==================== block 1
`src/rtl/activation_pkg.sv`:
```
// Shared types and Q-format defaults for the activation stage.
package activation_pkg;

    typedef enum logic [1:0] {
        ACT_STEP  = 2'd0,
        ACT_RELU  = 2'd1,
        ACT_LEAKY = 2'd2,
        ACT_HSIG  = 2'd3
    } act_mode_e;

    // Default Q15.16 signed word.
    localparam int unsigned DEF_SIGN = 1;
    localparam int unsigned DEF_Q_M  = 15;
    localparam int unsigned DEF_Q_N  = 16;

endpackage

```
`src/rtl/activation_lane.sv`:
```
// Combinational activation of one signed fixed-point lane.
module activation_lane
    import activation_pkg::*;
#(
    parameter int unsigned SIGN       = DEF_SIGN,
    parameter int unsigned Q_M        = DEF_Q_M,
    parameter int unsigned Q_N        = DEF_Q_N,
    parameter int unsigned LEAK_SHIFT = 3,
    localparam int unsigned W         = SIGN + Q_M + Q_N
) (
    input  act_mode_e      mode,
    input  logic [W-1:0]   x,
    output logic [W-1:0]   y,
    output logic           positive
);

    localparam logic signed [W-1:0] ONE  = W'(1) << Q_N;
    localparam logic signed [W-1:0] HALF = W'(1) << (Q_N - 1);

    logic signed [W-1:0] xs;
    logic signed [W-1:0] leak;
    logic signed [W-1:0] hsig;

    // Signed intermediates kept in their own statements so >>> stays arithmetic.
    always_comb begin
        xs   = x;
        leak = xs >>> LEAK_SHIFT;
        hsig = (xs >>> 2) + HALF;
    end

    // Mode select and clamping.
    always_comb begin
        y = '0;
        case (mode)
            ACT_STEP:  y = (!xs[W-1] && (xs != '0)) ? ONE : '0;
            ACT_RELU:  y = xs[W-1] ? '0 : x;
            ACT_LEAKY: y = xs[W-1] ? leak : x;
            ACT_HSIG: begin
                if (hsig[W-1]) begin
                    y = '0;
                end else if (hsig > ONE) begin
                    y = ONE;
                end else begin
                    y = hsig;
                end
            end
            default:   y = '0;
        endcase
        positive = !y[W-1] && (y != '0);
    end

endmodule

```
`src/rtl/activation_unit.sv`:
```
// Multi-lane activation stage: 2-stage valid/ready pipeline plus positive-lane counter.
module activation_unit
    import activation_pkg::*;
#(
    parameter int unsigned SIGN       = DEF_SIGN,
    parameter int unsigned Q_M        = DEF_Q_M,
    parameter int unsigned Q_N        = DEF_Q_N,
    parameter int unsigned LANES      = 4,
    parameter int unsigned LEAK_SHIFT = 3,
    parameter int unsigned CNT_W      = 16,
    localparam int unsigned W         = SIGN + Q_M + Q_N
) (
    input  logic                 clk,
    input  logic                 rst,
    input  logic                 in_valid,
    output logic                 in_ready,
    input  logic [1:0]           in_mode,
    input  logic [LANES*W-1:0]   in_data,
    output logic                 out_valid,
    input  logic                 out_ready,
    output logic [1:0]           out_mode,
    output logic [LANES*W-1:0]   out_data,
    input  logic                 cnt_clear,
    output logic [CNT_W-1:0]     active_count
);

    localparam int unsigned PW = $clog2(LANES + 1);
    localparam int unsigned SW = CNT_W + PW;
    localparam logic [CNT_W-1:0] CNT_MAX = '1;

    logic                 s1_valid_q, s2_valid_q;
    act_mode_e            s1_mode_q, s2_mode_q;
    logic [LANES*W-1:0]   s1_data_q, s2_data_q;
    logic [LANES-1:0]     s2_pos_q;
    logic [LANES*W-1:0]   lane_y;
    logic [LANES-1:0]     lane_pos;
    logic [CNT_W-1:0]     count_q, count_d;
    logic [PW-1:0]        pop;
    logic [SW-1:0]        sum;
    logic                 s1_adv, s2_adv, out_xfer;

    // Each stage advances when empty or when its consumer is taking the current word.
    always_comb begin
        s2_adv   = !s2_valid_q || out_ready;
        s1_adv   = !s1_valid_q || s2_adv;
        in_ready = s1_adv && !rst;
        out_xfer = s2_valid_q && out_ready;
    end

    for (genvar i = 0; i < LANES; i++) begin : g_lane
        activation_lane #(
            .SIGN       (SIGN),
            .Q_M        (Q_M),
            .Q_N        (Q_N),
            .LEAK_SHIFT (LEAK_SHIFT)
        ) u_lane (
            .mode     (s1_mode_q),
            .x        (s1_data_q[i*W +: W]),
            .y        (lane_y[i*W +: W]),
            .positive (lane_pos[i])
        );
    end

    // Pipeline registers; reset discards anything in flight.
    always_ff @(posedge clk) begin
        if (rst) begin
            s1_valid_q <= 1'b0;
            s1_mode_q  <= ACT_STEP;
            s1_data_q  <= '0;
            s2_valid_q <= 1'b0;
            s2_mode_q  <= ACT_STEP;
            s2_data_q  <= '0;
            s2_pos_q   <= '0;
        end else begin
            if (s1_adv) begin
                s1_valid_q <= in_valid;
                if (in_valid) begin
                    s1_mode_q <= act_mode_e'(in_mode);
                    s1_data_q <= in_data;
                end
            end
            if (s2_adv) begin
                s2_valid_q <= s1_valid_q;
                if (s1_valid_q) begin
                    s2_mode_q <= s1_mode_q;
                    s2_data_q <= lane_y;
                    s2_pos_q  <= lane_pos;
                end
            end
        end
    end

    // Saturating add of the popcount of positive lanes; clear has priority.
    always_comb begin
        pop = '0;
        for (int i = 0; i < LANES; i++) begin
            pop = pop + PW'(s2_pos_q[i]);
        end
        sum     = SW'(count_q) + SW'(pop);
        count_d = count_q;
        if (cnt_clear) begin
            count_d = '0;
        end else if (out_xfer) begin
            count_d = (sum > SW'(CNT_MAX)) ? CNT_MAX : sum[CNT_W-1:0];
        end
    end

    // Counter register.
    always_ff @(posedge clk) begin
        if (rst) begin
            count_q <= '0;
        end else begin
            count_q <= count_d;
        end
    end

    // Stage 2 drives the outputs directly.
    always_comb begin
        out_valid    = s2_valid_q;
        out_mode     = s2_mode_q;
        out_data     = s2_data_q;
        active_count = count_q;
    end

endmodule

```
`config.mk`:
```
export PLATFORM = sky130hd
export DESIGN_NAME = activation_unit
export DESIGN_NICKNAME = d
export VERILOG_FILES = /design/src/rtl/activation_pkg.sv /design/src/rtl/activation_lane.sv /design/src/rtl/activation_unit.sv
export SDC_FILE = /design/constraint.sdc
export NUM_CORES = 1
export LEC_CHECK = 0
export CORE_MARGIN = 2
export CORE_UTILIZATION = 56
export DETAILED_ROUTE_END_ITERATION = 16
export PLACE_DENSITY_LB_ADDON = 0.25
export SYNTH_ARGS = -nofsm -noshare
export SYNTH_HDL_FRONTEND = slang
export SYNTH_SLANG_ARGS = --single-unit
```
`constraint.sdc`:
```
create_clock -name clk -period 4.66 [get_ports clk]
set_input_delay 0.699 -clock clk [delete_from_list [all_inputs] [get_ports clk]]
set_output_delay 0.699 -clock clk [all_outputs]
set_load 0.01 [all_outputs]
```
==> run notes <==
The following summarizes the physical implementation.

Pwr
The power drawn by the sequential cells is ~2.7 mW. The share of total power dissipated in combinational logic is 0.141. In the power breakdown, the internal column shows approximately 4.7 mW. Of the total power, registers draw 0.431.

The largest power group is registers.

Finish
The biggest area consumer among cell classes is multi-input combinational cells. The proportion of cell area spent on the clock network is 0.0652. The ratio of cells with drive above 1 in the final layout is 0.0483.

The sequential cell count of the final layout is around 280. The finished design was reported to have a net count of about 2100.

Route
Dividing the detail-routed wire length by the instance count gives 19.4 µm. The wire length on met2 is 20.5 mm. The post-detailed-route via-to-cell ratio is around 6.4.

The sum of routed wire segments on met1 is between 15 and 20 mm. The violation tally recorded at the end of detailed-routing iteration 0 is ~1500. The first TritonRoute pass finished after 12 iterations. The number of nets with antenna violations after detailed routing is 0.

CTS
Clock tree synthesis selected as its root buffer the cell sky130_fd_sc_hd__clkbuf_16. Clock-pin slew was measured on the worst setup and hold paths at around 60 ps. The post-CTS hold buffer count recorded in the log is 0.

Final timing
The transition time of the tightest slew-check pin is about 1100 ps.

Synthesis
Yosys reports a chip area of between 10000 and 15000 µm². After synthesis, the share of flip-flops with an asynchronous set or reset is 0. In the Yosys stats the netlist draws on between 60 and 70 distinct library cells.

The net count after synthesis is approximately 1900. The cell type with the highest aggregate area in the netlist is sky130_fd_sc_hd__dfxtp_1.

Global route
The maximum number of pins on one net before global-route repair is about 140.

Status
The flow ran to the end, and the final reports show no timing, DRC or antenna violations.

Place
The total of buffers placed on input and output ports is around 280.
-- cell families (layout without fill, tap and decap cells) --
kind of cell,Yosys count,after routing,share of synthesized area
xor gates and xnor gates,12,12,0.00786
muxes,15,15,0.0115
adders and majority gates,8,8,0.00918
AOI/OAI and AO/OA,480,480,0.238
buffers and inverters,178,378,0.0518
DFF,282,282,0.422
and+or+nand+nor,772,772,0.259
-- critical path, cell delays in order, from the launching register on --
cell                       delay (ps)
sky130_fd_sc_hd__dfxtp_1          390
sky130_fd_sc_hd__fa_1             530
sky130_fd_sc_hd__inv_1             50
sky130_fd_sc_hd__fa_1             380
sky130_fd_sc_hd__inv_1             90
sky130_fd_sc_hd__fa_1             230
sky130_fd_sc_hd__nand3_1          220
sky130_fd_sc_hd__nor2_1           340
sky130_fd_sc_hd__nand4_1          610
sky130_fd_sc_hd__a21oi_1          400
sky130_fd_sc_hd__nor2_1            70
sky130_fd_sc_hd__a311oi_1         230
-- path summary, 6_finish.rpt --
path	start	cells past startpoint	endpoint	slack, ps
hold / removal	out_data[95]	2	out_data[95]	460
hold reg to reg	out_data[95]	2	out_data[95]	460
setup / recovery	s2_pos_q[0]	11	active_count[10]	1020
setup reg to reg	s2_pos_q[0]	11	active_count[10]	1020
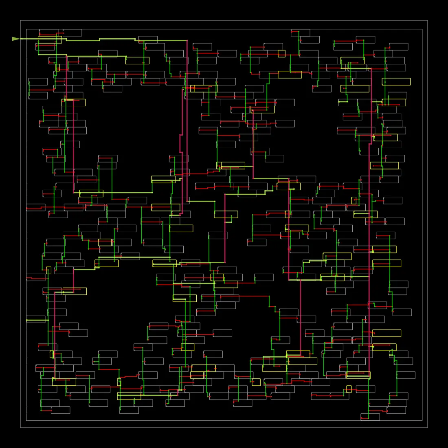
Figure 1: block 1, clock nets.
clock latency reported for the late side of the worst-skew pair: 560 ps
worst clock skew on the final layout: 6.78 ps


==================== block 2
## src/rtl/mux_pkg.sv

```systemverilog
// Shared constants and helpers for the arbitrating output mux.
package mux_pkg;

    localparam int unsigned DefaultWidth = 32;
    localparam int unsigned NMin         = 2;
    localparam int unsigned NMax         = 16;

    // Ceiling log2, evaluated at elaboration time for port widths.
    function automatic int unsigned clog2(input int unsigned value);
        int unsigned result;
        result = 0;
        for (int unsigned i = 0; i < 32; i++) begin
            if ((64'd1 << i) < 64'(value)) begin
                result = i + 1;
            end
        end
        return result;
    endfunction

endpackage

```

## src/rtl/rr_arb.sv

```systemverilog
// Round-robin grant: one-hot grant to the first asserted request at or after ptr, wrapping.
// With ptr tied to zero this degenerates to lowest-index fixed priority.
module rr_arb
    import mux_pkg::*;
#(
    parameter int unsigned N     = 4,
    parameter int unsigned SEL_W = clog2(N)
) (
    input  logic [N-1:0]     req,
    input  logic [SEL_W-1:0] ptr,
    output logic [N-1:0]     grant
);

    localparam int unsigned SumW = SEL_W + 1;

    logic [SumW-1:0] w_idx;
    logic            w_found;

    // Walk ptr, ptr+1, ... modulo N; wrap is an explicit subtract so non-power-of-two N works.
    always_comb begin
        grant   = '0;
        w_found = 1'b0;
        w_idx   = '0;
        for (int unsigned k = 0; k < N; k++) begin
            w_idx = {1'b0, ptr} + SumW'(k);
            if (w_idx >= SumW'(N)) begin
                w_idx = w_idx - SumW'(N);
            end
            if (!w_found && req[w_idx[SEL_W-1:0]]) begin
                grant[w_idx[SEL_W-1:0]] = 1'b1;
                w_found                 = 1'b1;
            end
        end
    end

endmodule

```

## src/rtl/arb_mux.sv

```systemverilog
// N-to-1 arbitrating mux with a single registered output stage (latency 1, full throughput).
// Define ARB_MUX_FIXED_PRIO_EN for fixed lowest-index priority; default is round-robin.
module arb_mux
    import mux_pkg::*;
#(
    parameter int unsigned WIDTH = DefaultWidth,
    parameter int unsigned N     = 4,
    parameter int unsigned SEL_W = clog2(N)
) (
    input  logic               clk,
    input  logic               clrn,
    input  logic [N-1:0]       in_valid,
    input  logic [N*WIDTH-1:0] in_data,
    output logic [N-1:0]       in_ready,
    output logic               out_valid,
    output logic [WIDTH-1:0]   out_data,
    output logic [SEL_W-1:0]   out_sel,
    input  logic               out_ready
);

    if ((N < NMin) || (N > NMax)) begin : g_n_range_check
        $error("arb_mux: N outside supported range");
    end

    logic             r_valid;
    logic [WIDTH-1:0] r_data;
    logic [SEL_W-1:0] r_sel;

    logic             w_load;
    logic             w_xfer;
    logic [N-1:0]     w_grant;
    logic [SEL_W-1:0] w_gidx;
    logic [WIDTH-1:0] w_word;
    logic [SEL_W-1:0] w_ptr;

    assign w_load = !r_valid || out_ready;
    assign w_xfer = w_load && (|w_grant);

    // Gated by clrn so nothing is accepted while reset is held.
    assign in_ready = (w_load && clrn) ? w_grant : '0;

    rr_arb #(
        .N     (N),
        .SEL_W (SEL_W)
    ) u_rr_arb (
        .req   (in_valid),
        .ptr   (w_ptr),
        .grant (w_grant)
    );

    // Encode the one-hot grant and select the granted word (AND-OR mux).
    always_comb begin
        w_gidx = '0;
        w_word = '0;
        for (int unsigned i = 0; i < N; i++) begin
            if (w_grant[i]) begin
                w_gidx = w_gidx | SEL_W'(i);
                w_word = w_word | in_data[i*WIDTH +: WIDTH];
            end
        end
    end

`ifdef ARB_MUX_FIXED_PRIO_EN
    assign w_ptr = '0;
`else
    logic [SEL_W-1:0] r_ptr;

    // Priority pointer moves just past the winner, only on an input transfer.
    always_ff @(posedge clk or negedge clrn) begin
        if (!clrn) begin
            r_ptr <= '0;
        end else if (w_xfer) begin
            r_ptr <= (w_gidx == SEL_W'(N - 1)) ? '0 : w_gidx + SEL_W'(1);
        end
    end

    assign w_ptr = r_ptr;
`endif

    // Output register: loads when empty or draining; data/sel hold when nothing is granted.
    always_ff @(posedge clk or negedge clrn) begin
        if (!clrn) begin
            r_valid <= 1'b0;
            r_data  <= '0;
            r_sel   <= '0;
        end else if (w_load) begin
            r_valid <= w_xfer;
            if (w_xfer) begin
                r_data <= w_word;
                r_sel  <= w_gidx;
            end
        end
    end

    assign out_valid = r_valid;
    assign out_data  = r_data;
    assign out_sel   = r_sel;

endmodule

```

## config.mk

```make
export PLATFORM = sky130hd
export DESIGN_NAME = arb_mux
export DESIGN_NICKNAME = d
export VERILOG_FILES = /design/src/rtl/mux_pkg.sv /design/src/rtl/rr_arb.sv /design/src/rtl/arb_mux.sv
export SDC_FILE = /design/constraint.sdc
export NUM_CORES = 1
export LEC_CHECK = 0
export ABC_AREA = 1
export CAP_MARGIN = 30
export CORE_ASPECT_RATIO = 0.7
export CORE_MARGIN = 2
export CORE_UTILIZATION = 43
export CTS_CLUSTER_DIAMETER = 30
export CTS_CLUSTER_SIZE = 40
export DETAILED_ROUTE_END_ITERATION = 8
export PLACE_DENSITY = 0.88
export SYNTH_ARGS = -nofsm -noshare
export SYNTH_HDL_FRONTEND = slang
export SYNTH_SLANG_ARGS = --single-unit
```

## constraint.sdc

```tcl
create_clock -name clk -period 6.5 [get_ports clk]
set_input_delay 1.625 -clock clk [delete_from_list [all_inputs] [get_ports clk]]
set_output_delay 1.625 -clock clk [all_outputs]
set_load 0.05 [all_outputs]
```

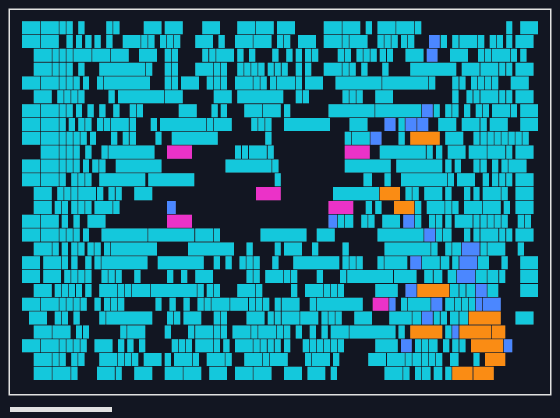
Figure 2: block 2, cell sizes after repair.
Bar = 20 µm.
Key: cyan = drive 1 or less [cells 661, share 94%]; orange = drive 3 to 4 [cells 12, share 1.7%]; blue = drive 2 [cells 25, share 3.6%]; magenta = drive 6 and up [cells 6, share 0.85%]
final worst-path setup slack: 892 ps
Buffers, non-clock: 174
finished layout cell area: 4960 µm²

==> metal layers <==
metal | wire (µm) | vias to the layer above | part of all wire
met5 | 0 | - | 0
met4 | 288 | 0 | 0.030
met3 | 951 | 45 | 0.098
met2 | 4620 | 189 | 0.48
met1 | 3860 | 1628 | 0.40
li1 | - | 1891 | -
==> flip-flops by register name, summed over array words and instances, names as in the netlist <==
name and flops:
out_sel 2, r_ptr 2, out_data 32, out_valid 1
==> kinds of logic after synthesis <==
kind of cell             Yosys count
AND/OR/NAND/NOR                  393
adder cells (fa/ha/maj)            6
buffers and inverters             99
AND-OR/OR-AND                      7
flip-flops                        37
==> stage by stage <==
stage	instance area, µm²	setup WS [ps]
3_5_place_dp	4880	964
5_1_grt	4960	734
2_1_floorplan	3150	1770
3_3_place_gp	4880	1150
6_report	4960	892
4_1_cts	4960	961
==> worst min-delay path: stages (launching register included) <==
cell and delay, ps:
sky130_fd_sc_hd__dfrtp_1 340, sky130_fd_sc_hd__nand2_1 50, sky130_fd_sc_hd__nand2_1 50
==> run notes <==
The following summarizes the physical implementation.

Synthesis
The number of flip-flops and latches in the synthesized netlist is 37. Per the synthesis report, the XOR/XNOR share of the synthesized area is 0. Ranked by instance count, the synthesized netlist is headed by sky130_fd_sc_hd__nand2_1, sky130_fd_sc_hd__inv_1, sky130_fd_sc_hd__dfrtp_1, sky130_fd_sc_hd__nand3_1, sky130_fd_sc_hd__nand2_2.

CTS
The deepest clock path buffer count is 2. TritonCTS built the clock tree.

Die
The die width is 106 µm. The number of placed I/O pins is ~170.

Global route
The global-route wire length before repair is around 16 mm. The global routing usage summed across all routing layers is 0.242. The fraction of met2 tracks used by global routing is 0.447. The global routing's busiest layer is met2.

Route
Per the detail_route report, vias per standard cell equal roughly 4.7. The first routing iteration left 266 violations.

Critical path
Looking at the critical path, the highest net fanout was 4. The critical path data arrival time is a little under 4000 ps. The number of buffers and inverters on the critical path is 3.

For reference, the most critical setup path is categorized as input pin to output port.

Min path
The worst hold path stage count is 2.

Finish
Of all the cell area in the finished design, non-clock buffers hold 0.350. Of the total standard cell area in the layout, the sequential portion is 0.187.

Place
The detailed placer's ending HPWL is between 7 and 8 mm. The count of placed standard cells including taps is 794.

Final timing
The number of max-slew violations in the final report is 0. The highest clock rate this design can be run at is 178 MHz. Setup repair after global routing left no endpoint under its margin. For this run, the final setup violation count is recorded as 0. The final worst hold slack is about 480 ps.

Pwr
The switching component of the power is around 1.7 mW. The static leakage is between 2 and 3 nW.

Status
The run finished with clean final reports.

==================== block 3
### src/rtl/mem_stage.sv
// mem_stage: load/store pipeline stage with a single-outstanding LSU handshake.
// Define MEM_MISALIGN_TRAP_EN to trap misaligned accesses instead of aligning them down.
module mem_stage (
    input  logic        clk,
    input  logic        rst,
    input  logic        in_valid,
    output logic        in_ready,
    input  logic [31:0] in_addr,
    input  logic [31:0] in_wdata,
    input  logic [6:0]  in_opcode,
    input  logic [2:0]  in_funct3,
    input  logic [4:0]  in_rd,
    output logic        lsu_ren,
    output logic [31:0] lsu_raddr,
    output logic        lsu_wen,
    output logic [31:0] lsu_waddr,
    output logic [31:0] lsu_wdata,
    output logic [7:0]  lsu_wmask,
    input  logic        lsu_valid,
    input  logic [31:0] lsu_rdata,
    output logic        out_valid,
    input  logic        out_ready,
    output logic [31:0] out_data,
    output logic [4:0]  out_rd,
    output logic        out_wen,
    output logic        out_err
);
    typedef enum logic [1:0] {IDLE, ISSUE, WAIT, RESP} state_t;
    state_t state, state_nx;
    logic accept, is_load, is_store, is_half, is_word, trap;
    logic [1:0] off, off_q;
    logic [2:0] funct3_q;
    logic [3:0] mask4;
    logic [31:0] word_sh, load_val;
    assign in_ready  = state == IDLE;
    assign out_valid = state == RESP;
    assign accept    = in_valid && in_ready;
    assign is_load   = in_opcode == 7'b0000011;
    assign is_store  = in_opcode == 7'b0100011;
    assign is_half   = in_funct3[1:0] == 2'b01;
    assign is_word   = in_funct3[1:0] == 2'b10;
    // Without trapping, halfwords and words are silently aligned down.
    assign off = is_word ? 2'b00 : is_half ? {in_addr[1], 1'b0} : in_addr[1:0];
    assign mask4 = in_funct3[1:0] == 2'b00 ? 4'b0001 << off :
                   is_half ? 4'b0011 << off :
                   is_word ? 4'b1111 : 4'b0000;
`ifdef MEM_MISALIGN_TRAP_EN
    assign trap = (is_load || is_store) &&
                  ((is_half && in_addr[0]) || (is_word && in_addr[1:0] != 2'b00));
`else
    assign trap = 1'b0;
`endif
    assign word_sh = lsu_rdata >> {off_q, 3'b000};
    assign load_val = funct3_q == 3'b000 ? {{24{word_sh[7]}}, word_sh[7:0]} :
                      funct3_q == 3'b001 ? {{16{word_sh[15]}}, word_sh[15:0]} :
                      funct3_q == 3'b010 ? word_sh :
                      funct3_q == 3'b100 ? {24'd0, word_sh[7:0]} :
                      funct3_q == 3'b101 ? {16'd0, word_sh[15:0]} : 32'd0;
    always_ff @(posedge clk or posedge rst) begin
        if (rst)
            state <= IDLE;
        else
            state <= state_nx;
    end
    always_comb begin
        state_nx = state;
        case (state)
            IDLE:    if (accept) state_nx = ((is_load || is_store) && !trap) ? ISSUE : RESP;
            ISSUE:   state_nx = lsu_ren ? WAIT : RESP;
            WAIT:    if (lsu_valid) state_nx = RESP;
            RESP:    if (out_ready) state_nx = IDLE;
            default: state_nx = IDLE;
        endcase
    end
    always_ff @(posedge clk or posedge rst) begin
        if (rst) begin
            lsu_ren   <= 1'b0;
            lsu_raddr <= '0;
            lsu_wen   <= 1'b0;
            lsu_waddr <= '0;
            lsu_wdata <= '0;
            lsu_wmask <= '0;
            out_data  <= '0;
            out_rd    <= '0;
            out_wen   <= 1'b0;
            out_err   <= 1'b0;
            off_q     <= '0;
            funct3_q  <= '0;
        end else begin
            lsu_ren <= 1'b0;
            lsu_wen <= 1'b0;
            if (accept) begin
                out_rd   <= in_rd;
                funct3_q <= in_funct3;
                off_q    <= off;
                out_err  <= trap;
                out_wen  <= !trap && !is_store && in_rd != 5'd0;
                out_data <= trap ? in_addr : in_wdata;
                if (is_load && !trap) begin
                    lsu_ren   <= 1'b1;
                    lsu_raddr <= {in_addr[31:2], 2'b00};
                end
                if (is_store && !trap) begin
                    lsu_wen   <= 1'b1;
                    lsu_waddr <= {in_addr[31:2], 2'b00};
                    lsu_wdata <= in_wdata << {off, 3'b000};
                    lsu_wmask <= {4'b0000, mask4};
                end
            end
            if (state == WAIT && lsu_valid)
                out_data <= load_val;
        end
    end
endmodule

### config.mk
export PLATFORM = sky130hd
export DESIGN_NAME = mem_stage
export DESIGN_NICKNAME = d
export VERILOG_FILES = /design/src/rtl/mem_stage.sv
export SDC_FILE = /design/constraint.sdc
export NUM_CORES = 1
export LEC_CHECK = 0
export CAP_MARGIN = 40
export CORE_MARGIN = 4
export CORE_UTILIZATION = 40
export CTS_BUF_LIST = sky130_fd_sc_hd__clkbuf_8
export CTS_CLUSTER_SIZE = 24
export DETAILED_ROUTE_END_ITERATION = 10
export PLACE_DENSITY = 0.74
export SKIP_CTS_REPAIR_TIMING = 1
export SYNTH_ARGS = -nofsm -noshare
export SYNTH_HDL_FRONTEND = slang
export SYNTH_SLANG_ARGS = --single-unit
### constraint.sdc
create_clock -name clk -period 11 [get_ports clk]
set_input_delay 1.65 -clock clk [delete_from_list [all_inputs] [get_ports clk]]
set_output_delay 1.65 -clock clk [all_outputs]
set_load 0.02 [all_outputs]
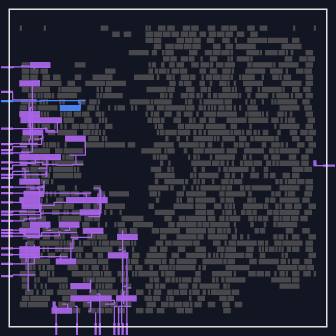
Figure 3: block 3, port wiring.
Key: purple = lsu_raddr [bits 32, direction output, edge 23 left, 8 bottom, 1 right, end cells 32, buffers 30, wire 1010 µm]; blue = lsu_wen [bits 1, direction output, edge left, end cells 1, buffers 1, wire 36.7 µm]
count of buffers from port buffering: 253
I/O pin count: 263

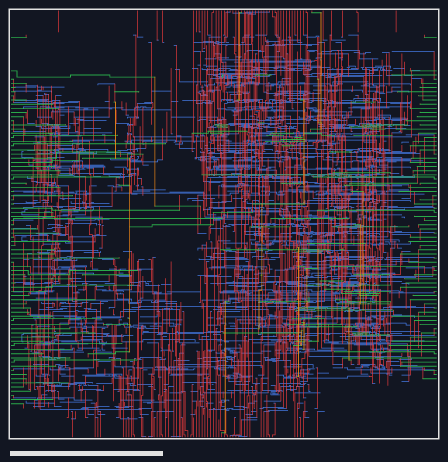
Figure 4: block 3, metal layers overlaid.
Bar = 50 µm.
Key: green = met3 [wire length 2750 µm]; orange = met4 [wire length 503 µm]; blue = met1 [wire length 8880 µm]; red = met2 [wire length 11100 µm]
total via count in the routed design: 6235
WL/cell: 19.8 µm
All-Layer GR Usage: 0.232
final wirelength: 23.2 mm

==> run notes <==
The following summarizes the physical implementation.

Status
The run finished with clean final reports.

Min path
The path class of the tightest hold or removal check is register to register. The worst hold path stage count is 2.

Final timing
Per the timing report, the achievable frequency comes out to 242 MHz. Setup repair after global routing left no endpoint under its margin. For reference, the final report shows the hold violation count at 0. The final setup slack of the worst path is between 6000 and 7000 ps.

Global route
The global routing report lists met2 layer usage as 0.381. For this run, global-route usage on met1 was measured as 0.279. The initial antenna violation count is 0.

Synthesis
Summing all multiplexer cells gives an area fraction of 0.115. Looking at the gate-level netlist, the highest instance count belongs to sky130_fd_sc_hd__nand2_1. The number of flip-flops and latches in the synthesized netlist is between 100 and 150. The mean cell area of the mapped netlist is slightly below 10 µm².

Die
The area of the core is 16800 µm². The effective utilization at floorplan is 0.414.

Critical path
Data arrives at the worst endpoint at between 4000 and 5000 ps. The delay contributed by the slowest stage of the critical path is approximately 640 ps. The internal reg-to-reg setup slack is around 7700 ps.

Finish
The top cell type in the final layout, fill and taps aside, is sky130_fd_sc_hd__clkdlybuf4s50_1. The largest registers in the layout are lsu_wdata: 32 flops, out_data: 32 flops.

CTS
Per the skew report, the later register of the worst-skew pair sees a clock latency of ~450 ps. The deepest clock path buffer count is 2. The H-tree was split into 4 levels.

Route
Per the post-route antenna check, the number of violating nets is 0. According to the report, the first pass of detailed routing completed in 5 iterations. The DRC violation total after the first TritonRoute iteration is between 400 and 500.

Place
Timing analysis after detailed placement gives a worst setup slack of 6410 ps. The wire-length estimate of the detail-placed layout is 16.9 mm.

Pwr
The worst-case vdd ir drop is about 0.13 mV.
==> metrics by stage <==
step,instance area (µm²),power (mW)
floorplan,6990,1.20
global placement,9600,1.54
detailed placement,9670,1.57
CTS,10100,1.98
global route,10100,2.08
finish,10100,1.97
==> area by class of cell <==
type | count | area, µm²
fillers | 1459 | 6760
inverters | 7 | 31.3
multi-input cells | 508 | 3120
well taps | 220 | 275
clock buffers | 19 | 262
clock inverters | 13 | 128
repair buffers | 264 | 2660
flip-flops and latches | 143 | 3580
==> power breakdown <==
part	switching (mW)	internal [mW]
Combinational	0.459	0.387
Sequential	0.0764	0.635
Clock	0.218	0.195
Total	0.754	1.22
==> worst min path at each step <==
stage	end	slack [ps]
6_report	lsu_waddr[16]	480
4_1_cts	lsu_waddr[8]	480
5_1_grt	lsu_raddr[23]	500
3_3_place_gp	lsu_waddr[10]	460
2_1_floorplan	state[0]	510
3_5_place_dp	lsu_waddr[21]	460
==> worst min-delay path, cell delays in order (launching register included) <==
cell                      delay, ps
sky130_fd_sc_hd__dfrtp_1        350
sky130_fd_sc_hd__nand2_1         50
sky130_fd_sc_hd__nand2_1         50

==================== block 4
Figure 5. Clock nets (block 4).
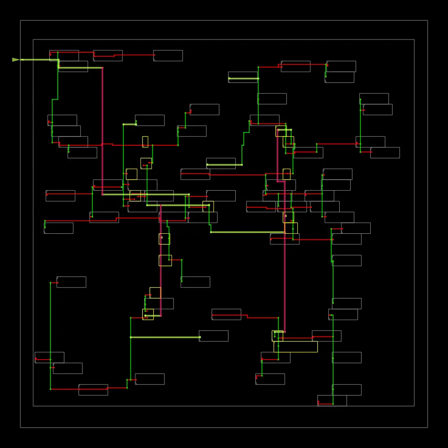
Figure 6. Port wiring (block 4).
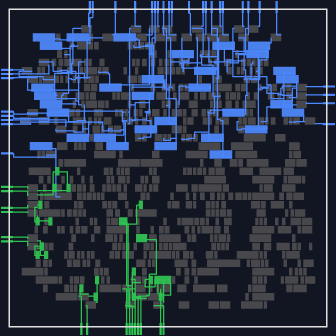
$ cat src/rtl/cpu_run_ctrl.sv
// CPU run controller: stretches the core reset, divides the system clock into
// advance ticks, and gates those ticks into a one-cycle cpu_ce according to
// the selected run mode (halt, free-run, single-step, counted burst).
module cpu_run_ctrl #(
   parameter int RST_HOLD = 4,
   parameter int DIV_W    = 8,
   parameter int CNT_W    = 16
) (
   input  logic             clk,
   input  logic             rst,
   input  logic [1:0]       mode,
   input  logic [DIV_W-1:0] div,
   input  logic             step,
   input  logic             go,
   input  logic [CNT_W-1:0] burst_len,
   output logic             cpu_rst,
   output logic             cpu_ce,
   output logic             busy,
   output logic [31:0]      cycle_cnt
);

   localparam int HW = (RST_HOLD > 1) ? $clog2(RST_HOLD) : 1;

   localparam logic [1:0] MODE_HALT  = 2'b00;
   localparam logic [1:0] MODE_RUN   = 2'b01;
   localparam logic [1:0] MODE_STEP  = 2'b10;
   localparam logic [1:0] MODE_BURST = 2'b11;

   typedef enum logic [2:0] {
      HOLD  = 3'd0,
      IDLE  = 3'd1,
      RUN   = 3'd2,
      STEP  = 3'd3,
      BURST = 3'd4
   } state_t;

   state_t           state, state_nxt;
   logic [HW-1:0]    hold_cnt;
   logic [DIV_W-1:0] div_cnt;
   logic [CNT_W-1:0] remaining, remaining_nxt;
   logic             tick;
   logic             ce_nxt;

   // The divider only runs once the core is out of reset; >= makes a shrinking
   // div that falls below the current count tick immediately.
   assign tick = (state != HOLD) && (div_cnt >= div);

   // Next-state and advance-enable decode; a mode change out of the active
   // mode aborts without issuing a pulse even when it lands on a tick.
   always_comb begin
      state_nxt     = state;
      remaining_nxt = remaining;
      ce_nxt        = 1'b0;
      case (state)
         HOLD: begin
            if (hold_cnt == HW'(RST_HOLD - 1))
               state_nxt = IDLE;
         end
         IDLE: begin
            case (mode)
               MODE_RUN:   state_nxt = RUN;
               MODE_STEP:  if (step) state_nxt = STEP;
               MODE_BURST: begin
                  if (go && (burst_len != '0)) begin
                     state_nxt     = BURST;
                     remaining_nxt = burst_len;
                  end
               end
               default:    state_nxt = IDLE;
            endcase
         end
         RUN: begin
            if (mode != MODE_RUN)
               state_nxt = IDLE;
            else
               ce_nxt = tick;
         end
         STEP: begin
            if (mode != MODE_STEP) begin
               state_nxt = IDLE;
            end else if (tick) begin
               ce_nxt    = 1'b1;
               state_nxt = IDLE;
            end
         end
         BURST: begin
            if (mode != MODE_BURST) begin
               state_nxt     = IDLE;
               remaining_nxt = '0;
            end else if (tick) begin
               ce_nxt        = 1'b1;
               remaining_nxt = remaining - CNT_W'(1);
               if (remaining == CNT_W'(1))
                  state_nxt = IDLE;
            end
         end
         default: state_nxt = HOLD;
      endcase
   end

   // State register plus the registered outputs derived from it.
   always_ff @(posedge clk) begin
      if (rst) begin
         state     <= HOLD;
         cpu_rst   <= 1'b1;
         cpu_ce    <= 1'b0;
         busy      <= 1'b0;
         remaining <= '0;
      end else begin
         state     <= state_nxt;
         cpu_rst   <= (state_nxt == HOLD);
         cpu_ce    <= ce_nxt;
         busy      <= (state_nxt == RUN) || (state_nxt == STEP) || (state_nxt == BURST);
         remaining <= remaining_nxt;
      end
   end

   // Reset-stretch counter: counts low-rst edges spent in HOLD.
   always_ff @(posedge clk) begin
      if (rst)
         hold_cnt <= '0;
      else if (state == HOLD)
         hold_cnt <= hold_cnt + HW'(1);
      else
         hold_cnt <= '0;
   end

   // Clock-enable divider: wraps to zero on every tick.
   always_ff @(posedge clk) begin
      if (rst || (state == HOLD) || tick)
         div_cnt <= '0;
      else
         div_cnt <= div_cnt + DIV_W'(1);
   end

   // Advance counter moves on the same edge that raises cpu_ce.
   always_ff @(posedge clk) begin
      if (rst)
         cycle_cnt <= '0;
      else
         cycle_cnt <= cycle_cnt + 32'(ce_nxt);
   end

endmodule

$ cat config.mk
export PLATFORM = sky130hd
export DESIGN_NAME = cpu_run_ctrl
export DESIGN_NICKNAME = d
export VERILOG_FILES = /design/src/rtl/cpu_run_ctrl.sv
export SDC_FILE = /design/constraint.sdc
export NUM_CORES = 1
export LEC_CHECK = 0
export ABC_AREA = 1
export CORE_MARGIN = 3
export CORE_UTILIZATION = 40
export CTS_BUF_LIST = sky130_fd_sc_hd__clkbuf_4
export DETAILED_ROUTE_END_ITERATION = 8
export GPL_TIMING_DRIVEN = 0
export SYNTH_ARGS = -nofsm -noshare
export SYNTH_HDL_FRONTEND = slang
export SYNTH_SLANG_ARGS = --single-unit
$ cat constraint.sdc
create_clock -name clk -period 3.5 [get_ports clk]
set_clock_uncertainty 0.2 [all_clocks]
set_input_delay 0.525 -clock clk [delete_from_list [all_inputs] [get_ports clk]]
set_output_delay 0.525 -clock clk [all_outputs]
set_load 0.02 [all_outputs]
==> run notes <==
The following summarizes the physical implementation.

Status
The flow ran to the end, and the final reports show no timing, DRC or antenna violations.

Critical path
The critical path data arrival time is roughly 3400 ps. The number of buffers and inverters on the critical path is 2.

Finish
The most instantiated logic cell after routing is sky130_fd_sc_hd__nand2_1. The final instance area is ~4700 µm². The finished design was reported to have a net count of 677.

In the final layout, the clock buffer count is 9. Per the final report, the share of cell area in clock cells is 0.0295.

Die
The chip area is 10600 µm². The area of the core is just under 9000 µm².

CTS
The number of buffers created by CTS is 9. Per the repair_timing log after CTS, setup buffers inserted total 0. The H-tree was split into 3 levels.

Final timing
The number of hold violations in the final report is 0. The number of max-slew violations in the final report is 0.

Route
The total via count after detailed routing is 3790. The detailed-route wire length is about 10 mm.

Synthesis
Post-synthesis, Yosys gives the total cell area as about 3700 µm².

Pwr
The largest power group is registers. The script computed the net switching share of total power as 0.281.

Place
The detailed placer's ending HPWL is approximately 7.8 mm.
About Figure 5:
number of clock sinks seen by CTS: 64
clock latency reported for the late side of the worst-skew pair: 410 ps
Clk. pwr: 515 µW

About Figure 6:
Key: blue = cycle_cnt [bits 32, direction output, edge 20 top, 8 left, 4 right, end cells 32, buffers 32, wire 1410 µm]; green = burst_len [bits 16, direction input, edge 10 bottom, 6 left, end cells 24, buffers 16, wire 365 µm]
I/O pin count: 65
count of buffers from port buffering: 64

==> cell families (layout without fill, tap and decap cells) <==
logic type | after synthesis | count (layout) | synth area share
AND/OR/NAND/NOR | 307 | 307 | 0.377
buffers and inverters | 72 | 152 | 0.0762
XOR/XNOR | 13 | 13 | 0.0304
AND-OR/OR-AND | 88 | 88 | 0.127
adder cells (fa/ha/maj) | 14 | 14 | 0.0468
flip-flops | 64 | 64 | 0.342
==> layer usage <==
metal	track usage	vias to the layer above	share of wire
met5	0	-	0
met3	0.0284	11	0.043
met1	0.283	1703	0.50
met4	0.0528	0	0.012
met2	0.316	85	0.45
li1	-	1991	-
==> timing repair <==
item                       in CTS  in global routing
setup endpoints to repair       8                 14
hold buffers                    0                  0
pin swaps                       0                  0
gates resized                   1                  8
==> final timing paths <==
kind / depth (start not counted) / endpoint / slack [ps]
hold reg to reg: 1 / hold_cnt[0] / 250
hold / removal: 1 / hold_cnt[0] / 250
setup / recovery: 18 / cycle_cnt[24] / 240
setup reg to reg: 16 / cycle_cnt[24] / 530
==> state kept, by name, indices dropped and copies added, names as in the netlist <==
register / flops
div_cnt: 8
busy: 1
cpu_ce: 1
state: 3
remaining: 16
cpu_rst: 1
hold_cnt: 2
cycle_cnt: 32

==================== block 5
Figure 7. Clock nets (block 5).
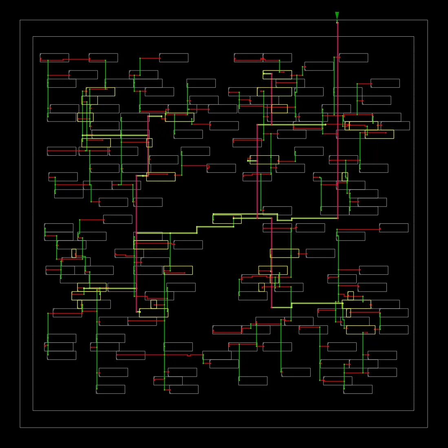
Figure 8. Register map, names as in the netlist (block 5).
Bar = 50 µm. Other sequential cells in the stronger gray, the rest of the logic in the fainter gray.
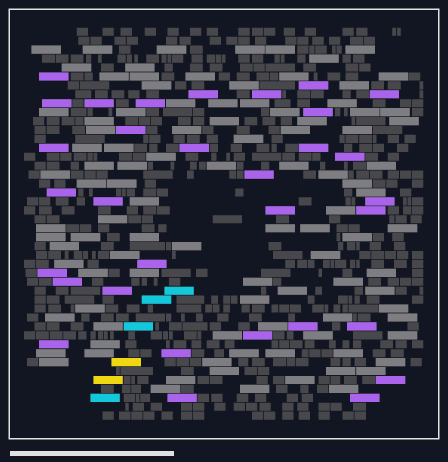
$ cat config.mk
export PLATFORM = sky130hd
export DESIGN_NAME = axi_lite_ctrl_regs
export DESIGN_NICKNAME = d
export VERILOG_FILES = /design/src/rtl/axi_lite_ctrl_regs.sv
export SDC_FILE = /design/constraint.sdc
export NUM_CORES = 1
export LEC_CHECK = 0
export CAP_MARGIN = 5
export CORE_MARGIN = 4
export CORE_UTILIZATION = 40
export CTS_CLUSTER_SIZE = 28
export DETAILED_ROUTE_END_ITERATION = 12
export PLACE_DENSITY_LB_ADDON = 0.25
export SLEW_MARGIN = 0
export SYNTH_ARGS = -nofsm -noshare
export SYNTH_HDL_FRONTEND = slang
export SYNTH_SLANG_ARGS = --single-unit
$ cat constraint.sdc
create_clock -name clock -period 6.7 [get_ports clock]
set_input_delay 2.01 -clock clock [delete_from_list [all_inputs] [get_ports clock]]
set_output_delay 2.01 -clock clock [all_outputs]
set_load 0.01 [all_outputs]
$ cat src/rtl/axi_lite_ctrl_regs.sv
// AXI4-Lite control register file: ap_start/done handshake plus three scalar kernel arguments.
// Define CTRL_IRQ_EN to build GIE/IER/ISR and the level interrupt; otherwise interrupt is tied low.
module axi_lite_ctrl_regs #(
   parameter int ADDR_BITS = 6,
   parameter int DATA_BITS = 32,
   parameter int STRB_BITS = DATA_BITS/8
) (
   input  logic                 clock,
   input  logic                 reset,
   input  logic                 s_axi_control_AWVALID,
   output logic                 s_axi_control_AWREADY,
   input  logic [ADDR_BITS-1:0] s_axi_control_AWADDR,
   input  logic                 s_axi_control_WVALID,
   output logic                 s_axi_control_WREADY,
   input  logic [DATA_BITS-1:0] s_axi_control_WDATA,
   input  logic [STRB_BITS-1:0] s_axi_control_WSTRB,
   output logic                 s_axi_control_BVALID,
   input  logic                 s_axi_control_BREADY,
   output logic [1:0]           s_axi_control_BRESP,
   input  logic                 s_axi_control_ARVALID,
   output logic                 s_axi_control_ARREADY,
   input  logic [ADDR_BITS-1:0] s_axi_control_ARADDR,
   output logic                 s_axi_control_RVALID,
   input  logic                 s_axi_control_RREADY,
   output logic [DATA_BITS-1:0] s_axi_control_RDATA,
   output logic [1:0]           s_axi_control_RRESP,
   output logic                 ap_start,
   input  logic                 ap_done,
   input  logic                 ap_idle,
   input  logic                 ap_ready,
   output logic [DATA_BITS-1:0] arg0,
   output logic [DATA_BITS-1:0] arg1,
   output logic [DATA_BITS-1:0] arg2,
   output logic                 interrupt
);
   typedef enum logic [1:0] {WIDLE, WDATA, WRESP} wstate_t;
   typedef enum logic {RIDLE, RDATA} rstate_t;

   wstate_t              r_wstate;
   rstate_t              r_rstate;
   logic [3:0]           r_waddr;
   logic [DATA_BITS-1:0] r_rdata;
   logic                 r_ap_start;
   logic                 r_auto_restart;
   logic                 r_done;
   logic [DATA_BITS-1:0] r_arg [3];

   logic                 w_aw_hs;
   logic                 w_w_hs;
   logic                 w_ar_hs;
   logic                 w_wr_ctrl;
   logic [3:0]           w_raddr;
   logic [DATA_BITS-1:0] w_rdata;
   logic                 w_unused_addr;

   assign w_aw_hs   = s_axi_control_AWVALID && (r_wstate == WIDLE);
   assign w_w_hs    = s_axi_control_WVALID && (r_wstate == WDATA);
   assign w_ar_hs   = s_axi_control_ARVALID && (r_rstate == RIDLE);
   assign w_raddr   = s_axi_control_ARADDR[5:2];
   assign w_wr_ctrl = w_w_hs && (r_waddr == 4'h0) && s_axi_control_WSTRB[0];
   assign w_unused_addr = &{1'b0, s_axi_control_AWADDR[1:0], s_axi_control_ARADDR[1:0]};

   assign s_axi_control_AWREADY = (r_wstate == WIDLE);
   assign s_axi_control_WREADY  = (r_wstate == WDATA);
   assign s_axi_control_BVALID  = (r_wstate == WRESP);
   assign s_axi_control_BRESP   = 2'b00;
   assign s_axi_control_ARREADY = (r_rstate == RIDLE);
   assign s_axi_control_RVALID  = (r_rstate == RDATA);
   assign s_axi_control_RDATA   = r_rdata;
   assign s_axi_control_RRESP   = 2'b00;
   assign ap_start = r_ap_start;
   assign arg0     = r_arg[0];
   assign arg1     = r_arg[1];
   assign arg2     = r_arg[2];

   always_ff @(posedge clock or posedge reset) begin
      if (reset) begin
         r_wstate <= WIDLE;
         r_waddr  <= '0;
      end else begin
         case (r_wstate)
            WIDLE: if (w_aw_hs) begin
               r_waddr  <= s_axi_control_AWADDR[5:2];
               r_wstate <= WDATA;
            end
            WDATA: if (w_w_hs) r_wstate <= WRESP;
            WRESP: if (s_axi_control_BREADY) r_wstate <= WIDLE;
            default: r_wstate <= WIDLE;
         endcase
      end
   end

   always_ff @(posedge clock or posedge reset) begin
      if (reset) begin
         r_rstate <= RIDLE;
         r_rdata  <= '0;
      end else begin
         case (r_rstate)
            RIDLE: if (w_ar_hs) begin
               r_rdata  <= w_rdata;
               r_rstate <= RDATA;
            end
            RDATA: if (s_axi_control_RREADY) r_rstate <= RIDLE;
         endcase
      end
   end

   // Priority: a software start beats ap_ready, and a fresh ap_done beats clear-on-read.
   always_ff @(posedge clock or posedge reset) begin
      if (reset) begin
         r_ap_start     <= 1'b0;
         r_auto_restart <= 1'b0;
         r_done         <= 1'b0;
      end else begin
         if (w_wr_ctrl) r_auto_restart <= s_axi_control_WDATA[7];
         if (w_wr_ctrl && s_axi_control_WDATA[0]) r_ap_start <= 1'b1;
         else if (ap_ready && !r_auto_restart)    r_ap_start <= 1'b0;
         if (ap_done)                             r_done <= 1'b1;
         else if (w_ar_hs && (w_raddr == 4'h0))   r_done <= 1'b0;
      end
   end

   always_ff @(posedge clock or posedge reset) begin
      if (reset) begin
         for (int unsigned i = 0; i < 3; i++) r_arg[i] <= '0;
      end else begin
         for (int unsigned i = 0; i < 3; i++) begin
            if (w_w_hs && (r_waddr == 4'(4 + i))) begin
               for (int unsigned b = 0; b < STRB_BITS; b++) begin
                  if (s_axi_control_WSTRB[b]) r_arg[i][8*b +: 8] <= s_axi_control_WDATA[8*b +: 8];
               end
            end
         end
      end
   end

`ifdef CTRL_IRQ_EN
   logic       r_gie;
   logic [1:0] r_ier;
   logic [1:0] r_isr;
   logic       r_irq;
   logic       w_gie_nxt;
   logic [1:0] w_ier_nxt;
   logic [1:0] w_isr_nxt;

   always_comb begin
      w_gie_nxt = r_gie;
      w_ier_nxt = r_ier;
      w_isr_nxt = r_isr;
      if (w_w_hs && s_axi_control_WSTRB[0]) begin
         case (r_waddr)
            4'h1: w_gie_nxt = s_axi_control_WDATA[0];
            4'h2: w_ier_nxt = s_axi_control_WDATA[1:0];
            4'h3: w_isr_nxt = r_isr ^ s_axi_control_WDATA[1:0];
            default: ;
         endcase
      end
      w_isr_nxt = w_isr_nxt | {ap_ready & r_ier[1], ap_done & r_ier[0]};
   end

   // Interrupt is flopped from next-state so it rises one cycle after the event.
   always_ff @(posedge clock or posedge reset) begin
      if (reset) begin
         r_gie <= 1'b0;
         r_ier <= '0;
         r_isr <= '0;
         r_irq <= 1'b0;
      end else begin
         r_gie <= w_gie_nxt;
         r_ier <= w_ier_nxt;
         r_isr <= w_isr_nxt;
         r_irq <= w_gie_nxt & (|w_isr_nxt);
      end
   end

   assign interrupt = r_irq;
`else
   assign interrupt = 1'b0;
`endif

   always_comb begin
      w_rdata = '0;
      case (w_raddr)
         4'h0: w_rdata[7:0] = {r_auto_restart, 3'b000, ap_ready, ap_idle, r_done | ap_done, r_ap_start};
`ifdef CTRL_IRQ_EN
         4'h1: w_rdata[0]   = r_gie;
         4'h2: w_rdata[1:0] = r_ier;
         4'h3: w_rdata[1:0] = r_isr;
`endif
         4'h4: w_rdata = r_arg[0];
         4'h5: w_rdata = r_arg[1];
         4'h6: w_rdata = r_arg[2];
         default: ;
      endcase
   end
endmodule

==> run notes <==
The following summarizes the physical implementation.

Synthesis
For this run, the number of Yosys warnings is 0. Counting flops with a built-in enable in the synthesized netlist gives 0. The number of cells reported by Yosys stat comes to between 400 and 500. The sequential share of the synthesized area is 0.576.

The count of different cell masters after synthesis is 34. The area of the mapped netlist is 5990 µm². The fraction of registers with async set/reset is 1.00.

Finish
Measured on the final layout, the clock distribution area share stands at 0.0668. In the final layout, excluding clock inverters the inverter count is 8. The number of clock buffers in the layout is 24.

The ratio of cells with drive above 1 in the final layout is 0.255. The class occupying the most area after layout is reported as registers.

Critical path
The kind of capture point of the worst setup path is a register. The critical path's slowest cell is sky130_fd_sc_hd__nor2b_2. Per STA, the worst path is made up of clkdlybuf4s50_1, nor2b_1, nor2b_2, a22oi_1, o21ai_0.

Global route
Routing resource usage on met1 recorded by global route was 0.268. Total global-route track usage over all layers is 0.212. The global routing's busiest layer is met2. The via count of the first global-routing pass was between 4000 and 5000.

Pwr
The design draws between 3 and 4 mW.

Final timing
The transition time of the tightest slew-check pin is a little over 1000 ps. The final worst hold slack is 473 ps.

Place
Routability-driven placement finished with a final weighted congestion of roughly 0.80. Buffers placed on the I/O ports in this run total between 150 and 200.

Die
The initialized floorplan defines 44 standard-cell rows.

Route
The sum of routed wire segments on met1 is 7.22 mm. The DRC violations left is 0.

Status
The flow ran to the end, and the final reports show no timing, DRC or antenna violations.
About Figure 7:
num sequential: 138
TritonCTS Buffers: 17

About Figure 8:
Key: purple = arg2 [sequential cells 32, where all over the die]; yellow = r_wstate [sequential cells 2]; cyan = r_waddr [sequential cells 4]
Another 100 sequential cells are not colored.
Final Core Density: 0.590
sequential portion of the cell area: 0.402
Seq group: 1.32 mW
sequential standard cell area: 3450 µm²

-- stage by stage --
step	cells	setup WS [ps]	util
6_report	831	2090	0.590
5_1_grt	831	1940	0.590
4_1_cts	831	2100	0.590
3_5_place_dp	799	1670	0.550
3_3_place_gp	799	1660	0.550
2_1_floorplan	448	994	-
-- final timing paths --
path / depth (start not counted) / endpoint / from
setup / recovery: 5 / s_axi_control_RDATA[10] / s_axi_control_ARADDR[3]
hold / removal: 2 / s_axi_control_RDATA[31] / s_axi_control_RDATA[31]
setup reg to reg: 5 / s_axi_control_RDATA[17] / s_axi_control_RVALID
hold reg to reg: 2 / s_axi_control_RDATA[31] / s_axi_control_RDATA[31]
max in group asynchronous: 3 / arg0[7] / reset
min in group asynchronous: 2 / arg2[4] / reset
-- power breakdown --
part           leakage (nW)  total [mW]  switching, mW  internal (mW)
Clock                 0.284       0.912          0.338          0.574
Sequential             1.86        1.32          0.224           1.10
Combinational          1.67        1.14          0.424          0.713
Total                  3.82        3.37          0.986           2.39
-- registers in the layout (all words and copies together) (netlist names), 2 cells and up --
register / flops
r_wstate: 2
s_axi_control_RDATA: 32
arg2: 32
arg1: 32
arg0: 32
r_waddr: 4

==================== block 6
Figure 9. Register map, names as in the netlist (block 6).
Bar = 20 µm. Other sequential cells in the stronger gray, the rest of the logic in the fainter gray.
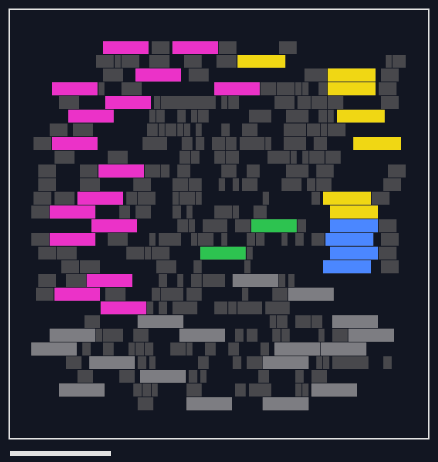
Figure 10. Metal layers overlaid (block 6).
Bar = 20 µm.
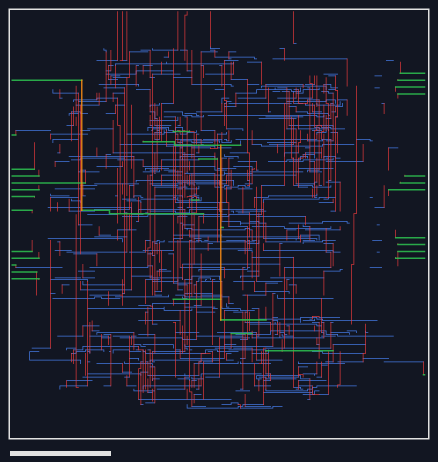
Figure 11. Cell sizes after repair (block 6).
Bar = 20 µm.
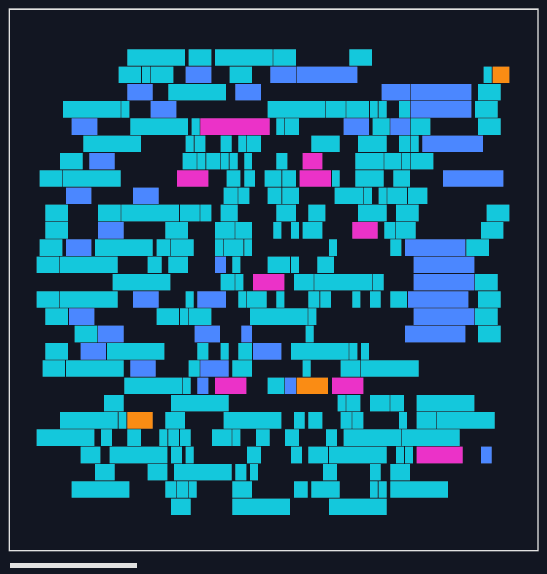
## config.mk

```make
export PLATFORM = sky130hd
export DESIGN_NAME = seg7_scan_driver
export DESIGN_NICKNAME = d
export VERILOG_FILES = /design/src/rtl/seg7_pkg.sv /design/src/rtl/hex_to_seg7.sv /design/src/rtl/seg7_scan_driver.sv
export SDC_FILE = /design/constraint.sdc
export NUM_CORES = 1
export LEC_CHECK = 0
export CORE_AREA = 4 4 79 81
export CTS_CLUSTER_DIAMETER = 80
export DETAILED_ROUTE_END_ITERATION = 6
export DIE_AREA = 0 0 83 85
export GPL_TIMING_DRIVEN = 0
export PLACE_DENSITY_LB_ADDON = 0.05
export SLEW_MARGIN = 25
export SYNTH_ARGS = -nofsm -noshare
export SYNTH_HDL_FRONTEND = slang
export SYNTH_SLANG_ARGS = --single-unit
export TNS_END_PERCENT = 5
```

## constraint.sdc

```tcl
create_clock -name clk -period 4.4 [get_ports clk]
set_input_delay 1.1 -clock clk [delete_from_list [all_inputs] [get_ports clk]]
set_output_delay 1.1 -clock clk [all_outputs]
set_load 0.01 [all_outputs]
```

## src/rtl/seg7_pkg.sv

```systemverilog
// seg7_pkg
//  Shared constants for the seven-segment scan driver:
//    SEG_BLANK  - all segments off (active-low)
//    AN_OFF     - all anodes off (active-low)
//    SEG_CODES  - 16-entry hex digit table, bit order {g,f,e,d,c,b,a}, active-low
//    state_t    - scan FSM encoding (BLANK gap / DRIVE digit)
package seg7_pkg;

    localparam logic [6:0] SEG_BLANK = 7'h7F;
    localparam logic [3:0] AN_OFF    = 4'b1111;

    localparam logic [6:0] SEG_CODES [16] = '{
        7'h40, 7'h79, 7'h24, 7'h30,   // 0 1 2 3
        7'h19, 7'h12, 7'h02, 7'h78,   // 4 5 6 7
        7'h00, 7'h10, 7'h08, 7'h03,   // 8 9 A b
        7'h46, 7'h21, 7'h06, 7'h0E    // C d E F
    };

    typedef enum logic {
        BLANK = 1'b0,
        DRIVE = 1'b1
    } state_t;

endpackage

```

## src/rtl/hex_to_seg7.sv

```systemverilog
// hex_to_seg7
//  Combinational nibble to seven-segment decoder (common anode, active-low).
//  Ports:
//    i_nibble  in  4  hex digit value
//    o_seg     out 7  {g,f,e,d,c,b,a}, 0 = segment lit
module hex_to_seg7
    import seg7_pkg::*;
(
    input  logic [3:0] i_nibble,
    output logic [6:0] o_seg
);

    assign o_seg = SEG_CODES[i_nibble];

endmodule

```

## src/rtl/seg7_scan_driver.sv

```systemverilog
// seg7_scan_driver
//  Captures a 16-bit value on a load strobe and shows it as four hex digits on
//  a multiplexed common-anode seven-segment display. Each digit slot lasts
//  REFRESH_DIV cycles; the first BLANK_CYCLES of every slot keep all anodes
//  off so the previous digit cannot ghost into the next. Optional leading-zero
//  blanking suppresses upper zero digits (digit 0 is always shown).
//  Ports:
//    clk       in   1   system clock
//    reset     in   1   asynchronous, active-low reset
//    data_in   in   16  value to display
//    load      in   1   capture data_in at this clock edge
//    blank_lz  in   1   1 = suppress leading zero digits
//    seg       out  7   {g,f,e,d,c,b,a}, active-low, registered
//    an        out  4   digit anodes, active-low, an[0] = low nibble, registered
//    dp        out  1   decimal point, active-low, always off
module seg7_scan_driver
    import seg7_pkg::*;
#(
    parameter int REFRESH_DIV  = 50000,
    parameter int BLANK_CYCLES = 500
) (
    input  logic        clk,
    input  logic        reset,
    input  logic [15:0] data_in,
    input  logic        load,
    input  logic        blank_lz,
    output logic [6:0]  seg,
    output logic [3:0]  an,
    output logic        dp
);

    localparam int PW = (REFRESH_DIV > 1) ? $clog2(REFRESH_DIV) : 1;
    localparam logic [PW-1:0] PRESC_MAX = PW'(REFRESH_DIV - 1);
    localparam logic [PW-1:0] BLANK_END = PW'(BLANK_CYCLES - 1);

    logic [15:0]   r_shown_val;
    logic [PW-1:0] r_presc;
    logic [1:0]    r_digit;
    state_t        r_state;
    logic [6:0]    r_seg;
    logic [3:0]    r_an;

    logic          w_wrap;
    logic [PW-1:0] w_presc_next;
    logic [1:0]    w_digit_next;
    state_t        w_state_next;
    logic [6:0]    w_seg_next;
    logic [3:0]    w_an_next;
    logic [3:0]    w_nibble;
    logic [6:0]    w_dec_seg;
    logic [3:0]    w_nib_zero;
    logic [3:0]    w_lz_mask;

    // Leading-zero mask: digit k>0 is hidden when it and every nibble above
    // it are zero. Uses the currently held value, not the one being loaded.
    for (genvar gi = 0; gi < 4; gi++) begin : g_nib_zero
        assign w_nib_zero[gi] = (r_shown_val[4*gi +: 4] == 4'h0);
    end

    assign w_lz_mask[0] = 1'b0;
    for (genvar gi = 1; gi < 4; gi++) begin : g_lz_mask
        assign w_lz_mask[gi] = blank_lz & (&w_nib_zero[3:gi]);
    end

    // Outputs are registered from the next-cycle scan position, so the
    // decoder looks at the nibble of the digit about to be driven.
    assign w_nibble = r_shown_val[{w_digit_next, 2'b00} +: 4];

    hex_to_seg7 u_dec (
        .i_nibble (w_nibble),
        .o_seg    (w_dec_seg)
    );

    // Next-state and output logic
    always_comb begin
        w_wrap       = (r_presc == PRESC_MAX);
        w_presc_next = r_presc + 1'b1;
        w_digit_next = r_digit;
        w_state_next = r_state;
        w_seg_next   = SEG_BLANK;
        w_an_next    = AN_OFF;

        case (r_state)
            BLANK:   if (r_presc == BLANK_END) w_state_next = DRIVE;
            DRIVE:   w_state_next = DRIVE;
            default: w_state_next = BLANK;
        endcase

        // Slot boundary wins over everything: advance digit, reopen the gap.
        if (w_wrap) begin
            w_presc_next = '0;
            w_digit_next = r_digit + 2'd1;
            w_state_next = BLANK;
        end

        if (w_state_next == DRIVE && !w_lz_mask[w_digit_next]) begin
            w_an_next  = ~(4'b0001 << w_digit_next);
            w_seg_next = w_dec_seg;
        end
    end

    // State and output registers
    always_ff @(posedge clk or negedge reset) begin
        if (!reset) begin
            r_shown_val <= 16'h0000;
            r_presc     <= '0;
            r_digit     <= 2'd0;
            r_state     <= BLANK;
            r_seg       <= SEG_BLANK;
            r_an        <= AN_OFF;
        end else begin
            if (load) r_shown_val <= data_in;
            r_presc <= w_presc_next;
            r_digit <= w_digit_next;
            r_state <= w_state_next;
            r_seg   <= w_seg_next;
            r_an    <= w_an_next;
        end
    end

    assign seg = r_seg;
    assign an  = r_an;
    assign dp  = 1'b1;

endmodule

```

==> run notes <==
The following summarizes the physical implementation.

Pwr
The part of the power in the clock network is 0.366. IR analysis of the VDD net gives a maximum drop of approximately 0.15 mV. The total clock network power is 318 µW. The switching component of the power is about 210 µW.

Global route
The initial antenna violation count is 0.

Place
The count of placed standard cells including taps is 331. For this run the detailed placement stage logged an HPWL of 3.65 mm. The worst setup slack after placement is about 1000 ps.

Critical path
On the critical path, the stage with the largest delay is an instance of sky130_fd_sc_hd__or4b_4. The internal reg-to-reg setup slack is about 900 ps.

CTS
The report lists the number of cells resized after CTS as 0. The clock passes through at most 2 buffers.

Synthesis
Ranked by instance count, the synthesized netlist is headed by sky130_fd_sc_hd__dfrtp_1, sky130_fd_sc_hd__nor2_1, sky130_fd_sc_hd__mux2_2, sky130_fd_sc_hd__nand2_1, sky130_fd_sc_hd__nand3_1. The synthesized netlist contains just over 50 unique library cells. The area fraction of the largest cell type after synthesis is 0.360.

Route
The detailed router put a total of around 2.5 mm of wire on met1. After detailed routing, the met2 layer carries 2.07 mm of wire.

Status
The flow ran to the end, and the final reports show no timing, DRC or antenna violations.

Final timing
Setup repair after global routing left no endpoint under its margin. On the final layout, the worst clock skew is 8.12 ps.
## Picture notes: Figure 9
Key: magenta = r_shown_val [sequential cells 16]; blue = an [sequential cells 4, where middle right]; yellow = seg [sequential cells 7]; green = r_digit [sequential cells 2]
Another 17 sequential cells are not colored.
Final Core Density: 0.538
sequential portion of the cell area: 0.396

## Picture notes: Figure 10
Key: red = met2 [wire length 2070 µm]; green = met3 [wire length 221 µm]; orange = met4 [wire length 60.5 µm]; blue = met1 [wire length 2510 µm]
total via count in the routed design: 1827
All-Layer GR Usage: 0.145
final wirelength: 4.86 mm
WL/cell: 14.3 µm

## Picture notes: Figure 11
Key: cyan = drive 1 or less [cells 216, share 81%]; orange = drive 3 to 4 [cells 3, share 1.1%]; magenta = drive 6 and up [cells 9, share 3.4%]; blue = drive 2 [cells 39, share 15%]
final worst-path setup slack: 915 ps
Buffers, non-clock: 43
finished layout cell area: 2940 µm²
area growth from synthesis to layout: 20.9%

registers in the layout (all words and copies together), names as in the netlist:
signal and flops:
an 4, r_digit 2, r_presc 16, r_shown_val 16
r_state 1, seg 7
cells by family (layout without fill, tap and decap cells):
family                     Yosys count  count (layout)  synth area share
other                                1               1           0.00154
DFF                                 46              46             0.478
muxes                               25              25             0.112
and+or+nand+nor                     85              85             0.182
xor gates and xnor gates            14              14            0.0503
AOI/OAI and AO/OA                   32              32             0.102
buffers and inverters               18              56            0.0339
adders and majority gates            8               8            0.0401
cell type report:
| class | count | area [µm²] |
|---|---|---|
| multi-input cells | 165 | 1190 |
| clock buffers | 5 | 68.8 |
| inverters | 5 | 18.8 |
| flip-flops and latches | 46 | 1160 |
| repair buffers | 30 | 305 |
| clock inverters | 3 | 43.8 |
| fillers | 520 | 2530 |
| plain buffers | 13 | 63.8 |
| well taps | 72 | 90.1 |
worst register-to-register path, delay by kind of cell, from the launching register on:
kind                       cells  cell delay (ps)
and+or+nand+nor                3             1200
DFF                            1              460
AOI/OAI and AO/OA              3              680
buffers and inverters          2              480
adders and majority gates      1              300
muxes                          1              280

==================== block 7
Figure 12. Port wiring (block 7).
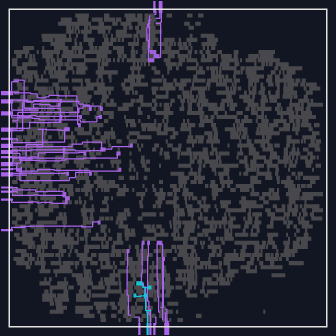
Figure 13. Metal layers overlaid (block 7).
Bar = 50 µm.
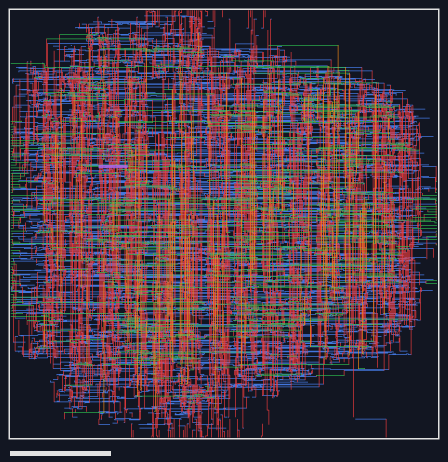
Figure 14. Register map, names as in the netlist (block 7).
Bar = 50 µm. Other sequential cells in the stronger gray, the rest of the logic in the fainter gray.
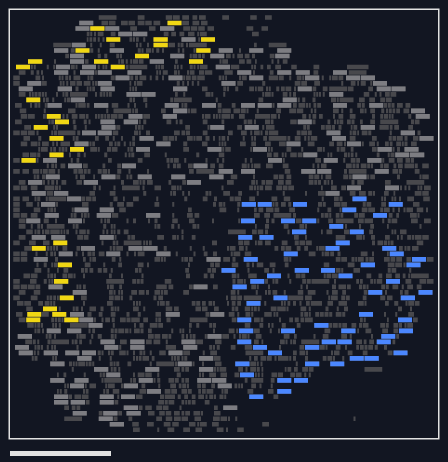
==> src/rtl/csr_reg_file.sv <==
// Machine-mode CSR register file: commits WB-stage CSR writes, serves EX-stage reads with
// write-through bypass, and owns the 64-bit mcycle/minstret counters.
module csr_reg_file #(
  parameter logic [31:0] MTVEC_RESET = 32'h0000_0000,
  parameter logic [31:0] MHARTID     = 32'h0000_0000
) (
  input  logic        clk,
  input  logic        rst,
  input  logic        csr_we_WB,
  input  logic [11:0] csr_addr_WB,
  input  logic [31:0] csr_data_WB,
  input  logic        instret_inc,
  input  logic [11:0] csr_raddr_EX,
  output logic [31:0] csr_rdata_EX,
  output logic        csr_hit_EX,
  output logic [31:0] mtvec_o,
  output logic [31:0] mepc_o
);

  localparam logic [11:0] AddrMstatus   = 12'h300;
  localparam logic [11:0] AddrMtvec     = 12'h305;
  localparam logic [11:0] AddrMscratch  = 12'h340;
  localparam logic [11:0] AddrMepc      = 12'h341;
  localparam logic [11:0] AddrMcause    = 12'h342;
  localparam logic [11:0] AddrMcycle    = 12'hB00;
  localparam logic [11:0] AddrMcycleh   = 12'hB80;
  localparam logic [11:0] AddrMinstret  = 12'hB02;
  localparam logic [11:0] AddrMinstreth = 12'hB82;
  localparam logic [11:0] AddrCycle     = 12'hC00;
  localparam logic [11:0] AddrCycleh    = 12'hC80;
  localparam logic [11:0] AddrInstret   = 12'hC02;
  localparam logic [11:0] AddrInstreth  = 12'hC82;
  localparam logic [11:0] AddrMhartid   = 12'hF14;

  // Only MIE (bit 3) and MPIE (bit 7) are implemented in mstatus.
  localparam logic [31:0] MstatusMask = 32'h0000_0088;
  localparam logic [31:0] AlignMask   = 32'hFFFF_FFFC;

  logic [31:0] mstatus_q, mtvec_q, mscratch_q, mepc_q, mcause_q;
  logic [63:0] mcycle_q, mcycle_d, mcycle_inc;
  logic [63:0] minstret_q, minstret_d, minstret_inc;

  logic        wr_writable;
  logic        wr_en;
  logic [31:0] wdata_masked;

  // Decode the WB write: which addresses accept writes and how their data is masked.
  always_comb begin
    wr_writable  = 1'b0;
    wdata_masked = csr_data_WB;
    case (csr_addr_WB)
      AddrMstatus: begin
        wr_writable  = 1'b1;
        wdata_masked = csr_data_WB & MstatusMask;
      end
      AddrMtvec, AddrMepc: begin
        wr_writable  = 1'b1;
        wdata_masked = csr_data_WB & AlignMask;
      end
      AddrMscratch, AddrMcause, AddrMcycle, AddrMcycleh, AddrMinstret, AddrMinstreth: begin
        wr_writable = 1'b1;
      end
      default: ;
    endcase
  end

  assign wr_en = csr_we_WB & wr_writable;

  // A written counter half takes the write data; the other half keeps its increment/carry.
  always_comb begin
    mcycle_inc   = mcycle_q + 64'd1;
    minstret_inc = minstret_q + {63'd0, instret_inc};
    mcycle_d     = mcycle_inc;
    minstret_d   = minstret_inc;
    if (wr_en) begin
      case (csr_addr_WB)
        AddrMcycle:    mcycle_d[31:0]    = wdata_masked;
        AddrMcycleh:   mcycle_d[63:32]   = wdata_masked;
        AddrMinstret:  minstret_d[31:0]  = wdata_masked;
        AddrMinstreth: minstret_d[63:32] = wdata_masked;
        default: ;
      endcase
    end
  end

  always_ff @(posedge clk) begin
    if (rst) begin
      mstatus_q  <= 32'd0;
      mtvec_q    <= MTVEC_RESET;
      mscratch_q <= 32'd0;
      mepc_q     <= 32'd0;
      mcause_q   <= 32'd0;
      mcycle_q   <= 64'd0;
      minstret_q <= 64'd0;
    end else begin
      if (wr_en && csr_addr_WB == AddrMstatus)  mstatus_q  <= wdata_masked;
      if (wr_en && csr_addr_WB == AddrMtvec)    mtvec_q    <= wdata_masked;
      if (wr_en && csr_addr_WB == AddrMscratch) mscratch_q <= wdata_masked;
      if (wr_en && csr_addr_WB == AddrMepc)     mepc_q     <= wdata_masked;
      if (wr_en && csr_addr_WB == AddrMcause)   mcause_q   <= wdata_masked;
      mcycle_q   <= mcycle_d;
      minstret_q <= minstret_d;
    end
  end

  always_comb begin
    csr_hit_EX   = 1'b1;
    csr_rdata_EX = 32'd0;
    case (csr_raddr_EX)
      AddrMstatus:                 csr_rdata_EX = mstatus_q;
      AddrMtvec:                   csr_rdata_EX = mtvec_q;
      AddrMscratch:                csr_rdata_EX = mscratch_q;
      AddrMepc:                    csr_rdata_EX = mepc_q;
      AddrMcause:                  csr_rdata_EX = mcause_q;
      AddrMcycle,    AddrCycle:    csr_rdata_EX = mcycle_q[31:0];
      AddrMcycleh,   AddrCycleh:   csr_rdata_EX = mcycle_q[63:32];
      AddrMinstret,  AddrInstret:  csr_rdata_EX = minstret_q[31:0];
      AddrMinstreth, AddrInstreth: csr_rdata_EX = minstret_q[63:32];
      AddrMhartid:                 csr_rdata_EX = MHARTID;
      default:                     csr_hit_EX   = 1'b0;
    endcase
    // Same-address bypass only; read-only aliases never match a writable write address.
    if (wr_en && csr_addr_WB == csr_raddr_EX) csr_rdata_EX = wdata_masked;
  end

  assign mtvec_o = mtvec_q;
  assign mepc_o  = mepc_q;

endmodule

==> config.mk <==
export PLATFORM = sky130hd
export DESIGN_NAME = csr_reg_file
export DESIGN_NICKNAME = d
export VERILOG_FILES = /design/src/rtl/csr_reg_file.sv
export SDC_FILE = /design/constraint.sdc
export NUM_CORES = 1
export LEC_CHECK = 0
export CAP_MARGIN = 25
export CORE_UTILIZATION = 35
export DETAILED_ROUTE_END_ITERATION = 7
export GPL_TIMING_DRIVEN = 0
export SKIP_CTS_REPAIR_TIMING = 1
export SLEW_MARGIN = 10
export SYNTH_ARGS = -nofsm -noshare
export SYNTH_HDL_FRONTEND = slang
export SYNTH_SLANG_ARGS = --single-unit
==> constraint.sdc <==
create_clock -name clk -period 6.12 [get_ports clk]
set_input_delay 0.918 -clock clk [delete_from_list [all_inputs] [get_ports clk]]
set_output_delay 0.918 -clock clk [all_outputs]
set_load 0.005 [all_outputs]
==> run notes <==
The following summarizes the physical implementation.

Status
The flow ran to the end, but the final reports show violations. The checks that failed: negative setup slack.

Synthesis
After synthesis the netlist holds a flip-flop and latch count of approximately 290. The synthesis warning total is 0. Per the synth stats, the flop cell with the highest instance count is sky130_fd_sc_hd__dfxtp_1.

Pwr
The total power is ~4.3 mW. The switching component of the power is about 1.1 mW.

Final timing
The final setup slack of the worst path is -27.1 ps. The number of setup violations in the final report is 1.

CTS
The clock edge transition at the registers on the reported setup and hold paths is around 50 ps. The TritonCTS sink count is approximately 290.

Finish
The ratio of cells with drive above 1 in the final layout is 0.0442. The final instance area is roughly 19000 µm². Among logic cells in the layout, the one with the most instances is sky130_fd_sc_hd__nor2_1.

Critical path
Looking at the critical path, the single cell with the biggest stage delay is sky130_fd_sc_hd__clkdlybuf4s50_1.

Place
The global placer's final weighted congestion is between 1 and 1.5.

Die
The chip area is ~45000 µm².
Notes on Figure 12 above:
Key: purple = csr_rdata_EX [bits 32, direction output, edge 23 left, 6 bottom, 3 top, end cells 32, buffers 32, wire 1870 µm]; cyan = csr_we_WB [bits 1, direction input, edge bottom, end cells 5, buffers 1, wire 46.5 µm]
count of buffers from port buffering: 146
I/O pin count: 157

Notes on Figure 13 above:
Key: orange = met4 [wire length 5000 µm]; blue = met1 [wire length 32.4 mm]; purple = met5 [wire length 12.9 µm]; red = met2 [wire length 34.9 mm]; green = met3 [wire length 8990 µm]
total via count in the routed design: 16900
WL/cell: 29.5 µm
final wirelength: 81.3 mm
All-Layer GR Usage: 0.358

Notes on Figure 14 above:
Key: yellow = mtvec_o [sequential cells 32]; blue = mcycle_q [sequential cells 64]
Another 192 sequential cells are not colored.
sequential standard cell area: 5770 µm²
sequential portion of the cell area: 0.306
Final Core Density: 0.435
Seq group: 1.88 mW

-- kinds of logic after synthesis --
kind of cell	count (synthesis)	synth area share
AND-OR/OR-AND	465	0.195
XOR/XNOR	130	0.0739
adder cells (fa/ha/maj)	3	0.00244
buffers and inverters	164	0.0411
flip-flops	288	0.374
multiplexers	82	0.0539
AND/OR/NAND/NOR	827	0.259
-- worst register-to-register path, stage by stage, from the launching register on --
cell and delay (ps):
sky130_fd_sc_hd__dfxtp_1 360, sky130_fd_sc_hd__ha_1 220, sky130_fd_sc_hd__ha_1 220, sky130_fd_sc_hd__nand3_1 170
sky130_fd_sc_hd__nor4_2 810, sky130_fd_sc_hd__nand4_1 310, sky130_fd_sc_hd__buf_2 310, sky130_fd_sc_hd__nor3_1 330
sky130_fd_sc_hd__xnor2_1 170, sky130_fd_sc_hd__o31ai_1 70
-- layer usage --
metal | up-vias | GRT usage | wire length (µm)
met1 | 8109 | 0.470 | 32400
met2 | 1183 | 0.547 | 34900
met3 | 237 | 0.0715 | 8990
li1 | 7405 | - | -
met4 | 2 | 0.202 | 5000
met5 | - | 0 | 12

==================== block 8
Figure 15. Port wiring (block 8).
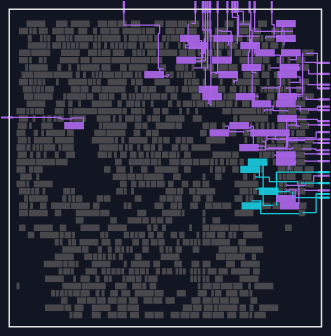
--- src/rtl/lsu_pkg.sv ---
// -----------------------------------------------------------------------------
// lsu_pkg -- shared types and constants for the RV32I load/store unit.
//   lsu_state_e    : access FSM states (IDLE/REQ/WAIT/DONE)
//   F3_*           : RV32I funct3 encodings for loads and stores
//   is_misaligned  : natural-alignment test used when the misalign trap
//                    (LSU_MISALIGN_TRAP_EN) is built in
// -----------------------------------------------------------------------------
package lsu_pkg;

    typedef enum logic [1:0] {
        IDLE = 2'd0,
        REQ  = 2'd1,
        WAIT = 2'd2,
        DONE = 2'd3
    } lsu_state_e;

    localparam logic [2:0] F3_LB  = 3'b000;
    localparam logic [2:0] F3_LH  = 3'b001;
    localparam logic [2:0] F3_LW  = 3'b010;
    localparam logic [2:0] F3_LBU = 3'b100;
    localparam logic [2:0] F3_LHU = 3'b101;
    localparam logic [2:0] F3_SB  = 3'b000;
    localparam logic [2:0] F3_SH  = 3'b001;
    localparam logic [2:0] F3_SW  = 3'b010;

    // Halfwords need addr[0]=0, words (including the unused 11 size code)
    // need addr[1:0]=0; bytes are always aligned.
    function automatic logic is_misaligned(input logic [2:0] funct3,
                                           input logic [1:0] addr_lo);
        case (funct3[1:0])
            F3_LB[1:0]: is_misaligned = 1'b0;
            F3_LH[1:0]: is_misaligned = addr_lo[0];
            default:    is_misaligned = |addr_lo;
        endcase
    endfunction

endpackage

--- src/rtl/lsu_align.sv ---
// -----------------------------------------------------------------------------
// lsu_align -- combinational lane logic for the load/store unit.
//   funct3    in  3   RV32I width/sign field
//   addr_lo   in  2   byte offset within the word
//   wdata     in  32  raw store data (rs2)
//   rdata     in  32  raw read word from memory
//   be        out 4   byte enables
//   wdata_rep out 32  store data replicated across the addressed lanes
//   rdata_ext out 32  selected and sign/zero-extended load data
// Halfwords use only addr_lo[1] and words ignore addr_lo, so misaligned
// addresses fall back to the containing aligned lane.
// -----------------------------------------------------------------------------
module lsu_align
    import lsu_pkg::*;
(
    input  logic [2:0]  funct3,
    input  logic [1:0]  addr_lo,
    input  logic [31:0] wdata,
    input  logic [31:0] rdata,
    output logic [3:0]  be,
    output logic [31:0] wdata_rep,
    output logic [31:0] rdata_ext
);

    logic [7:0]  lane_b;
    logic [15:0] lane_h;
    logic        sign_en;

    // funct3[2] set means the unsigned variant (LBU/LHU).
    assign sign_en = ~funct3[2];

    always_comb begin
        // NOTE: every output gets a default first so no path can infer a latch.
        be        = 4'b1111;
        wdata_rep = wdata;
        rdata_ext = rdata;
        lane_b    = rdata[7:0];
        lane_h    = addr_lo[1] ? rdata[31:16] : rdata[15:0];

        case (addr_lo)
            2'd1:    lane_b = rdata[15:8];
            2'd2:    lane_b = rdata[23:16];
            2'd3:    lane_b = rdata[31:24];
            default: lane_b = rdata[7:0];
        endcase

        case (funct3[1:0])
            F3_LB[1:0]: begin
                be        = 4'b0001 << addr_lo;
                wdata_rep = {4{wdata[7:0]}};
                rdata_ext = {{24{sign_en & lane_b[7]}}, lane_b};
            end
            F3_LH[1:0]: begin
                be        = addr_lo[1] ? 4'b1100 : 4'b0011;
                wdata_rep = {2{wdata[15:0]}};
                rdata_ext = {{16{sign_en & lane_h[15]}}, lane_h};
            end
            default: begin
                be        = 4'b1111;
                wdata_rep = wdata;
                rdata_ext = rdata;
            end
        endcase
    end

endmodule

--- src/rtl/lsu.sv ---
// -----------------------------------------------------------------------------
// lsu -- RV32I load/store unit: one data-memory access per instruction over a
// req/gnt/rvalid handshake, stalling execute until the response returns.
//   clk, rst              core clock, synchronous active-high reset
//   valid_i/we_i/funct3_i execute-stage request, store flag, width/sign
//   addr_i/wdata_i        effective address and store data
//   busy_o                stall request to the core
//   done_o                one-cycle completion pulse (qualifies rdata_o/misalign_o)
//   rdata_o               extended load data, 0 for stores
//   misalign_o            misaligned-access flag
//   mem_req/we/addr/be/wdata  memory request channel (registered, stable in REQ)
//   mem_gnt/rvalid/rdata  memory handshake and read data
// Build option: LSU_MISALIGN_TRAP_EN -- misaligned halfword/word accesses skip
// the memory and complete immediately with misalign_o=1. Without it the flag
// is tied low and misaligned addresses use the containing aligned lane.
// -----------------------------------------------------------------------------
module lsu
    import lsu_pkg::*;
(
    input  logic        clk,
    input  logic        rst,
    input  logic        valid_i,
    input  logic        we_i,
    input  logic [2:0]  funct3_i,
    input  logic [31:0] addr_i,
    input  logic [31:0] wdata_i,
    output logic        busy_o,
    output logic        done_o,
    output logic [31:0] rdata_o,
    output logic        misalign_o,
    output logic        mem_req,
    output logic        mem_we,
    output logic [31:0] mem_addr,
    output logic [3:0]  mem_be,
    output logic [31:0] mem_wdata,
    input  logic        mem_gnt,
    input  logic        mem_rvalid,
    input  logic [31:0] mem_rdata
);

    lsu_state_e  state;
    logic [2:0]  funct3_q;
    logic [1:0]  addr_lo_q;
    logic [2:0]  sel_funct3;
    logic [1:0]  sel_addr_lo;
    logic [3:0]  be_c;
    logic [31:0] wdata_c;
    logic [31:0] rdata_c;
    logic        trap_c;

    // In IDLE the lane logic works on the incoming request (to load the
    // request registers); afterwards it works on the captured fields (to
    // extend the returning read word).
    assign sel_funct3  = (state == IDLE) ? funct3_i     : funct3_q;
    assign sel_addr_lo = (state == IDLE) ? addr_i[1:0]  : addr_lo_q;

    lsu_align u_align (
        .funct3    (sel_funct3),
        .addr_lo   (sel_addr_lo),
        .wdata     (wdata_i),
        .rdata     (mem_rdata),
        .be        (be_c),
        .wdata_rep (wdata_c),
        .rdata_ext (rdata_c)
    );

`ifdef LSU_MISALIGN_TRAP_EN
    assign trap_c = is_misaligned(funct3_i, addr_i[1:0]);
`else
    assign trap_c = 1'b0;
`endif

    // NOTE: busy_o must include valid_i in IDLE so the core stalls in the
    // request cycle itself; it is therefore combinational, not registered.
    assign busy_o = ((state == IDLE) && valid_i) || (state == REQ) || (state == WAIT);
    assign done_o = (state == DONE);

    // NOTE: all state below uses non-blocking assignments so every register
    // samples pre-edge values regardless of statement order.
    always_ff @(posedge clk) begin
        if (rst) begin
            state      <= IDLE;
            funct3_q   <= 3'b000;
            addr_lo_q  <= 2'b00;
            rdata_o    <= 32'h0;
            misalign_o <= 1'b0;
            mem_req    <= 1'b0;
            mem_we     <= 1'b0;
            mem_addr   <= 32'h0;
            mem_be     <= 4'h0;
            mem_wdata  <= 32'h0;
        end else begin
            case (state)
                IDLE: begin
                    misalign_o <= 1'b0;
                    if (valid_i) begin
                        funct3_q  <= funct3_i;
                        addr_lo_q <= addr_i[1:0];
                        if (trap_c) begin
                            state      <= DONE;
                            misalign_o <= 1'b1;
                            rdata_o    <= 32'h0;
                        end else begin
                            state     <= REQ;
                            mem_req   <= 1'b1;
                            mem_we    <= we_i;
                            mem_addr  <= {addr_i[31:2], 2'b00};
                            mem_be    <= be_c;
                            mem_wdata <= wdata_c;
                        end
                    end
                end
                REQ: begin
                    if (mem_gnt) begin
                        mem_req <= 1'b0;
                        state   <= WAIT;
                    end
                end
                WAIT: begin
                    if (mem_rvalid) begin
                        rdata_o <= mem_we ? 32'h0 : rdata_c;
                        state   <= DONE;
                    end
                end
                DONE: begin
                    misalign_o <= 1'b0;
                    state      <= IDLE;
                end
                default: state <= IDLE;
            endcase
        end
    end

endmodule

--- config.mk ---
export PLATFORM = sky130hd
export DESIGN_NAME = lsu
export DESIGN_NICKNAME = d
export VERILOG_FILES = /design/src/rtl/lsu_pkg.sv /design/src/rtl/lsu_align.sv /design/src/rtl/lsu.sv
export SDC_FILE = /design/constraint.sdc
export NUM_CORES = 1
export LEC_CHECK = 0
export CORE_AREA = 2 2 114 116
export DETAILED_ROUTE_END_ITERATION = 7
export DIE_AREA = 0 0 116 118
export MAX_ROUTING_LAYER = met4
export PLACE_DENSITY = 0.76
export SLEW_MARGIN = 0
export SYNTH_ARGS = -nofsm -noshare
export SYNTH_HDL_FRONTEND = slang
export SYNTH_SLANG_ARGS = --single-unit
--- constraint.sdc ---
create_clock -name clk -period 2.2 [get_ports clk]
set_input_delay 0.66 -clock clk [delete_from_list [all_inputs] [get_ports clk]]
set_output_delay 0.66 -clock clk [all_outputs]
set_load 0.05 [all_outputs]
==> run notes <==
The following summarizes the physical implementation.

Final timing
The number of setup violations in the final report is 0. The final worst hold slack is 454 ps. Dividing the final minimum period by the clock period gives 0.995.

Finish
Per the cell usage report, the commonest logic cells after layout are sky130_fd_sc_hd__clkdlybuf4s50_1, sky130_fd_sc_hd__nand2_1, sky130_fd_sc_hd__dfxtp_1. Relative to the synthesized area, the layout overhead comes to 64.7%. The final report gives the core utilization as 0.619. After routing the design area is about 7700 µm². The most instantiated logic cell after routing is sky130_fd_sc_hd__clkdlybuf4s50_1.

Critical path
For reference, the most critical setup path is categorized as register to output port. The category of the worst setup path launch point is a register. The required time of the critical path is about 1500 ps. The critical path data arrival time is ~1500 ps. The worst setup path startpoint is state[0].

Synthesis
Summing every instance area after synthesis gives around 4700 µm². In the post-synthesis netlist, the cell with the most instances is sky130_fd_sc_hd__nand2_1. The cell count in the Yosys report is roughly 590.

The post-synthesis share of cell area spent on and-or and or-and gates is 0.261.

Status
The run finished with clean final reports.

Global route
The global-route track usage on met3 is 0.0355. The fraction of met2 tracks used by global routing is 0.367. The global-route wire length before repair is between 20 and 30 mm.

CTS
Looking at the clock tree report, the H-tree level count equals 3.

Min path
The class of the most critical hold timing path is register to register. For the worst min-delay path, the startpoint reported by OpenROAD is rdata_o[6].

Pwr
The cell area power density is approximately 1300 nW/µm².

Route
The total via count after detailed routing is around 5100. The iteration count recorded for the first detailed-route pass is 5.
Notes on Figure 15 above:
Key: purple = mem_wdata [bits 32, direction output, edge 17 right, 14 top, 1 left, end cells 32, buffers 32, wire 846 µm]; cyan = mem_be [bits 4, direction output, edge right, end cells 4, buffers 4, wire 138 µm]
I/O pin count: 210
count of buffers from port buffering: 206

==> what timing repair did <==
action                     4_1_cts  5_1_grt
setup endpoints to repair        3       61
pin swaps                        1        0
hold endpoints to repair         0        0
gates resized                   15       34
setup buffers                    1        0
hold buffers                     0        0
==> power by group <==
part	internal [mW]	leakage, nW	total, mW	switching [mW]
logic	2.04	2.43	5.39	3.35
registers	2.38	0.877	2.64	0.259
clock network	0.960	0.157	1.72	0.757
total	5.38	3.46	9.75	4.37
==> stage by stage <==
| stage | total power, mW | setup slack [ps] | TNS (ps) |
|---|---|---|---|
| 2_1_floorplan | 5.92 | 75.8 | 0 |
| 5_1_grt | 10.3 | -53.5 | -527 |
| 3_3_place_gp | 7.89 | -249 | -12920 |
| 6_report | 9.75 | 10.1 | 0 |
| 3_5_place_dp | 7.96 | -315 | -17050 |
| 4_1_cts | 9.77 | -17.0 | -17.0 |
==> sequential cells by signal, summed over array words and instances (netlist names) <==
| name | cells |
|---|---|
| mem_be | 4 |
| mem_req | 1 |
| mem_wdata | 32 |
| rdata_o | 32 |
| mem_we | 1 |
| funct3_q | 3 |
| addr_lo_q | 2 |
| state | 2 |
| mem_addr | 30 |

==================== block 9
Figure 16. Cell sizes after repair (block 9).
Bar = 20 µm.
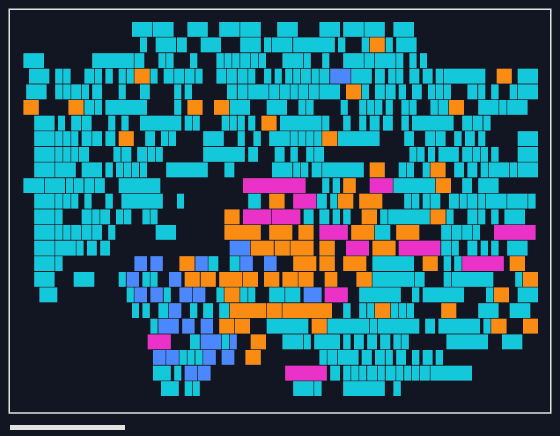
Figure 17. Clock nets (block 9).
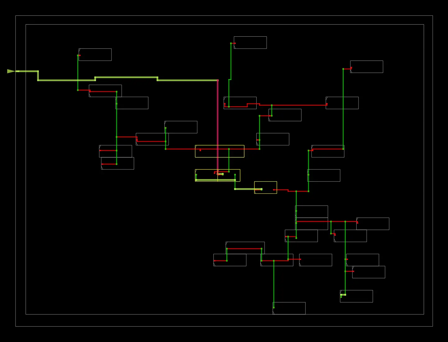
[config.mk]
export PLATFORM = sky130hd
export DESIGN_NAME = cdc_tx_arbiter_flat
export DESIGN_NICKNAME = d
export VERILOG_FILES = /design/src/rtl/cdc_tx_arbiter_if.sv /design/src/rtl/cdc_tx_arbiter.sv /design/src/flat_wrapper.sv
export SDC_FILE = /design/constraint.sdc
export NUM_CORES = 1
export LEC_CHECK = 0
export ABC_AREA = 1
export CORE_AREA = 2 2 92 68
export CTS_CLUSTER_DIAMETER = 200
export DETAILED_ROUTE_END_ITERATION = 6
export DIE_AREA = 0 0 94 70
export PLACE_DENSITY = 0.83
export SYNTH_ARGS = -nofsm -noshare
export SYNTH_HDL_FRONTEND = slang
export SYNTH_SLANG_ARGS = --single-unit
[constraint.sdc]
create_clock -name clk -period 2.05 [get_ports clk]
set_clock_uncertainty 0.05 [all_clocks]
set_input_delay 0.3075 -clock clk [delete_from_list [all_inputs] [get_ports clk]]
set_output_delay 0.3075 -clock clk [all_outputs]
set_load 0.1 [all_outputs]
[src/rtl/cdc_tx_arbiter_if.sv]
// rtl/cdc_tx_arbiter_if.sv - requester/CDC-side signal bundle for cdc_tx_arbiter (optional CDC_TX_ARBITER_STATS_EN adds grant_cnt_o)
interface cdc_tx_arbiter_if #(
    parameter int NREQ = 4,
    parameter int DW   = 16
);
    localparam int IDW = (NREQ > 1) ? $clog2(NREQ) : 1;

    logic                  en_i;
    logic [NREQ-1:0]       req_valid_i;
    logic [NREQ*DW-1:0]    req_data_i;
    logic [NREQ-1:0]       req_ready_o;
    logic [IDW+DW-1:0]     cdc_data_o;
    logic                  cdc_valid_o;
    logic                  busy_o;
`ifdef CDC_TX_ARBITER_STATS_EN
    logic [NREQ*16-1:0]    grant_cnt_o;

    // Producer/CDC side: drives requests, observes grants and issue pulses
    modport master (
        output en_i, req_valid_i, req_data_i,
        input  req_ready_o, cdc_data_o, cdc_valid_o, busy_o, grant_cnt_o
    );

    // Arbiter side
    modport slave (
        input  en_i, req_valid_i, req_data_i,
        output req_ready_o, cdc_data_o, cdc_valid_o, busy_o, grant_cnt_o
    );
`else
    // Producer/CDC side: drives requests, observes grants and issue pulses
    modport master (
        output en_i, req_valid_i, req_data_i,
        input  req_ready_o, cdc_data_o, cdc_valid_o, busy_o
    );

    // Arbiter side
    modport slave (
        input  en_i, req_valid_i, req_data_i,
        output req_ready_o, cdc_data_o, cdc_valid_o, busy_o
    );
`endif
endinterface

[src/rtl/cdc_tx_arbiter.sv]
// rtl/cdc_tx_arbiter.sv - round-robin scheduler feeding one Fast2SlowCdc channel with hold-off (optional CDC_TX_ARBITER_STATS_EN)
module cdc_tx_arbiter #(
    parameter int NREQ    = 4,
    parameter int DW      = 16,
    parameter int HOLDOFF = 16
) (
    input  logic           clk,
    input  logic           rst,
    cdc_tx_arbiter_if.slave bus
);
    localparam int IDW = (NREQ > 1) ? $clog2(NREQ) : 1;
    localparam int CW  = (HOLDOFF > 1) ? $clog2(HOLDOFF) : 1;

    typedef enum logic [1:0] {IDLE, ISSUE, HOLD} state_t;

    state_t            state;
    state_t            state_nxt;
    logic [IDW-1:0]    last;
    logic [IDW-1:0]    grant_idx;
    logic              grant_found;
    logic              grant_take;
    logic [CW-1:0]     hold_cnt;
    logic [NREQ-1:0]   ready;
    logic [IDW+DW-1:0] data_q;
    logic              valid_q;
    logic              busy_q;
    logic [IDW-1:0]    idx;

    // Round-robin search starting just after the last granted requester
    always_comb begin
        grant_found = 1'b0;
        grant_idx   = '0;
        idx         = '0;
        for (int i = 1; i <= NREQ; i++) begin
            idx = IDW'((int'(last) + i) % NREQ);
            if (!grant_found && bus.req_valid_i[idx]) begin
                grant_found = 1'b1;
                grant_idx   = idx;
            end
        end
    end

    // Grant only from IDLE; rst suppresses the strobe so a coincident reset wins
    always_comb begin
        grant_take = (state == IDLE) && bus.en_i && !rst && grant_found;
        ready      = '0;
        if (grant_take) begin
            ready[grant_idx] = 1'b1;
        end
    end

    assign bus.req_ready_o = ready;
    assign bus.cdc_data_o  = data_q;
    assign bus.cdc_valid_o = valid_q;
    assign bus.busy_o      = busy_q;

    // State register
    always_ff @(posedge clk) begin
        if (rst) begin
            state <= IDLE;
        end else begin
            state <= state_nxt;
        end
    end

    // Next-state: one ISSUE cycle, then HOLD until the counter reaches zero
    always_comb begin
        state_nxt = state;
        case (state)
            IDLE:    if (grant_take) state_nxt = ISSUE;
            ISSUE:   state_nxt = HOLD;
            HOLD:    if (hold_cnt == '0) state_nxt = IDLE;
            default: state_nxt = IDLE;
        endcase
    end

    // Registered outputs, pointer and hold-off counter
    always_ff @(posedge clk) begin
        if (rst) begin
            data_q   <= '0;
            valid_q  <= 1'b0;
            busy_q   <= 1'b0;
            last     <= IDW'(NREQ - 1);
            hold_cnt <= '0;
        end else begin
            valid_q <= grant_take;
            busy_q  <= (state_nxt != IDLE);
            if (grant_take) begin
                data_q <= {grant_idx, bus.req_data_i[int'(grant_idx)*DW +: DW]};
                last   <= grant_idx;
            end
            if (state == ISSUE) begin
                hold_cnt <= CW'(HOLDOFF - 1);
            end else if (state == HOLD && hold_cnt != '0) begin
                hold_cnt <= hold_cnt - 1'b1;
            end
        end
    end

`ifdef CDC_TX_ARBITER_STATS_EN
    logic [15:0] grant_cnt [NREQ];

    // Per-requester saturating accepted-word counters
    always_ff @(posedge clk) begin
        for (int k = 0; k < NREQ; k++) begin
            if (rst) begin
                grant_cnt[k] <= '0;
            end else if (ready[k] && bus.req_valid_i[k] && grant_cnt[k] != 16'hFFFF) begin
                grant_cnt[k] <= grant_cnt[k] + 16'd1;
            end
        end
    end

    for (genvar k = 0; k < NREQ; k++) begin : g_cnt_out
        assign bus.grant_cnt_o[k*16 +: 16] = grant_cnt[k];
    end
`endif
endmodule
[src/flat_wrapper.sv]
// flat-port wrapper written by rule: the top's interface ports become plain ports
module cdc_tx_arbiter_flat 
#(
    parameter int NREQ    = 4,
    parameter int DW      = 16,
    parameter int HOLDOFF = 16
)
  (clk, rst, bus_en_i, bus_req_valid_i, bus_req_data_i, bus_req_ready_o, bus_cdc_data_o, bus_cdc_valid_o, bus_busy_o);
  cdc_tx_arbiter_if #(.NREQ(NREQ), .DW(DW)) bus_i ();
  input  logic clk;
  input  logic rst;
  input wire logic [$bits(bus_i.en_i)-1:0] bus_en_i;
  input wire logic [$bits(bus_i.req_valid_i)-1:0] bus_req_valid_i;
  input wire logic [$bits(bus_i.req_data_i)-1:0] bus_req_data_i;
  output wire logic [$bits(bus_i.req_ready_o)-1:0] bus_req_ready_o;
  output wire logic [$bits(bus_i.cdc_data_o)-1:0] bus_cdc_data_o;
  output wire logic [$bits(bus_i.cdc_valid_o)-1:0] bus_cdc_valid_o;
  output wire logic [$bits(bus_i.busy_o)-1:0] bus_busy_o;
  assign bus_i.en_i = bus_en_i;
  assign bus_i.req_valid_i = bus_req_valid_i;
  assign bus_i.req_data_i = bus_req_data_i;
  assign bus_req_ready_o = bus_i.req_ready_o;
  assign bus_cdc_data_o = bus_i.cdc_data_o;
  assign bus_cdc_valid_o = bus_i.cdc_valid_o;
  assign bus_busy_o = bus_i.busy_o;
  cdc_tx_arbiter #(.NREQ(NREQ), .DW(DW), .HOLDOFF(HOLDOFF)) u_core (.clk(clk), .rst(rst), .bus(bus_i));
endmodule
==> run notes <==
The following summarizes the physical implementation.

Final timing
Per the finish-stage timing summary, setup violations number 8. In this run the tightest slew margin relative to its limit is 0.772. Once routing completed, OpenROAD measured the worst setup slack at -274 ps.

Critical path
The endpoint of the worst setup timing path is bus_req_ready_o[2]. The number of buffers and inverters on the critical path is 5. The class of the most critical setup path is input pin to output port.

Synthesis
Summing every instance area after synthesis gives 2200 µm². The main area contributors are sky130_fd_sc_hd__dfxtp_1, sky130_fd_sc_hd__nand3_1, sky130_fd_sc_hd__inv_1. Synthesis instantiated 23 different standard cells from the library.

Status
The final reports fail on negative setup slack. The run finished, with violations left.

Pwr
In this run, power in flip-flops and latches comes to about 650 µW.

CTS
CTS built an H-tree with a depth of 1.

Finish
Of the cells placed in the final design, the portion with a size suffix greater than 1 is 0.200.

Global route
The via count of the first global-routing pass is 2494.

Route
The number of nets with antenna violations after detailed routing is 0.
## Picture notes: Figure 16
Key: cyan = drive 1 or less [cells 404, share 80%]; magenta = drive 6 and up [cells 13, share 2.6%]; blue = drive 2 [cells 26, share 5.1%]; orange = drive 3 to 4 [cells 62, share 12%]
area growth from synthesis to layout: 61.8%
finished layout cell area: 3560 µm²
final worst-path setup slack: -274 ps
Buffers, non-clock: 124

## Picture notes: Figure 17
Clk. pwr: 440 µW
TritonCTS Buffers: 3
num sequential: 28
number of clock sinks seen by CTS: 28

## flip-flops by register name (all words and copies together), names as in the netlist
register	flops
u_core.last	2
u_core.hold_cnt	4
u_core.bus.cdc_data_o	18
u_core.state	2
u_core.bus.busy_o	1
u_core.bus.cdc_valid_o	1
## worst reg2reg max path: cells and delay by family, from the launching register on
family,cells,cell delay (ps)
buf+inv,6,630
flops,1,400
simple gates,10,850
## cells by family after synthesis
family / count (synthesis) / share of synthesized area
AND/OR/NAND/NOR: 225 / 0.454
buffers and inverters: 122 / 0.237
flip-flops: 28 / 0.255
AND-OR/OR-AND: 19 / 0.0484
adder cells (fa/ha/maj): 1 / 0.00569
## final cells by class
type | instances | share of cell area
Tap cell | 78 | 0.0274
Sequential cell | 28 | 0.159
Timing Repair Buffer | 124 | 0.327
Inverter | 104 | 0.115
Clock buffer | 3 | 0.0116
Clock inverter | 1 | 0.00844
Multi-Input combinational cell | 245 | 0.351
## layer usage
metal | up-vias | global-route usage | wire, µm
met2 | 114 | 0.360 | 3080
li1 | 1401 | - | -
met3 | 5 | 0.0388 | 620
met5 | - | 0 | 0
met4 | 0 | 0.0225 | 44
met1 | 1164 | 0.254 | 2800

==================== block 10
**config.mk**
```make
export PLATFORM = sky130hd
export DESIGN_NAME = axi_mem_port_sched
export DESIGN_NICKNAME = d
export VERILOG_FILES = /design/src/rtl/soc_arb_pkg.sv /design/src/rtl/sched_sel_fifo.sv /design/src/rtl/axi_mem_port_sched.sv
export SDC_FILE = /design/constraint.sdc
export NUM_CORES = 1
export LEC_CHECK = 0
export ABC_AREA = 1
export ABC_CLOCK_PERIOD_IN_PS = 2300
export CELL_PAD_IN_SITES_DETAIL_PLACEMENT = 0
export CELL_PAD_IN_SITES_GLOBAL_PLACEMENT = 1
export CORE_MARGIN = 8
export CORE_UTILIZATION = 29
export CTS_CLUSTER_SIZE = 10
export DETAILED_ROUTE_END_ITERATION = 16
export PLACE_DENSITY_LB_ADDON = 0.1
export SYNTH_ARGS = -nofsm -noshare
export SYNTH_HDL_FRONTEND = slang
export SYNTH_HIERARCHICAL = 1
export SYNTH_SLANG_ARGS = --single-unit
```
**constraint.sdc**
```tcl
create_clock -name clk -period 2.3 [get_ports clk]
set_input_delay 0.46 -clock clk [delete_from_list [all_inputs] [get_ports clk]]
set_output_delay 0.46 -clock clk [all_outputs]
set_load 0.05 [all_outputs]
```
**src/rtl/soc_arb_pkg.sv**
```systemverilog
// Shared types and helpers for the DDR port scheduler: state encoding and round-robin pick.
package soc_arb_pkg;

  localparam int unsigned MAX_REQ = 16;
  localparam int unsigned IDX_W   = 4;

  typedef logic [IDX_W-1:0] req_idx_t;

  typedef enum logic {
    ARB_IDLE  = 1'b0,
    ARB_GRANT = 1'b1
  } arb_state_t;

  function automatic int unsigned sel_w(input int unsigned n);
    return (n > 1) ? $clog2(n) : 1;
  endfunction

  // First set bit of valid at or after ptr, wrapping at n; returns ptr when none set.
  function automatic req_idx_t rr_pick(input logic [MAX_REQ-1:0] valid, input req_idx_t ptr,
                                       input int unsigned n);
    req_idx_t pick;
    int       idx;
    pick = ptr;
    for (int k = MAX_REQ - 1; k >= 0; k--) begin
      if (k < int'(n)) begin
        idx = int'(ptr) + k;
        if (idx >= int'(n)) idx = idx - int'(n);
        if (valid[idx]) pick = req_idx_t'(idx);
      end
    end
    return pick;
  endfunction

endpackage

```
**src/rtl/sched_sel_fifo.sv**
```systemverilog
// Synchronous FIFO holding the requester index of each AW grant, in grant order.
module sched_sel_fifo #(
  parameter int unsigned  WIDTH = 1,
  parameter int unsigned  DEPTH = 4,
  localparam int unsigned AW    = $clog2(DEPTH),
  localparam int unsigned CW    = AW + 1
) (
  input  logic             clk,
  input  logic             rst,
  input  logic             push,
  input  logic [WIDTH-1:0] push_data,
  input  logic             pop,
  output logic [WIDTH-1:0] pop_data,
  output logic             full,
  output logic             empty,
  output logic [CW-1:0]    count
);

  logic [WIDTH-1:0] mem [DEPTH];
  logic [AW-1:0]    wr_ptr;
  logic [AW-1:0]    rd_ptr;
  logic [CW-1:0]    cnt_q;
  logic             do_push;
  logic             do_pop;

  // A pop frees a slot in the same cycle, so push is accepted even when full.
  assign do_pop  = pop && !empty;
  assign do_push = push && (!full || do_pop);

  always_ff @(posedge clk) begin
    if (do_push) mem[wr_ptr] <= push_data;
  end

  always_ff @(posedge clk) begin
    if (rst) begin
      wr_ptr <= '0;
      rd_ptr <= '0;
      cnt_q  <= '0;
    end else begin
      if (do_push) wr_ptr <= wr_ptr + 1'b1;
      if (do_pop)  rd_ptr <= rd_ptr + 1'b1;
      case ({do_push, do_pop})
        2'b10:   cnt_q <= cnt_q + 1'b1;
        2'b01:   cnt_q <= cnt_q - 1'b1;
        default: cnt_q <= cnt_q;
      endcase
    end
  end

  assign full     = (cnt_q == CW'(DEPTH));
  assign empty    = (cnt_q == '0);
  assign count    = cnt_q;
  assign pop_data = empty ? '0 : mem[rd_ptr];

endmodule

```
**src/rtl/axi_mem_port_sched.sv**
```systemverilog
// Round-robin AR/AW grant controller for the shared DDR AXI port with per-requester
// outstanding caps and AW-ordered W steering.
module axi_mem_port_sched
  import soc_arb_pkg::*;
#(
  parameter int unsigned  NUM_REQ      = 2,
  parameter int unsigned  MAX_OUTST    = 4,
  parameter int unsigned  W_FIFO_DEPTH = 4,
  localparam int unsigned SEL_W        = sel_w(NUM_REQ)
) (
  input  logic               clk,
  input  logic               rst,
  input  logic [NUM_REQ-1:0] req_ar_valid,
  input  logic [NUM_REQ-1:0] req_aw_valid,
  input  logic               ar_hs,
  input  logic               aw_hs,
  input  logic               w_last_hs,
  input  logic               r_last_hs,
  input  logic [SEL_W-1:0]   r_src,
  input  logic               b_hs,
  input  logic [SEL_W-1:0]   b_src,
  output logic [NUM_REQ-1:0] ar_gnt,
  output logic [NUM_REQ-1:0] aw_gnt,
  output logic [SEL_W-1:0]   w_sel,
  output logic               w_sel_valid,
  output logic               idle,
  output logic               err_underflow
);

  localparam int unsigned CNT_W  = $clog2(MAX_OUTST + 1);
  localparam int unsigned FCNT_W = $clog2(W_FIFO_DEPTH) + 1;
  localparam int unsigned NCH    = 2;  // channel 0 = AR/R, channel 1 = AW/B

  logic [NCH-1:0][NUM_REQ-1:0]            valid, elig, gnt, inc, dec, uf;
  logic [NCH-1:0]                         hs, done, busy;
  logic [NCH-1:0][SEL_W-1:0]              src, win, ptr, pick;
  logic [NCH-1:0][NUM_REQ-1:0][CNT_W-1:0] cnt;
  arb_state_t                             state [NCH];
  logic                                   fifo_full, fifo_empty, fifo_push, pop_err, cnt_zero;
  logic [FCNT_W-1:0]                      fifo_count;

  assign valid = {req_aw_valid, req_ar_valid};
  assign hs    = {aw_hs, ar_hs};
  assign done  = {b_hs, r_last_hs};
  assign src   = {b_src, r_src};

  // Eligibility, counter increment/decrement strobes and round-robin choice per channel.
  always_comb begin
    elig     = '0;
    inc      = '0;
    dec      = '0;
    uf       = '0;
    busy     = '0;
    pick     = '0;
    cnt_zero = 1'b1;
    for (int unsigned c = 0; c < NCH; c++) begin
      busy[c] = (state[c] == ARB_GRANT);
      for (int unsigned i = 0; i < NUM_REQ; i++) begin
        elig[c][i] = valid[c][i] && (cnt[c][i] < CNT_W'(MAX_OUTST)) && !(c == 1 && fifo_full);
        inc[c][i]  = busy[c] && hs[c] && (win[c] == SEL_W'(i));
        dec[c][i]  = done[c] && (src[c] == SEL_W'(i));
        uf[c][i]   = dec[c][i] && !inc[c][i] && (cnt[c][i] == '0);
        if (cnt[c][i] != '0) cnt_zero = 1'b0;
      end
      pick[c] = SEL_W'(rr_pick(MAX_REQ'(elig[c]), req_idx_t'(ptr[c]), NUM_REQ));
    end
  end

  // Grant is held until the downstream handshake, then the pointer moves past the winner.
  always_ff @(posedge clk) begin
    if (rst) begin
      for (int unsigned c = 0; c < NCH; c++) state[c] <= ARB_IDLE;
      gnt <= '0;
      win <= '0;
      ptr <= '0;
    end else begin
      for (int unsigned c = 0; c < NCH; c++) begin
        case (state[c])
          ARB_IDLE: begin
            if (|elig[c]) begin
              gnt[c]   <= NUM_REQ'(1) << pick[c];
              win[c]   <= pick[c];
              state[c] <= ARB_GRANT;
            end
          end
          ARB_GRANT: begin
            if (hs[c]) begin
              gnt[c]   <= '0;
              ptr[c]   <= (win[c] == SEL_W'(NUM_REQ - 1)) ? '0 : win[c] + 1'b1;
              state[c] <= ARB_IDLE;
            end
          end
          default: state[c] <= ARB_IDLE;
        endcase
      end
    end
  end

  always_ff @(posedge clk) begin
    if (rst) begin
      cnt           <= '0;
      err_underflow <= 1'b0;
    end else begin
      for (int unsigned c = 0; c < NCH; c++) begin
        for (int unsigned i = 0; i < NUM_REQ; i++) begin
          if (inc[c][i] && !dec[c][i])
            cnt[c][i] <= cnt[c][i] + 1'b1;
          else if (dec[c][i] && !inc[c][i] && cnt[c][i] != '0)
            cnt[c][i] <= cnt[c][i] - 1'b1;
        end
      end
      if ((|uf) || pop_err) err_underflow <= 1'b1;
    end
  end

  assign fifo_push = busy[1] && aw_hs;
  assign pop_err   = w_last_hs && fifo_empty;

  sched_sel_fifo #(
    .WIDTH (SEL_W),
    .DEPTH (W_FIFO_DEPTH)
  ) u_aw_order (
    .clk       (clk),
    .rst       (rst),
    .push      (fifo_push),
    .push_data (win[1]),
    .pop       (w_last_hs),
    .pop_data  (w_sel),
    .full      (fifo_full),
    .empty     (fifo_empty),
    .count     (fifo_count)
  );

  assign ar_gnt      = gnt[0];
  assign aw_gnt      = gnt[1];
  assign w_sel_valid = !fifo_empty;
  assign idle        = (gnt == '0) && cnt_zero && (fifo_count == '0);

endmodule
```
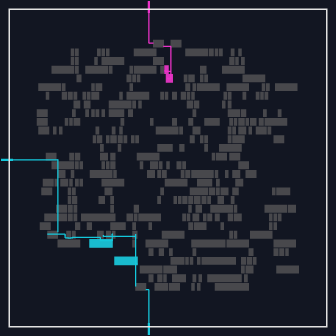
Figure 18: block 10, port wiring.
Key: magenta = b_src [bits 1, direction input, edge top, end cells 2, buffers 1, wire 27.4 µm]; cyan = aw_gnt [bits 2, direction output, edge 1 left, 1 bottom, end cells 2, buffers 2, wire 101 µm]
count of buffers from port buffering: 20
I/O pin count: 21

==> run notes <==
The following summarizes the physical implementation.

Synthesis
The synthesis warning total is 6. The cell count in the Yosys report is 280. The synthesis stat section lists a flop and latch total of 36. Synthesis produced roughly 280 cells.

Pwr
The share of total power dissipated in the clock network is 0.201. The largest power group is combinational cells. The analysis attributes to cell leakage a power of around 1.1 nW.

Critical path
For the worst reg-to-reg path, the endpoint reported by OpenROAD is cnt[11]. The maximum net fanout on the critical path is 3. The endpoint of the worst setup timing path is aw_gnt[0]. The kind of capture point of the worst setup path is an output port. STA classifies the critical path startpoint as a register. For the worst setup path, the data arrival time is around 1500 ps. The depth of the worst register-to-register path is 8.

OpenSTA lists the critical path startpoint as aw_gnt[0].

Place
Prior to clock tree synthesis, the placed netlist has a worst setup slack of about 55 ps. RePlAce ended its routability-driven mode at a weighted congestion of 0.741.

Final timing
The clock period could shrink to ~2000 ps. The setup TNS is 0 ps.

Finish
The non-clock inverter instance count of the final layout is 62. Counting the fill cells in the layout gives 724. Leaving out fill and tap cells, the most frequent cells in the layout are sky130_fd_sc_hd__inv_1, sky130_fd_sc_hd__nor2_1, sky130_fd_sc_hd__nand2_1.

Route
The detailed-route wire length is 4.39 mm. Detailed routing placed a total of between 200 and 250 µm of wire on met3.

Status
The flow ran to the end, and the final reports show no timing, DRC or antenna violations.

CTS
The number of buffers created by CTS is 5.

Global route
The met1 usage in global routing is 0.117.
cells in the mapped netlist (all sizes together):
cell type,instances,area share
dfxtp,31,0.31
o21ai,12,0.036
fa,5,0.050
a21o,1,0.0038
nand4,6,0.019
edfxtp,5,0.075
o21a,1,0.0038
o31ai,2,0.0075
inv,62,0.12
nor4,1,0.0031
ha,4,0.025
a21oi,15,0.038
nand2,48,0.099
o21bai,1,0.0038
a21boi,1,0.0038
buf,1,0.0025
nor3,2,0.0050
o22ai,1,0.0031
nor2,54,0.12
nand3,26,0.073
or2,1,0.0031
registers in the layout, indices dropped and copies added (netlist names), named ones only:
name               flops
ar_gnt                 2
aw_gnt                 2
cnt                   12
err_underflow          1
ptr                    2
state                  2
u_aw_order/count       3
u_aw_order/mem         4
u_aw_order/rd_ptr      2
u_aw_order/wr_ptr      2
win                    2
cells by family after synthesis:
| kind of cell | share of synthesized area |
|---|---|
| and+or+nand+nor | 0.320 |
| buffers and inverters | 0.119 |
| AOI/OAI and AO/OA | 0.0991 |
| adders and majority gates | 0.0753 |
| DFF | 0.386 |

==================== block 11
Figure 19. Port wiring (block 11).
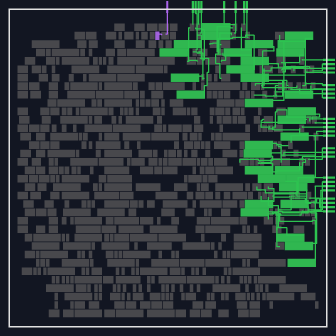
Figure 20. Metal layers overlaid (block 11).
Bar = 20 µm.
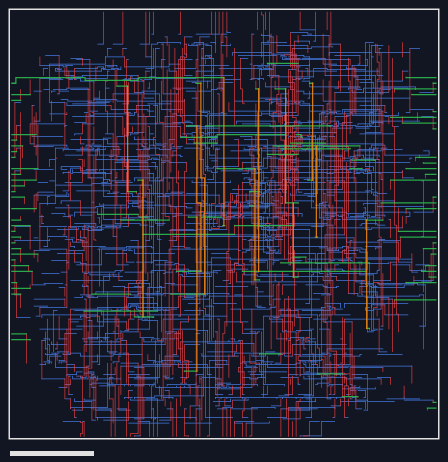
Figure 21. Clock nets (block 11).
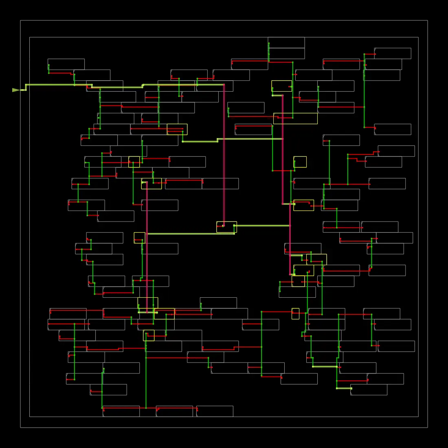
<file path="src/rtl/add_sub_seq.sv">
// add_sub_seq: block-serial adder/subtractor, one BLK-bit slice per clock with a registered inter-block carry.
// Define ADDSUB_OVF_EN to build the signed-overflow flag; otherwise o_ovf is tied to 0.
module add_sub_seq #(
  parameter int WIDTH = 32,
  parameter int BLK   = 8
) (
  input  logic             clk,
  input  logic             rst_n,
  input  logic             i_in_valid,
  output logic             o_in_ready,
  input  logic [WIDTH-1:0] i_a,
  input  logic [WIDTH-1:0] i_b,
  input  logic             i_sub,
  output logic             o_out_valid,
  input  logic             i_out_ready,
  output logic [WIDTH-1:0] o_sum,
  output logic             o_cout,
  output logic             o_ovf,
  output logic             o_zero
);
  localparam int NBLK = WIDTH / BLK;
  localparam int IW   = NBLK > 1 ? $clog2(NBLK) : 1;
  typedef enum logic [1:0] {IDLE, RUN, DONE} state_t;
  state_t           r_state, w_next;
  logic [WIDTH-1:0] r_a, r_b, r_sum, w_sum;
  logic [IW-1:0]    r_idx;
  logic             r_carry, r_cout, r_zero;
  logic [BLK-1:0]   w_sa, w_sb;
  logic [BLK:0]     w_rip;
  logic             w_carry, w_last, w_acc;
  assign w_sa    = r_a[r_idx*BLK +: BLK];
  assign w_sb    = r_b[r_idx*BLK +: BLK];
  assign w_rip   = {1'b0, w_sa} + {1'b0, w_sb} + {{BLK{1'b0}}, r_carry};
  // a fully propagating slice passes its carry-in straight through (same value as the ripple)
  assign w_carry = &(w_sa ^ w_sb) ? r_carry : w_rip[BLK];
  assign w_last  = r_idx == IW'(NBLK - 1);
  assign w_acc   = i_in_valid && r_state == IDLE;
  always_comb begin
    w_sum = r_sum;
    w_sum[r_idx*BLK +: BLK] = w_rip[BLK-1:0];
  end
  always_ff @(posedge clk or negedge rst_n) begin
    if (!rst_n) r_state <= IDLE;
    else        r_state <= w_next;
  end
  always_comb begin
    w_next = r_state;
    case (r_state)
      IDLE:    if (i_in_valid) w_next = RUN;
      RUN:     if (w_last) w_next = DONE;
      DONE:    if (i_out_ready) w_next = IDLE;
      default: w_next = IDLE;
    endcase
  end
  always_ff @(posedge clk or negedge rst_n) begin
    if (!rst_n) begin
      r_a     <= '0;
      r_b     <= '0;
      r_sum   <= '0;
      r_idx   <= '0;
      r_carry <= 1'b0;
      r_cout  <= 1'b0;
      r_zero  <= 1'b0;
    end else if (w_acc) begin
      r_a     <= i_a;
      r_b     <= i_b ^ {WIDTH{i_sub}};
      r_carry <= i_sub;
      r_idx   <= '0;
      r_sum   <= '0;
    end else if (r_state == RUN) begin
      r_sum   <= w_sum;
      r_carry <= w_carry;
      r_idx   <= w_last ? '0 : r_idx + 1'b1;
      if (w_last) begin
        r_cout <= w_carry;
        r_zero <= w_sum == '0;
      end
    end
  end
`ifdef ADDSUB_OVF_EN
  logic r_ovf;
  logic w_ovf;
  // carry into the MSB recovered from the MSB sum bit and its operand bits
  assign w_ovf = (w_sa[BLK-1] ^ w_sb[BLK-1] ^ w_rip[BLK-1]) ^ w_carry;
  always_ff @(posedge clk or negedge rst_n) begin
    if (!rst_n)                         r_ovf <= 1'b0;
    else if (r_state == RUN && w_last) r_ovf <= w_ovf;
  end
  assign o_ovf = r_ovf;
`else
  assign o_ovf = 1'b0;
`endif
  assign o_in_ready  = r_state == IDLE;
  assign o_out_valid = r_state == DONE;
  assign o_sum       = r_sum;
  assign o_cout      = r_cout;
  assign o_zero      = r_zero;
endmodule
</file>
<file path="config.mk">
export PLATFORM = sky130hd
export DESIGN_NAME = add_sub_seq
export DESIGN_NICKNAME = d
export VERILOG_FILES = /design/src/rtl/add_sub_seq.sv
export SDC_FILE = /design/constraint.sdc
export NUM_CORES = 1
export LEC_CHECK = 0
export CAP_MARGIN = 20
export CORE_MARGIN = 2
export CORE_UTILIZATION = 53
export CTS_BUF_LIST = sky130_fd_sc_hd__clkbuf_4 sky130_fd_sc_hd__clkbuf_8
export CTS_CLUSTER_DIAMETER = 120
export DETAILED_ROUTE_END_ITERATION = 16
export PLACE_DENSITY = 0.78
export SLEW_MARGIN = 40
export SYNTH_ARGS = -nofsm -noshare
export SYNTH_HDL_FRONTEND = slang
export SYNTH_SLANG_ARGS = --single-unit
export TNS_END_PERCENT = 20
</file>
<file path="constraint.sdc">
create_clock -name clk -period 3.4 [get_ports clk]
set_input_delay 0.51 -clock clk [delete_from_list [all_inputs] [get_ports clk]]
set_output_delay 0.51 -clock clk [all_outputs]
set_load 0.1 [all_outputs]
</file>
==> run notes <==
The following summarizes the physical implementation.

Status
The flow ran to the end, and the final reports show no timing, DRC or antenna violations.

Synthesis
Synthesis produced around 500 cells. The number of cells reported by Yosys stat comes to 502. The sequential share of the synthesized area is 0.505.

When the netlist entered floorplanning its net count stood at about 600.

Critical path
The depth of the worst register-to-register path is 8. STA classifies the critical path startpoint as a register. The kind of cell adding the most delay to the critical path is adder cells. The critical path data arrival time is 3420 ps.

CTS
Per the repair_timing log after CTS, setup buffers inserted total 0. The cell chosen for the clock root is sky130_fd_sc_hd__clkbuf_8. The quantity of hold-fixing buffers added after cts is 0.

Finish
The layout buffering overhead excluding clock cells is 0.150. Among all cell classes, the greatest summed area belongs to registers. The final instance area is roughly 6300 µm².

Final timing
Per the final report, max-transition violations number 0. At the pin with the least slew margin, the transition time is 705 ps.

Global route
The via count of the first global-routing pass is approximately 4000.
Notes on Figure 19 above:
Key: green = o_sum [bits 32, direction output, edge 24 right, 8 top, end cells 32, buffers 32, wire 975 µm]; purple = o_out_valid [bits 1, direction output, edge top, end cells 1, buffers 1, wire 9.30 µm]
count of buffers from port buffering: 104
I/O pin count: 106

Notes on Figure 20 above:
Key: orange = met4 [wire length 402 µm]; blue = met1 [wire length 5170 µm]; red = met2 [wire length 5940 µm]; green = met3 [wire length 632 µm]
total via count in the routed design: 4025
final wirelength: 12.1 mm
All-Layer GR Usage: 0.251

Notes on Figure 21 above:
worst clock skew on the final layout: 17.9 ps
TritonCTS Buffers: 9

cells by family after synthesis:
logic type | share of synthesized area
simple gates | 0.152
compound gates | 0.134
flops | 0.505
buf+inv | 0.0301
xor+xnor | 0.0650
fa+ha+maj | 0.0422
mux | 0.0706
other cells | 0.000735
how the worst max path moves through the flow:
| stage | slack, ps | to |
|---|---|---|
| after global routing | 110 | o_zero |
| after detailed placement | 260 | o_zero |
| after CTS | 240 | o_zero |
| final | 250 | o_zero |
| after floorplan | 300 | o_zero |
| after global placement | 440 | o_zero |
state kept, by name, summed over array words and instances (netlist names):
name and flops:
o_zero 1, r_b 32, o_cout 1, r_idx 2
r_a 32, o_sum 32, r_carry 1, r_state 2
stage by stage:
step | hold slack [ps] | setup WS, ps
5_1_grt | 225 | 106
6_report | 158 | 251
2_1_floorplan | 214 | 296
3_5_place_dp | 462 | 264
3_3_place_gp | 457 | 435
4_1_cts | 224 | 243

==================== block 12
Figure 22. Clock nets (block 12).
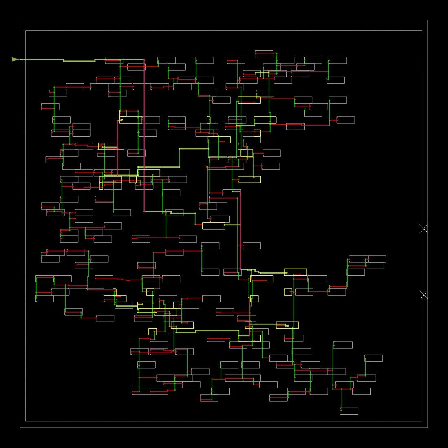
Figure 23. Cell sizes after repair (block 12).
Bar = 50 µm.
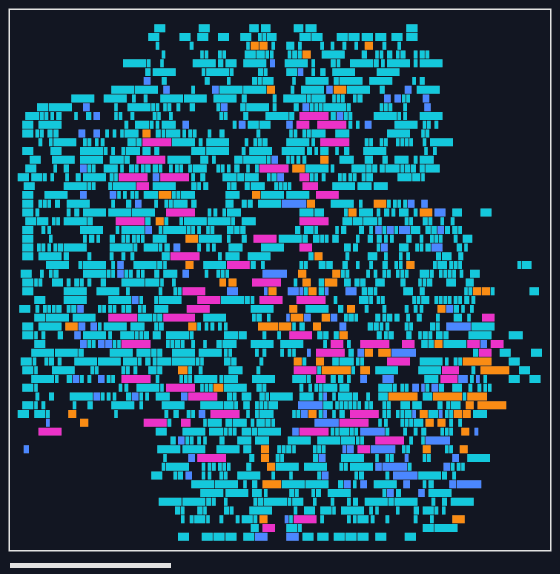
Figure 24. Metal layers overlaid (block 12).
Bar = 50 µm.
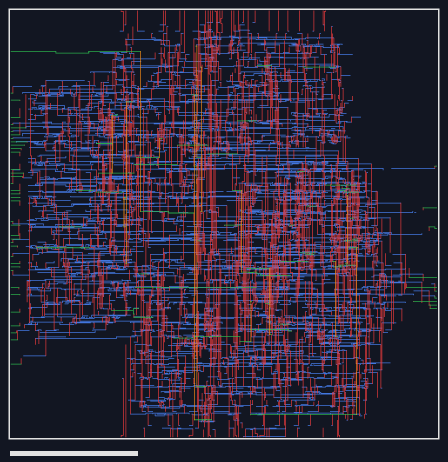
## config.mk

```make
export PLATFORM = sky130hd
export DESIGN_NAME = pwm_multichannel
export DESIGN_NICKNAME = d
export VERILOG_FILES = /design/src/rtl/pwm_multichannel.sv
export SDC_FILE = /design/constraint.sdc
export NUM_CORES = 1
export LEC_CHECK = 0
export ABC_AREA = 1
export CAP_MARGIN = 0
export CORE_MARGIN = 2
export CORE_UTILIZATION = 35
export CTS_CLUSTER_DIAMETER = 200
export CTS_CLUSTER_SIZE = 40
export DETAILED_ROUTE_END_ITERATION = 10
export MAX_ROUTING_LAYER = met4
export PLACE_DENSITY = 0.59
export SLEW_MARGIN = 20
export SYNTH_ARGS = -nofsm -noshare
export SYNTH_HDL_FRONTEND = slang
export SYNTH_SLANG_ARGS = --single-unit
export TNS_END_PERCENT = 20
```

## constraint.sdc

```tcl
create_clock -name clk -period 2.3 [get_ports clk]
set_input_delay 0.69 -clock clk [delete_from_list [all_inputs] [get_ports clk]]
set_output_delay 0.69 -clock clk [all_outputs]
set_load 0.01 [all_outputs]
```

## src/rtl/pwm_multichannel.sv

```systemverilog
// Multi-channel PWM generator: shared prescaler and counter (edge or center aligned),
// per-channel comparators, staged settings applied only at period boundaries.
module pwm_multichannel #(
    parameter int unsigned N_CH  = 4,
    parameter int unsigned CNT_W = 13,
    parameter int unsigned PRE_W = 5
) (
    input  logic                  clk,
    input  logic                  reset,
    input  logic                  en,
    input  logic [PRE_W-1:0]      prescale,
    input  logic [CNT_W-1:0]      period,
    input  logic [N_CH*CNT_W-1:0] duty,
    input  logic                  center_mode,
    input  logic                  load,
    output logic                  tick,
    output logic [CNT_W-1:0]      count,
    output logic [N_CH-1:0]       pwm_out,
    output logic [N_CH-1:0]       pwm_set,
    output logic [N_CH-1:0]       pwm_reset,
    output logic                  cycle_start,
    output logic                  load_ack
);

    typedef enum logic {DirUp, DirDown} dir_e;

    localparam logic [CNT_W-1:0] CntOne = CNT_W'(1);
    localparam logic [CNT_W-1:0] CntTwo = CNT_W'(2);
    localparam logic [PRE_W-1:0] PreOne = PRE_W'(1);

    logic [PRE_W-1:0]      stg_prescale_q, act_prescale_q;
    logic [CNT_W-1:0]      stg_period_q, act_period_q;
    logic [N_CH*CNT_W-1:0] stg_duty_q, act_duty_q;
    logic                  stg_mode_q, act_mode_q;
    logic                  pending_q, pending_d;

    logic [PRE_W-1:0]      pre_q, pre_d;
    logic                  tick_q, tick_d;
    logic [CNT_W-1:0]      count_q, count_d;
    dir_e                  dir_q, dir_d;
    logic [N_CH-1:0]       pwm_q, pwm_prev_q, cmp;
    logic                  cycle_start_q, load_ack_q;

    logic                  tick_run;
    logic                  boundary;
    logic                  apply;

    assign tick_run = tick_q & en;

    // Prescaler; the >= guards against a smaller prescale landing while pre is mid-count.
    always_comb begin
        pre_d  = pre_q;
        tick_d = tick_q;
        if (en) begin
            if (pre_q >= act_prescale_q) begin
                pre_d  = '0;
                tick_d = 1'b1;
            end else begin
                pre_d  = pre_q + PreOne;
                tick_d = 1'b0;
            end
        end
    end

    always_comb begin
        count_d  = count_q;
        dir_d    = dir_q;
        boundary = 1'b0;
        if (tick_run) begin
            if (!act_mode_q) begin
                if (count_q == act_period_q) begin
                    count_d  = '0;
                    boundary = 1'b1;
                end else begin
                    count_d = count_q + CntOne;
                end
            end else if (dir_q == DirUp) begin
                if (count_q < act_period_q) begin
                    count_d = count_q + CntOne;
                end else if (act_period_q >= CntTwo) begin
                    count_d = act_period_q - CntOne;
                    dir_d   = DirDown;
                end else begin
                    count_d  = '0;
                    boundary = 1'b1;
                end
            end else begin
                if (count_q >= CntTwo) begin
                    count_d = count_q - CntOne;
                end else begin
                    count_d  = '0;
                    dir_d    = DirUp;
                    boundary = 1'b1;
                end
            end
        end
        apply = boundary & pending_q;
        if (apply) begin
            dir_d = DirUp;
        end
        // A load coinciding with the boundary stays pending for the next one.
        pending_d = load ? 1'b1 : (apply ? 1'b0 : pending_q);
    end

    always_comb begin
        cmp = '0;
        for (int i = 0; i < int'(N_CH); i++) begin
            cmp[i] = count_q < act_duty_q[i*CNT_W +: CNT_W];
        end
    end

    always_ff @(posedge clk) begin
        if (reset) begin
            stg_prescale_q <= '0;
            stg_period_q   <= '0;
            stg_duty_q     <= '0;
            stg_mode_q     <= 1'b0;
            act_prescale_q <= '0;
            act_period_q   <= '0;
            act_duty_q     <= '0;
            act_mode_q     <= 1'b0;
            pending_q      <= 1'b0;
            pre_q          <= '0;
            tick_q         <= 1'b0;
            count_q        <= '0;
            dir_q          <= DirUp;
            pwm_q          <= '0;
            pwm_prev_q     <= '0;
            cycle_start_q  <= 1'b0;
            load_ack_q     <= 1'b0;
        end else begin
            if (load) begin
                stg_prescale_q <= prescale;
                stg_period_q   <= period;
                stg_duty_q     <= duty;
                stg_mode_q     <= center_mode;
            end
            if (apply) begin
                act_prescale_q <= stg_prescale_q;
                act_period_q   <= stg_period_q;
                act_duty_q     <= stg_duty_q;
                act_mode_q     <= stg_mode_q;
            end
            pending_q <= pending_d;
            pre_q     <= pre_d;
            tick_q    <= tick_d;
            count_q   <= count_d;
            dir_q     <= dir_d;
            // Pulse sources hold while disabled so no edge is lost across a pause.
            if (en) begin
                pwm_q         <= cmp;
                pwm_prev_q    <= pwm_q;
                cycle_start_q <= boundary;
                load_ack_q    <= apply;
            end
        end
    end

    assign tick        = tick_run;
    assign count       = count_q;
    assign pwm_out     = pwm_q;
    assign pwm_set     = {N_CH{en}} & pwm_q & ~pwm_prev_q;
    assign pwm_reset   = {N_CH{en}} & ~pwm_q & pwm_prev_q;
    assign cycle_start = cycle_start_q & en;
    assign load_ack    = load_ack_q & en;

endmodule

```

==> run notes <==
The following summarizes the physical implementation.

Status
The run finished, with violations left. The checks that failed: design-rule violations.

Pwr
The leakage component of the power was reported as 5.95 nW. The highest supply drop recorded on VDD is around 0.4 mV. The cell area power density is between 600 and 700 nW/µm².

Critical path
The worst setup path startpoint is count[8]. The internal reg-to-reg setup slack is about 120 ps. Along the worst path, the maximum fanout reaches 11.

Die
The area of the core is 26100 µm².

Finish
The fraction of final cell area spent on clock buffers and inverters in this run is 0.0440. Per the layout area report, the combinational gate area comes to 5250 µm². Leaving out filler cells and counting taps, the final layout contains roughly 1800.

Place
Per the placement log, port buffering inserted about 100 buffers.

Job
The number of logged tool warnings is 31.

Synthesis
The portion of synthesized cell area occupied by the leading cell type is 0.370.

Route
Detailed-route iteration 0 reported a violation count of 465. The sum of routed wire segments on met1 is 12.5 mm. The DRC violations left is 2.

Global route
The initial antenna violation count came to 0. The global routing's busiest layer is met2.

Min path
Looking at the hold checks, the worst path lands on act_period_q[0].
About Figure 22:
worst clock skew on the final layout: 10.1 ps
Clock buffer cells: 22
number of clock sinks seen by CTS: 173
clock latency reported for the late side of the worst-skew pair: 430 ps
TritonCTS Buffers: 17

About Figure 23:
Key: magenta = drive 6 and up [cells 58, share 3.9%]; cyan = drive 1 or less [cells 1235, share 83%]; orange = drive 3 to 4 [cells 74, share 5.0%]; blue = drive 2 [cells 119, share 8.0%]
Buffers, non-clock: 183
finished layout cell area: 12200 µm²
area growth from synthesis to layout: 30.2%
final worst-path setup slack: 13.7 ps

About Figure 24:
Key: red = met2 [wire length 12100 µm]; green = met3 [wire length 682 µm]; blue = met1 [wire length 12500 µm]; orange = met4 [wire length 675 µm]
final wirelength: 25.9 mm
WL/cell: 14.2 µm
total via count in the routed design: 8566
All-Layer GR Usage: 0.179

power groups by stage:
stage	Combinational, mW	Clock, mW	Sequential (mW)
after CTS	1.32	2.74	3.25
after detailed placement	1.30	0	3.32
after global placement	1.29	0	3.31
final	1.44	2.69	3.25
after floorplan	0.803	0	3.30
after global routing	1.61	2.88	3.27
registers in the layout, summed over array words and instances (netlist names):
signal and cells:
dir_q 1, act_mode_q 1, stg_duty_q 52, load_ack_q 1, act_prescale_q 5, act_duty_q 52
stg_prescale_q 5, pre_q 5, pwm_prev_q 4, stg_period_q 13, cycle_start_q 1, pwm_out 4
stg_mode_q 1, tick_q 1, count 13, pending_q 1, act_period_q 13
worst max-delay path: cells and delay by family (launching register included):
kind	cells	cell delay, ps
flops	1	410
buf+inv	2	770
placed cells by master, fill, tap and decap left out, drive strengths merged, types with 6 or more instances in the layout:
cell type,count
nor2,349
nand2,280
dfxtp,173
inv,128
o21ai,95
clkdlybuf4s50,88
buf,74
ha,72
a21oi,61
clkbuf,32
xor2,28
nand3,28
nor3,17
nand4,8
o22ai,7
dlygate4sd2,7
o211ai,6
timing repair:
action,in CTS,in global routing
setup buffers,4,4
resized,30,74
pin swaps,1,14
gates cloned,0,14
setup endpoints to repair,87,95

==================== block 13
Figure 25. Register map, names as in the netlist (block 13).
Bar = 20 µm. Other sequential cells in the stronger gray, the rest of the logic in the fainter gray.
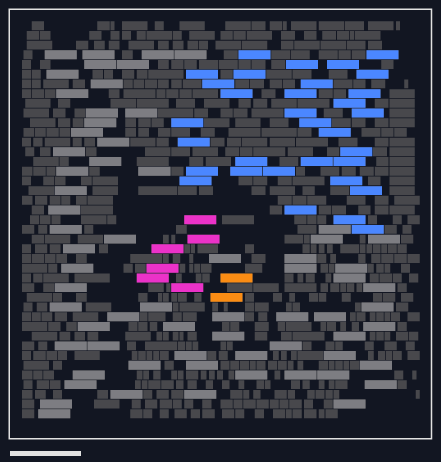
Figure 26. Clock nets (block 13).
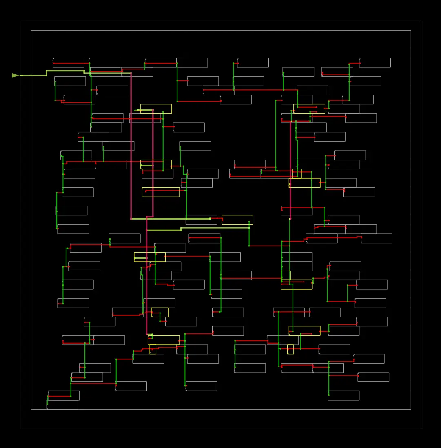
Figure 27. Port wiring (block 13).
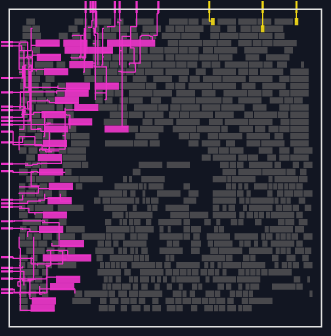
<file path="src/rtl/alu_mul_seq.sv">
// Purpose : iterative 32x32 -> 64-bit multiplier that borrows an external ALU as its only adder.
// Latency : start accepted at edge 0, 32 add-and-shift cycles, done pulses in cycle 33, idle in cycle 34.
// Backpres: none; start is only sampled while idle and is dropped (not queued) while busy.
//
// Optional feature: define MUL_SIGNED_EN to add signed (radix-2 Booth) multiplication,
// selected per operation with is_signed. Without it every multiply is unsigned.
//
// Ports:
//   clk, rst_n          : rising-edge clock, asynchronous active-low reset
//   start, src1, src2   : request, multiplicand M, multiplier Q (sampled when idle)
//   is_signed           : signed (Booth) mode request, honoured only with MUL_SIGNED_EN
//   busy, done          : busy from cycle after accept through done; done is a 1-cycle pulse
//   product_hi/lo       : live view of the product registers, final while done, held while idle
//   alu_src1/2, alu_ctrl, alu_bonus : operand/control outputs to the shared ALU
//   alu_result, alu_cout, alu_overflow : ALU responses consumed in the same cycle

module alu_mul_seq (
    input  logic        clk,
    input  logic        rst_n,
    input  logic        start,
    input  logic [31:0] src1,
    input  logic [31:0] src2,
    input  logic        is_signed,
    output logic        busy,
    output logic        done,
    output logic [31:0] product_hi,
    output logic [31:0] product_lo,
    output logic [31:0] alu_src1,
    output logic [31:0] alu_src2,
    output logic [3:0]  alu_ctrl,
    output logic [2:0]  alu_bonus,
    input  logic [31:0] alu_result,
    input  logic        alu_cout,
    input  logic        alu_overflow
);

    localparam logic [3:0] ALU_ADD   = 4'b0010;
    localparam logic [3:0] ALU_SUB   = 4'b0110;
    localparam logic [2:0] ALU_BONUS = 3'd7;

    localparam logic [1:0] S_IDLE = 2'd0;
    localparam logic [1:0] S_RUN  = 2'd1;
    localparam logic [1:0] S_DONE = 2'd2;

    logic [1:0]  state;
    logic [31:0] p_hi;
    logic [31:0] p_lo;
    logic [31:0] m;
    logic        q_1;
    logic        mode;
    logic [5:0]  cnt;
    logic        busy_q;
    logic        done_q;
    logic        shift_in;

    // ------------------------------------------------------------------
    // ALU operand / control selection. Only RUN talks to the ALU; in every
    // other state the ALU sees 0 + 0 so its outputs stay quiet.
    // ------------------------------------------------------------------
    always_comb begin
        alu_src1 = '0;
        alu_src2 = '0;
        alu_ctrl = ALU_ADD;
        if (state == S_RUN) begin
            alu_src1 = p_hi;
`ifdef MUL_SIGNED_EN
            if (mode) begin
                // Booth recoding on the current LSB and the bit shifted out last step:
                // 01 ends a run of ones (add M), 10 begins one (subtract M).
                case ({p_lo[0], q_1})
                    2'b01: begin
                        alu_src2 = m;
                        alu_ctrl = ALU_ADD;
                    end
                    2'b10: begin
                        alu_src2 = m;
                        alu_ctrl = ALU_SUB;
                    end
                    default: begin
                        alu_src2 = '0;
                        alu_ctrl = ALU_ADD;
                    end
                endcase
            end else begin
                alu_src2 = p_lo[0] ? m : '0;
            end
`else
            alu_src2 = p_lo[0] ? m : '0;
`endif
        end
    end

    assign alu_bonus = ALU_BONUS;

    // ------------------------------------------------------------------
    // Bit shifted into P_hi[31]. Unsigned: the 33rd bit of the sum is the
    // carry-out. Signed: the 33-bit two's-complement sum's sign is the
    // result MSB corrected by overflow; this is what keeps M = 0x80000000
    // (where M and -M collide in 32 bits) exact.
    // ------------------------------------------------------------------
    always_comb begin
`ifdef MUL_SIGNED_EN
        shift_in = mode ? (alu_result[31] ^ alu_overflow) : alu_cout;
`else
        shift_in = alu_cout;
`endif
    end

`ifndef MUL_SIGNED_EN
    // Signed-mode inputs and the mode flop have no consumers in this build.
    logic unused_signed_path;
    assign unused_signed_path = ^{is_signed, alu_overflow, mode};
`endif

    // ------------------------------------------------------------------
    // Control and datapath registers.
    // ------------------------------------------------------------------
    always_ff @(posedge clk or negedge rst_n) begin
        if (!rst_n) begin
            state  <= S_IDLE;
            p_hi   <= '0;
            p_lo   <= '0;
            m      <= '0;
            q_1    <= 1'b0;
            mode   <= 1'b0;
            cnt    <= '0;
            busy_q <= 1'b0;
            done_q <= 1'b0;
        end else begin
            case (state)
                S_IDLE: begin
                    done_q <= 1'b0;
                    if (start) begin
                        p_hi   <= '0;
                        p_lo   <= src2;
                        m      <= src1;
                        q_1    <= 1'b0;
                        cnt    <= '0;
`ifdef MUL_SIGNED_EN
                        mode   <= is_signed;
`else
                        mode   <= 1'b0;
`endif
                        busy_q <= 1'b1;
                        state  <= S_RUN;
                    end
                end
                S_RUN: begin
                    // {P_hi, P_lo, q_1} <= {t, alu_result, P_lo}: one-bit right shift
                    // of the accumulator with the fresh sum dropped into the top half.
                    p_hi <= {shift_in, alu_result[31:1]};
                    p_lo <= {alu_result[0], p_lo[31:1]};
                    q_1  <= p_lo[0];
                    cnt  <= cnt + 6'd1;
                    if (cnt == 6'd31) begin
                        done_q <= 1'b1;
                        state  <= S_DONE;
                    end
                end
                S_DONE: begin
                    done_q <= 1'b0;
                    busy_q <= 1'b0;
                    state  <= S_IDLE;
                end
                default: begin
                    done_q <= 1'b0;
                    busy_q <= 1'b0;
                    state  <= S_IDLE;
                end
            endcase
        end
    end

    assign busy       = busy_q;
    assign done       = done_q;
    assign product_hi = p_hi;
    assign product_lo = p_lo;

endmodule

</file>
<file path="config.mk">
export PLATFORM = sky130hd
export DESIGN_NAME = alu_mul_seq
export DESIGN_NICKNAME = d
export VERILOG_FILES = /design/src/rtl/alu_mul_seq.sv
export SDC_FILE = /design/constraint.sdc
export NUM_CORES = 1
export LEC_CHECK = 0
export CORE_AREA = 3 3 115 117
export CTS_CLUSTER_DIAMETER = 200
export DETAILED_ROUTE_END_ITERATION = 16
export DIE_AREA = 0 0 118 120
export GPL_TIMING_DRIVEN = 1
export PLACE_DENSITY = 0.76
export SLEW_MARGIN = 10
export SYNTH_ARGS = -nofsm -noshare
export SYNTH_HDL_FRONTEND = slang
export SYNTH_SLANG_ARGS = --single-unit
</file>
<file path="constraint.sdc">
create_clock -name clk -period 1.7 [get_ports clk]
set_input_delay 0.34 -clock clk [delete_from_list [all_inputs] [get_ports clk]]
set_output_delay 0.34 -clock clk [all_outputs]
set_load 0.05 [all_outputs]
</file>
==> run notes <==
The following summarizes the physical implementation.

Route
Per the post-route antenna check, the number of violating nets is 0. For this run, design rule violations remaining after detail routing come to 0.

Pwr
The worst VDD IR drop from the latest analysis is ~0.58 mV. The static leakage is roughly 4.0 nW. After layout, the design draws a total of between 10 and 15 mW.

Synthesis
The post-synthesis share of cell area spent on and-or and or-and gates is 0.181. The synthesis report lists the most area-consuming cells as sky130_fd_sc_hd__dfrtp_1, sky130_fd_sc_hd__mux2_4, sky130_fd_sc_hd__a22o_1. Per the synthesis report, the simple-gate share of the synthesized area is 0.135.

Status
The checks that failed: negative setup slack. The flow ran to the end, but the final reports show violations.

Critical path
The depth of the worst register-to-register path is 4. Per the timing report, the biggest fanout along the worst path comes to 9. The launch instance of the worst register-to-register path is state[1].

The kind of cell with the highest combined delay along the critical path is buffers and inverters.

Finish
Of the cells placed in the final design, the portion with a size suffix greater than 1 is 0.417. The number of diodes is 0. The post-layout net count is just under 800.

Final timing
The headroom to the max-slew limit is 0.662. The number of setup violations in the final report is roughly 64. In the post-route analysis, the smallest setup slack over all paths is -191 ps.

Global route
The via count of the first global-routing pass is around 4600.

CTS
The number of levels the H-tree was split into is 3.

Job
The number of maximum-capacitance violations recorded for the run is 0. The number of warnings reported in the stage logs is 31.

Die
The area of the core is ~12000 µm².
About Figure 25:
Key: orange = state [sequential cells 2]; magenta = cnt [sequential cells 6, where center]; blue = m [sequential cells 32]
Final Core Density: 0.714
sequential portion of the cell area: 0.298
sequential standard cell area: 2650 µm²

About Figure 26:
worst clock skew on the final layout: 5.53 ps
num sequential: 106
Clk. pwr: 2.10 mW

About Figure 27:
Key: magenta = product_hi [bits 32, direction output, edge 24 left, 8 top, end cells 32, buffers 32, wire 1290 µm]; yellow = alu_bonus [bits 3, direction output, edge top, end cells 3, buffers 0, wire 15.8 µm]
count of buffers from port buffering: 229
I/O pin count: 239

-- cells by family after synthesis --
family / Yosys count
compound gates: 139
xor+xnor: 1
fa+ha+maj: 1
buf+inv: 49
flops: 106
mux: 33
other cells: 2
simple gates: 111
-- sequential cells by signal, summed over array words and instances, names as in the netlist --
signal      count
cnt             6
product_hi     32
m              32
done            1
state           2
product_lo     32
busy            1
-- layout make-up --
cell class	count	area [µm²]	area share
flip-flops and latches	106	2650	0.298
multi-input cells	292	2360	0.265
clock buffers	10	239	0.0268
inverters	2	7.51	0.000843
repair buffers	268	3370	0.379
well taps	172	215	0.0242
clock inverters	5	55.1	0.00618
-- report_power, final --
part           internal, mW  switching (mW)  total [mW]
Combinational          2.77            3.26        6.04
Sequential             3.08           0.506        3.59
Clock                  1.17           0.934        2.10
-- layer usage --
layer,wire length [µm],global-route usage
met1,6280,0.264
met2,8130,0.367
met3,1070,0.0518
met4,306,0.0806
met5,0,0
-- through the flow --
step                      hold slack (ps)  utilization  instance area (µm²)
after global routing                  529        0.714                 8900
after global placement                323        0.654                 8160
after CTS                             496        0.701                 8730
final                                 501        0.714                 8900
after floorplan                      44.4            -                 5170
after detailed placement              333        0.654                 8160

==================== block 14
[src/rtl/sram_arbiter_pkg.sv]
// Shared types and constants for the single-port SRAM arbiter that serves
// the fetch (IF) and data (MEM) sides of the pipeline.
package sram_arbiter_pkg;

  localparam int DATA_W = 32;
  localparam int CNT_W  = 4;

  typedef enum logic [1:0] {
    IDLE = 2'd0,
    ACC  = 2'd1,
    RESP = 2'd2
  } state_e;

  typedef enum logic {
    GNT_IF  = 1'b0,
    GNT_MEM = 1'b1
  } gnt_e;

  // On a tie the side that was not granted last wins.
  function automatic gnt_e pick_grant(input logic if_req, input logic mem_req,
                                      input gnt_e last_gnt);
    gnt_e g;
    if (if_req && mem_req) begin
      g = (last_gnt == GNT_IF) ? GNT_MEM : GNT_IF;
    end else if (mem_req) begin
      g = GNT_MEM;
    end else begin
      g = GNT_IF;
    end
    return g;
  endfunction

endpackage

[src/rtl/sram_arbiter_wait_counter.sv]
// Loadable down-counter timing the SRAM access window; saturates at zero.
module wait_counter
  import sram_arbiter_pkg::*;
#(
  parameter int W = CNT_W
) (
  input  logic         clk,
  input  logic         rst,
  input  logic         load_i,
  input  logic         dec_i,
  input  logic [W-1:0] load_val_i,
  output logic         zero_o
);

  logic [W-1:0] cnt_q;
  logic [W-1:0] cnt_d;

  // Next count: load has priority over decrement.
  always_comb begin
    cnt_d = cnt_q;
    if (load_i) begin
      cnt_d = load_val_i;
    end else if (dec_i && (cnt_q != {W{1'b0}})) begin
      cnt_d = cnt_q - {{(W-1){1'b0}}, 1'b1};
    end else begin
      cnt_d = cnt_q;
    end
  end

  // Count register.
  always_ff @(posedge clk or posedge rst) begin
    if (rst) begin
      cnt_q <= {W{1'b0}};
    end else begin
      cnt_q <= cnt_d;
    end
  end

  assign zero_o = (cnt_q == {W{1'b0}});

endmodule

[src/rtl/sram_arbiter.sv]
// Arbitrates one asynchronous SRAM between instruction fetch and data access;
// each transfer holds the SRAM for WAIT_CYCLES cycles then pulses ready once.
module sram_arbiter
  import sram_arbiter_pkg::*;
#(
  parameter int WAIT_CYCLES = 2,
  parameter int AW          = 18
) (
  input  logic              clk,
  input  logic              rst,
  input  logic              if_req,
  input  logic [31:0]       if_addr,
  output logic [31:0]       if_rdata,
  output logic              if_ready,
  input  logic              mem_rd_en,
  input  logic              mem_wr_en,
  input  logic [31:0]       mem_addr,
  input  logic [31:0]       mem_wdata,
  output logic [31:0]       mem_rdata,
  output logic              mem_ready,
  output logic [AW-1:0]     sram_addr,
  output logic [31:0]       sram_wdata,
  input  logic [31:0]       sram_rdata,
  output logic              sram_we_n,
  output logic              sram_oe_n,
  output logic              freeze
);

  localparam logic [CNT_W-1:0] LOAD_VAL = CNT_W'(WAIT_CYCLES - 1);

  state_e            state_q, state_d;
  gnt_e              gnt_q, gnt_d;
  gnt_e              last_q, last_d;
  logic              wr_q, wr_d;
  logic [AW-1:0]     addr_q, addr_d;
  logic [DATA_W-1:0] wdata_q, wdata_d;
  logic [DATA_W-1:0] if_rdata_q, if_rdata_d;
  logic [DATA_W-1:0] mem_rdata_q, mem_rdata_d;
  logic              if_ready_q, if_ready_d;
  logic              mem_ready_q, mem_ready_d;
  logic              oe_n_q, oe_n_d;
  logic              we_n_q, we_n_d;
  logic              cnt_load_s;
  logic              cnt_dec_s;
  logic              cnt_zero_s;
  logic              mem_req_s;
  logic              unused_addr_bits_s;

  assign mem_req_s          = mem_rd_en | mem_wr_en;
  assign unused_addr_bits_s = ^{if_addr, mem_addr};

  wait_counter #(.W(CNT_W)) u_wait (
    .clk        (clk),
    .rst        (rst),
    .load_i     (cnt_load_s),
    .dec_i      (cnt_dec_s),
    .load_val_i (LOAD_VAL),
    .zero_o     (cnt_zero_s)
  );

  // Next-state and datapath decode; SRAM strobes are computed from the
  // next state so the registered outputs are active exactly during ACC.
  always_comb begin
    state_d     = state_q;
    gnt_d       = gnt_q;
    last_d      = last_q;
    wr_d        = wr_q;
    addr_d      = addr_q;
    wdata_d     = wdata_q;
    if_rdata_d  = if_rdata_q;
    mem_rdata_d = mem_rdata_q;
    if_ready_d  = 1'b0;
    mem_ready_d = 1'b0;
    cnt_load_s  = 1'b0;
    cnt_dec_s   = 1'b0;
    case (state_q)
      IDLE: begin
        if (if_req || mem_req_s) begin
          gnt_d      = pick_grant(if_req, mem_req_s, last_q);
          last_d     = gnt_d;
          addr_d     = (gnt_d == GNT_MEM) ? mem_addr[AW-1:0] : if_addr[AW-1:0];
          wdata_d    = mem_wdata;
          wr_d       = (gnt_d == GNT_MEM) && mem_wr_en;
          cnt_load_s = 1'b1;
          state_d    = ACC;
        end else begin
          state_d = IDLE;
        end
      end
      ACC: begin
        if (cnt_zero_s) begin
          if (!wr_q && (gnt_q == GNT_IF)) begin
            if_rdata_d = sram_rdata;
          end else if (!wr_q) begin
            mem_rdata_d = sram_rdata;
          end else begin
            mem_rdata_d = mem_rdata_q;
          end
          if (gnt_q == GNT_IF) begin
            if_ready_d = 1'b1;
          end else begin
            mem_ready_d = 1'b1;
          end
          state_d = RESP;
        end else begin
          cnt_dec_s = 1'b1;
          state_d   = ACC;
        end
      end
      RESP: begin
        state_d = IDLE;
      end
      default: begin
        state_d = IDLE;
      end
    endcase
    oe_n_d = ~((state_d == ACC) && !wr_d);
    we_n_d = ~((state_d == ACC) && wr_d);
  end

  // State and output registers; reset aborts any access in flight.
  always_ff @(posedge clk or posedge rst) begin
    if (rst) begin
      state_q     <= IDLE;
      gnt_q       <= GNT_IF;
      last_q      <= GNT_IF;
      wr_q        <= 1'b0;
      addr_q      <= {AW{1'b0}};
      wdata_q     <= {DATA_W{1'b0}};
      if_rdata_q  <= {DATA_W{1'b0}};
      mem_rdata_q <= {DATA_W{1'b0}};
      if_ready_q  <= 1'b0;
      mem_ready_q <= 1'b0;
      oe_n_q      <= 1'b1;
      we_n_q      <= 1'b1;
    end else begin
      state_q     <= state_d;
      gnt_q       <= gnt_d;
      last_q      <= last_d;
      wr_q        <= wr_d;
      addr_q      <= addr_d;
      wdata_q     <= wdata_d;
      if_rdata_q  <= if_rdata_d;
      mem_rdata_q <= mem_rdata_d;
      if_ready_q  <= if_ready_d;
      mem_ready_q <= mem_ready_d;
      oe_n_q      <= oe_n_d;
      we_n_q      <= we_n_d;
    end
  end

  assign if_rdata   = if_rdata_q;
  assign mem_rdata  = mem_rdata_q;
  assign if_ready   = if_ready_q;
  assign mem_ready  = mem_ready_q;
  assign sram_addr  = addr_q;
  assign sram_wdata = wdata_q;
  assign sram_we_n  = we_n_q;
  assign sram_oe_n  = oe_n_q;
  assign freeze     = (if_req & ~if_ready_q) | (mem_req_s & ~mem_ready_q);

endmodule
[config.mk]
export PLATFORM = sky130hd
export DESIGN_NAME = sram_arbiter
export DESIGN_NICKNAME = d
export VERILOG_FILES = /design/src/rtl/sram_arbiter_pkg.sv /design/src/rtl/sram_arbiter_wait_counter.sv /design/src/rtl/sram_arbiter.sv
export SDC_FILE = /design/constraint.sdc
export NUM_CORES = 1
export LEC_CHECK = 0
export ABC_AREA = 1
export ABC_CLOCK_PERIOD_IN_PS = 5200
export CORE_UTILIZATION = 42
export CTS_BUF_LIST = sky130_fd_sc_hd__clkbuf_8
export CTS_CLUSTER_DIAMETER = 100
export DETAILED_ROUTE_END_ITERATION = 12
export PLACE_DENSITY_LB_ADDON = 0.05
export SLEW_MARGIN = 20
export SYNTH_ARGS = -nofsm -noshare
export SYNTH_HDL_FRONTEND = slang
export SYNTH_SLANG_ARGS = --single-unit
[constraint.sdc]
create_clock -name clk -period 5.2 [get_ports clk]
set_clock_uncertainty 0.05 [all_clocks]
set_input_delay 1.04 -clock clk [delete_from_list [all_inputs] [get_ports clk]]
set_output_delay 1.04 -clock clk [all_outputs]
set_load 0.03 [all_outputs]
==> run notes <==
The following summarizes the physical implementation.

Finish
Per the cell usage report, the commonest logic cells after layout are sky130_fd_sc_hd__clkdlybuf4s50_1, sky130_fd_sc_hd__nand2_1, sky130_fd_sc_hd__dfrtp_1. Fill cells in the final layout number 1035. For this run, the share of the core covered by cells in the final layout is 0.653.

Final timing
The transition time of the tightest slew-check pin is 938 ps. The final max-slew violation count recorded for this run is 0.

Global route
The maximum number of pins on one net before global-route repair is between 60 and 70.

CTS
The clock edge transition at the registers on the reported setup and hold paths is about 70 ps. In this run, post-CTS hold repair placed 0 buffers. TritonCTS built the clock tree. The number of buffers added for setup after CTS is 0. The clock tree synthesis step divided the H-tree into 4 levels.

Synthesis
Of the synthesized area, sequential elements account for 0.600. The post-synthesis chip area from yosys is around 5300 µm². The post-synthesis adder-cell area fraction is 0.00476. The post-synthesis share of cell area spent on and-or and or-and gates is 0.106.

After synthesis, the share of flip-flops with an asynchronous set or reset is 1.00.

Critical path
The delay contributed by the slowest stage of the critical path is between 600 and 700 ps. Counting cells, the worst reg-to-reg path comes to 4.

Status
The run finished with clean final reports.

Job
The number of logged tool warnings is ~55.

Place
Before CTS, the worst setup slack after placement is 1660 ps.

Route
For this block, wires on met1 add up to approximately 5.1 mm.
## layer usage
metal  vias to the layer above  track usage
met5                         -            0
met4                         0       0.0970
met3                        24       0.0765
met2                       143        0.344
met1                      2078        0.238
li1                       2185            -
## power breakdown
part	total, mW	switching [mW]	leakage (nW)	internal [mW]
Sequential	1.76	0.278	1.52	1.48
Combinational	3.01	1.82	2.14	1.19
Clock	0.738	0.351	0.205	0.387
Total	5.51	2.45	3.87	3.06
## area by class of cell
cell class | count | area (µm²) | area share
clock inverters | 13 | 83.8 | 0.0106
flip-flops and latches | 126 | 3160 | 0.399
repair buffers | 227 | 2260 | 0.286
clock buffers | 19 | 262 | 0.0331
well taps | 168 | 210 | 0.0266
inverters | 64 | 243 | 0.0307
multi-input cells | 357 | 1690 | 0.214
## worst reg2reg max path, delay by kind of cell, from the launching register on
kind | cells | cell delay, ps
DFF | 1 | 370
and+or+nand+nor | 1 | 670
buffers and inverters | 1 | 130
AOI/OAI and AO/OA | 1 | 490
adders and majority gates | 1 | 280
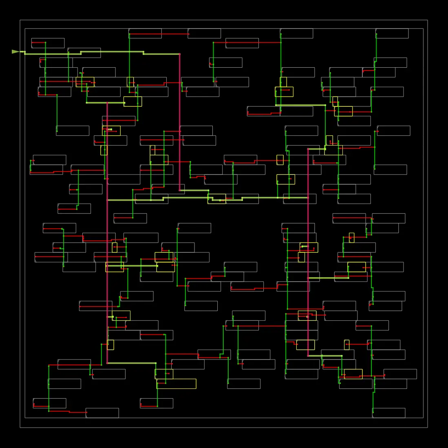
Figure 28: block 14, clock nets.
TritonCTS Buffers: 17
clock latency reported for the late side of the worst-skew pair: 430 ps
num sequential: 126
Clk. pwr: 738 µW
Clock buffer cells: 19

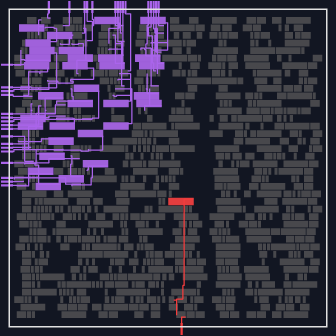
Figure 29: block 14, port wiring.
Key: purple = sram_wdata [bits 32, direction output, edge 17 left, 15 top, end cells 32, buffers 32, wire 1030 µm]; red = if_ready [bits 1, direction output, edge bottom, end cells 1, buffers 1, wire 53.0 µm]
I/O pin count: 252
count of buffers from port buffering: 223


==================== block 15
Figure 30. Register map, names as in the netlist (block 15).
Bar = 20 µm. Other sequential cells in the stronger gray, the rest of the logic in the fainter gray.
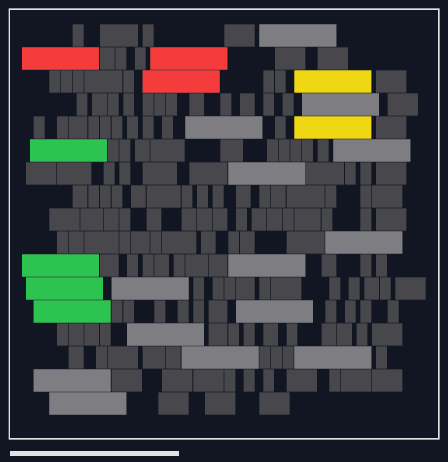
Figure 31. Cell sizes after repair (block 15).
Bar = 20 µm.
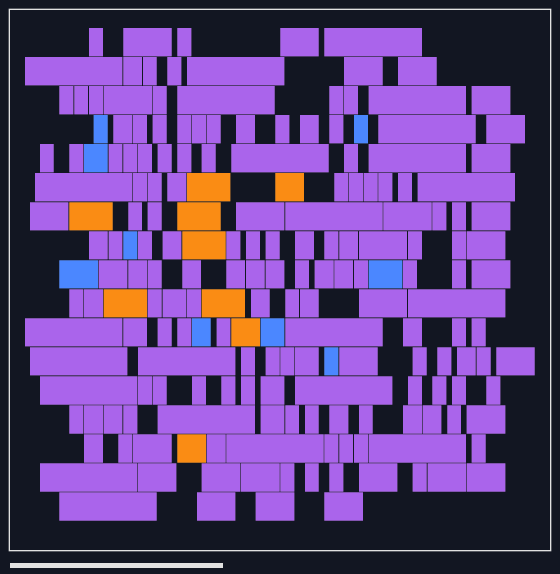
--- src/rtl/quad_and_bist_pkg.sv ---
// Shared types and helpers for the quad AND-gate BIST sequencer.
// Pure declarations; no timing. No flow control.
package quad_and_bist_pkg;

    localparam int NUM_GATES   = 4;
    localparam int NUM_VECTORS = 4;

    typedef enum logic [3:0] {
        IDLE,
        PWR_UP,
        APPLY,
        SETTLE,
        CHECK,
        OFF_APPLY,
        OFF_SETTLE,
        OFF_CHECK,
        DONE
    } bist_state_t;

    // Gate g sees input combination (k+g) mod 4 as {a,b}.
    function automatic logic [1:0] vec_ab(input logic [1:0] k, input int g);
        return k + 2'(g);
    endfunction

    function automatic logic exp_y(input logic [1:0] k, input int g);
        return vec_ab(k, g) == 2'd3;
    endfunction

    function automatic int max_int(input int x, input int y);
        return (x > y) ? x : y;
    endfunction

endpackage

--- src/rtl/quad_and_bist_ctrl_if.sv ---
// Pin bundle between the BIST sequencer (master) and the quad AND-gate macro (slave).
// Wires only; no latency. No flow control.
interface quad_and_bist_ctrl_if;
    import quad_and_bist_pkg::*;

    logic [NUM_GATES-1:0] a_o;
    logic [NUM_GATES-1:0] b_o;
    logic                 vcc_o;
    logic                 vss_o;
    logic [NUM_GATES-1:0] y_i;

    modport master (output a_o, output b_o, output vcc_o, output vss_o, input y_i);
    modport slave  (input a_o, input b_o, input vcc_o, input vss_o, output y_i);
endinterface

--- src/rtl/quad_and_bist_timer.sv ---
// Loadable down-counter with zero flag, shared by power-up and settle waits.
// Zero flag is combinational from the count; load takes effect next cycle. No flow control.
module quad_and_bist_timer #(
    parameter int WIDTH = 2
) (
    input  logic             clk,
    input  logic             rst_n,
    input  logic             load,
    input  logic [WIDTH-1:0] load_val,
    output logic             zero
);

    logic [WIDTH-1:0] cnt;

    always_ff @(posedge clk or negedge rst_n) begin
        if (!rst_n) begin
            cnt <= '0;
        end else if (load) begin
            cnt <= load_val;
        end else if (cnt != '0) begin
            cnt <= cnt - 1'b1;
        end
    end

    assign zero = (cnt == '0);

endmodule

--- src/rtl/quad_and_bist_ctrl.sv ---
// BIST sequencer for the quad AND-gate macro; optional power-off check under QUAD_AND_BIST_PWR_OFF_CHECK_EN.
// done one cycle after edge PWR_UP_CYCLES + 4*(SETTLE_CYCLES+2) (+SETTLE_CYCLES+2 with the off check).
// No backpressure: start is only sampled in IDLE and ignored while busy.
module quad_and_bist_ctrl
    import quad_and_bist_pkg::*;
#(
    parameter int PWR_UP_CYCLES = 4,
    parameter int SETTLE_CYCLES = 2
) (
    input  logic                 clk,
    input  logic                 rst_n,
    input  logic                 start,
    quad_and_bist_ctrl_if.master gate,
    output logic                 busy,
    output logic                 done,
    output logic                 pass,
    output logic [NUM_GATES-1:0] fail_mask
);

    localparam int TW = $clog2(max_int(PWR_UP_CYCLES, SETTLE_CYCLES) + 1);

    bist_state_t          state;
    logic [1:0]           k;
    logic [1:0]           kn;
    logic [NUM_GATES-1:0] pat_a;
    logic [NUM_GATES-1:0] pat_b;
    logic [NUM_GATES-1:0] mism;
    logic [NUM_GATES-1:0] fm_next;
    logic                 tmr_load;
    logic [TW-1:0]        tmr_val;
    logic                 tmr_zero;

    quad_and_bist_timer #(.WIDTH(TW)) u_timer (
        .clk      (clk),
        .rst_n    (rst_n),
        .load     (tmr_load),
        .load_val (tmr_val),
        .zero     (tmr_zero)
    );

    // Next vector pattern: k+1 when leaving CHECK, vector 0 when leaving PWR_UP.
    always_comb begin
        kn = (state == CHECK) ? (k + 2'd1) : 2'd0;
        for (int g = 0; g < NUM_GATES; g++) begin
            {pat_a[g], pat_b[g]} = vec_ab(kn, g);
            mism[g]              = gate.y_i[g] ^ exp_y(k, g);
        end
        fm_next = fail_mask | mism;
`ifdef QUAD_AND_BIST_PWR_OFF_CHECK_EN
        if (state == OFF_CHECK) begin
            fm_next = fail_mask | gate.y_i;
        end
`endif
    end

    always_comb begin
        tmr_load = 1'b0;
        tmr_val  = TW'(SETTLE_CYCLES - 1);
        case (state)
            IDLE: begin
                tmr_load = start;
                tmr_val  = TW'(PWR_UP_CYCLES - 1);
            end
            APPLY:     tmr_load = 1'b1;
`ifdef QUAD_AND_BIST_PWR_OFF_CHECK_EN
            OFF_APPLY: tmr_load = 1'b1;
`endif
            default:   tmr_load = 1'b0;
        endcase
    end

    always_ff @(posedge clk or negedge rst_n) begin
        if (!rst_n) begin
            state      <= IDLE;
            k          <= 2'd0;
            busy       <= 1'b0;
            done       <= 1'b0;
            pass       <= 1'b0;
            fail_mask  <= '0;
            gate.a_o   <= '0;
            gate.b_o   <= '0;
            gate.vcc_o <= 1'b0;
            gate.vss_o <= 1'b0;
        end else begin
            case (state)
                IDLE: begin
                    if (start) begin
                        fail_mask  <= '0;
                        pass       <= 1'b0;
                        busy       <= 1'b1;
                        k          <= 2'd0;
                        gate.vcc_o <= 1'b1;
                        gate.vss_o <= 1'b1;
                        gate.a_o   <= '0;
                        gate.b_o   <= '0;
                        state      <= PWR_UP;
                    end
                end
                PWR_UP: begin
                    if (tmr_zero) begin
                        gate.a_o <= pat_a;
                        gate.b_o <= pat_b;
                        state    <= APPLY;
                    end
                end
                APPLY: state <= SETTLE;
                SETTLE: begin
                    if (tmr_zero) state <= CHECK;
                end
                CHECK: begin
                    fail_mask <= fm_next;
                    if (k == 2'd3) begin
`ifdef QUAD_AND_BIST_PWR_OFF_CHECK_EN
                        // Unpowered gate must not pass A&B through.
                        gate.a_o   <= '1;
                        gate.b_o   <= '1;
                        gate.vcc_o <= 1'b0;
                        state      <= OFF_APPLY;
`else
                        pass       <= ~|fm_next;
                        done       <= 1'b1;
                        gate.a_o   <= '0;
                        gate.b_o   <= '0;
                        gate.vcc_o <= 1'b0;
                        gate.vss_o <= 1'b0;
                        state      <= DONE;
`endif
                    end else begin
                        k        <= kn;
                        gate.a_o <= pat_a;
                        gate.b_o <= pat_b;
                        state    <= APPLY;
                    end
                end
`ifdef QUAD_AND_BIST_PWR_OFF_CHECK_EN
                OFF_APPLY: state <= OFF_SETTLE;
                OFF_SETTLE: begin
                    if (tmr_zero) state <= OFF_CHECK;
                end
                OFF_CHECK: begin
                    fail_mask  <= fm_next;
                    pass       <= ~|fm_next;
                    done       <= 1'b1;
                    gate.a_o   <= '0;
                    gate.b_o   <= '0;
                    gate.vcc_o <= 1'b0;
                    gate.vss_o <= 1'b0;
                    state      <= DONE;
                end
`endif
                DONE: begin
                    done  <= 1'b0;
                    busy  <= 1'b0;
                    state <= IDLE;
                end
                default: state <= IDLE;
            endcase
        end
    end

endmodule

--- src/flat_wrapper.sv ---
// flat-port wrapper written by rule: the top's interface ports become plain ports
module quad_and_bist_ctrl_flat import quad_and_bist_pkg::*;
#(
    parameter int PWR_UP_CYCLES = 4,
    parameter int SETTLE_CYCLES = 2
)
  (clk, rst_n, start, busy, done, pass, fail_mask, gate_a_o, gate_b_o, gate_vcc_o, gate_vss_o, gate_y_i);
  quad_and_bist_ctrl_if gate_i ();
  input  logic clk;
  input  logic rst_n;
  input  logic start;
  output logic busy;
  output logic done;
  output logic pass;
  output logic [NUM_GATES-1:0] fail_mask;
  output wire logic [$bits(gate_i.a_o)-1:0] gate_a_o;
  output wire logic [$bits(gate_i.b_o)-1:0] gate_b_o;
  output wire logic [$bits(gate_i.vcc_o)-1:0] gate_vcc_o;
  output wire logic [$bits(gate_i.vss_o)-1:0] gate_vss_o;
  input wire logic [$bits(gate_i.y_i)-1:0] gate_y_i;
  assign gate_a_o = gate_i.a_o;
  assign gate_b_o = gate_i.b_o;
  assign gate_vcc_o = gate_i.vcc_o;
  assign gate_vss_o = gate_i.vss_o;
  assign gate_i.y_i = gate_y_i;
  quad_and_bist_ctrl #(.PWR_UP_CYCLES(PWR_UP_CYCLES), .SETTLE_CYCLES(SETTLE_CYCLES)) u_core (.clk(clk), .rst_n(rst_n), .start(start), .gate(gate_i), .busy(busy), .done(done), .pass(pass), .fail_mask(fail_mask));
endmodule
--- config.mk ---
export PLATFORM = sky130hd
export DESIGN_NAME = quad_and_bist_ctrl_flat
export DESIGN_NICKNAME = d
export VERILOG_FILES = /design/src/rtl/quad_and_bist_pkg.sv /design/src/rtl/quad_and_bist_ctrl_if.sv /design/src/rtl/quad_and_bist_timer.sv /design/src/rtl/quad_and_bist_ctrl.sv /design/src/flat_wrapper.sv
export SDC_FILE = /design/constraint.sdc
export NUM_CORES = 1
export LEC_CHECK = 0
export ABC_AREA = 1
export CORE_UTILIZATION = 55
export CTS_CLUSTER_DIAMETER = 60
export CTS_CLUSTER_SIZE = 28
export DETAILED_ROUTE_END_ITERATION = 8
export GPL_TIMING_DRIVEN = 1
export PLACE_DENSITY = 0.89
export SYNTH_ARGS = -nofsm -noshare
export SYNTH_HDL_FRONTEND = slang
export SYNTH_HIERARCHICAL = 1
export SYNTH_SLANG_ARGS = --single-unit
--- constraint.sdc ---
create_clock -name clk -period 4.2 [get_ports clk]
set_clock_uncertainty 0.05 [all_clocks]
set_input_delay 1.26 -clock clk [delete_from_list [all_inputs] [get_ports clk]]
set_output_delay 1.26 -clock clk [all_outputs]
set_load 0.01 [all_outputs]
==> run notes <==
The following summarizes the physical implementation.

Die
Per the OpenROAD floorplan log, the area of the die is ~2600 µm². The number of placement rows is 17.

Final timing
The number of hold violations in the final report is 0. The time the worst path needs with I/O delays and setup is 2560 ps. The setup TNS is 0 ps.

Critical path
The largest individual stage delay along the critical path comes from the cell sky130_fd_sc_hd__clkdlybuf4s50_1. The endpoint of the worst setup timing path is gate_b_o[0]. The worst register-to-register path begins at u_core/state[0].

Synthesis
The portion of synthesized cell area occupied by the leading cell type is 0.443. According to the Yosys statistics, the synthesized design has a chip area of about 1300 µm². The sequential share of the synthesized area is 0.443.

Place
The total of buffers placed on input and output ports is 23.

Finish
The area of combinational cells with multiple inputs is about 590 µm².

CTS
The deepest clock path buffer count is 2.

Status
The run finished with clean final reports.

Pwr
Power attributed to the clock group is 102 µW.
## Picture notes: Figure 30
Key: yellow = u_core/gate.b_o [sequential cells 2]; red = u_core/u_timer/cnt [sequential cells 3]; green = u_core/state [sequential cells 4]
Another 14 sequential cells are not colored.
sequential standard cell area: 576 µm²
Final Core Density: 0.710
sequential portion of the cell area: 0.367
Seq group: 367 µW

## Picture notes: Figure 31
Key: blue = drive 2 [cells 9, share 4.7%]; purple = drive 1 or less [cells 175, share 91%]; orange = drive 3 to 4 [cells 9, share 4.7%]
area growth from synthesis to layout: 20.8%
Buffers, non-clock: 23
final worst-path setup slack: 1640 ps

routing by layer:
metal | wire [µm] | track usage
met1 | 1080 | 0.260
met2 | 1280 | 0.389
met3 | 85 | 0.0455
met4 | 54 | 0.106
met5 | 0 | 0
flip-flops by register name, summed over array words and instances, names as in the netlist:
name                count
u_core/state            4
u_core/gate.vss_o       1
u_core/done             1
u_core/fail_mask        4
u_core/u_timer/cnt      3
u_core/busy             1
u_core/k                2
u_core/pass             1
u_core/gate.a_o         4
u_core/gate.b_o         2
cells by family (layout without fill, tap and decap cells):
family | Yosys count | in the layout | synth area share
compound gates | 16 | 16 | 0.0664
simple gates | 88 | 88 | 0.321
other cells | 2 | 2 | 0.00578
flops | 23 | 23 | 0.443
buf+inv | 34 | 58 | 0.107
fa+ha+maj | 6 | 6 | 0.0577
stage by stage:
stage	instances	cell area, µm²	power, mW	hold slack [ps]	setup slack, ps
2_1_floorplan	169	1300	0.759	399	2260
3_3_place_gp	217	1540	0.918	409	1620
3_5_place_dp	217	1540	0.950	408	1550
4_1_cts	221	1570	1.05	440	1620
5_1_grt	221	1570	1.14	467	1570
6_report	221	1570	1.05	439	1640

==================== block 16
Figure 32. Register map, names as in the netlist (block 16).
Bar = 20 µm. Other sequential cells in the stronger gray, the rest of the logic in the fainter gray.
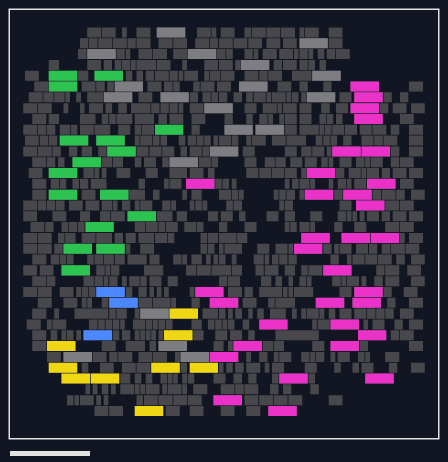
Figure 33. Metal layers overlaid (block 16).
Bar = 20 µm.
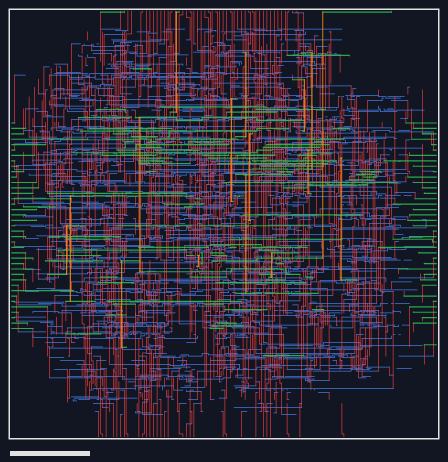
Figure 34. Port wiring (block 16).
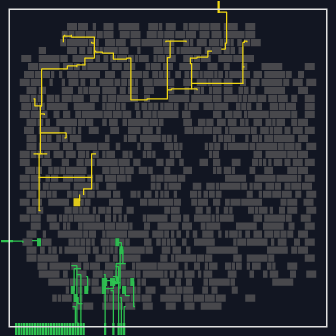
--- src/rtl/load_store_unit_if.sv ---
// CPU request/response and data-memory bus of the load/store unit.
// slave = the unit itself; master = the CPU plus the memory it drives.
interface load_store_unit_if #(
  parameter int N  = 32,
  parameter int DM = 7,
  parameter int AW = 32
);
  logic          req_valid;
  logic          req_ready;
  logic          req_write;
  logic [1:0]    req_size;
  logic          req_signed;
  logic [AW-1:0] req_addr;
  logic [N-1:0]  req_wdata;
  logic          resp_valid;
  logic [N-1:0]  resp_rdata;
  logic          misaligned;
  logic [DM-1:0] mem_addr;
  logic [N-1:0]  mem_wdata;
  logic          mem_read;
  logic          mem_write;
  logic [N-1:0]  mem_rdata;

  modport master (
    output req_valid, req_write, req_size, req_signed, req_addr, req_wdata, mem_rdata,
    input  req_ready, resp_valid, resp_rdata, misaligned, mem_addr, mem_wdata, mem_read, mem_write
  );

  modport slave (
    input  req_valid, req_write, req_size, req_signed, req_addr, req_wdata, mem_rdata,
    output req_ready, resp_valid, resp_rdata, misaligned, mem_addr, mem_wdata, mem_read, mem_write
  );
endinterface

--- src/rtl/load_store_unit.sv ---
// Byte/half/word load-store initiator for a registered-read word memory; sub-word stores use RMW.
// Latency error 1 / word store 2 / load 3 / sub-word store 4 cycles; req_ready only while idle.
module load_store_unit #(
  parameter int N  = 32,
  parameter int DM = 7,
  parameter int AW = 32
) (
  input  logic              clk,
  input  logic              reset,
  load_store_unit_if.slave  bus
);

  localparam logic [2:0] IDLE  = 3'd0;
  localparam logic [2:0] ERR   = 3'd1;
  localparam logic [2:0] WR    = 3'd2;
  localparam logic [2:0] RD    = 3'd3;
  localparam logic [2:0] LWAIT = 3'd4;
  localparam logic [2:0] MERGE = 3'd5;
  localparam logic [2:0] RMWWR = 3'd6;
  localparam logic [2:0] RESP  = 3'd7;

  logic [2:0]    state;
  logic [DM+1:0] addr_q;
  logic [1:0]    size_q;
  logic          signed_q;
  logic          write_q;
  logic [N-1:0]  data_q;   // store data, becomes the merged word in MERGE
  logic [N-1:0]  rdata_q;

  logic          req_err;
  logic [4:0]    shamt;
  logic [N-1:0]  lane_mask;
  logic [N-1:0]  lane;
  logic [N-1:0]  merged;
  logic [N-1:0]  load_val;
  logic          mem_write_i;
  logic          unused_addr;

  assign unused_addr = ^bus.req_addr[AW-1:DM+2];

  always_comb begin
    req_err = 1'b0;
    case (bus.req_size)
      2'b01:   req_err = bus.req_addr[0];
      2'b10:   req_err = (bus.req_addr[1:0] != 2'b00);
      2'b11:   req_err = 1'b1;
      default: req_err = 1'b0;
    endcase
  end

  // Lane position of the latched request; words always sit at lane 0.
  always_comb begin
    shamt     = 5'd0;
    lane_mask = '1;
    case (size_q)
      2'b00: begin
        shamt     = {addr_q[1:0], 3'b000};
        lane_mask = N'(32'h0000_00FF) << shamt;
      end
      2'b01: begin
        shamt     = {addr_q[1], 4'b0000};
        lane_mask = N'(32'h0000_FFFF) << shamt;
      end
      default: begin
        shamt     = 5'd0;
        lane_mask = '1;
      end
    endcase
  end

  assign lane   = bus.mem_rdata >> shamt;
  assign merged = (bus.mem_rdata & ~lane_mask) | ((data_q << shamt) & lane_mask);

  always_comb begin
    load_val = bus.mem_rdata;
    case (size_q)
      2'b00:   load_val = {{(N-8){signed_q & lane[7]}}, lane[7:0]};
      2'b01:   load_val = {{(N-16){signed_q & lane[15]}}, lane[15:0]};
      default: load_val = bus.mem_rdata;
    endcase
  end

  always_ff @(posedge clk) begin
    if (reset) begin
      state    <= IDLE;
      addr_q   <= '0;
      size_q   <= 2'b00;
      signed_q <= 1'b0;
      write_q  <= 1'b0;
      data_q   <= '0;
      rdata_q  <= '0;
    end else begin
      case (state)
        IDLE: begin
          if (bus.req_valid) begin
            addr_q   <= bus.req_addr[DM+1:0];
            size_q   <= bus.req_size;
            signed_q <= bus.req_signed;
            write_q  <= bus.req_write;
            data_q   <= bus.req_wdata;
            rdata_q  <= '0;
            if (req_err)
              state <= ERR;
            else if (bus.req_write && bus.req_size == 2'b10)
              state <= WR;
            else
              state <= RD;
          end
        end
        ERR:   state <= IDLE;
        WR:    state <= RESP;
        RD:    state <= write_q ? MERGE : LWAIT;
        LWAIT: begin
          rdata_q <= load_val;
          state   <= RESP;
        end
        MERGE: begin
          data_q <= merged;
          state  <= RMWWR;
        end
        RMWWR: state <= RESP;
        RESP:  state <= IDLE;
        default: state <= IDLE;
      endcase
    end
  end

  assign mem_write_i    = (state == WR) || (state == RMWWR);
  assign bus.req_ready  = (state == IDLE);
  assign bus.mem_read   = (state == RD);
  assign bus.mem_write  = mem_write_i;
  assign bus.mem_addr   = addr_q[DM+1:2];
  assign bus.mem_wdata  = mem_write_i ? data_q : '0;
  assign bus.resp_valid = (state == ERR) || (state == RESP);
  assign bus.misaligned = (state == ERR);
  assign bus.resp_rdata = (state == RESP) ? rdata_q : '0;

endmodule

--- src/flat_wrapper.sv ---
// flat-port wrapper written by rule: the top's interface ports become plain ports
module load_store_unit_flat 
#(
  parameter int N  = 32,
  parameter int DM = 7,
  parameter int AW = 32
)
  (clk, reset, bus_req_valid, bus_req_write, bus_req_size, bus_req_signed, bus_req_addr, bus_req_wdata, bus_mem_rdata, bus_req_ready, bus_resp_valid, bus_resp_rdata, bus_misaligned, bus_mem_addr, bus_mem_wdata, bus_mem_read, bus_mem_write);
  load_store_unit_if #(.N(N), .DM(DM), .AW(AW)) bus_i ();
  input  logic clk;
  input  logic reset;
  input wire logic [$bits(bus_i.req_valid)-1:0] bus_req_valid;
  input wire logic [$bits(bus_i.req_write)-1:0] bus_req_write;
  input wire logic [$bits(bus_i.req_size)-1:0] bus_req_size;
  input wire logic [$bits(bus_i.req_signed)-1:0] bus_req_signed;
  input wire logic [$bits(bus_i.req_addr)-1:0] bus_req_addr;
  input wire logic [$bits(bus_i.req_wdata)-1:0] bus_req_wdata;
  input wire logic [$bits(bus_i.mem_rdata)-1:0] bus_mem_rdata;
  output wire logic [$bits(bus_i.req_ready)-1:0] bus_req_ready;
  output wire logic [$bits(bus_i.resp_valid)-1:0] bus_resp_valid;
  output wire logic [$bits(bus_i.resp_rdata)-1:0] bus_resp_rdata;
  output wire logic [$bits(bus_i.misaligned)-1:0] bus_misaligned;
  output wire logic [$bits(bus_i.mem_addr)-1:0] bus_mem_addr;
  output wire logic [$bits(bus_i.mem_wdata)-1:0] bus_mem_wdata;
  output wire logic [$bits(bus_i.mem_read)-1:0] bus_mem_read;
  output wire logic [$bits(bus_i.mem_write)-1:0] bus_mem_write;
  assign bus_i.req_valid = bus_req_valid;
  assign bus_i.req_write = bus_req_write;
  assign bus_i.req_size = bus_req_size;
  assign bus_i.req_signed = bus_req_signed;
  assign bus_i.req_addr = bus_req_addr;
  assign bus_i.req_wdata = bus_req_wdata;
  assign bus_i.mem_rdata = bus_mem_rdata;
  assign bus_req_ready = bus_i.req_ready;
  assign bus_resp_valid = bus_i.resp_valid;
  assign bus_resp_rdata = bus_i.resp_rdata;
  assign bus_misaligned = bus_i.misaligned;
  assign bus_mem_addr = bus_i.mem_addr;
  assign bus_mem_wdata = bus_i.mem_wdata;
  assign bus_mem_read = bus_i.mem_read;
  assign bus_mem_write = bus_i.mem_write;
  load_store_unit #(.N(N), .DM(DM), .AW(AW)) u_core (.clk(clk), .reset(reset), .bus(bus_i));
endmodule
--- config.mk ---
export PLATFORM = sky130hd
export DESIGN_NAME = load_store_unit_flat
export DESIGN_NICKNAME = d
export VERILOG_FILES = /design/src/rtl/load_store_unit_if.sv /design/src/rtl/load_store_unit.sv /design/src/flat_wrapper.sv
export SDC_FILE = /design/constraint.sdc
export NUM_CORES = 1
export LEC_CHECK = 0
export CORE_MARGIN = 3
export CORE_UTILIZATION = 49
export DETAILED_ROUTE_END_ITERATION = 16
export PLACE_DENSITY = 0.86
export SYNTH_ARGS = -nofsm -noshare
export SYNTH_HDL_FRONTEND = slang
export SYNTH_SLANG_ARGS = --single-unit
--- constraint.sdc ---
create_clock -name clk -period 5.5 [get_ports clk]
set_clock_uncertainty 0.2 [all_clocks]
set_input_delay 1.65 -clock clk [delete_from_list [all_inputs] [get_ports clk]]
set_output_delay 1.65 -clock clk [all_outputs]
set_load 0.02 [all_outputs]
==> run notes <==
The following summarizes the physical implementation.

Final timing
The max-slew check reports its worst relative slack as 0.229. For the finished layout, the period the worst path requires is 4550 ps. For the pin with the worst max-slew slack, the measured transition is approximately 1200 ps.

Critical path
STA classifies the critical path startpoint as a register.

Status
The run finished with clean final reports.

Synthesis
Counting flops with a built-in enable in the synthesized netlist gives 0. The post-synthesis adder-cell area fraction is 0.

Finish
The number of diodes is 0.

Place
After detailed placement, the total cell area comes to around 6500 µm².

Global route
Entering global routing, the biggest net connects between 50 and 60 pins. The overall overflow remaining after global route is 0.

Route
The post-detailed-route via-to-cell ratio is ~6.1. The first detailed-routing pass ran for 7 iterations.

Die
The number of placement rows is 36. According to the floorplan report, the placeable core area is between 9000 and 10000 µm².
Notes on Figure 32 above:
Key: green = u_core.data_q [sequential cells 16]; yellow = u_core.addr_q [sequential cells 9]; blue = u_core.state [sequential cells 3]; magenta = u_core.rdata_q [sequential cells 32]
sequential standard cell area: 1600 µm²
Final Core Density: 0.679
sequential portion of the cell area: 0.238

Notes on Figure 33 above:
Key: blue = met1 [wire length 7180 µm]; orange = met4 [wire length 377 µm]; green = met3 [wire length 1720 µm]; red = met2 [wire length 8140 µm]
WL/cell: 19.4 µm
All-Layer GR Usage: 0.295
total via count in the routed design: 5506
final wirelength: 17.4 mm

Notes on Figure 34 above:
Key: green = bus_req_addr [bits 32, direction input, edge 31 bottom, 1 left, end cells 11, buffers 9, wire 203 µm]; yellow = bus_mem_write [bits 1, direction output, edge top, end cells 1, buffers 2, wire 308 µm]
I/O pin count: 179
count of buffers from port buffering: 155

power breakdown:
group          switching [mW]  leakage (nW)  internal, mW
combinational           0.266          1.58         0.200
sequential             0.0554         0.653         0.630
clock                   0.218         0.103         0.234
total                   0.539          2.34          1.06
routing by layer:
layer  wire (µm)  up-vias  share of wire  global-route usage
met2        8140      318           0.47               0.462
met4         377        0          0.022              0.0956
met1        7180     2587           0.41               0.401
met5           0        -              0                   0
met3        1720       35          0.098              0.0678
li1            -     2566              -                   -
final cells by class:
type | count | share of cell area
multi-input combinational | 482 | 0.453
timing repair buffer | 166 | 0.243
sequential | 80 | 0.238
tap | 133 | 0.0247
clock buffer | 13 | 0.0236
inverter | 22 | 0.0123
clock inverter | 3 | 0.00595
worst reg2reg max path: cells and delay by family, from the launching register on:
family          cells  cell delay, ps
simple gates        1             930
compound gates      3             720
flops               1             930
final timing paths:
check / from / to / slack (ps) / cells after the start
max: u_core.state[1] / bus_resp_rdata[10] / 950 / 3
min: u_core.addr_q[7] / u_core.addr_q[7] / 260 / 2
max reg2reg: u_core.size_q[0] / register / 2660 / 4
min reg2reg: u_core.addr_q[7] / u_core.addr_q[7] / 260 / 2

==================== block 17
Figure 35. Port wiring (block 17).
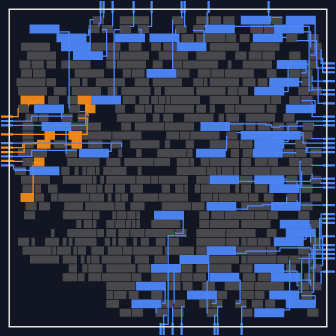
File: src/rtl/leaf_stream_packetizer_if.sv
// User-side ap_vld/ap_ack word handshake between a kernel output stream and the packetizer.
// The kernel holds din/vld until ack is seen; ack is combinational on the packetizer side.
interface leaf_stream_packetizer_if #(
    parameter int PAYLOAD_BITS = 32
);
    logic [PAYLOAD_BITS-1:0] din_leaf_user2interface;
    logic                    vld_user2interface;
    logic                    ack_interface2user;

    modport master (
        output din_leaf_user2interface,
        output vld_user2interface,
        input  ack_interface2user
    );

    modport slave (
        input  din_leaf_user2interface,
        input  vld_user2interface,
        output ack_interface2user
    );
endinterface

File: src/rtl/leaf_stream_packetizer.sv
// Leaf transmit path: wraps user words into BFT packets under credit-based flow control,
// with single-cycle packet pulses and on-demand re-issue of the most recent packet.
module leaf_stream_packetizer #(
    parameter int PACKET_BITS           = 49,
    parameter int PAYLOAD_BITS          = 32,
    parameter int NUM_LEAF_BITS         = 5,
    parameter int NUM_PORT_BITS         = 4,
    parameter int NUM_ADDR_BITS         = 7,
    parameter int FREESPACE_UPDATE_SIZE = 64
) (
    input  logic                     clk_user,
    input  logic                     reset,
    leaf_stream_packetizer_if.slave  user,
    input  logic [NUM_LEAF_BITS-1:0] dst_leaf,
    input  logic [NUM_PORT_BITS-1:0] dst_port,
    input  logic                     freespace_update,
    input  logic                     resend,
    output logic [PACKET_BITS-1:0]   dout_leaf_interface2bft,
    output logic                     credit_overflow
);
    localparam int CREDIT_W = NUM_ADDR_BITS + 1;
    localparam int SUM_W    = 32;
    localparam logic [SUM_W-1:0] CREDIT_CAP = SUM_W'(1) << NUM_ADDR_BITS;

    typedef enum logic {
        ST_RUN,
        ST_RESEND
    } state_t;

    state_t                   state;
    logic [CREDIT_W-1:0]      credits;
    logic [NUM_ADDR_BITS-1:0] addr_ptr;
    logic [PACKET_BITS-1:0]   last_pkt;
    logic                     last_vld;
    logic                     ack;
    logic [PACKET_BITS-1:0]   new_pkt;
    logic [SUM_W-1:0]         credit_sum;

    function automatic logic credit_sat_ovf(input logic [SUM_W-1:0] sum);
        return sum > CREDIT_CAP;
    endfunction

    function automatic logic [CREDIT_W-1:0] credit_sat(input logic [SUM_W-1:0] sum);
        if (sum > CREDIT_CAP)
            return CREDIT_CAP[CREDIT_W-1:0];
        return sum[CREDIT_W-1:0];
    endfunction

    // Acceptance is gated by reset too, so a word is never acked while state is being cleared.
    assign ack = user.vld_user2interface & (credits != '0) & ~resend & ~reset;
    assign user.ack_interface2user = ack;

    assign new_pkt = {1'b1, dst_leaf, dst_port, addr_ptr, user.din_leaf_user2interface};

    // Ack can never underflow the counter since it requires credits != 0.
    assign credit_sum = SUM_W'(credits)
                      + (freespace_update ? SUM_W'(FREESPACE_UPDATE_SIZE) : '0)
                      - SUM_W'(ack);

    always_ff @(posedge clk_user or posedge reset) begin
        if (reset) begin
            state                   <= ST_RUN;
            credits                 <= CREDIT_CAP[CREDIT_W-1:0];
            addr_ptr                <= '0;
            last_pkt                <= '0;
            last_vld                <= 1'b0;
            dout_leaf_interface2bft <= '0;
            credit_overflow         <= 1'b0;
        end else begin
            credits <= credit_sat(credit_sum);
            if (credit_sat_ovf(credit_sum))
                credit_overflow <= 1'b1;

            if (resend) begin
                // Back-to-back resends implies a packet was already re-issued, so last_pkt holds it.
                dout_leaf_interface2bft <= (last_vld || state == ST_RESEND) ? last_pkt : '0;
                state                   <= ST_RESEND;
            end else begin
                state <= ST_RUN;
                if (ack) begin
                    dout_leaf_interface2bft <= new_pkt;
                    last_pkt                <= new_pkt;
                    last_vld                <= 1'b1;
                    addr_ptr                <= addr_ptr + 1'b1;
                end else begin
                    dout_leaf_interface2bft <= '0;
                end
            end
        end
    end
endmodule

File: src/flat_wrapper.sv
// flat-port wrapper written by rule: the top's interface ports become plain ports
module leaf_stream_packetizer_flat 
#(
    parameter int PACKET_BITS           = 49,
    parameter int PAYLOAD_BITS          = 32,
    parameter int NUM_LEAF_BITS         = 5,
    parameter int NUM_PORT_BITS         = 4,
    parameter int NUM_ADDR_BITS         = 7,
    parameter int FREESPACE_UPDATE_SIZE = 64
)
  (clk_user, reset, dst_leaf, dst_port, freespace_update, resend, dout_leaf_interface2bft, credit_overflow, user_din_leaf_user2interface, user_vld_user2interface, user_ack_interface2user);
  leaf_stream_packetizer_if #(.PAYLOAD_BITS(PAYLOAD_BITS)) user_i ();
  input  logic clk_user;
  input  logic reset;
  input  logic [NUM_LEAF_BITS-1:0] dst_leaf;
  input  logic [NUM_PORT_BITS-1:0] dst_port;
  input  logic freespace_update;
  input  logic resend;
  output logic [PACKET_BITS-1:0] dout_leaf_interface2bft;
  output logic credit_overflow;
  input wire logic [$bits(user_i.din_leaf_user2interface)-1:0] user_din_leaf_user2interface;
  input wire logic [$bits(user_i.vld_user2interface)-1:0] user_vld_user2interface;
  output wire logic [$bits(user_i.ack_interface2user)-1:0] user_ack_interface2user;
  assign user_i.din_leaf_user2interface = user_din_leaf_user2interface;
  assign user_i.vld_user2interface = user_vld_user2interface;
  assign user_ack_interface2user = user_i.ack_interface2user;
  leaf_stream_packetizer #(.PACKET_BITS(PACKET_BITS), .PAYLOAD_BITS(PAYLOAD_BITS), .NUM_LEAF_BITS(NUM_LEAF_BITS), .NUM_PORT_BITS(NUM_PORT_BITS), .NUM_ADDR_BITS(NUM_ADDR_BITS), .FREESPACE_UPDATE_SIZE(FREESPACE_UPDATE_SIZE)) u_core (.clk_user(clk_user), .reset(reset), .user(user_i), .dst_leaf(dst_leaf), .dst_port(dst_port), .freespace_update(freespace_update), .resend(resend), .dout_leaf_interface2bft(dout_leaf_interface2bft), .credit_overflow(credit_overflow));
endmodule
File: config.mk
export PLATFORM = sky130hd
export DESIGN_NAME = leaf_stream_packetizer_flat
export DESIGN_NICKNAME = d
export VERILOG_FILES = /design/src/rtl/leaf_stream_packetizer_if.sv /design/src/rtl/leaf_stream_packetizer.sv /design/src/flat_wrapper.sv
export SDC_FILE = /design/constraint.sdc
export NUM_CORES = 1
export LEC_CHECK = 0
export CORE_UTILIZATION = 51
export DETAILED_ROUTE_END_ITERATION = 6
export GPL_ROUTABILITY_DRIVEN = 1
export GPL_TIMING_DRIVEN = 0
export MAX_ROUTING_LAYER = met4
export PLACE_DENSITY = 0.8
export SETUP_SLACK_MARGIN = 0.2
export SYNTH_ARGS = -nofsm -noshare
export SYNTH_HDL_FRONTEND = slang
export SYNTH_SLANG_ARGS = --single-unit
File: constraint.sdc
create_clock -name clk_user -period 5.45 [get_ports clk_user]
set_clock_uncertainty 0.2 [all_clocks]
set_input_delay 1.09 -clock clk_user [delete_from_list [all_inputs] [get_ports clk_user]]
set_output_delay 1.09 -clock clk_user [all_outputs]
set_load 0.01 [all_outputs]
==> run notes <==
The following summarizes the physical implementation.

Route
After detailed routing, the number of remaining DRC violations is 0. The post-detailed-route via-to-cell ratio is roughly 5.5.

Critical path
The cell sequence reported for the critical path is clkdlybuf4s50_1, or3b_1, a31oi_4, buf_2, buf_2, ha_1, inv_1, ha_1, a21oi_1, nor4b_1, o21ai_1, nand2b_1, a21oi_1, ha_1, nor2b_1, a21boi_1, o21bai_4, or2_2. The critical path's slowest cell is sky130_fd_sc_hd__clkdlybuf4s50_1.

Pwr
The power drawn by the sequential cells is between 1 and 1.5 mW. The power drawn by the combinational cells is ~970 µW. The switching share of power is 0.293.

Finish
The most common logic cell in the final layout is sky130_fd_sc_hd__dfrtp_1. Non-clock buffers in the final layout number ~110. There are 115 flip-flops and latches. Counting the fill cells in the layout gives about 590. In the final layout, the multi-input gates occupy 1600 µm².

Synthesis
Of the total synthesized cell area, the portion taken by XOR and XNOR cells is 0.0207. In this run, the synthesized area fraction spent on and/or/nand/nor cells is recorded as 0.0365. Once synthesis finished, the tally of register bits stood at 115.

The count of library flops with an enable pin is 0. In the synthesized netlist the async set-or-reset flop fraction comes to 1.00. The area of the mapped netlist is ~4600 µm².

CTS
The deepest clock path buffer count is 2. Per the CTS log, the maximum H-tree level is 4.

Final timing
The top achievable clock speed is just over 200 MHz. The final setup slack of the worst path is around 540 ps. For the pin with the worst max-slew slack, the measured transition is 720 ps.

Status
The flow ran to the end, and the final reports show no timing, DRC or antenna violations.
Notes on Figure 35 above:
Key: blue = dout_leaf_interface2bft [bits 49, direction output, edge 28 right, 9 top, 7 bottom, 5 left, end cells 49, buffers 49, wire 950 µm]; orange = dst_leaf [bits 5, direction input, edge left, end cells 10, buffers 5, wire 95.4 µm]
I/O pin count: 97
count of buffers from port buffering: 96

-- state kept, by name, summed over array words and instances (netlist names) --
name                            count
u_core.state                        1
u_core.dout_leaf_interface2bft     49
u_core.last_vld                     1
u_core.last_pkt                    48
u_core.credits                      8
u_core.credit_overflow              1
u_core.addr_ptr                     7
-- synthesized netlist by cell type, drive strengths merged, types with 3 or more instances --
master  instances
a21oi           4
a22o           48
buf            11
clkbuf          6
dfrtp         114
ha             14
inv            16
mux2           49
nand2           4
nand4           4
nor2            4
nor3            3
nor3b           4
o21bai          3
xnor2           8
-- timing repair --
action / CTS / global route
resized: 1 / 4
setup endpoints to repair: 9 / 9
setup buffers: 0 / 0
-- worst paths after layout --
path / startpoint / end / slack (ps) / depth (start not counted)
worst max register to register: u_core.credits[1] / u_core.credits[7] / 980 / 17
worst min-delay path: u_core.last_pkt[0] / u_core.dout_leaf_interface2bft[0] / 290 / 1
worst min register to register: u_core.last_pkt[0] / u_core.dout_leaf_interface2bft[0] / 290 / 1
min in group asynchronous: reset / u_core.credit_overflow / 900 / 2
worst max-delay path: resend / u_core.credits[7] / 540 / 18
max in group asynchronous: reset / u_core.dout_leaf_interface2bft[26] / 3430 / 3

==================== block 18
File: src/rtl/vga_pkg.sv
// vga_pkg: shared timing/colour types and defaults for the VGA tile
// scan-out engine.
package vga_pkg;

  typedef struct packed {
    logic [15:0] active;
    logic [15:0] fp;
    logic [15:0] sync;
    logic [15:0] bp;
  } vga_timing_t;

  localparam vga_timing_t VGA_640x480_H = '{
    active: 16'd640, fp: 16'd16, sync: 16'd96, bp: 16'd48
  };
  localparam vga_timing_t VGA_640x480_V = '{
    active: 16'd480, fp: 16'd10, sync: 16'd2, bp: 16'd33
  };

  typedef struct packed {
    logic [3:0] r;
    logic [3:0] g;
    logic [3:0] b;
  } rgb444_t;

  // Tile word layout: {spare[15:12], R, G, B}
  localparam int TW_X_MSB = 15;
  localparam int TW_X_LSB = 12;
  localparam int TW_R_LSB = 8;
  localparam int TW_G_LSB = 4;
  localparam int TW_B_LSB = 0;

  function automatic rgb444_t tile_rgb(input logic [11:0] c);
    rgb444_t o;
    o.r = c[TW_R_LSB +: 4];
    o.g = c[TW_G_LSB +: 4];
    o.b = c[TW_B_LSB +: 4];
    return o;
  endfunction

endpackage

File: src/rtl/vga_delay_line.sv
// vga_delay_line: WIDTH x DEPTH shift register with synchronous clear,
// used to align sync/blank flags with the memory read latency.
module vga_delay_line #(
  parameter int WIDTH = 1,
  parameter int DEPTH = 1
) (
  input  logic             i_clk,
  input  logic             i_clr,
  input  logic [WIDTH-1:0] i_d,
  output logic [WIDTH-1:0] o_q
);

  logic [WIDTH-1:0] r_sr [DEPTH];

  always_ff @(posedge i_clk) begin
    if (i_clr) begin
      for (int i = 0; i < DEPTH; i++) begin
        r_sr[i] <= '0;
      end
    end else begin
      r_sr[0] <= i_d;
      for (int i = 1; i < DEPTH; i++) begin
        r_sr[i] <= r_sr[i-1];
      end
    end
  end

  assign o_q = r_sr[DEPTH-1];

endmodule

File: src/rtl/vga_tile_scanout.sv
// vga_tile_scanout: parametrised VGA raster + tile-mapped scan-out.
// Define VGA_FRAME_STATUS_EN to add frame_start/frame_count ports.
module vga_tile_scanout
  import vga_pkg::*;
#(
  parameter int          H_ACTIVE    = int'(VGA_640x480_H.active),
  parameter int          H_FP        = int'(VGA_640x480_H.fp),
  parameter int          H_SYNC      = int'(VGA_640x480_H.sync),
  parameter int          H_BP        = int'(VGA_640x480_H.bp),
  parameter int          V_ACTIVE    = int'(VGA_640x480_V.active),
  parameter int          V_FP        = int'(VGA_640x480_V.fp),
  parameter int          V_SYNC      = int'(VGA_640x480_V.sync),
  parameter int          V_BP        = int'(VGA_640x480_V.bp),
  parameter int          TILE_W      = 16,
  parameter int          TILE_H      = 16,
  parameter logic [15:0] BASE_ADDR   = 16'h2000,
  parameter int          MEM_LATENCY = 2,
  parameter bit          HS_POL      = 1'b0,
  parameter bit          VS_POL      = 1'b0
) (
  input  logic        clock,
  input  logic        reset,
  input  logic        enable,
  output logic [15:0] mem_addr,
  input  logic [15:0] mem_q,
  output logic        hs,
  output logic        vs,
  output logic [3:0]  vga_r,
  output logic [3:0]  vga_g,
  output logic [3:0]  vga_b,
  output logic        active
`ifdef VGA_FRAME_STATUS_EN
  ,
  output logic        frame_start,
  output logic [15:0] frame_count
`endif
);

  localparam int H_TOTAL = H_ACTIVE + H_FP + H_SYNC + H_BP;
  localparam int V_TOTAL = V_ACTIVE + V_FP + V_SYNC + V_BP;
  localparam int COLS    = H_ACTIVE / TILE_W;
  localparam int ROWS    = V_ACTIVE / TILE_H;

  if ((COLS * TILE_W != H_ACTIVE) || (ROWS * TILE_H != V_ACTIVE))
  begin : g_bad_tile
    $error("vga_tile_scanout: active area not a whole number of tiles");
  end
  if ((MEM_LATENCY < 1) || (MEM_LATENCY > 4)) begin : g_bad_lat
    $error("vga_tile_scanout: MEM_LATENCY must be 1..4");
  end

  localparam logic [15:0] HA     = 16'(H_ACTIVE);
  localparam logic [15:0] VA     = 16'(V_ACTIVE);
  localparam logic [15:0] H_LAST = 16'(H_TOTAL - 1);
  localparam logic [15:0] V_LAST = 16'(V_TOTAL - 1);
  localparam logic [15:0] HA_END = 16'(H_ACTIVE - 1);
  localparam logic [15:0] VA_END = 16'(V_ACTIVE - 1);
  localparam logic [15:0] TX_END = 16'(TILE_W - 1);
  localparam logic [15:0] TY_END = 16'(TILE_H - 1);
  localparam logic [15:0] HS_BEG = 16'(H_ACTIVE + H_FP);
  localparam logic [15:0] HS_END = 16'(H_ACTIVE + H_FP + H_SYNC);
  localparam logic [15:0] VS_BEG = 16'(V_ACTIVE + V_FP);
  localparam logic [15:0] VS_END = 16'(V_ACTIVE + V_FP + V_SYNC);
  localparam logic [15:0] COLS16 = 16'(COLS);

  logic        w_clr;
  logic [15:0] r_h, r_v, r_tx, r_col, r_ty, r_line_base, r_addr;
  logic [15:0] w_h_nx, w_v_nx, w_tx_nx, w_col_nx, w_ty_nx;
  logic [15:0] w_lb_nx, w_addr_nx;

  assign w_clr = reset | ~enable;

  always_comb begin
    w_h_nx   = r_h + 16'd1;
    w_v_nx   = r_v;
    w_tx_nx  = r_tx;
    w_col_nx = r_col;
    w_ty_nx  = r_ty;
    w_lb_nx  = r_line_base;
    if (r_h == H_LAST) begin
      w_h_nx = '0;
      w_v_nx = (r_v == V_LAST) ? 16'd0 : r_v + 16'd1;
    end
    if (r_h == HA_END) begin
      w_tx_nx  = '0;
      w_col_nx = '0;
    end else if (r_h < HA) begin
      if (r_tx == TX_END) begin
        w_tx_nx  = '0;
        w_col_nx = r_col + 16'd1;
      end else begin
        w_tx_nx = r_tx + 16'd1;
      end
    end
    if ((r_h == H_LAST) && (r_v < VA)) begin
      if (r_v == VA_END) begin
        w_ty_nx = '0;
        w_lb_nx = BASE_ADDR;
      end else if (r_ty == TY_END) begin
        w_ty_nx = '0;
        w_lb_nx = r_line_base + COLS16;
      end else begin
        w_ty_nx = r_ty + 16'd1;
      end
    end
    w_addr_nx = (w_v_nx < VA) ? w_lb_nx + w_col_nx : BASE_ADDR;
  end

  always_ff @(posedge clock) begin
    if (w_clr) begin
      r_h         <= '0;
      r_v         <= '0;
      r_tx        <= '0;
      r_col       <= '0;
      r_ty        <= '0;
      r_line_base <= BASE_ADDR;
      r_addr      <= BASE_ADDR;
    end else begin
      r_h         <= w_h_nx;
      r_v         <= w_v_nx;
      r_tx        <= w_tx_nx;
      r_col       <= w_col_nx;
      r_ty        <= w_ty_nx;
      r_line_base <= w_lb_nx;
      r_addr      <= w_addr_nx;
    end
  end

  assign mem_addr = r_addr;

  logic w_in_act, w_in_hs, w_in_vs, w_fs;
  assign w_in_act = (r_h < HA) && (r_v < VA);
  assign w_in_hs  = (r_h >= HS_BEG) && (r_h < HS_END);
  assign w_in_vs  = (r_v >= VS_BEG) && (r_v < VS_END);
  assign w_fs     = (r_h == 16'd0) && (r_v == VA);

`ifdef VGA_FRAME_STATUS_EN
  localparam int DW = 4;
  logic [DW-1:0] w_dly_in;
  assign w_dly_in = {w_fs, w_in_hs, w_in_vs, w_in_act};
`else
  localparam int DW = 3;
  logic [DW-1:0] w_dly_in;
  logic          w_unused_fs;
  assign w_dly_in    = {w_in_hs, w_in_vs, w_in_act};
  assign w_unused_fs = w_fs;
`endif

  // Last stage of the pin delay is the output register below.
  logic [DW-1:0] w_dly;
  vga_delay_line #(
    .WIDTH (DW),
    .DEPTH (MEM_LATENCY)
  ) u_dly (
    .i_clk (clock),
    .i_clr (w_clr),
    .i_d   (w_dly_in),
    .o_q   (w_dly)
  );

  logic    r_hs, r_vs, r_act;
  rgb444_t r_rgb;
  logic [TW_X_MSB-TW_X_LSB:0] w_unused_q;
  assign w_unused_q = mem_q[TW_X_MSB:TW_X_LSB];

  always_ff @(posedge clock) begin
    if (w_clr) begin
      r_hs  <= ~HS_POL;
      r_vs  <= ~VS_POL;
      r_act <= 1'b0;
      r_rgb <= '0;
    end else begin
      r_hs  <= w_dly[2] ? HS_POL : ~HS_POL;
      r_vs  <= w_dly[1] ? VS_POL : ~VS_POL;
      r_act <= w_dly[0];
      r_rgb <= w_dly[0] ? tile_rgb(mem_q[11:0]) : '0;
    end
  end

  assign hs     = r_hs;
  assign vs     = r_vs;
  assign active = r_act;
  assign vga_r  = r_rgb.r;
  assign vga_g  = r_rgb.g;
  assign vga_b  = r_rgb.b;

`ifdef VGA_FRAME_STATUS_EN
  logic        r_fs;
  logic [15:0] r_fc;

  always_ff @(posedge clock) begin
    if (w_clr) r_fs <= 1'b0;
    else       r_fs <= w_dly[3];
  end

  always_ff @(posedge clock) begin
    if (reset) begin
      r_fc <= '0;
    end else if (!w_clr && w_dly[3]) begin
      r_fc <= r_fc + 16'd1;
    end
  end

  assign frame_start = r_fs;
  assign frame_count = r_fc;
`endif

endmodule

File: config.mk
export PLATFORM = sky130hd
export DESIGN_NAME = vga_tile_scanout
export DESIGN_NICKNAME = d
export VERILOG_FILES = /design/src/rtl/vga_pkg.sv /design/src/rtl/vga_delay_line.sv /design/src/rtl/vga_tile_scanout.sv
export SDC_FILE = /design/constraint.sdc
export NUM_CORES = 1
export LEC_CHECK = 0
export CAP_MARGIN = 20
export CORE_ASPECT_RATIO = 1.25
export CORE_MARGIN = 2
export CORE_UTILIZATION = 52
export CTS_CLUSTER_DIAMETER = 200
export DETAILED_ROUTE_END_ITERATION = 16
export PLACE_DENSITY_LB_ADDON = 0.25
export SLEW_MARGIN = 20
export SYNTH_ARGS = -nofsm -noshare
export SYNTH_HDL_FRONTEND = slang
export SYNTH_SLANG_ARGS = --single-unit
export TNS_END_PERCENT = 30
File: constraint.sdc
create_clock -name clock -period 11.1 [get_ports clock]
set_input_delay 2.22 -clock clock [delete_from_list [all_inputs] [get_ports clock]]
set_output_delay 2.22 -clock clock [all_outputs]
set_load 0.02 [all_outputs]
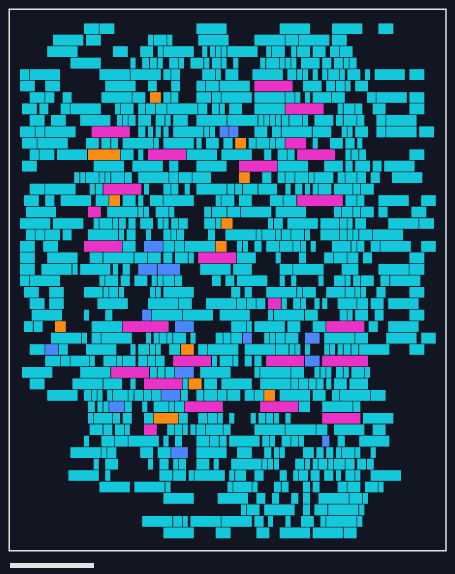
Figure 36: block 18, cell sizes after repair.
Bar = 20 µm.
Key: blue = drive 2 [cells 16, share 2.0%]; orange = drive 3 to 4 [cells 12, share 1.5%]; magenta = drive 6 and up [cells 24, share 3.0%]; cyan = drive 1 or less [cells 751, share 94%]
area growth from synthesis to layout: 18.3%
final worst-path setup slack: 6350 ps

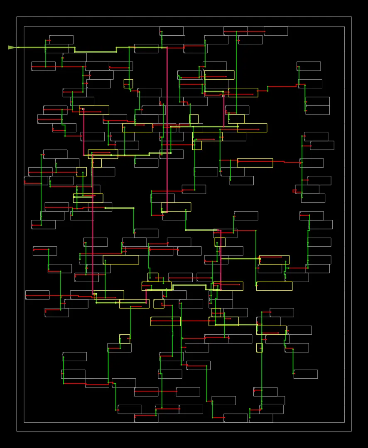
Figure 37: block 18, clock nets.
Clk. pwr: 580 µW
clock latency reported for the late side of the worst-skew pair: 420 ps
num sequential: 133

[worst paths after layout]
kind / startpoint / endpoint / cells after the start
hold reg to reg: u_dly.r_sr[0][4] / vs / 1
setup reg to reg: r_h[0] / mem_addr[15] / 16
hold / removal: u_dly.r_sr[0][4] / vs / 1
setup / recovery: r_h[0] / mem_addr[15] / 16
[layout make-up]
cell class	count	area (µm²)	area share
clock buffer	18	439	0.0578
clock inverter	14	176	0.0232
inverter	12	45.0	0.00593
multi-input combinational	578	3590	0.473
sequential	133	2660	0.351
tap	164	205	0.0270
timing repair buffer	48	473	0.0623
[per-stage QoR]
stage               utilization  instance area, µm²  setup slack, ps  instances  power (mW)
detailed placement        0.577                6980             6370        935       0.507
global placement          0.577                6980             6470        935       0.506
global route              0.627                7590             5950        967        1.11
floorplan                     -                6420             7330        751       0.499
finish                    0.627                7590             6350        967        1.08
CTS                       0.627                7590             6330        967        1.09
[report_power, final]
| part | internal (mW) | switching (mW) | leakage, nW |
|---|---|---|---|
| Combinational | 0.00707 | 0.00987 | 1.58 |
| Sequential | 0.479 | 0.00110 | 1.07 |
| Clock | 0.361 | 0.219 | 0.286 |
| Total | 0.847 | 0.230 | 2.94 |
==> run notes <==
The following summarizes the physical implementation.

Status
The run finished with clean final reports.

CTS
The cell chosen for the clock root is sky130_fd_sc_hd__clkbuf_16. The number of cells upsized or downsized after cts is 0. In this run the deepest clock path goes through 2 buffers. TritonCTS built the clock tree.

Global route
Entering global routing, the biggest net connects 26 pins. The first global-routing pass estimated 22.9 mm of wire. The global routing usage summed across all routing layers is 0.215.

Finish
The fill cell instance count of the final layout is ~1000. The post-layout net count is approximately 830. Per the cell usage report, the commonest logic cell in the layout is sky130_fd_sc_hd__nor2_1. For this run, the script counts the antenna cells in the layout as 0.

Final timing
The top achievable clock speed is 211 MHz. Per the slew report, the remaining headroom to the max-slew limit stands at 0.285. The last timing report of the flow puts the setup violation total at 0. The period utilization is 0.427.

Synthesis
The largest family of logic cells by area is simple AND/OR/NAND/NOR gates. The netlist uses 58 different library cells. Of the post-synthesis cell area, the dominant cell type holds 0.415.

The post-synthesis adder-cell area fraction is 0.0480.

Critical path
The timing report gives the biggest stage delay along the critical path as 650 ps. The critical path's slowest cell is sky130_fd_sc_hd__or3_1.

Route
The detailed router finished its first iteration with 227 violations.

Pwr
The worst-case vdd ir drop is around 0.11 mV.

Die
The die is between 100 and 150 µm tall.

==================== block 19
Figure 38. Clock wires, drivers and flops (block 19).
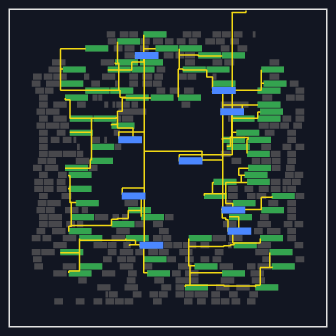
Figure 39. Port wiring (block 19).
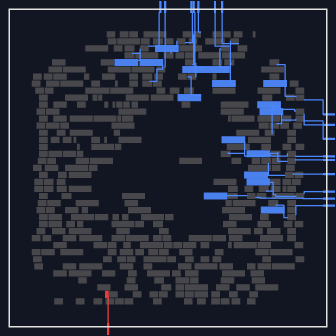
Figure 40. Metal layers overlaid (block 19).
Bar = 20 µm.
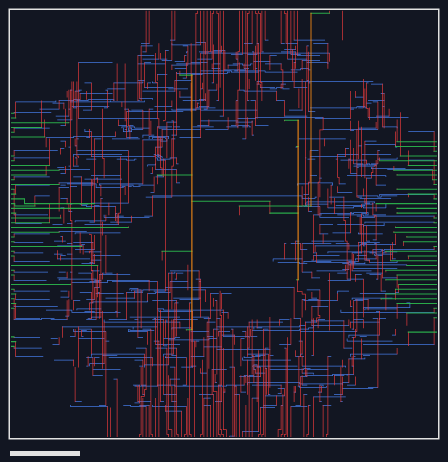
==> src/rtl/data_memory_arbiter.sv <==
// Round-robin arbiter sharing one single-port data memory between two req/gnt requesters.
// Optional out-of-range address checking is enabled with DATA_MEMORY_ARBITER_ADDR_CHECK_EN.
module data_memory_arbiter #(
    parameter int unsigned ADDR_WIDTH = 16,
    parameter int unsigned DATA_WIDTH = 16,
    parameter int unsigned DEPTH      = 16
) (
    input  logic                  clock,
    input  logic                  reset,
    input  logic                  r0_req,
    input  logic                  r0_we,
    input  logic [ADDR_WIDTH-1:0] r0_addr,
    input  logic [DATA_WIDTH-1:0] r0_wdata,
    output logic                  r0_gnt,
    output logic                  r0_rvalid,
    output logic [DATA_WIDTH-1:0] r0_rdata,
    output logic                  r0_err,
    input  logic                  r1_req,
    input  logic                  r1_we,
    input  logic [ADDR_WIDTH-1:0] r1_addr,
    input  logic [DATA_WIDTH-1:0] r1_wdata,
    output logic                  r1_gnt,
    output logic                  r1_rvalid,
    output logic [DATA_WIDTH-1:0] r1_rdata,
    output logic                  r1_err,
    output logic                  mem_write,
    output logic [ADDR_WIDTH-1:0] mem_address,
    output logic [DATA_WIDTH-1:0] mem_write_data,
    input  logic [DATA_WIDTH-1:0] mem_read_data,
    output logic                  busy
);

`ifdef DATA_MEMORY_ARBITER_ADDR_CHECK_EN
    localparam bit AddrCheck = 1'b1;
`else
    localparam bit AddrCheck = 1'b0;
`endif
    localparam int unsigned CmpWidth = ADDR_WIDTH + 1;

    typedef enum logic [1:0] {IDLE, ISSUE, RESP} state_e;

    state_e                state_q;
    logic                  cmd_we_q;
    logic                  cmd_id_q;
    logic                  cmd_oor_q;
    logic                  rr_last_q;
    logic [ADDR_WIDTH-1:0] cmd_addr_q;
    logic [DATA_WIDTH-1:0] cmd_wdata_q;
    logic                  mem_write_q;
    logic [1:0]            gnt_q;
    logic [1:0]            rvalid_q;
    logic [1:0]            err_q;
    logic [DATA_WIDTH-1:0] r0_rdata_q;
    logic [DATA_WIDTH-1:0] r1_rdata_q;

    logic                  any_req;
    logic                  win_id;
    logic                  win_we;
    logic [ADDR_WIDTH-1:0] win_addr;
    logic [DATA_WIDTH-1:0] win_wdata;
    logic                  win_oor;

    // On a tie the requester that did not win last time goes next.
    assign any_req   = r0_req | r1_req;
    assign win_id    = (r0_req && r1_req) ? ~rr_last_q : r1_req;
    assign win_we    = win_id ? r1_we    : r0_we;
    assign win_addr  = win_id ? r1_addr  : r0_addr;
    assign win_wdata = win_id ? r1_wdata : r0_wdata;
    assign win_oor   = AddrCheck && ({1'b0, win_addr} >= CmpWidth'(DEPTH));

    always_ff @(posedge clock or posedge reset) begin
        if (reset) begin
            state_q     <= IDLE;
            cmd_we_q    <= 1'b0;
            cmd_id_q    <= 1'b0;
            cmd_oor_q   <= 1'b0;
            rr_last_q   <= 1'b1;
            cmd_addr_q  <= '0;
            cmd_wdata_q <= '0;
            mem_write_q <= 1'b0;
            gnt_q       <= '0;
            rvalid_q    <= '0;
            err_q       <= '0;
            r0_rdata_q  <= '0;
            r1_rdata_q  <= '0;
        end else begin
            gnt_q       <= '0;
            rvalid_q    <= '0;
            err_q       <= '0;
            mem_write_q <= 1'b0;
            case (state_q)
                IDLE: begin
                    if (any_req) begin
                        cmd_we_q       <= win_we;
                        cmd_id_q       <= win_id;
                        cmd_oor_q      <= win_oor;
                        cmd_addr_q     <= win_addr;
                        cmd_wdata_q    <= win_wdata;
                        rr_last_q      <= win_id;
                        gnt_q[win_id]  <= 1'b1;
                        mem_write_q    <= win_we & ~win_oor;
                        state_q        <= ISSUE;
                    end
                end
                ISSUE: begin
                    if (cmd_we_q) begin
                        err_q[cmd_id_q] <= cmd_oor_q;
                        state_q         <= IDLE;
                    end else begin
                        state_q <= RESP;
                    end
                end
                RESP: begin
                    if (cmd_id_q) begin
                        r1_rdata_q <= cmd_oor_q ? '0 : mem_read_data;
                    end else begin
                        r0_rdata_q <= cmd_oor_q ? '0 : mem_read_data;
                    end
                    rvalid_q[cmd_id_q] <= 1'b1;
                    err_q[cmd_id_q]    <= cmd_oor_q;
                    state_q            <= IDLE;
                end
                default: state_q <= IDLE;
            endcase
        end
    end

    assign r0_gnt         = gnt_q[0];
    assign r1_gnt         = gnt_q[1];
    assign r0_rvalid      = rvalid_q[0];
    assign r1_rvalid      = rvalid_q[1];
    assign r0_err         = err_q[0];
    assign r1_err         = err_q[1];
    assign r0_rdata       = r0_rdata_q;
    assign r1_rdata       = r1_rdata_q;
    assign mem_write      = mem_write_q;
    assign mem_address    = cmd_addr_q;
    assign mem_write_data = cmd_wdata_q;
    assign busy           = (state_q != IDLE);

endmodule

==> config.mk <==
export PLATFORM = sky130hd
export DESIGN_NAME = data_memory_arbiter
export DESIGN_NICKNAME = d
export VERILOG_FILES = /design/src/rtl/data_memory_arbiter.sv
export SDC_FILE = /design/constraint.sdc
export NUM_CORES = 1
export LEC_CHECK = 0
export CAP_MARGIN = 20
export CORE_MARGIN = 8
export CORE_UTILIZATION = 30
export DETAILED_ROUTE_END_ITERATION = 12
export PLACE_DENSITY = 0.63
export SLEW_MARGIN = 20
export SYNTH_ARGS = -nofsm -noshare
export SYNTH_HDL_FRONTEND = slang
export SYNTH_SLANG_ARGS = --single-unit
==> constraint.sdc <==
create_clock -name clock -period 4.6 [get_ports clock]
set_clock_uncertainty 0.1 [all_clocks]
set_input_delay 0.92 -clock clock [delete_from_list [all_inputs] [get_ports clock]]
set_output_delay 0.92 -clock clock [all_outputs]
set_load 0.05 [all_outputs]
==> run notes <==
The following summarizes the physical implementation.

Min path
The startpoint of the worst hold path is cmd_we_q.

Synthesis
The cell count after synthesis came out at 201. The most frequently used flop master after synthesis is sky130_fd_sc_hd__dfrtp_1. The post-synthesis chip area from yosys is roughly 3400 µm². Of the synthesized area, sequential elements account for 0.546. The cell type that accounts for the most area after synthesis is sky130_fd_sc_hd__dfrtp_1.

Final timing
The number of max-slew violations in the final report is 0. The setup TNS is 0 ps.

Global route
The global routing's busiest layer is met2.

Route
After the first detailed-routing iteration, the DRC count stood at between 100 and 150.

Pwr
Dividing total power by cell area gives a power density of 842 nW/µm².

CTS
Per the TritonCTS log, the buffer count is 9. The number of levels the H-tree was split into is 3.

Finish
By instance count after routing, the leading logic cell types are sky130_fd_sc_hd__clkdlybuf4s50_1, sky130_fd_sc_hd__dfrtp_1, sky130_fd_sc_hd__mux2_4.

Die
The number of placement rows is 39. The height of the chip is 122 µm.

Status
The flow ran to the end, and the final reports show no timing, DRC or antenna violations.
Notes on Figure 38 above:
Key: green = flip-flops [count 74]; yellow = clock wires [length 979 µm]; blue = cells driving clock nets [count 9]
There are 10 routed clock nets. Position of the flops: all over the die.
clock network fraction of design power: 0.164
clock latency reported for the late side of the worst-skew pair: 330 ps
Clk. pwr: 738 µW

Notes on Figure 39 above:
Key: red = r1_err [bits 1, direction output, edge bottom, end cells 1, buffers 0, wire 11.1 µm]; blue = r1_rdata [bits 16, direction output, edge 9 right, 7 top, end cells 16, buffers 16, wire 492 µm]
count of buffers from port buffering: 155
I/O pin count: 158

Notes on Figure 40 above:
Key: blue = met1 [wire length 3440 µm]; orange = met4 [wire length 173 µm]; red = met2 [wire length 4080 µm]; green = met3 [wire length 727 µm]
final wirelength: 8.42 mm
All-Layer GR Usage: 0.114
WL/cell: 16.5 µm
total via count in the routed design: 2211

## power by group
group          internal (mW)  switching (mW)  total [mW]
sequential             0.984           0.181        1.16
combinational           1.07            1.54        2.61
clock                  0.473           0.265       0.738
## synth_stat cells (2+ instances only)
cell type and n:
sky130_fd_sc_hd__mux2_4 54, sky130_fd_sc_hd__nor2_1 2, sky130_fd_sc_hd__inv_1 4, sky130_fd_sc_hd__mux2_2 42, sky130_fd_sc_hd__buf_6 5, sky130_fd_sc_hd__buf_12 2, sky130_fd_sc_hd__mux2i_1 2, sky130_fd_sc_hd__buf_4 2
sky130_fd_sc_hd__dfrtp_1 73
## logic make-up after synthesis
logic type,Yosys count,synth area share
muxes,98,0.385
DFF,74,0.546
buffers and inverters,16,0.0443
and+or+nand+nor,7,0.0137
AOI/OAI and AO/OA,5,0.00996
other,1,0.00111
## through the flow
step           power, mW  instances
5_1_grt             4.71        511
4_1_cts             4.58        511
2_1_floorplan       2.98        202
3_3_place_gp        3.79        495
6_report            4.51        511
3_5_place_dp        3.82        495
## routing by layer
layer,share of wire,vias to the layer above
met5,0,-
met4,0.021,0
met3,0.086,11
met2,0.48,90
met1,0.41,1079
li1,-,1031

==================== block 20
Figure 41. Port wiring (block 20).
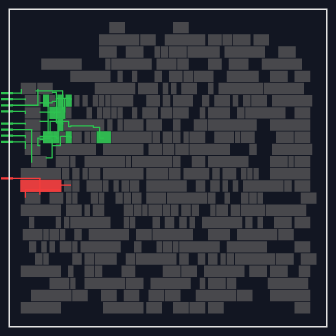
Figure 42. Cell sizes after repair (block 20).
Bar = 20 µm.
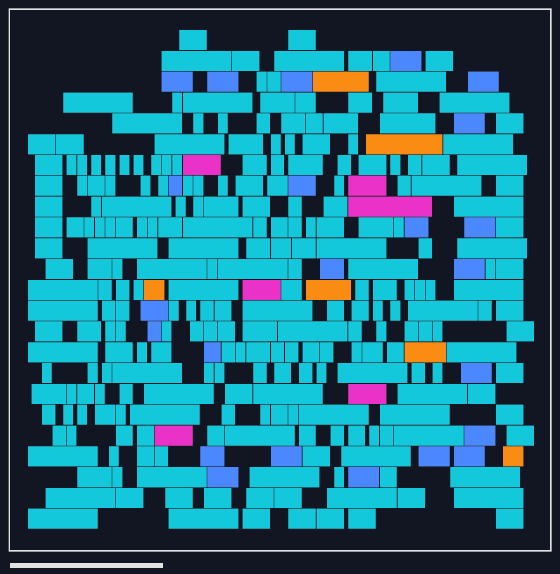
Figure 43. Register map, names as in the netlist (block 20).
Bar = 20 µm. Other sequential cells in the stronger gray, the rest of the logic in the fainter gray.
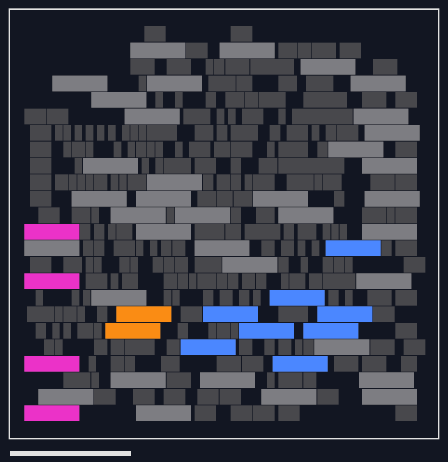
--- config.mk ---
export PLATFORM = sky130hd
export DESIGN_NAME = seq_restoring_divider
export DESIGN_NICKNAME = d
export VERILOG_FILES = /design/src/rtl/seq_restoring_divider.sv
export SDC_FILE = /design/constraint.sdc
export NUM_CORES = 1
export LEC_CHECK = 0
export CAP_MARGIN = 20
export CORE_MARGIN = 2
export CORE_UTILIZATION = 58
export CTS_CLUSTER_DIAMETER = 30
export CTS_CLUSTER_SIZE = 40
export DETAILED_ROUTE_END_ITERATION = 10
export GPL_ROUTABILITY_DRIVEN = 0
export PLACE_DENSITY = 0.85
export SKIP_CTS_REPAIR_TIMING = 1
export SLEW_MARGIN = 20
export SYNTH_ARGS = -nofsm -noshare
export SYNTH_HDL_FRONTEND = slang
export SYNTH_SLANG_ARGS = --single-unit
--- constraint.sdc ---
create_clock -name clk -period 7 [get_ports clk]
set_input_delay 1.4 -clock clk [delete_from_list [all_inputs] [get_ports clk]]
set_output_delay 1.4 -clock clk [all_outputs]
set_load 0.01 [all_outputs]
--- src/rtl/seq_restoring_divider.sv ---
// seq_restoring_divider: radix-2 restoring divider, one quotient bit per clock, start/done handshake.
// Define DIVIDER_SIGNED_EN for two's complement operands (truncating division); default is unsigned.
module seq_restoring_divider #(
  parameter int WIDTH = 8
) (
  input  logic             clk,
  input  logic             rst_n,
  input  logic             start,
  input  logic [WIDTH-1:0] dividend,
  input  logic [WIDTH-1:0] divisor,
  output logic             busy,
  output logic             done,
  output logic [WIDTH-1:0] quotient,
  output logic [WIDTH-1:0] remainder,
  output logic             div_by_zero
);
  localparam int CW = $clog2(WIDTH + 1);
  typedef enum logic [1:0] {IDLE, RUN, DONE} state_t;
  state_t state;
  logic [WIDTH:0] t;
  logic [WIDTH-1:0] r, q, dvs, dvd_mag, dvs_mag, q_fix, r_fix;
  logic [CW-1:0] cnt;
  logic zero_pend;
`ifdef DIVIDER_SIGNED_EN
  logic neg_q, neg_r;
  always_comb begin
    dvd_mag = dividend[WIDTH-1] ? -dividend : dividend;
    dvs_mag = divisor[WIDTH-1] ? -divisor : divisor;
    q_fix = neg_q ? -q : q;
    r_fix = neg_r ? -r : r;
  end
`else
  always_comb begin
    dvd_mag = dividend;
    dvs_mag = divisor;
    q_fix = q;
    r_fix = r;
  end
`endif
  // A partial remainder below the divisor always fits WIDTH bits after the shift when restoring.
  assign t = {r, q[WIDTH-1]} - {1'b0, dvs};
  always_ff @(posedge clk or negedge rst_n) begin
    if (!rst_n) begin
      state <= IDLE;
      busy <= 1'b0;
      done <= 1'b0;
      quotient <= '0;
      remainder <= '0;
      div_by_zero <= 1'b0;
      r <= '0;
      q <= '0;
      dvs <= '0;
      cnt <= '0;
      zero_pend <= 1'b0;
`ifdef DIVIDER_SIGNED_EN
      neg_q <= 1'b0;
      neg_r <= 1'b0;
`endif
    end else begin
      case (state)
        IDLE: begin
          done <= 1'b0;
          busy <= start;
          if (start && divisor == '0) begin
            state <= DONE;
            q <= '1;
            r <= dividend;
            zero_pend <= 1'b1;
`ifdef DIVIDER_SIGNED_EN
            neg_q <= 1'b0;
            neg_r <= 1'b0;
`endif
          end else if (start) begin
            state <= RUN;
            q <= dvd_mag;
            r <= '0;
            dvs <= dvs_mag;
            cnt <= CW'(WIDTH);
            zero_pend <= 1'b0;
            div_by_zero <= 1'b0;
`ifdef DIVIDER_SIGNED_EN
            neg_q <= dividend[WIDTH-1] ^ divisor[WIDTH-1];
            neg_r <= dividend[WIDTH-1];
`endif
          end
        end
        RUN: begin
          r <= t[WIDTH] ? {r[WIDTH-2:0], q[WIDTH-1]} : t[WIDTH-1:0];
          q <= {q[WIDTH-2:0], ~t[WIDTH]};
          cnt <= cnt - 1'b1;
          state <= (cnt == CW'(1)) ? DONE : RUN;
        end
        DONE: begin
          done <= 1'b1;
          quotient <= q_fix;
          remainder <= r_fix;
          div_by_zero <= zero_pend;
          state <= IDLE;
        end
        default: state <= IDLE;
      endcase
    end
  end
endmodule

==> run notes <==
The following summarizes the physical implementation.

Status
The run finished with clean final reports.

Critical path
The maximum net fanout on the critical path is 8. STA puts the critical path data required time at between 7000 and 8000 ps.

Synthesis
The number of flip-flops and latches in the synthesized netlist is approximately 50. Per Yosys stat, the portion of area used by sequential elements is 0.487. The fraction of registers with async set/reset is 1.00. The share of cell area taken by muxes after synthesis is 0.0988. The portion of synthesized cell area occupied by the leading cell type is 0.487.

Pwr
Per report_power, the top consumer among the power groups is combinational cells. For the clock group, total power comes out at 200 µW.

CTS
TritonCTS created 5 clock buffers.

Finish
The area taken by multi-input combinational cells is reported as between 1000 and 1500 µm². The fill cell instance count of the final layout is approximately 350.

Place
The detailed placer's ending HPWL is approximately 3.8 mm.

Final timing
The final timing summary puts the cycle share of the worst path at 0.435. The number of hold violations in the final report is 0.

Route
The post-detailed-route via-to-cell ratio is just under 6.
Notes on Figure 41 above:
Key: green = divisor [bits 8, direction input, edge left, end cells 10, buffers 8, wire 128 µm]; red = div_by_zero [bits 1, direction output, edge left, end cells 1, buffers 1, wire 21.6 µm]
count of buffers from port buffering: 37
I/O pin count: 38

Notes on Figure 42 above:
Key: blue = drive 2 [cells 23, share 7.9%]; magenta = drive 6 and up [cells 6, share 2.1%]; orange = drive 3 to 4 [cells 6, share 2.1%]; cyan = drive 1 or less [cells 255, share 88%]
Buffers, non-clock: 38
area growth from synthesis to layout: 19.4%

Notes on Figure 43 above:
Key: blue = q [sequential cells 8]; orange = state [sequential cells 2]; magenta = cnt [sequential cells 4]
Final Core Density: 0.710
Seq group: 547 µW

flip-flops by register name (all words and copies together) (netlist names):
signal	cells
dvs	8
done	1
remainder	8
quotient	8
zero_pend	1
q	8
cnt	4
state	2
busy	1
r	8
div_by_zero	1
metal layers:
| layer | share of wire | track usage | routed length [µm] | up-vias |
|---|---|---|---|---|
| li1 | - | - | - | 949 |
| met1 | 0.43 | 0.297 | 2400 | 963 |
| met2 | 0.49 | 0.401 | 2700 | 58 |
| met3 | 0.040 | 0.0513 | 223 | 21 |
| met4 | 0.037 | 0.111 | 206 | 0 |
| met5 | 0 | 0 | 0 | - |
metrics by stage:
stage               cell area (µm²)  setup WS [ps]  cells  utilization  power, mW
floorplan                      2570           4440    254            -       1.19
global placement               2960           3770    334        0.684       1.41
detailed placement             2960           3710    334        0.684       1.45
CTS                            3070           4010    342        0.709       1.68
global route                   3070           3710    342        0.710       1.80
finish                         3070           3960    342        0.710       1.67
critical path, stage by stage:
cell                              delay (ps)
sky130_fd_sc_hd__clkdlybuf4s50_1         440
sky130_fd_sc_hd__nor4_1                  440
sky130_fd_sc_hd__and2_1                  380
sky130_fd_sc_hd__nand2_1                 150
sky130_fd_sc_hd__a221oi_1                410

==================== block 21
Figure 44. Port wiring (block 21).
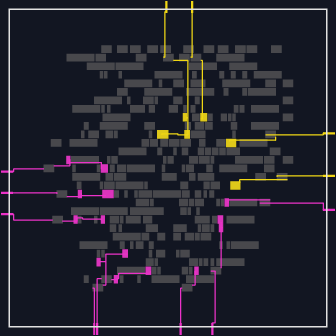
Figure 45. Register map, names as in the netlist (block 21).
Bar = 20 µm. Other sequential cells in the stronger gray, the rest of the logic in the fainter gray.
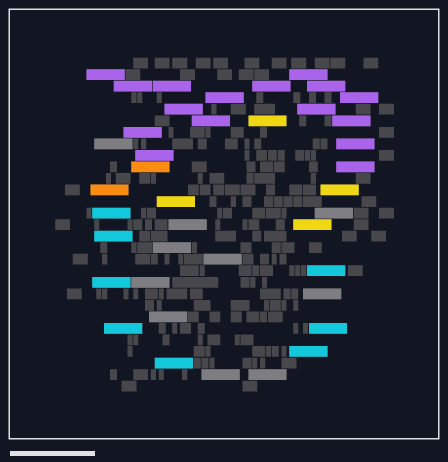
**config.mk**
```make
export PLATFORM = sky130hd
export DESIGN_NAME = dec_scan_n
export DESIGN_NICKNAME = d
export VERILOG_FILES = /design/src/rtl/dec_scan_n.sv
export SDC_FILE = /design/constraint.sdc
export NUM_CORES = 1
export LEC_CHECK = 0
export CAP_MARGIN = 20
export CORE_MARGIN = 10
export CORE_UTILIZATION = 30
export CTS_BUF_LIST = sky130_fd_sc_hd__clkbuf_8
export DETAILED_ROUTE_END_ITERATION = 10
export PLACE_DENSITY = 0.51
export SLEW_MARGIN = 10
export SYNTH_ARGS = -nofsm -noshare
export SYNTH_HDL_FRONTEND = slang
export SYNTH_SLANG_ARGS = --single-unit
```
**constraint.sdc**
```tcl
create_clock -name CLK -period 3.3 [get_ports CLK]
set_clock_uncertainty 0.2 [all_clocks]
set_input_delay 0.495 -clock CLK [delete_from_list [all_inputs] [get_ports CLK]]
set_output_delay 0.495 -clock CLK [all_outputs]
set_load 0.01 [all_outputs]
```
**src/rtl/dec_scan_n.sv**
```systemverilog
// rtl/dec_scan_n.sv - registered N-to-2^N one-hot decoder with enable-gated auto-scan sequencer
module dec_scan_n #(
    parameter int N       = 4,
    parameter int DWELL_W = 8
) (
    input  logic                 CLK,
    input  logic                 RST_L,
    input  logic                 E1,
    input  logic                 E0_L,
    input  logic                 MODE,
    input  logic                 LOAD,
    input  logic                 STOP,
    input  logic [N-1:0]         X,
    input  logic [DWELL_W-1:0]   DWELL,
    output logic [(1<<N)-1:0]    Y,
    output logic [N-1:0]         IDX,
    output logic                 SCANNING,
    output logic                 WRAP
);

    localparam int LINES = 1 << N;

    typedef enum logic [1:0] {
        ST_IDLE   = 2'd0,
        ST_DIRECT = 2'd1,
        ST_SCAN   = 2'd2
    } state_t;

    state_t               state, state_n;
    logic [N-1:0]         idx_n;
    logic [DWELL_W-1:0]   cnt, cnt_n;
    logic [DWELL_W-1:0]   dwell_q, dwell_n;
    logic [LINES-1:0]     y_n;
    logic                 wrap_n;
    logic                 scanning_n;
    logic                 en;

    assign en = E1 & ~E0_L;

    always_comb begin
        state_n    = state;
        idx_n      = IDX;
        cnt_n      = cnt;
        dwell_n    = dwell_q;
        wrap_n     = 1'b0;
        if (STOP) begin
            state_n = ST_IDLE;
        end else if (LOAD) begin
            idx_n = X;
            if (MODE) begin
                dwell_n = DWELL;
                cnt_n   = DWELL;
                state_n = ST_SCAN;
            end else begin
                state_n = ST_DIRECT;
            end
        end else if (state == ST_SCAN && en) begin
            // Counter reaching zero ends the dwell of the current line.
            if (cnt != '0) begin
                cnt_n = cnt - DWELL_W'(1);
            end else begin
                idx_n  = IDX + N'(1);
                cnt_n  = dwell_q;
                wrap_n = (IDX == {N{1'b1}});
            end
        end
        scanning_n = (state_n == ST_SCAN);
        // Outputs are precomputed from next state so Y lines up with IDX after the edge.
        y_n = '0;
        if (en && state_n != ST_IDLE) begin
            y_n = LINES'(1) << idx_n;
        end
    end

    always_ff @(posedge CLK or negedge RST_L) begin
        if (!RST_L) begin
            state    <= ST_IDLE;
            IDX      <= '0;
            cnt      <= '0;
            dwell_q  <= '0;
            Y        <= '0;
            SCANNING <= 1'b0;
            WRAP     <= 1'b0;
        end else begin
            state    <= state_n;
            IDX      <= idx_n;
            cnt      <= cnt_n;
            dwell_q  <= dwell_n;
            Y        <= y_n;
            SCANNING <= scanning_n;
            WRAP     <= wrap_n;
        end
    end

endmodule
```
==> run notes <==
The following summarizes the physical implementation.

Critical path
The critical path data arrival time is 2640 ps. The endpoint of the worst-slack reg-to-reg timing path is Y[8]. The worst setup path is captured at a register. Counting buffers and inverters, the worst setup path is 7 cells deep.

Job
The run reported a max-capacitance violation count of 0.

Global route
The global routing usage summed across all routing layers is 0.103.

Die
The chip area is 10200 µm².

Synthesis
Synthesis produced a netlist with a net count of approximately 230. Per the synthesis report, the adder-cell share of the synthesized area is 0.0191. The count of library flops with an enable pin is 0. For reference, the top cells by area after synthesis are sky130_fd_sc_hd__dfrtp_1, sky130_fd_sc_hd__nand2_1, sky130_fd_sc_hd__nor2_1. The cell type with the highest aggregate area in the netlist is sky130_fd_sc_hd__dfrtp_1. The portion of synthesized cell area occupied by the leading cell type is 0.510. Synthesis instantiated ~47 different standard cells from the library. The cell count in the Yosys report is ~200.

Finish
The signed area change from the synthesized netlist to the final layout is 30.3%. The number of diodes is 0. Per the cell usage report, the commonest logic cells after layout are sky130_fd_sc_hd__dfrtp_1, sky130_fd_sc_hd__clkdlybuf4s50_1, sky130_fd_sc_hd__nand2_1.

Final timing
The top achievable clock speed is ~370 MHz. Setup repair after global routing left no endpoint under its margin.

Status
The flow ran to the end, and the final reports show no timing, DRC or antenna violations.

Route
The post-detailed-route via-to-cell ratio is roughly 5. Detailed-route iteration 0 reported a violation count of approximately 80. The pre-antenna-repair detailed-routing pass consisted of 5 iterations.

Pwr
The cell area power density is between 500 and 600 nW/µm².

CTS
The number of buffers created by CTS is 5. Per the skew report, the later register of the worst-skew pair sees a clock latency of around 290 ps.
About Figure 44:
Key: yellow = X [bits 4, direction input, edge 2 right, 2 top, end cells 6, buffers 4, wire 156 µm]; magenta = DWELL [bits 8, direction input, edge 4 bottom, 3 left, 1 right, end cells 14, buffers 8, wire 240 µm]
count of buffers from port buffering: 40
I/O pin count: 41

About Figure 45:
Key: yellow = IDX [sequential cells 4]; purple = Y [sequential cells 16]; cyan = dwell_q [sequential cells 8]; orange = state [sequential cells 2]
sequential portion of the cell area: 0.391
sequential standard cell area: 1000 µm²
Final Core Density: 0.403
Seq group: 610 µW

registers in the layout, indices dropped and copies added (netlist names):
register,flops
IDX,4
SCANNING,1
WRAP,1
Y,16
cnt,8
dwell_q,8
state,2
through the flow:
stage	area [µm²]	worst slack [ps]	total power, mW	cells	utilization
2_1_floorplan	1960	1110	0.806	203	-
3_3_place_gp	2440	436	0.919	317	0.384
3_5_place_dp	2440	465	0.920	317	0.384
4_1_cts	2560	655	1.35	325	0.403
5_1_grt	2560	348	1.43	325	0.403
6_report	2560	607	1.34	325	0.403
area by class of cell:
class | instances | area (µm²) | area share
clock buffer | 6 | 82.6 | 0.0323
sequential | 40 | 1000 | 0.391
clock inverter | 2 | 38.8 | 0.0152
tap | 77 | 96.3 | 0.0376
timing repair buffer | 43 | 418 | 0.163
inverter | 7 | 26.3 | 0.0103
multi-input combinational | 150 | 897 | 0.350
power breakdown:
group          switching (mW)  leakage [nW]  internal (mW)  total [mW]
combinational           0.153         0.541          0.147       0.300
clock                   0.181        0.0614          0.247       0.429
sequential             0.0670         0.520          0.543       0.610
total                   0.401          1.12          0.938        1.34
metal layers:
metal  track usage  share of wire
met1         0.141           0.48
met2         0.150           0.45
met3        0.0219          0.052
met4        0.0472          0.013
met5             0              0

==================== block 22
[src/rtl/muscle_twitch_pkg.sv]
// muscle_twitch_pkg: shared encodings and constants for the muscle twitch scheduler
package muscle_twitch_pkg;

    typedef enum logic [1:0] {
        OP_I2F = 2'd0,
        OP_MUL = 2'd1,
        OP_ADD = 2'd2,
        OP_SUB = 2'd3
    } op_e;

    typedef enum logic [3:0] {
        S_IDLE,
        S_FETCH,
        S_CONV,
        S_M_B1,
        S_M_A1,
        S_M_A2,
        S_ADD34,
        S_SUB,
        S_WRITE
    } state_e;

    localparam logic [1:0] CFG_B1   = 2'd0;
    localparam logic [1:0] CFG_A1   = 2'd1;
    localparam logic [1:0] CFG_A2   = 2'd2;
    localparam logic [1:0] CFG_RSVD = 2'd3;

    localparam logic [31:0] FP_ZERO     = 32'h0;
    localparam int          FP_SIGN_BIT = 31;

endpackage

[src/rtl/muscle_twitch_hist_ram.sv]
// muscle_twitch_hist_ram: per-channel coefficient (b1, a1, a2) and history (x1, y1, y2) registers
module muscle_twitch_hist_ram
    import muscle_twitch_pkg::*;
#(
    parameter int NUM_CH = 8,
    parameter int CH_W   = $clog2(NUM_CH)
) (
    input  logic            clk,
    input  logic            reset,
    input  logic            cfg_we,
    input  logic [CH_W-1:0] cfg_ch,
    input  logic [1:0]      cfg_sel,
    input  logic [31:0]     cfg_data,
    input  logic            hist_we,
    input  logic [CH_W-1:0] ch,
    input  logic [31:0]     x_new,
    input  logic [31:0]     y_new,
    output logic [31:0]     b1,
    output logic [31:0]     a1,
    output logic [31:0]     a2,
    output logic [31:0]     x1,
    output logic [31:0]     y1,
    output logic [31:0]     y2
);

    logic [31:0] b1_m [NUM_CH];
    logic [31:0] a1_m [NUM_CH];
    logic [31:0] a2_m [NUM_CH];
    logic [31:0] x1_m [NUM_CH];
    logic [31:0] y1_m [NUM_CH];
    logic [31:0] y2_m [NUM_CH];

    assign b1 = b1_m[ch];
    assign a1 = a1_m[ch];
    assign a2 = a2_m[ch];
    assign x1 = x1_m[ch];
    assign y1 = y1_m[ch];
    assign y2 = y2_m[ch];

    // config writes land only while idle and history shifts only in WRITE, so the ports never collide
    always_ff @(posedge clk or negedge reset) begin
        if (!reset) begin
            for (int i = 0; i < NUM_CH; i++) begin
                b1_m[i] <= FP_ZERO;
                a1_m[i] <= FP_ZERO;
                a2_m[i] <= FP_ZERO;
                x1_m[i] <= FP_ZERO;
                y1_m[i] <= FP_ZERO;
                y2_m[i] <= FP_ZERO;
            end
        end else begin
            if (cfg_we && cfg_sel == CFG_B1) b1_m[cfg_ch] <= cfg_data;
            if (cfg_we && cfg_sel == CFG_A1) a1_m[cfg_ch] <= cfg_data;
            if (cfg_we && cfg_sel == CFG_A2) a2_m[cfg_ch] <= cfg_data;
            if (hist_we) begin
                x1_m[ch] <= x_new;
                y1_m[ch] <= y_new;
                y2_m[ch] <= y1_m[ch];
            end
        end
    end

endmodule

[src/rtl/muscle_twitch_scheduler.sv]
// muscle_twitch_scheduler: sweeps all channels through y = b1*x1 - (a1*y1 + a2*y2) on one shared FP unit; MUSCLE_TWITCH_CLAMP_EN clamps negative y to zero
module muscle_twitch_scheduler
    import muscle_twitch_pkg::*;
#(
    parameter int NUM_CH = 8,
    parameter int CH_W   = $clog2(NUM_CH)
) (
    input  logic            clk,
    input  logic            reset,
    input  logic            tick,
    output logic            busy,
    output logic            overrun,
    input  logic            cfg_we,
    input  logic [CH_W-1:0] cfg_ch,
    input  logic [1:0]      cfg_sel,
    input  logic [31:0]     cfg_data,
    output logic            cfg_err,
    output logic [CH_W-1:0] spike_ch,
    input  logic [31:0]     spike_cnt,
    output logic            op_valid,
    input  logic            op_ready,
    output logic [1:0]      op_code,
    output logic [31:0]     op_a,
    output logic [31:0]     op_b,
    input  logic            res_valid,
    input  logic [31:0]     res_data,
    output logic            force_valid,
    output logic [CH_W-1:0] force_ch,
    output logic [31:0]     force_data
);

    state_e          state, state_nx;
    logic [CH_W-1:0] ch, ch_nx;
    logic            fetch_ph, fetch_ph_nx, waiting, waiting_nx, is_op, res_take, last_ch;
    op_e             code;
    logic [31:0]     cnt, xf, t1, t3, t4, s, y, y_w;
    logic [31:0]     b1, a1, a2, x1, y1, y2;

    assign busy        = state != S_IDLE;
    assign is_op       = state inside {S_CONV, S_M_B1, S_M_A1, S_M_A2, S_ADD34, S_SUB};
    assign res_take    = is_op && waiting && res_valid;
    assign last_ch     = ch == CH_W'(NUM_CH - 1);
    assign spike_ch    = state == S_FETCH ? ch : '0;
    assign force_valid = state == S_WRITE;
    assign force_ch    = force_valid ? ch : '0;
    assign force_data  = force_valid ? y_w : FP_ZERO;
    assign op_code     = code;

`ifdef MUSCLE_TWITCH_CLAMP_EN
    assign y_w = y[FP_SIGN_BIT] ? FP_ZERO : y;
`else
    assign y_w = y;
`endif

    muscle_twitch_hist_ram #(.NUM_CH(NUM_CH), .CH_W(CH_W)) u_ram (
        .clk      (clk),
        .reset    (reset),
        .cfg_we   (cfg_we && !busy && cfg_sel != CFG_RSVD),
        .cfg_ch   (cfg_ch),
        .cfg_sel  (cfg_sel),
        .cfg_data (cfg_data),
        .hist_we  (force_valid),
        .ch       (ch),
        .x_new    (xf),
        .y_new    (y_w),
        .b1       (b1),
        .a1       (a1),
        .a2       (a2),
        .x1       (x1),
        .y1       (y1),
        .y2       (y2)
    );

    // sequencer state plus the sticky error flags
    always_ff @(posedge clk or negedge reset) begin
        if (!reset) begin
            state    <= S_IDLE;
            ch       <= '0;
            fetch_ph <= 1'b0;
            waiting  <= 1'b0;
            overrun  <= 1'b0;
            cfg_err  <= 1'b0;
        end else begin
            state    <= state_nx;
            ch       <= ch_nx;
            fetch_ph <= fetch_ph_nx;
            waiting  <= waiting_nx;
            overrun  <= overrun | (tick & busy);
            cfg_err  <= cfg_err | (cfg_we & busy & (cfg_sel != CFG_RSVD));
        end
    end

    // next state and operand selection; operands depend only on state and registers, so they hold while issuing
    always_comb begin
        state_nx    = state;
        ch_nx       = ch;
        fetch_ph_nx = fetch_ph;
        waiting_nx  = waiting;
        op_valid    = 1'b0;
        code        = OP_I2F;
        op_a        = FP_ZERO;
        op_b        = FP_ZERO;
        case (state)
            S_IDLE: begin
                state_nx    = tick ? S_FETCH : S_IDLE;
                ch_nx       = '0;
                fetch_ph_nx = 1'b0;
            end
            S_FETCH: begin
                fetch_ph_nx = !fetch_ph;
                state_nx    = fetch_ph ? S_CONV : S_FETCH;
            end
            S_CONV:  op_a = cnt;
            S_M_B1:  begin code = OP_MUL; op_a = b1; op_b = x1; end
            S_M_A1:  begin code = OP_MUL; op_a = a1; op_b = y1; end
            S_M_A2:  begin code = OP_MUL; op_a = a2; op_b = y2; end
            S_ADD34: begin code = OP_ADD; op_a = t3; op_b = t4; end
            S_SUB:   begin code = OP_SUB; op_a = t1; op_b = s; end
            S_WRITE: begin
                state_nx = last_ch ? S_IDLE : S_FETCH;
                ch_nx    = last_ch ? '0 : ch + CH_W'(1);
            end
            default: state_nx = S_IDLE;
        endcase
        if (is_op) begin
            op_valid   = !waiting;
            waiting_nx = waiting ? !res_valid : op_ready;
            state_nx   = res_take ? state_e'(state + 4'd1) : state;
        end
    end

    // spike capture and op result registers; a result outside an op wait is dropped
    always_ff @(posedge clk or negedge reset) begin
        if (!reset) begin
            cnt <= FP_ZERO;
            xf  <= FP_ZERO;
            t1  <= FP_ZERO;
            t3  <= FP_ZERO;
            t4  <= FP_ZERO;
            s   <= FP_ZERO;
            y   <= FP_ZERO;
        end else begin
            if (state == S_FETCH && fetch_ph) cnt <= spike_cnt;
            if (res_take) begin
                case (state)
                    S_CONV:  xf <= res_data;
                    S_M_B1:  t1 <= res_data;
                    S_M_A1:  t3 <= res_data;
                    S_M_A2:  t4 <= res_data;
                    S_ADD34: s  <= res_data;
                    default: y  <= res_data;
                endcase
            end
        end
    end

endmodule

[config.mk]
export PLATFORM = sky130hd
export DESIGN_NAME = muscle_twitch_scheduler
export DESIGN_NICKNAME = d
export VERILOG_FILES = /design/src/rtl/muscle_twitch_pkg.sv /design/src/rtl/muscle_twitch_hist_ram.sv /design/src/rtl/muscle_twitch_scheduler.sv
export SDC_FILE = /design/constraint.sdc
export NUM_CORES = 2
export LEC_CHECK = 0
export CORE_AREA = 2 2 556 558
export CTS_BUF_LIST = sky130_fd_sc_hd__clkbuf_2
export DETAILED_ROUTE_END_ITERATION = 16
export DIE_AREA = 0 0 558 560
export SYNTH_ARGS = -nofsm -noshare
export SYNTH_HDL_FRONTEND = slang
export SYNTH_SLANG_ARGS = --single-unit
[constraint.sdc]
create_clock -name clk -period 2.95 [get_ports clk]
set_clock_uncertainty 0.2 [all_clocks]
set_input_delay 0.59 -clock clk [delete_from_list [all_inputs] [get_ports clk]]
set_output_delay 0.59 -clock clk [all_outputs]
set_load 0.02 [all_outputs]
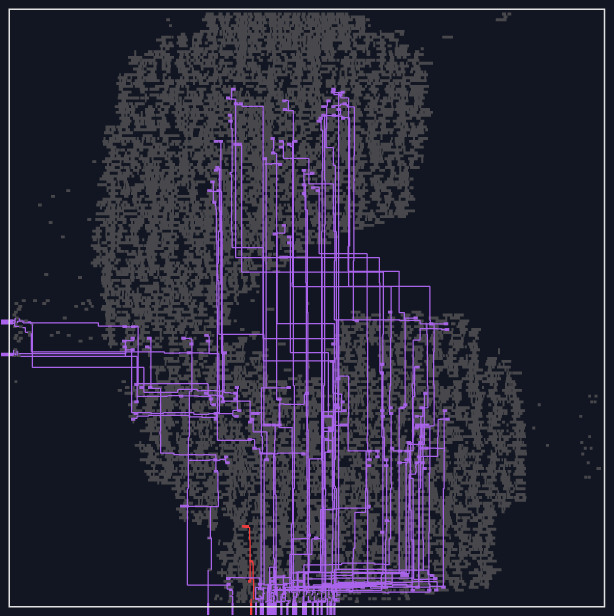
Figure 46: block 22, port wiring.
Key: red = cfg_we [bits 1, direction input, edge bottom, end cells 2, buffers 3, wire 106 µm]; purple = res_data [bits 32, direction input, edge 27 bottom, 5 left, end cells 192, buffers 108, wire 18600 µm]
count of buffers from port buffering: 215
I/O pin count: 216

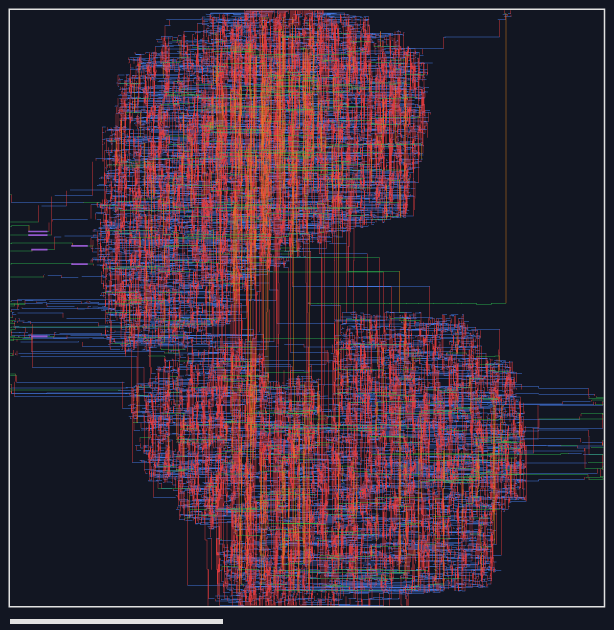
Figure 47: block 22, metal layers overlaid.
Bar = 200 µm.
Key: red = met2 [wire length 132 mm]; blue = met1 [wire length 109 mm]; purple = met5 [wire length 88.3 µm]; orange = met4 [wire length 13400 µm]; green = met3 [wire length 12500 µm]
total via count in the routed design: 55100
final wirelength: 267 mm
All-Layer GR Usage: 0.163
WL/cell: 23.3 µm

## sequential cells by signal, summed over array words and instances (netlist names), 256 cells and up
name        count
u_ram.a1_m    256
u_ram.b1_m    256
u_ram.x1_m    256
u_ram.a2_m    256
u_ram.y1_m    256
u_ram.y2_m    256
## repair_timing
action | in CTS | in global routing
hold endpoints to repair | 2770 | 0
endpoints found under the setup margin | 605 | 901
resized | 474 | 349
buffers inserted | 51 | 121
hold buffers | 178 | 0
cloned | 20 | 26
pin swaps | 90 | 119
## area by class of cell
cell class	count	share of cell area
tap	4120	0.0510
inverter	5	0.000260
timing repair buffer	1157	0.134
clock buffer	613	0.0303
sequential	1771	0.438
antenna	10	0.000247
multi-input combinational	3651	0.340
clock inverter	114	0.00602
## cell families (layout without fill, tap and decap cells)
group / after synthesis / in the layout / share of synthesized area
AND-OR/OR-AND: 812 / 812 / 0.0619
flip-flops: 1771 / 1771 / 0.558
adder cells (fa/ha/maj): 6 / 6 / 0.000945
other: 0 / 10 / 0
XOR/XNOR: 2 / 2 / 0.000220
AND/OR/NAND/NOR: 590 / 590 / 0.0334
multiplexers: 2241 / 2241 / 0.317
buffers and inverters: 531 / 1889 / 0.0289
==> run notes <==
The following summarizes the physical implementation.

Final timing
The final timing report derives a shortest allowable period of roughly 4800 ps. The final setup slack of the worst path is -1850 ps. For this run, the final setup violation count is recorded as between 800 and 900.

Route
The uppermost signal routing layer after detailed routing is met5.

Finish
Per the run report, area growth between synthesis and finish was 27.3%. The finished design was reported to have a net count of slightly above 7000. Per the layout report, the design carries 30200 filler cells.

Leaving out buffers and inverters, the combinational logic in the layout accounts for ~34000 µm².

Place
According to the dpl log, the detail-placed design has an HPWL of approximately 170 mm. Once placement completed, the tool counted placed cells totaling 10300.

Min path
The class of the most critical hold timing path is input pin to register.

Global route
The overall overflow remaining after global route is 0.

Pwr
Summed over all combinational cells, the power is roughly 9 mW.

Synthesis
For this run, the register share of the synthesized area comes to 0.558. Each instance of the synthesized netlist takes up on average between 10 and 15 µm².

CTS
The clock edge transition at the registers on the reported setup and hold paths is ~100 ps.

Status
The flow ran to the end, but the final reports show violations. The final reports fail on negative setup slack.

==================== block 23
Figure 48. Register map, names as in the netlist (block 23).
Bar = 20 µm. Other sequential cells in the stronger gray, the rest of the logic in the fainter gray.
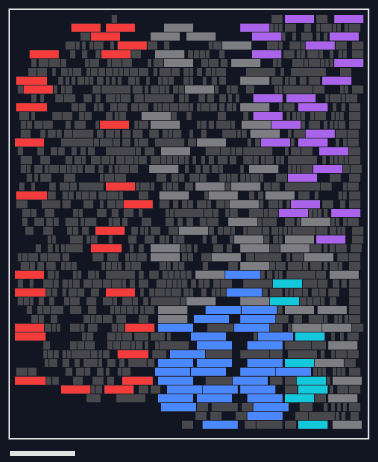
[config.mk]
export PLATFORM = sky130hd
export DESIGN_NAME = piano_scheduler
export DESIGN_NICKNAME = d
export VERILOG_FILES = /design/src/rtl/piano_scheduler.sv
export SDC_FILE = /design/constraint.sdc
export NUM_CORES = 1
export LEC_CHECK = 0
export CAP_MARGIN = 20
export CORE_ASPECT_RATIO = 1.2
export CORE_UTILIZATION = 60
export CTS_CLUSTER_DIAMETER = 200
export DETAILED_ROUTE_END_ITERATION = 6
export PLACE_DENSITY_LB_ADDON = 0.25
export SYNTH_ARGS = -nofsm -noshare
export SYNTH_HDL_FRONTEND = slang
export SYNTH_SLANG_ARGS = --single-unit
[constraint.sdc]
create_clock -name clk -period 6.5 [get_ports clk]
set_input_delay 0.65 -clock clk [delete_from_list [all_inputs] [get_ports clk]]
set_output_delay 0.65 -clock clk [all_outputs]
set_load 0.1 [all_outputs]
[src/rtl/piano_scheduler.sv]
// piano_scheduler: sequencing controller between the UART receive path and
// the square-wave tone generator.
//
// Received ASCII note bytes are buffered in a small queue. Each byte is looked
// up in an external note-period ROM, played for note_len cycles, and echoed
// back on UART TX when the note starts. The rotary wheel adjusts note_len in
// saturating steps. A stop pulse aborts the current note and flushes the queue.
//
// Ports:
//   clk, rst_b                  system clock, asynchronous active-low reset
//   ua_rx_data/valid/ready      byte stream from UART RX into the note queue
//   ua_tx_data/valid/ready      echo of each started note to UART TX
//   rotary_event, rotary_left   one-cycle duration step, left = shorter
//   stop                        one-cycle abort and queue flush
//   rom_addr, rom_data          note ROM lookup, data valid one cycle after addr
//   tone_period, tone_enable    tone generator controls
//   queue_count                 entries currently queued
//   busy                        sequencer is not idle
module piano_scheduler #(
    parameter int unsigned CLOCK_FREQ       = 33_000_000,
    parameter int unsigned NOTE_LEN_DEFAULT = CLOCK_FREQ / 5,
    parameter int unsigned NOTE_LEN_STEP    = CLOCK_FREQ / 50,
    parameter int unsigned NOTE_LEN_MIN     = CLOCK_FREQ / 50,
    parameter int unsigned NOTE_LEN_MAX     = CLOCK_FREQ,
    parameter int unsigned QUEUE_DEPTH      = 4,
    localparam int unsigned PTR_W = $clog2(QUEUE_DEPTH),
    localparam int unsigned CNT_W = PTR_W + 1
) (
    input  logic              clk,
    input  logic              rst_b,
    input  logic [7:0]        ua_rx_data,
    input  logic              ua_rx_valid,
    output logic              ua_rx_ready,
    output logic [7:0]        ua_tx_data,
    output logic              ua_tx_valid,
    input  logic              ua_tx_ready,
    input  logic              rotary_event,
    input  logic              rotary_left,
    input  logic              stop,
    output logic [7:0]        rom_addr,
    input  logic [23:0]       rom_data,
    output logic [23:0]       tone_period,
    output logic              tone_enable,
    output logic [CNT_W-1:0]  queue_count,
    output logic              busy
);

    typedef enum logic [1:0] {S_IDLE, S_FETCH, S_LOAD, S_PLAY} state_t;

    state_t            state;
    state_t            state_nxt;
    logic [7:0]        queue_mem [QUEUE_DEPTH];
    logic [PTR_W-1:0]  wr_ptr;
    logic [PTR_W-1:0]  rd_ptr;
    logic [CNT_W-1:0]  count;
    logic              full;
    logic              empty;
    logic              push;
    logic              pop;
    logic              load;
    logic              play_done;
    logic [7:0]        echo_byte;
    logic [31:0]       note_len;
    logic [31:0]       play_cnt;

    // Saturating duration step up, bounded by NOTE_LEN_MAX.
    function automatic logic [31:0] len_inc(input logic [31:0] len);
        logic [31:0] sum;
        sum = len + NOTE_LEN_STEP;
        return (sum > NOTE_LEN_MAX) ? NOTE_LEN_MAX : sum;
    endfunction

    // Saturating duration step down, bounded by NOTE_LEN_MIN. The comparison
    // is done before subtracting so the value can never wrap below zero.
    function automatic logic [31:0] len_dec(input logic [31:0] len);
        return (len < NOTE_LEN_MIN + NOTE_LEN_STEP) ? NOTE_LEN_MIN : len - NOTE_LEN_STEP;
    endfunction

    assign full        = (count == CNT_W'(QUEUE_DEPTH));
    assign empty       = (count == '0);
    // Ready ignores a same-cycle pop; it is forced low during reset and stop.
    assign ua_rx_ready = rst_b & ~full & ~stop;
    assign push        = ua_rx_valid & ua_rx_ready;
    assign queue_count = count;

    // State register
    always_ff @(posedge clk or negedge rst_b) begin
        if (!rst_b) state <= S_IDLE;
        else        state <= state_nxt;
    end

    // Next-state logic; a note waits in IDLE until the previous echo is taken.
    always_comb begin
        state_nxt = state;
        case (state)
            S_IDLE:  if (!empty && !ua_tx_valid) state_nxt = S_FETCH;
            S_FETCH: state_nxt = S_LOAD;
            S_LOAD:  state_nxt = S_PLAY;
            S_PLAY:  if (play_cnt == '0) state_nxt = S_IDLE;
            default: state_nxt = S_IDLE;
        endcase
        if (stop) state_nxt = S_IDLE;
    end

    // FSM strobes
    always_comb begin
        pop       = (state == S_IDLE) & ~empty & ~ua_tx_valid & ~stop;
        load      = (state == S_LOAD) & ~stop;
        play_done = (state == S_PLAY) & (play_cnt == '0);
        busy      = (state != S_IDLE);
    end

    // Queue storage holds data only, no reset needed.
    always_ff @(posedge clk) begin
        if (push) queue_mem[wr_ptr] <= ua_rx_data;
    end

    // Queue pointers and occupancy; pointers wrap naturally at the
    // power-of-two depth.
    always_ff @(posedge clk or negedge rst_b) begin
        if (!rst_b) begin
            wr_ptr <= '0;
            rd_ptr <= '0;
            count  <= '0;
        end else if (stop) begin
            wr_ptr <= '0;
            rd_ptr <= '0;
            count  <= '0;
        end else begin
            if (push) wr_ptr <= wr_ptr + 1'b1;
            if (pop)  rd_ptr <= rd_ptr + 1'b1;
            case ({push, pop})
                2'b10:   count <= count + 1'b1;
                2'b01:   count <= count - 1'b1;
                default: count <= count;
            endcase
        end
    end

    // Note sequencing datapath: ROM address and echo capture on pop, tone and
    // echo launch on leaving LOAD, countdown during PLAY.
    always_ff @(posedge clk or negedge rst_b) begin
        if (!rst_b) begin
            rom_addr    <= '0;
            echo_byte   <= '0;
            tone_period <= '0;
            tone_enable <= 1'b0;
            ua_tx_data  <= '0;
            ua_tx_valid <= 1'b0;
            play_cnt    <= '0;
        end else begin
            if (pop) begin
                rom_addr  <= queue_mem[rd_ptr];
                echo_byte <= queue_mem[rd_ptr];
            end
            if (load) begin
                tone_period <= rom_data;
                tone_enable <= (rom_data != '0);
                play_cnt    <= note_len - 32'd1;
                ua_tx_data  <= echo_byte;
                ua_tx_valid <= 1'b1;
            end else if (ua_tx_valid && ua_tx_ready) begin
                ua_tx_valid <= 1'b0;
            end
            if (play_done) begin
                tone_enable <= 1'b0;
            end else if (state == S_PLAY) begin
                play_cnt <= play_cnt - 32'd1;
            end
            // A pending echo survives stop; only the tone is cut.
            if (stop) tone_enable <= 1'b0;
        end
    end

    // Duration is sampled at LOAD, so changes mid-note apply to later notes.
    always_ff @(posedge clk or negedge rst_b) begin
        if (!rst_b) begin
            note_len <= NOTE_LEN_DEFAULT;
        end else if (rotary_event) begin
            note_len <= rotary_left ? len_dec(note_len) : len_inc(note_len);
        end
    end

endmodule

==> run notes <==
The following summarizes the physical implementation.

Status
The flow ran to the end, and the final reports show no timing, DRC or antenna violations.

Critical path
In this run the critical register-to-register path is launched from play_cnt[25]. The depth of the worst register-to-register path is 9.

Route
In the final routing, the length of wire on met1 measures around 8.7 mm. Detailed routing inserted a total of approximately 7500 vias. For this sky-water flow run, the detailed-routed wirelength per cell is reported as 18.7 µm. The uppermost signal routing layer after detailed routing is met4.

Pwr
The power report puts the net switching power at 2.77 mW. The combinational share of power is 0.505. The total clock network power is ~970 µW.

Final timing
Counting pins that exceed their max-slew limit in the final report gives 0. The time the worst path needs with I/O delays and setup is between 3000 and 4000 ps. Setup repair after global routing left no endpoint under its margin. Post-route period utilization is reported as 0.588.

CTS
The tree built by TritonCTS fans out to 142 sinks. The quantity of hold-fixing buffers added after cts is 0. In this run, CTS created clock tree buffers numbering 17.

The number of cells upsized or downsized after cts is 0.

Die
The effective utilization at floorplan is 0.614.

Finish
In the final layout, excluding clock buffers the buffer count is slightly above 90. The layout buffering overhead excluding clock cells is 0.0918.

Place
The worst setup slack after placement is between 2000 and 3000 ps. The count of placed standard cells including taps is roughly 1100.

Global route
The global routing usage summed across all routing layers is 0.318. The maximum number of pins on one net before global-route repair is about 70.

Synthesis
The cell type with the highest aggregate area in the netlist is sky130_fd_sc_hd__dfrtp_1.
About Figure 48:
Key: cyan = echo_byte [sequential cells 8, where lower right]; red = note_len [sequential cells 27]; purple = tone_period [sequential cells 24]; blue = queue_mem [sequential cells 32, where bottom center]
Another 51 sequential cells are not colored.
sequential portion of the cell area: 0.377
Final Core Density: 0.719
sequential standard cell area: 3720 µm²

## placed cells by master (no fill, tap or decap), types with 17 or more instances in the layout
cell type / count
sky130_fd_sc_hd__a21oi_1: 49
sky130_fd_sc_hd__a31oi_1: 17
sky130_fd_sc_hd__clkbuf_16: 17
sky130_fd_sc_hd__clkdlybuf4s50_1: 84
sky130_fd_sc_hd__dfrtp_1: 101
sky130_fd_sc_hd__edfxtp_1: 32
sky130_fd_sc_hd__inv_1: 23
sky130_fd_sc_hd__nand2_1: 159
sky130_fd_sc_hd__nand3_1: 25
sky130_fd_sc_hd__nor2_1: 86
sky130_fd_sc_hd__nor3_1: 36
sky130_fd_sc_hd__nor4_1: 18
sky130_fd_sc_hd__o21ai_0: 50
sky130_fd_sc_hd__xnor2_1: 26
## worst max-delay path: cells and delay by family
family,cells,cell delay [ps]
AOI/OAI and AO/OA,1,340
buffers and inverters,2,1910
and+or+nand+nor,1,280
## flip-flops by register name (all words and copies together) (netlist names), 2 cells and up
| register | count |
|---|---|
| queue_mem | 32 |
| note_len | 27 |
| echo_byte | 8 |
| state | 2 |
| queue_count | 3 |
| tone_period | 24 |
| ua_tx_data | 8 |
| rd_ptr | 2 |
| wr_ptr | 2 |
| play_cnt | 32 |

==================== block 24
Figure 49. Cell sizes after repair (block 24).
Bar = 50 µm.
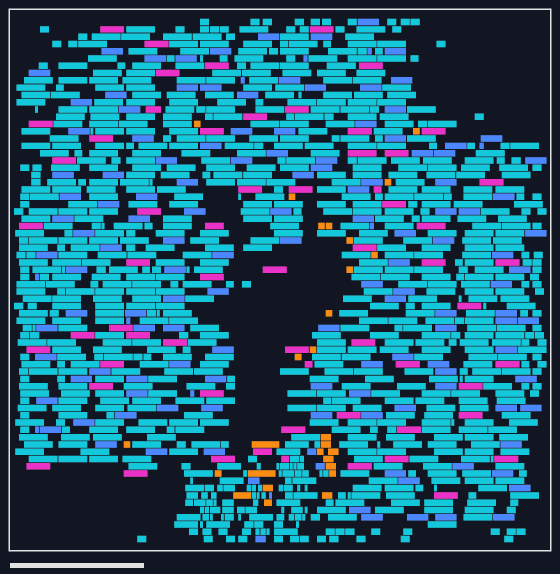
## config.mk

```make
export PLATFORM = sky130hd
export DESIGN_NAME = inst_queue
export DESIGN_NICKNAME = d
export VERILOG_FILES = /design/src/rtl/inst_queue.sv
export SDC_FILE = /design/constraint.sdc
export NUM_CORES = 1
export LEC_CHECK = 0
export CORE_UTILIZATION = 50
export CTS_CLUSTER_DIAMETER = 60
export DETAILED_ROUTE_END_ITERATION = 12
export HOLD_SLACK_MARGIN = 0.1
export PLACE_DENSITY = 0.8
export SETUP_SLACK_MARGIN = 0.02
export SLEW_MARGIN = 15
export SYNTH_ARGS = -nofsm -noshare
export SYNTH_HDL_FRONTEND = slang
export SYNTH_SLANG_ARGS = --single-unit
```

## constraint.sdc

```tcl
create_clock -name clk_i -period 7.7 [get_ports clk_i]
set_input_delay 0.77 -clock clk_i [delete_from_list [all_inputs] [get_ports clk_i]]
set_output_delay 0.77 -clock clk_i [all_outputs]
set_load 0.02 [all_outputs]
```

## src/rtl/inst_queue.sv

```systemverilog
// inst_queue: fetch-to-decode instruction FIFO with early stall, flush drop window and overflow flag.
// Optional INST_QUEUE_BYPASS_EN adds a same-cycle path from fetch to decode when the queue is empty.
module inst_queue #(
   parameter int DEPTH      = 8,
   parameter int SKID       = 2,
   parameter int FLUSH_DROP = 2
) (
   input  logic                       clk_i,
   input  logic                       reset_ni,
   input  logic [31:0]                pc_i,
   input  logic [31:0]                inst_i,
   input  logic                       inst_valid_i,
   output logic                       stall_o,
   input  logic                       flush_i,
   output logic                       deq_valid_o,
   input  logic                       deq_ready_i,
   output logic [31:0]                deq_pc_o,
   output logic [31:0]                deq_inst_o,
   output logic [$clog2(DEPTH):0]     count_o,
   output logic                       overflow_o
);
   localparam int AW = $clog2(DEPTH);
   localparam int CW = AW + 1;
   localparam int DW = $clog2(FLUSH_DROP + 1);
   logic [31:0]   pc_mem   [DEPTH];
   logic [31:0]   inst_mem [DEPTH];
   logic [AW-1:0] rd_ptr, wr_ptr;
   logic [CW-1:0] count, count_nxt;
   logic [DW-1:0] drop_cnt;
   logic          empty, full, accept, byp, deq_fire, enq_fire, ovf_set;
   always_comb begin
      empty     = (count == '0);
      full      = (count == CW'(DEPTH));
      accept    = inst_valid_i & ~flush_i & (drop_cnt == '0);
`ifdef INST_QUEUE_BYPASS_EN
      byp       = accept & empty;
`else
      byp       = 1'b0;
`endif
      deq_valid_o = ~empty | byp;
      deq_pc_o    = ~empty ? pc_mem[rd_ptr]   : byp ? pc_i   : '0;
      deq_inst_o  = ~empty ? inst_mem[rd_ptr] : byp ? inst_i : '0;
      deq_fire  = ~empty & deq_ready_i & ~flush_i;
      // a bypassed entry taken by decode never occupies a slot
      enq_fire  = accept & (~full | deq_fire) & ~(byp & deq_ready_i);
      ovf_set   = accept & full & ~deq_fire;
      count_nxt = flush_i ? '0 : count + CW'(enq_fire) - CW'(deq_fire);
   end
   assign count_o = count;
   always_ff @(posedge clk_i or negedge reset_ni) begin
      if (!reset_ni) begin
         rd_ptr     <= '0;
         wr_ptr     <= '0;
         count      <= '0;
         drop_cnt   <= '0;
         overflow_o <= 1'b0;
         stall_o    <= 1'b0;
      end else begin
         count   <= count_nxt;
         stall_o <= (count_nxt >= CW'(DEPTH - SKID));
         if (flush_i) begin
            rd_ptr   <= '0;
            wr_ptr   <= '0;
            drop_cnt <= DW'(FLUSH_DROP);
         end else begin
            if (enq_fire) wr_ptr <= wr_ptr + 1'b1;
            if (deq_fire) rd_ptr <= rd_ptr + 1'b1;
            if (inst_valid_i && drop_cnt != '0) drop_cnt <= drop_cnt - 1'b1;
            if (ovf_set) overflow_o <= 1'b1;
         end
      end
   end
   always_ff @(posedge clk_i) begin
      if (enq_fire) begin
         pc_mem[wr_ptr]   <= pc_i;
         inst_mem[wr_ptr] <= inst_i;
      end
   end
endmodule
```

==> run notes <==
The following summarizes the physical implementation.

Finish
The post-layout net count is around 1100. Once layout is complete, the cells apart from fillers number around 1600.

CTS
In this run, post-CTS repair resized a total of 0 instances. The clock edge transition at the registers on the reported setup and hold paths is ~60 ps.

Synthesis
The cell with the most instances after synthesis is sky130_fd_sc_hd__edfxtp_1. The area share of and/or/nand/nor cells after synthesis is 0.00997. In this run, the synthesized area fraction spent on adder and majority cells is recorded as 0.00602.

For reference, the top cells by count after synthesis are sky130_fd_sc_hd__edfxtp_1, sky130_fd_sc_hd__mux4_2, sky130_fd_sc_hd__a22o_1, sky130_fd_sc_hd__clkbuf_1, sky130_fd_sc_hd__dfrtp_1.

Job
The run reported a max-capacitance violation count of 0.

Pwr
In this run, power in the clock network comes to between 2 and 2.5 mW. Looking at the group totals, the largest power group turns out to be registers. The combinational share of power is 0.229.

The worst-case vdd ir drop is 0.217 mV. The static leakage is ~7.4 nW.

Die
The number of placed I/O pins is 140.

Critical path
STA classifies the critical path startpoint as a register.

Global route
The met1 usage in global routing is 0.264.

Status
The run finished with clean final reports.

Final timing
Of the available clock period, the critical path in the final layout requires 0.582.
## Picture notes: Figure 49
Key: orange = drive 3 to 4 [cells 27, share 2.6%]; cyan = drive 1 or less [cells 810, share 78%]; blue = drive 2 [cells 142, share 14%]; magenta = drive 6 and up [cells 60, share 5.8%]
final worst-path setup slack: 3220 ps
area growth from synthesis to layout: 17.8%
Buffers, non-clock: 152
finished layout cell area: 23500 µm²

area by class of cell:
| type | count | area (µm²) | share of cell area |
|---|---|---|---|
| flip-flops and latches | 526 | 15700 | 0.670 |
| multi-input cells | 261 | 4010 | 0.170 |
| repair buffers | 152 | 1510 | 0.0644 |
| clock buffers | 58 | 1320 | 0.0564 |
| well taps | 518 | 648 | 0.0276 |
| clock inverters | 33 | 234 | 0.00996 |
| inverters | 9 | 33.8 | 0.00144 |
per-layer routing:
layer  wire length [µm]  up-vias
met3               2370       61
met1              16100     4909
met2              20100      332
li1                   -     3933
met5                 11        -
met4                784        2
state kept, by name (all words and copies together) (netlist names):
signal      count
inst_mem      256
pc_mem        256
count_o         4
rd_ptr          3
wr_ptr          3
drop_cnt        2
overflow_o      1
stall_o         1
critical path, delay by kind of cell, from the launching register on:
kind / cells / cell delay [ps]
compound gates: 1 / 300
fa+ha+maj: 1 / 240
buf+inv: 3 / 1380
simple gates: 2 / 830
flops: 1 / 350


==> notes/layouts.md <==
Pictures saved along the way, in no particular order.

Port wiring.
Plate I
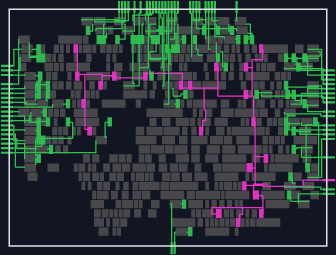
Plate II
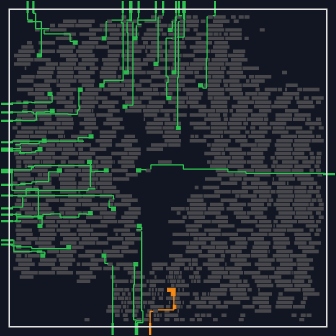
Plate III
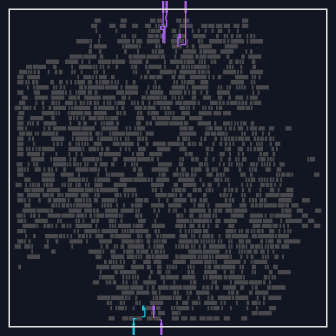
Plate IV
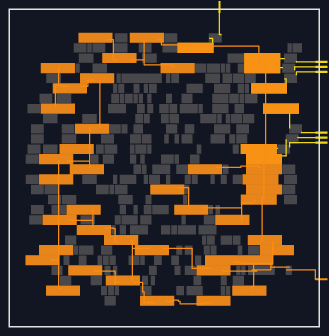
Plate V
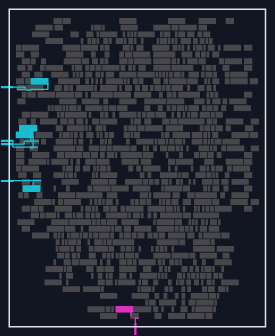
Plate VI
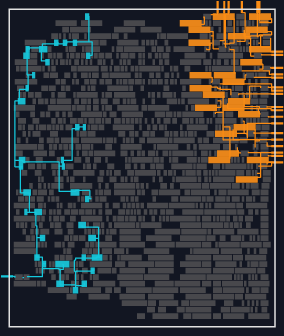
- fewest cells: Plate IV
- most cells: Plate III
- block 23 = Plate VI
- block 9 = Plate I
- block 6 = Plate IV
- block 24 = Plate II
- block 18 = Plate V
- block 12 = Plate III

Key to Plate V:
Key: cyan = vga_r [bits 4, direction output, edge left, end cells 4, buffers 4, wire 77.6 µm]; magenta = vs [bits 1, direction output, edge bottom, end cells 1, buffers 1, wire 7.20 µm]


==> gallery <==
Clock nets.
shot_01.png
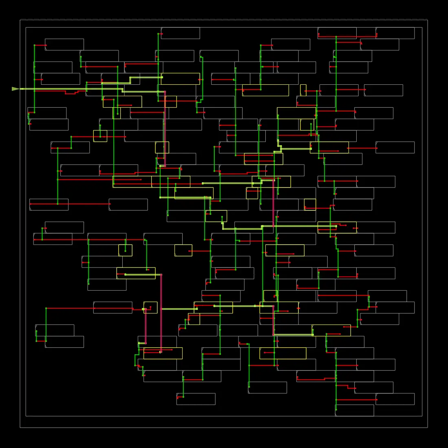
shot_02.png
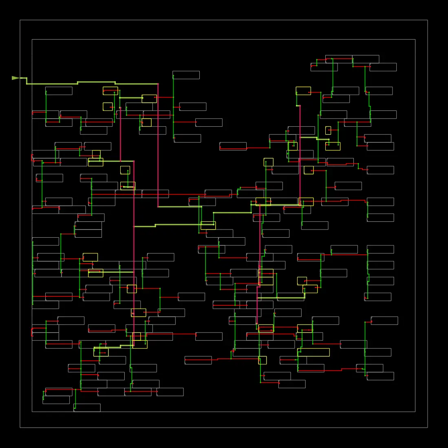
shot_03.png
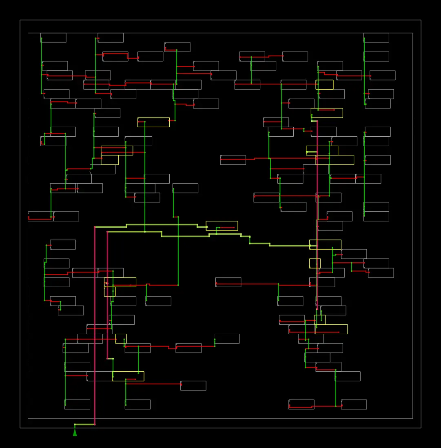
shot_04.png
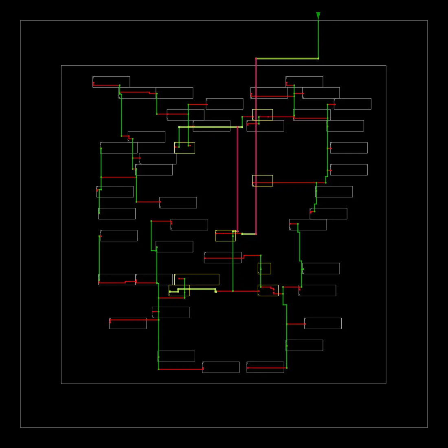
shot_05.png
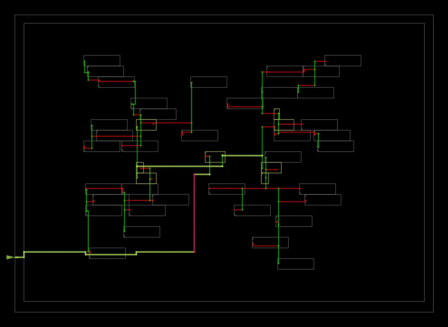
shot_06.png
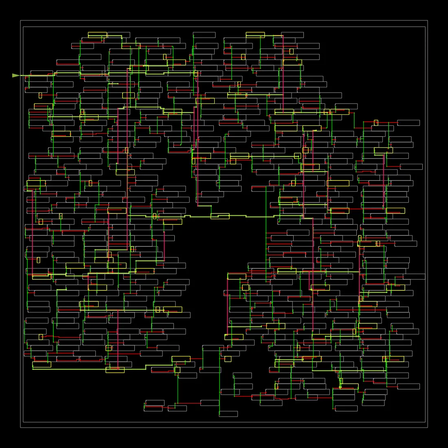
shot_06.png is block 24.
shot_03.png is block 8.
shot_04.png is block 21.
shot_01.png is block 17.
shot_02.png is block 3.
shot_05.png is block 2.
Of these, most sequential cells: shot_06.png
Of these, most clock buffers: shot_06.png

Power figures rest on the tool's default switching activity, not on a simulated workload.
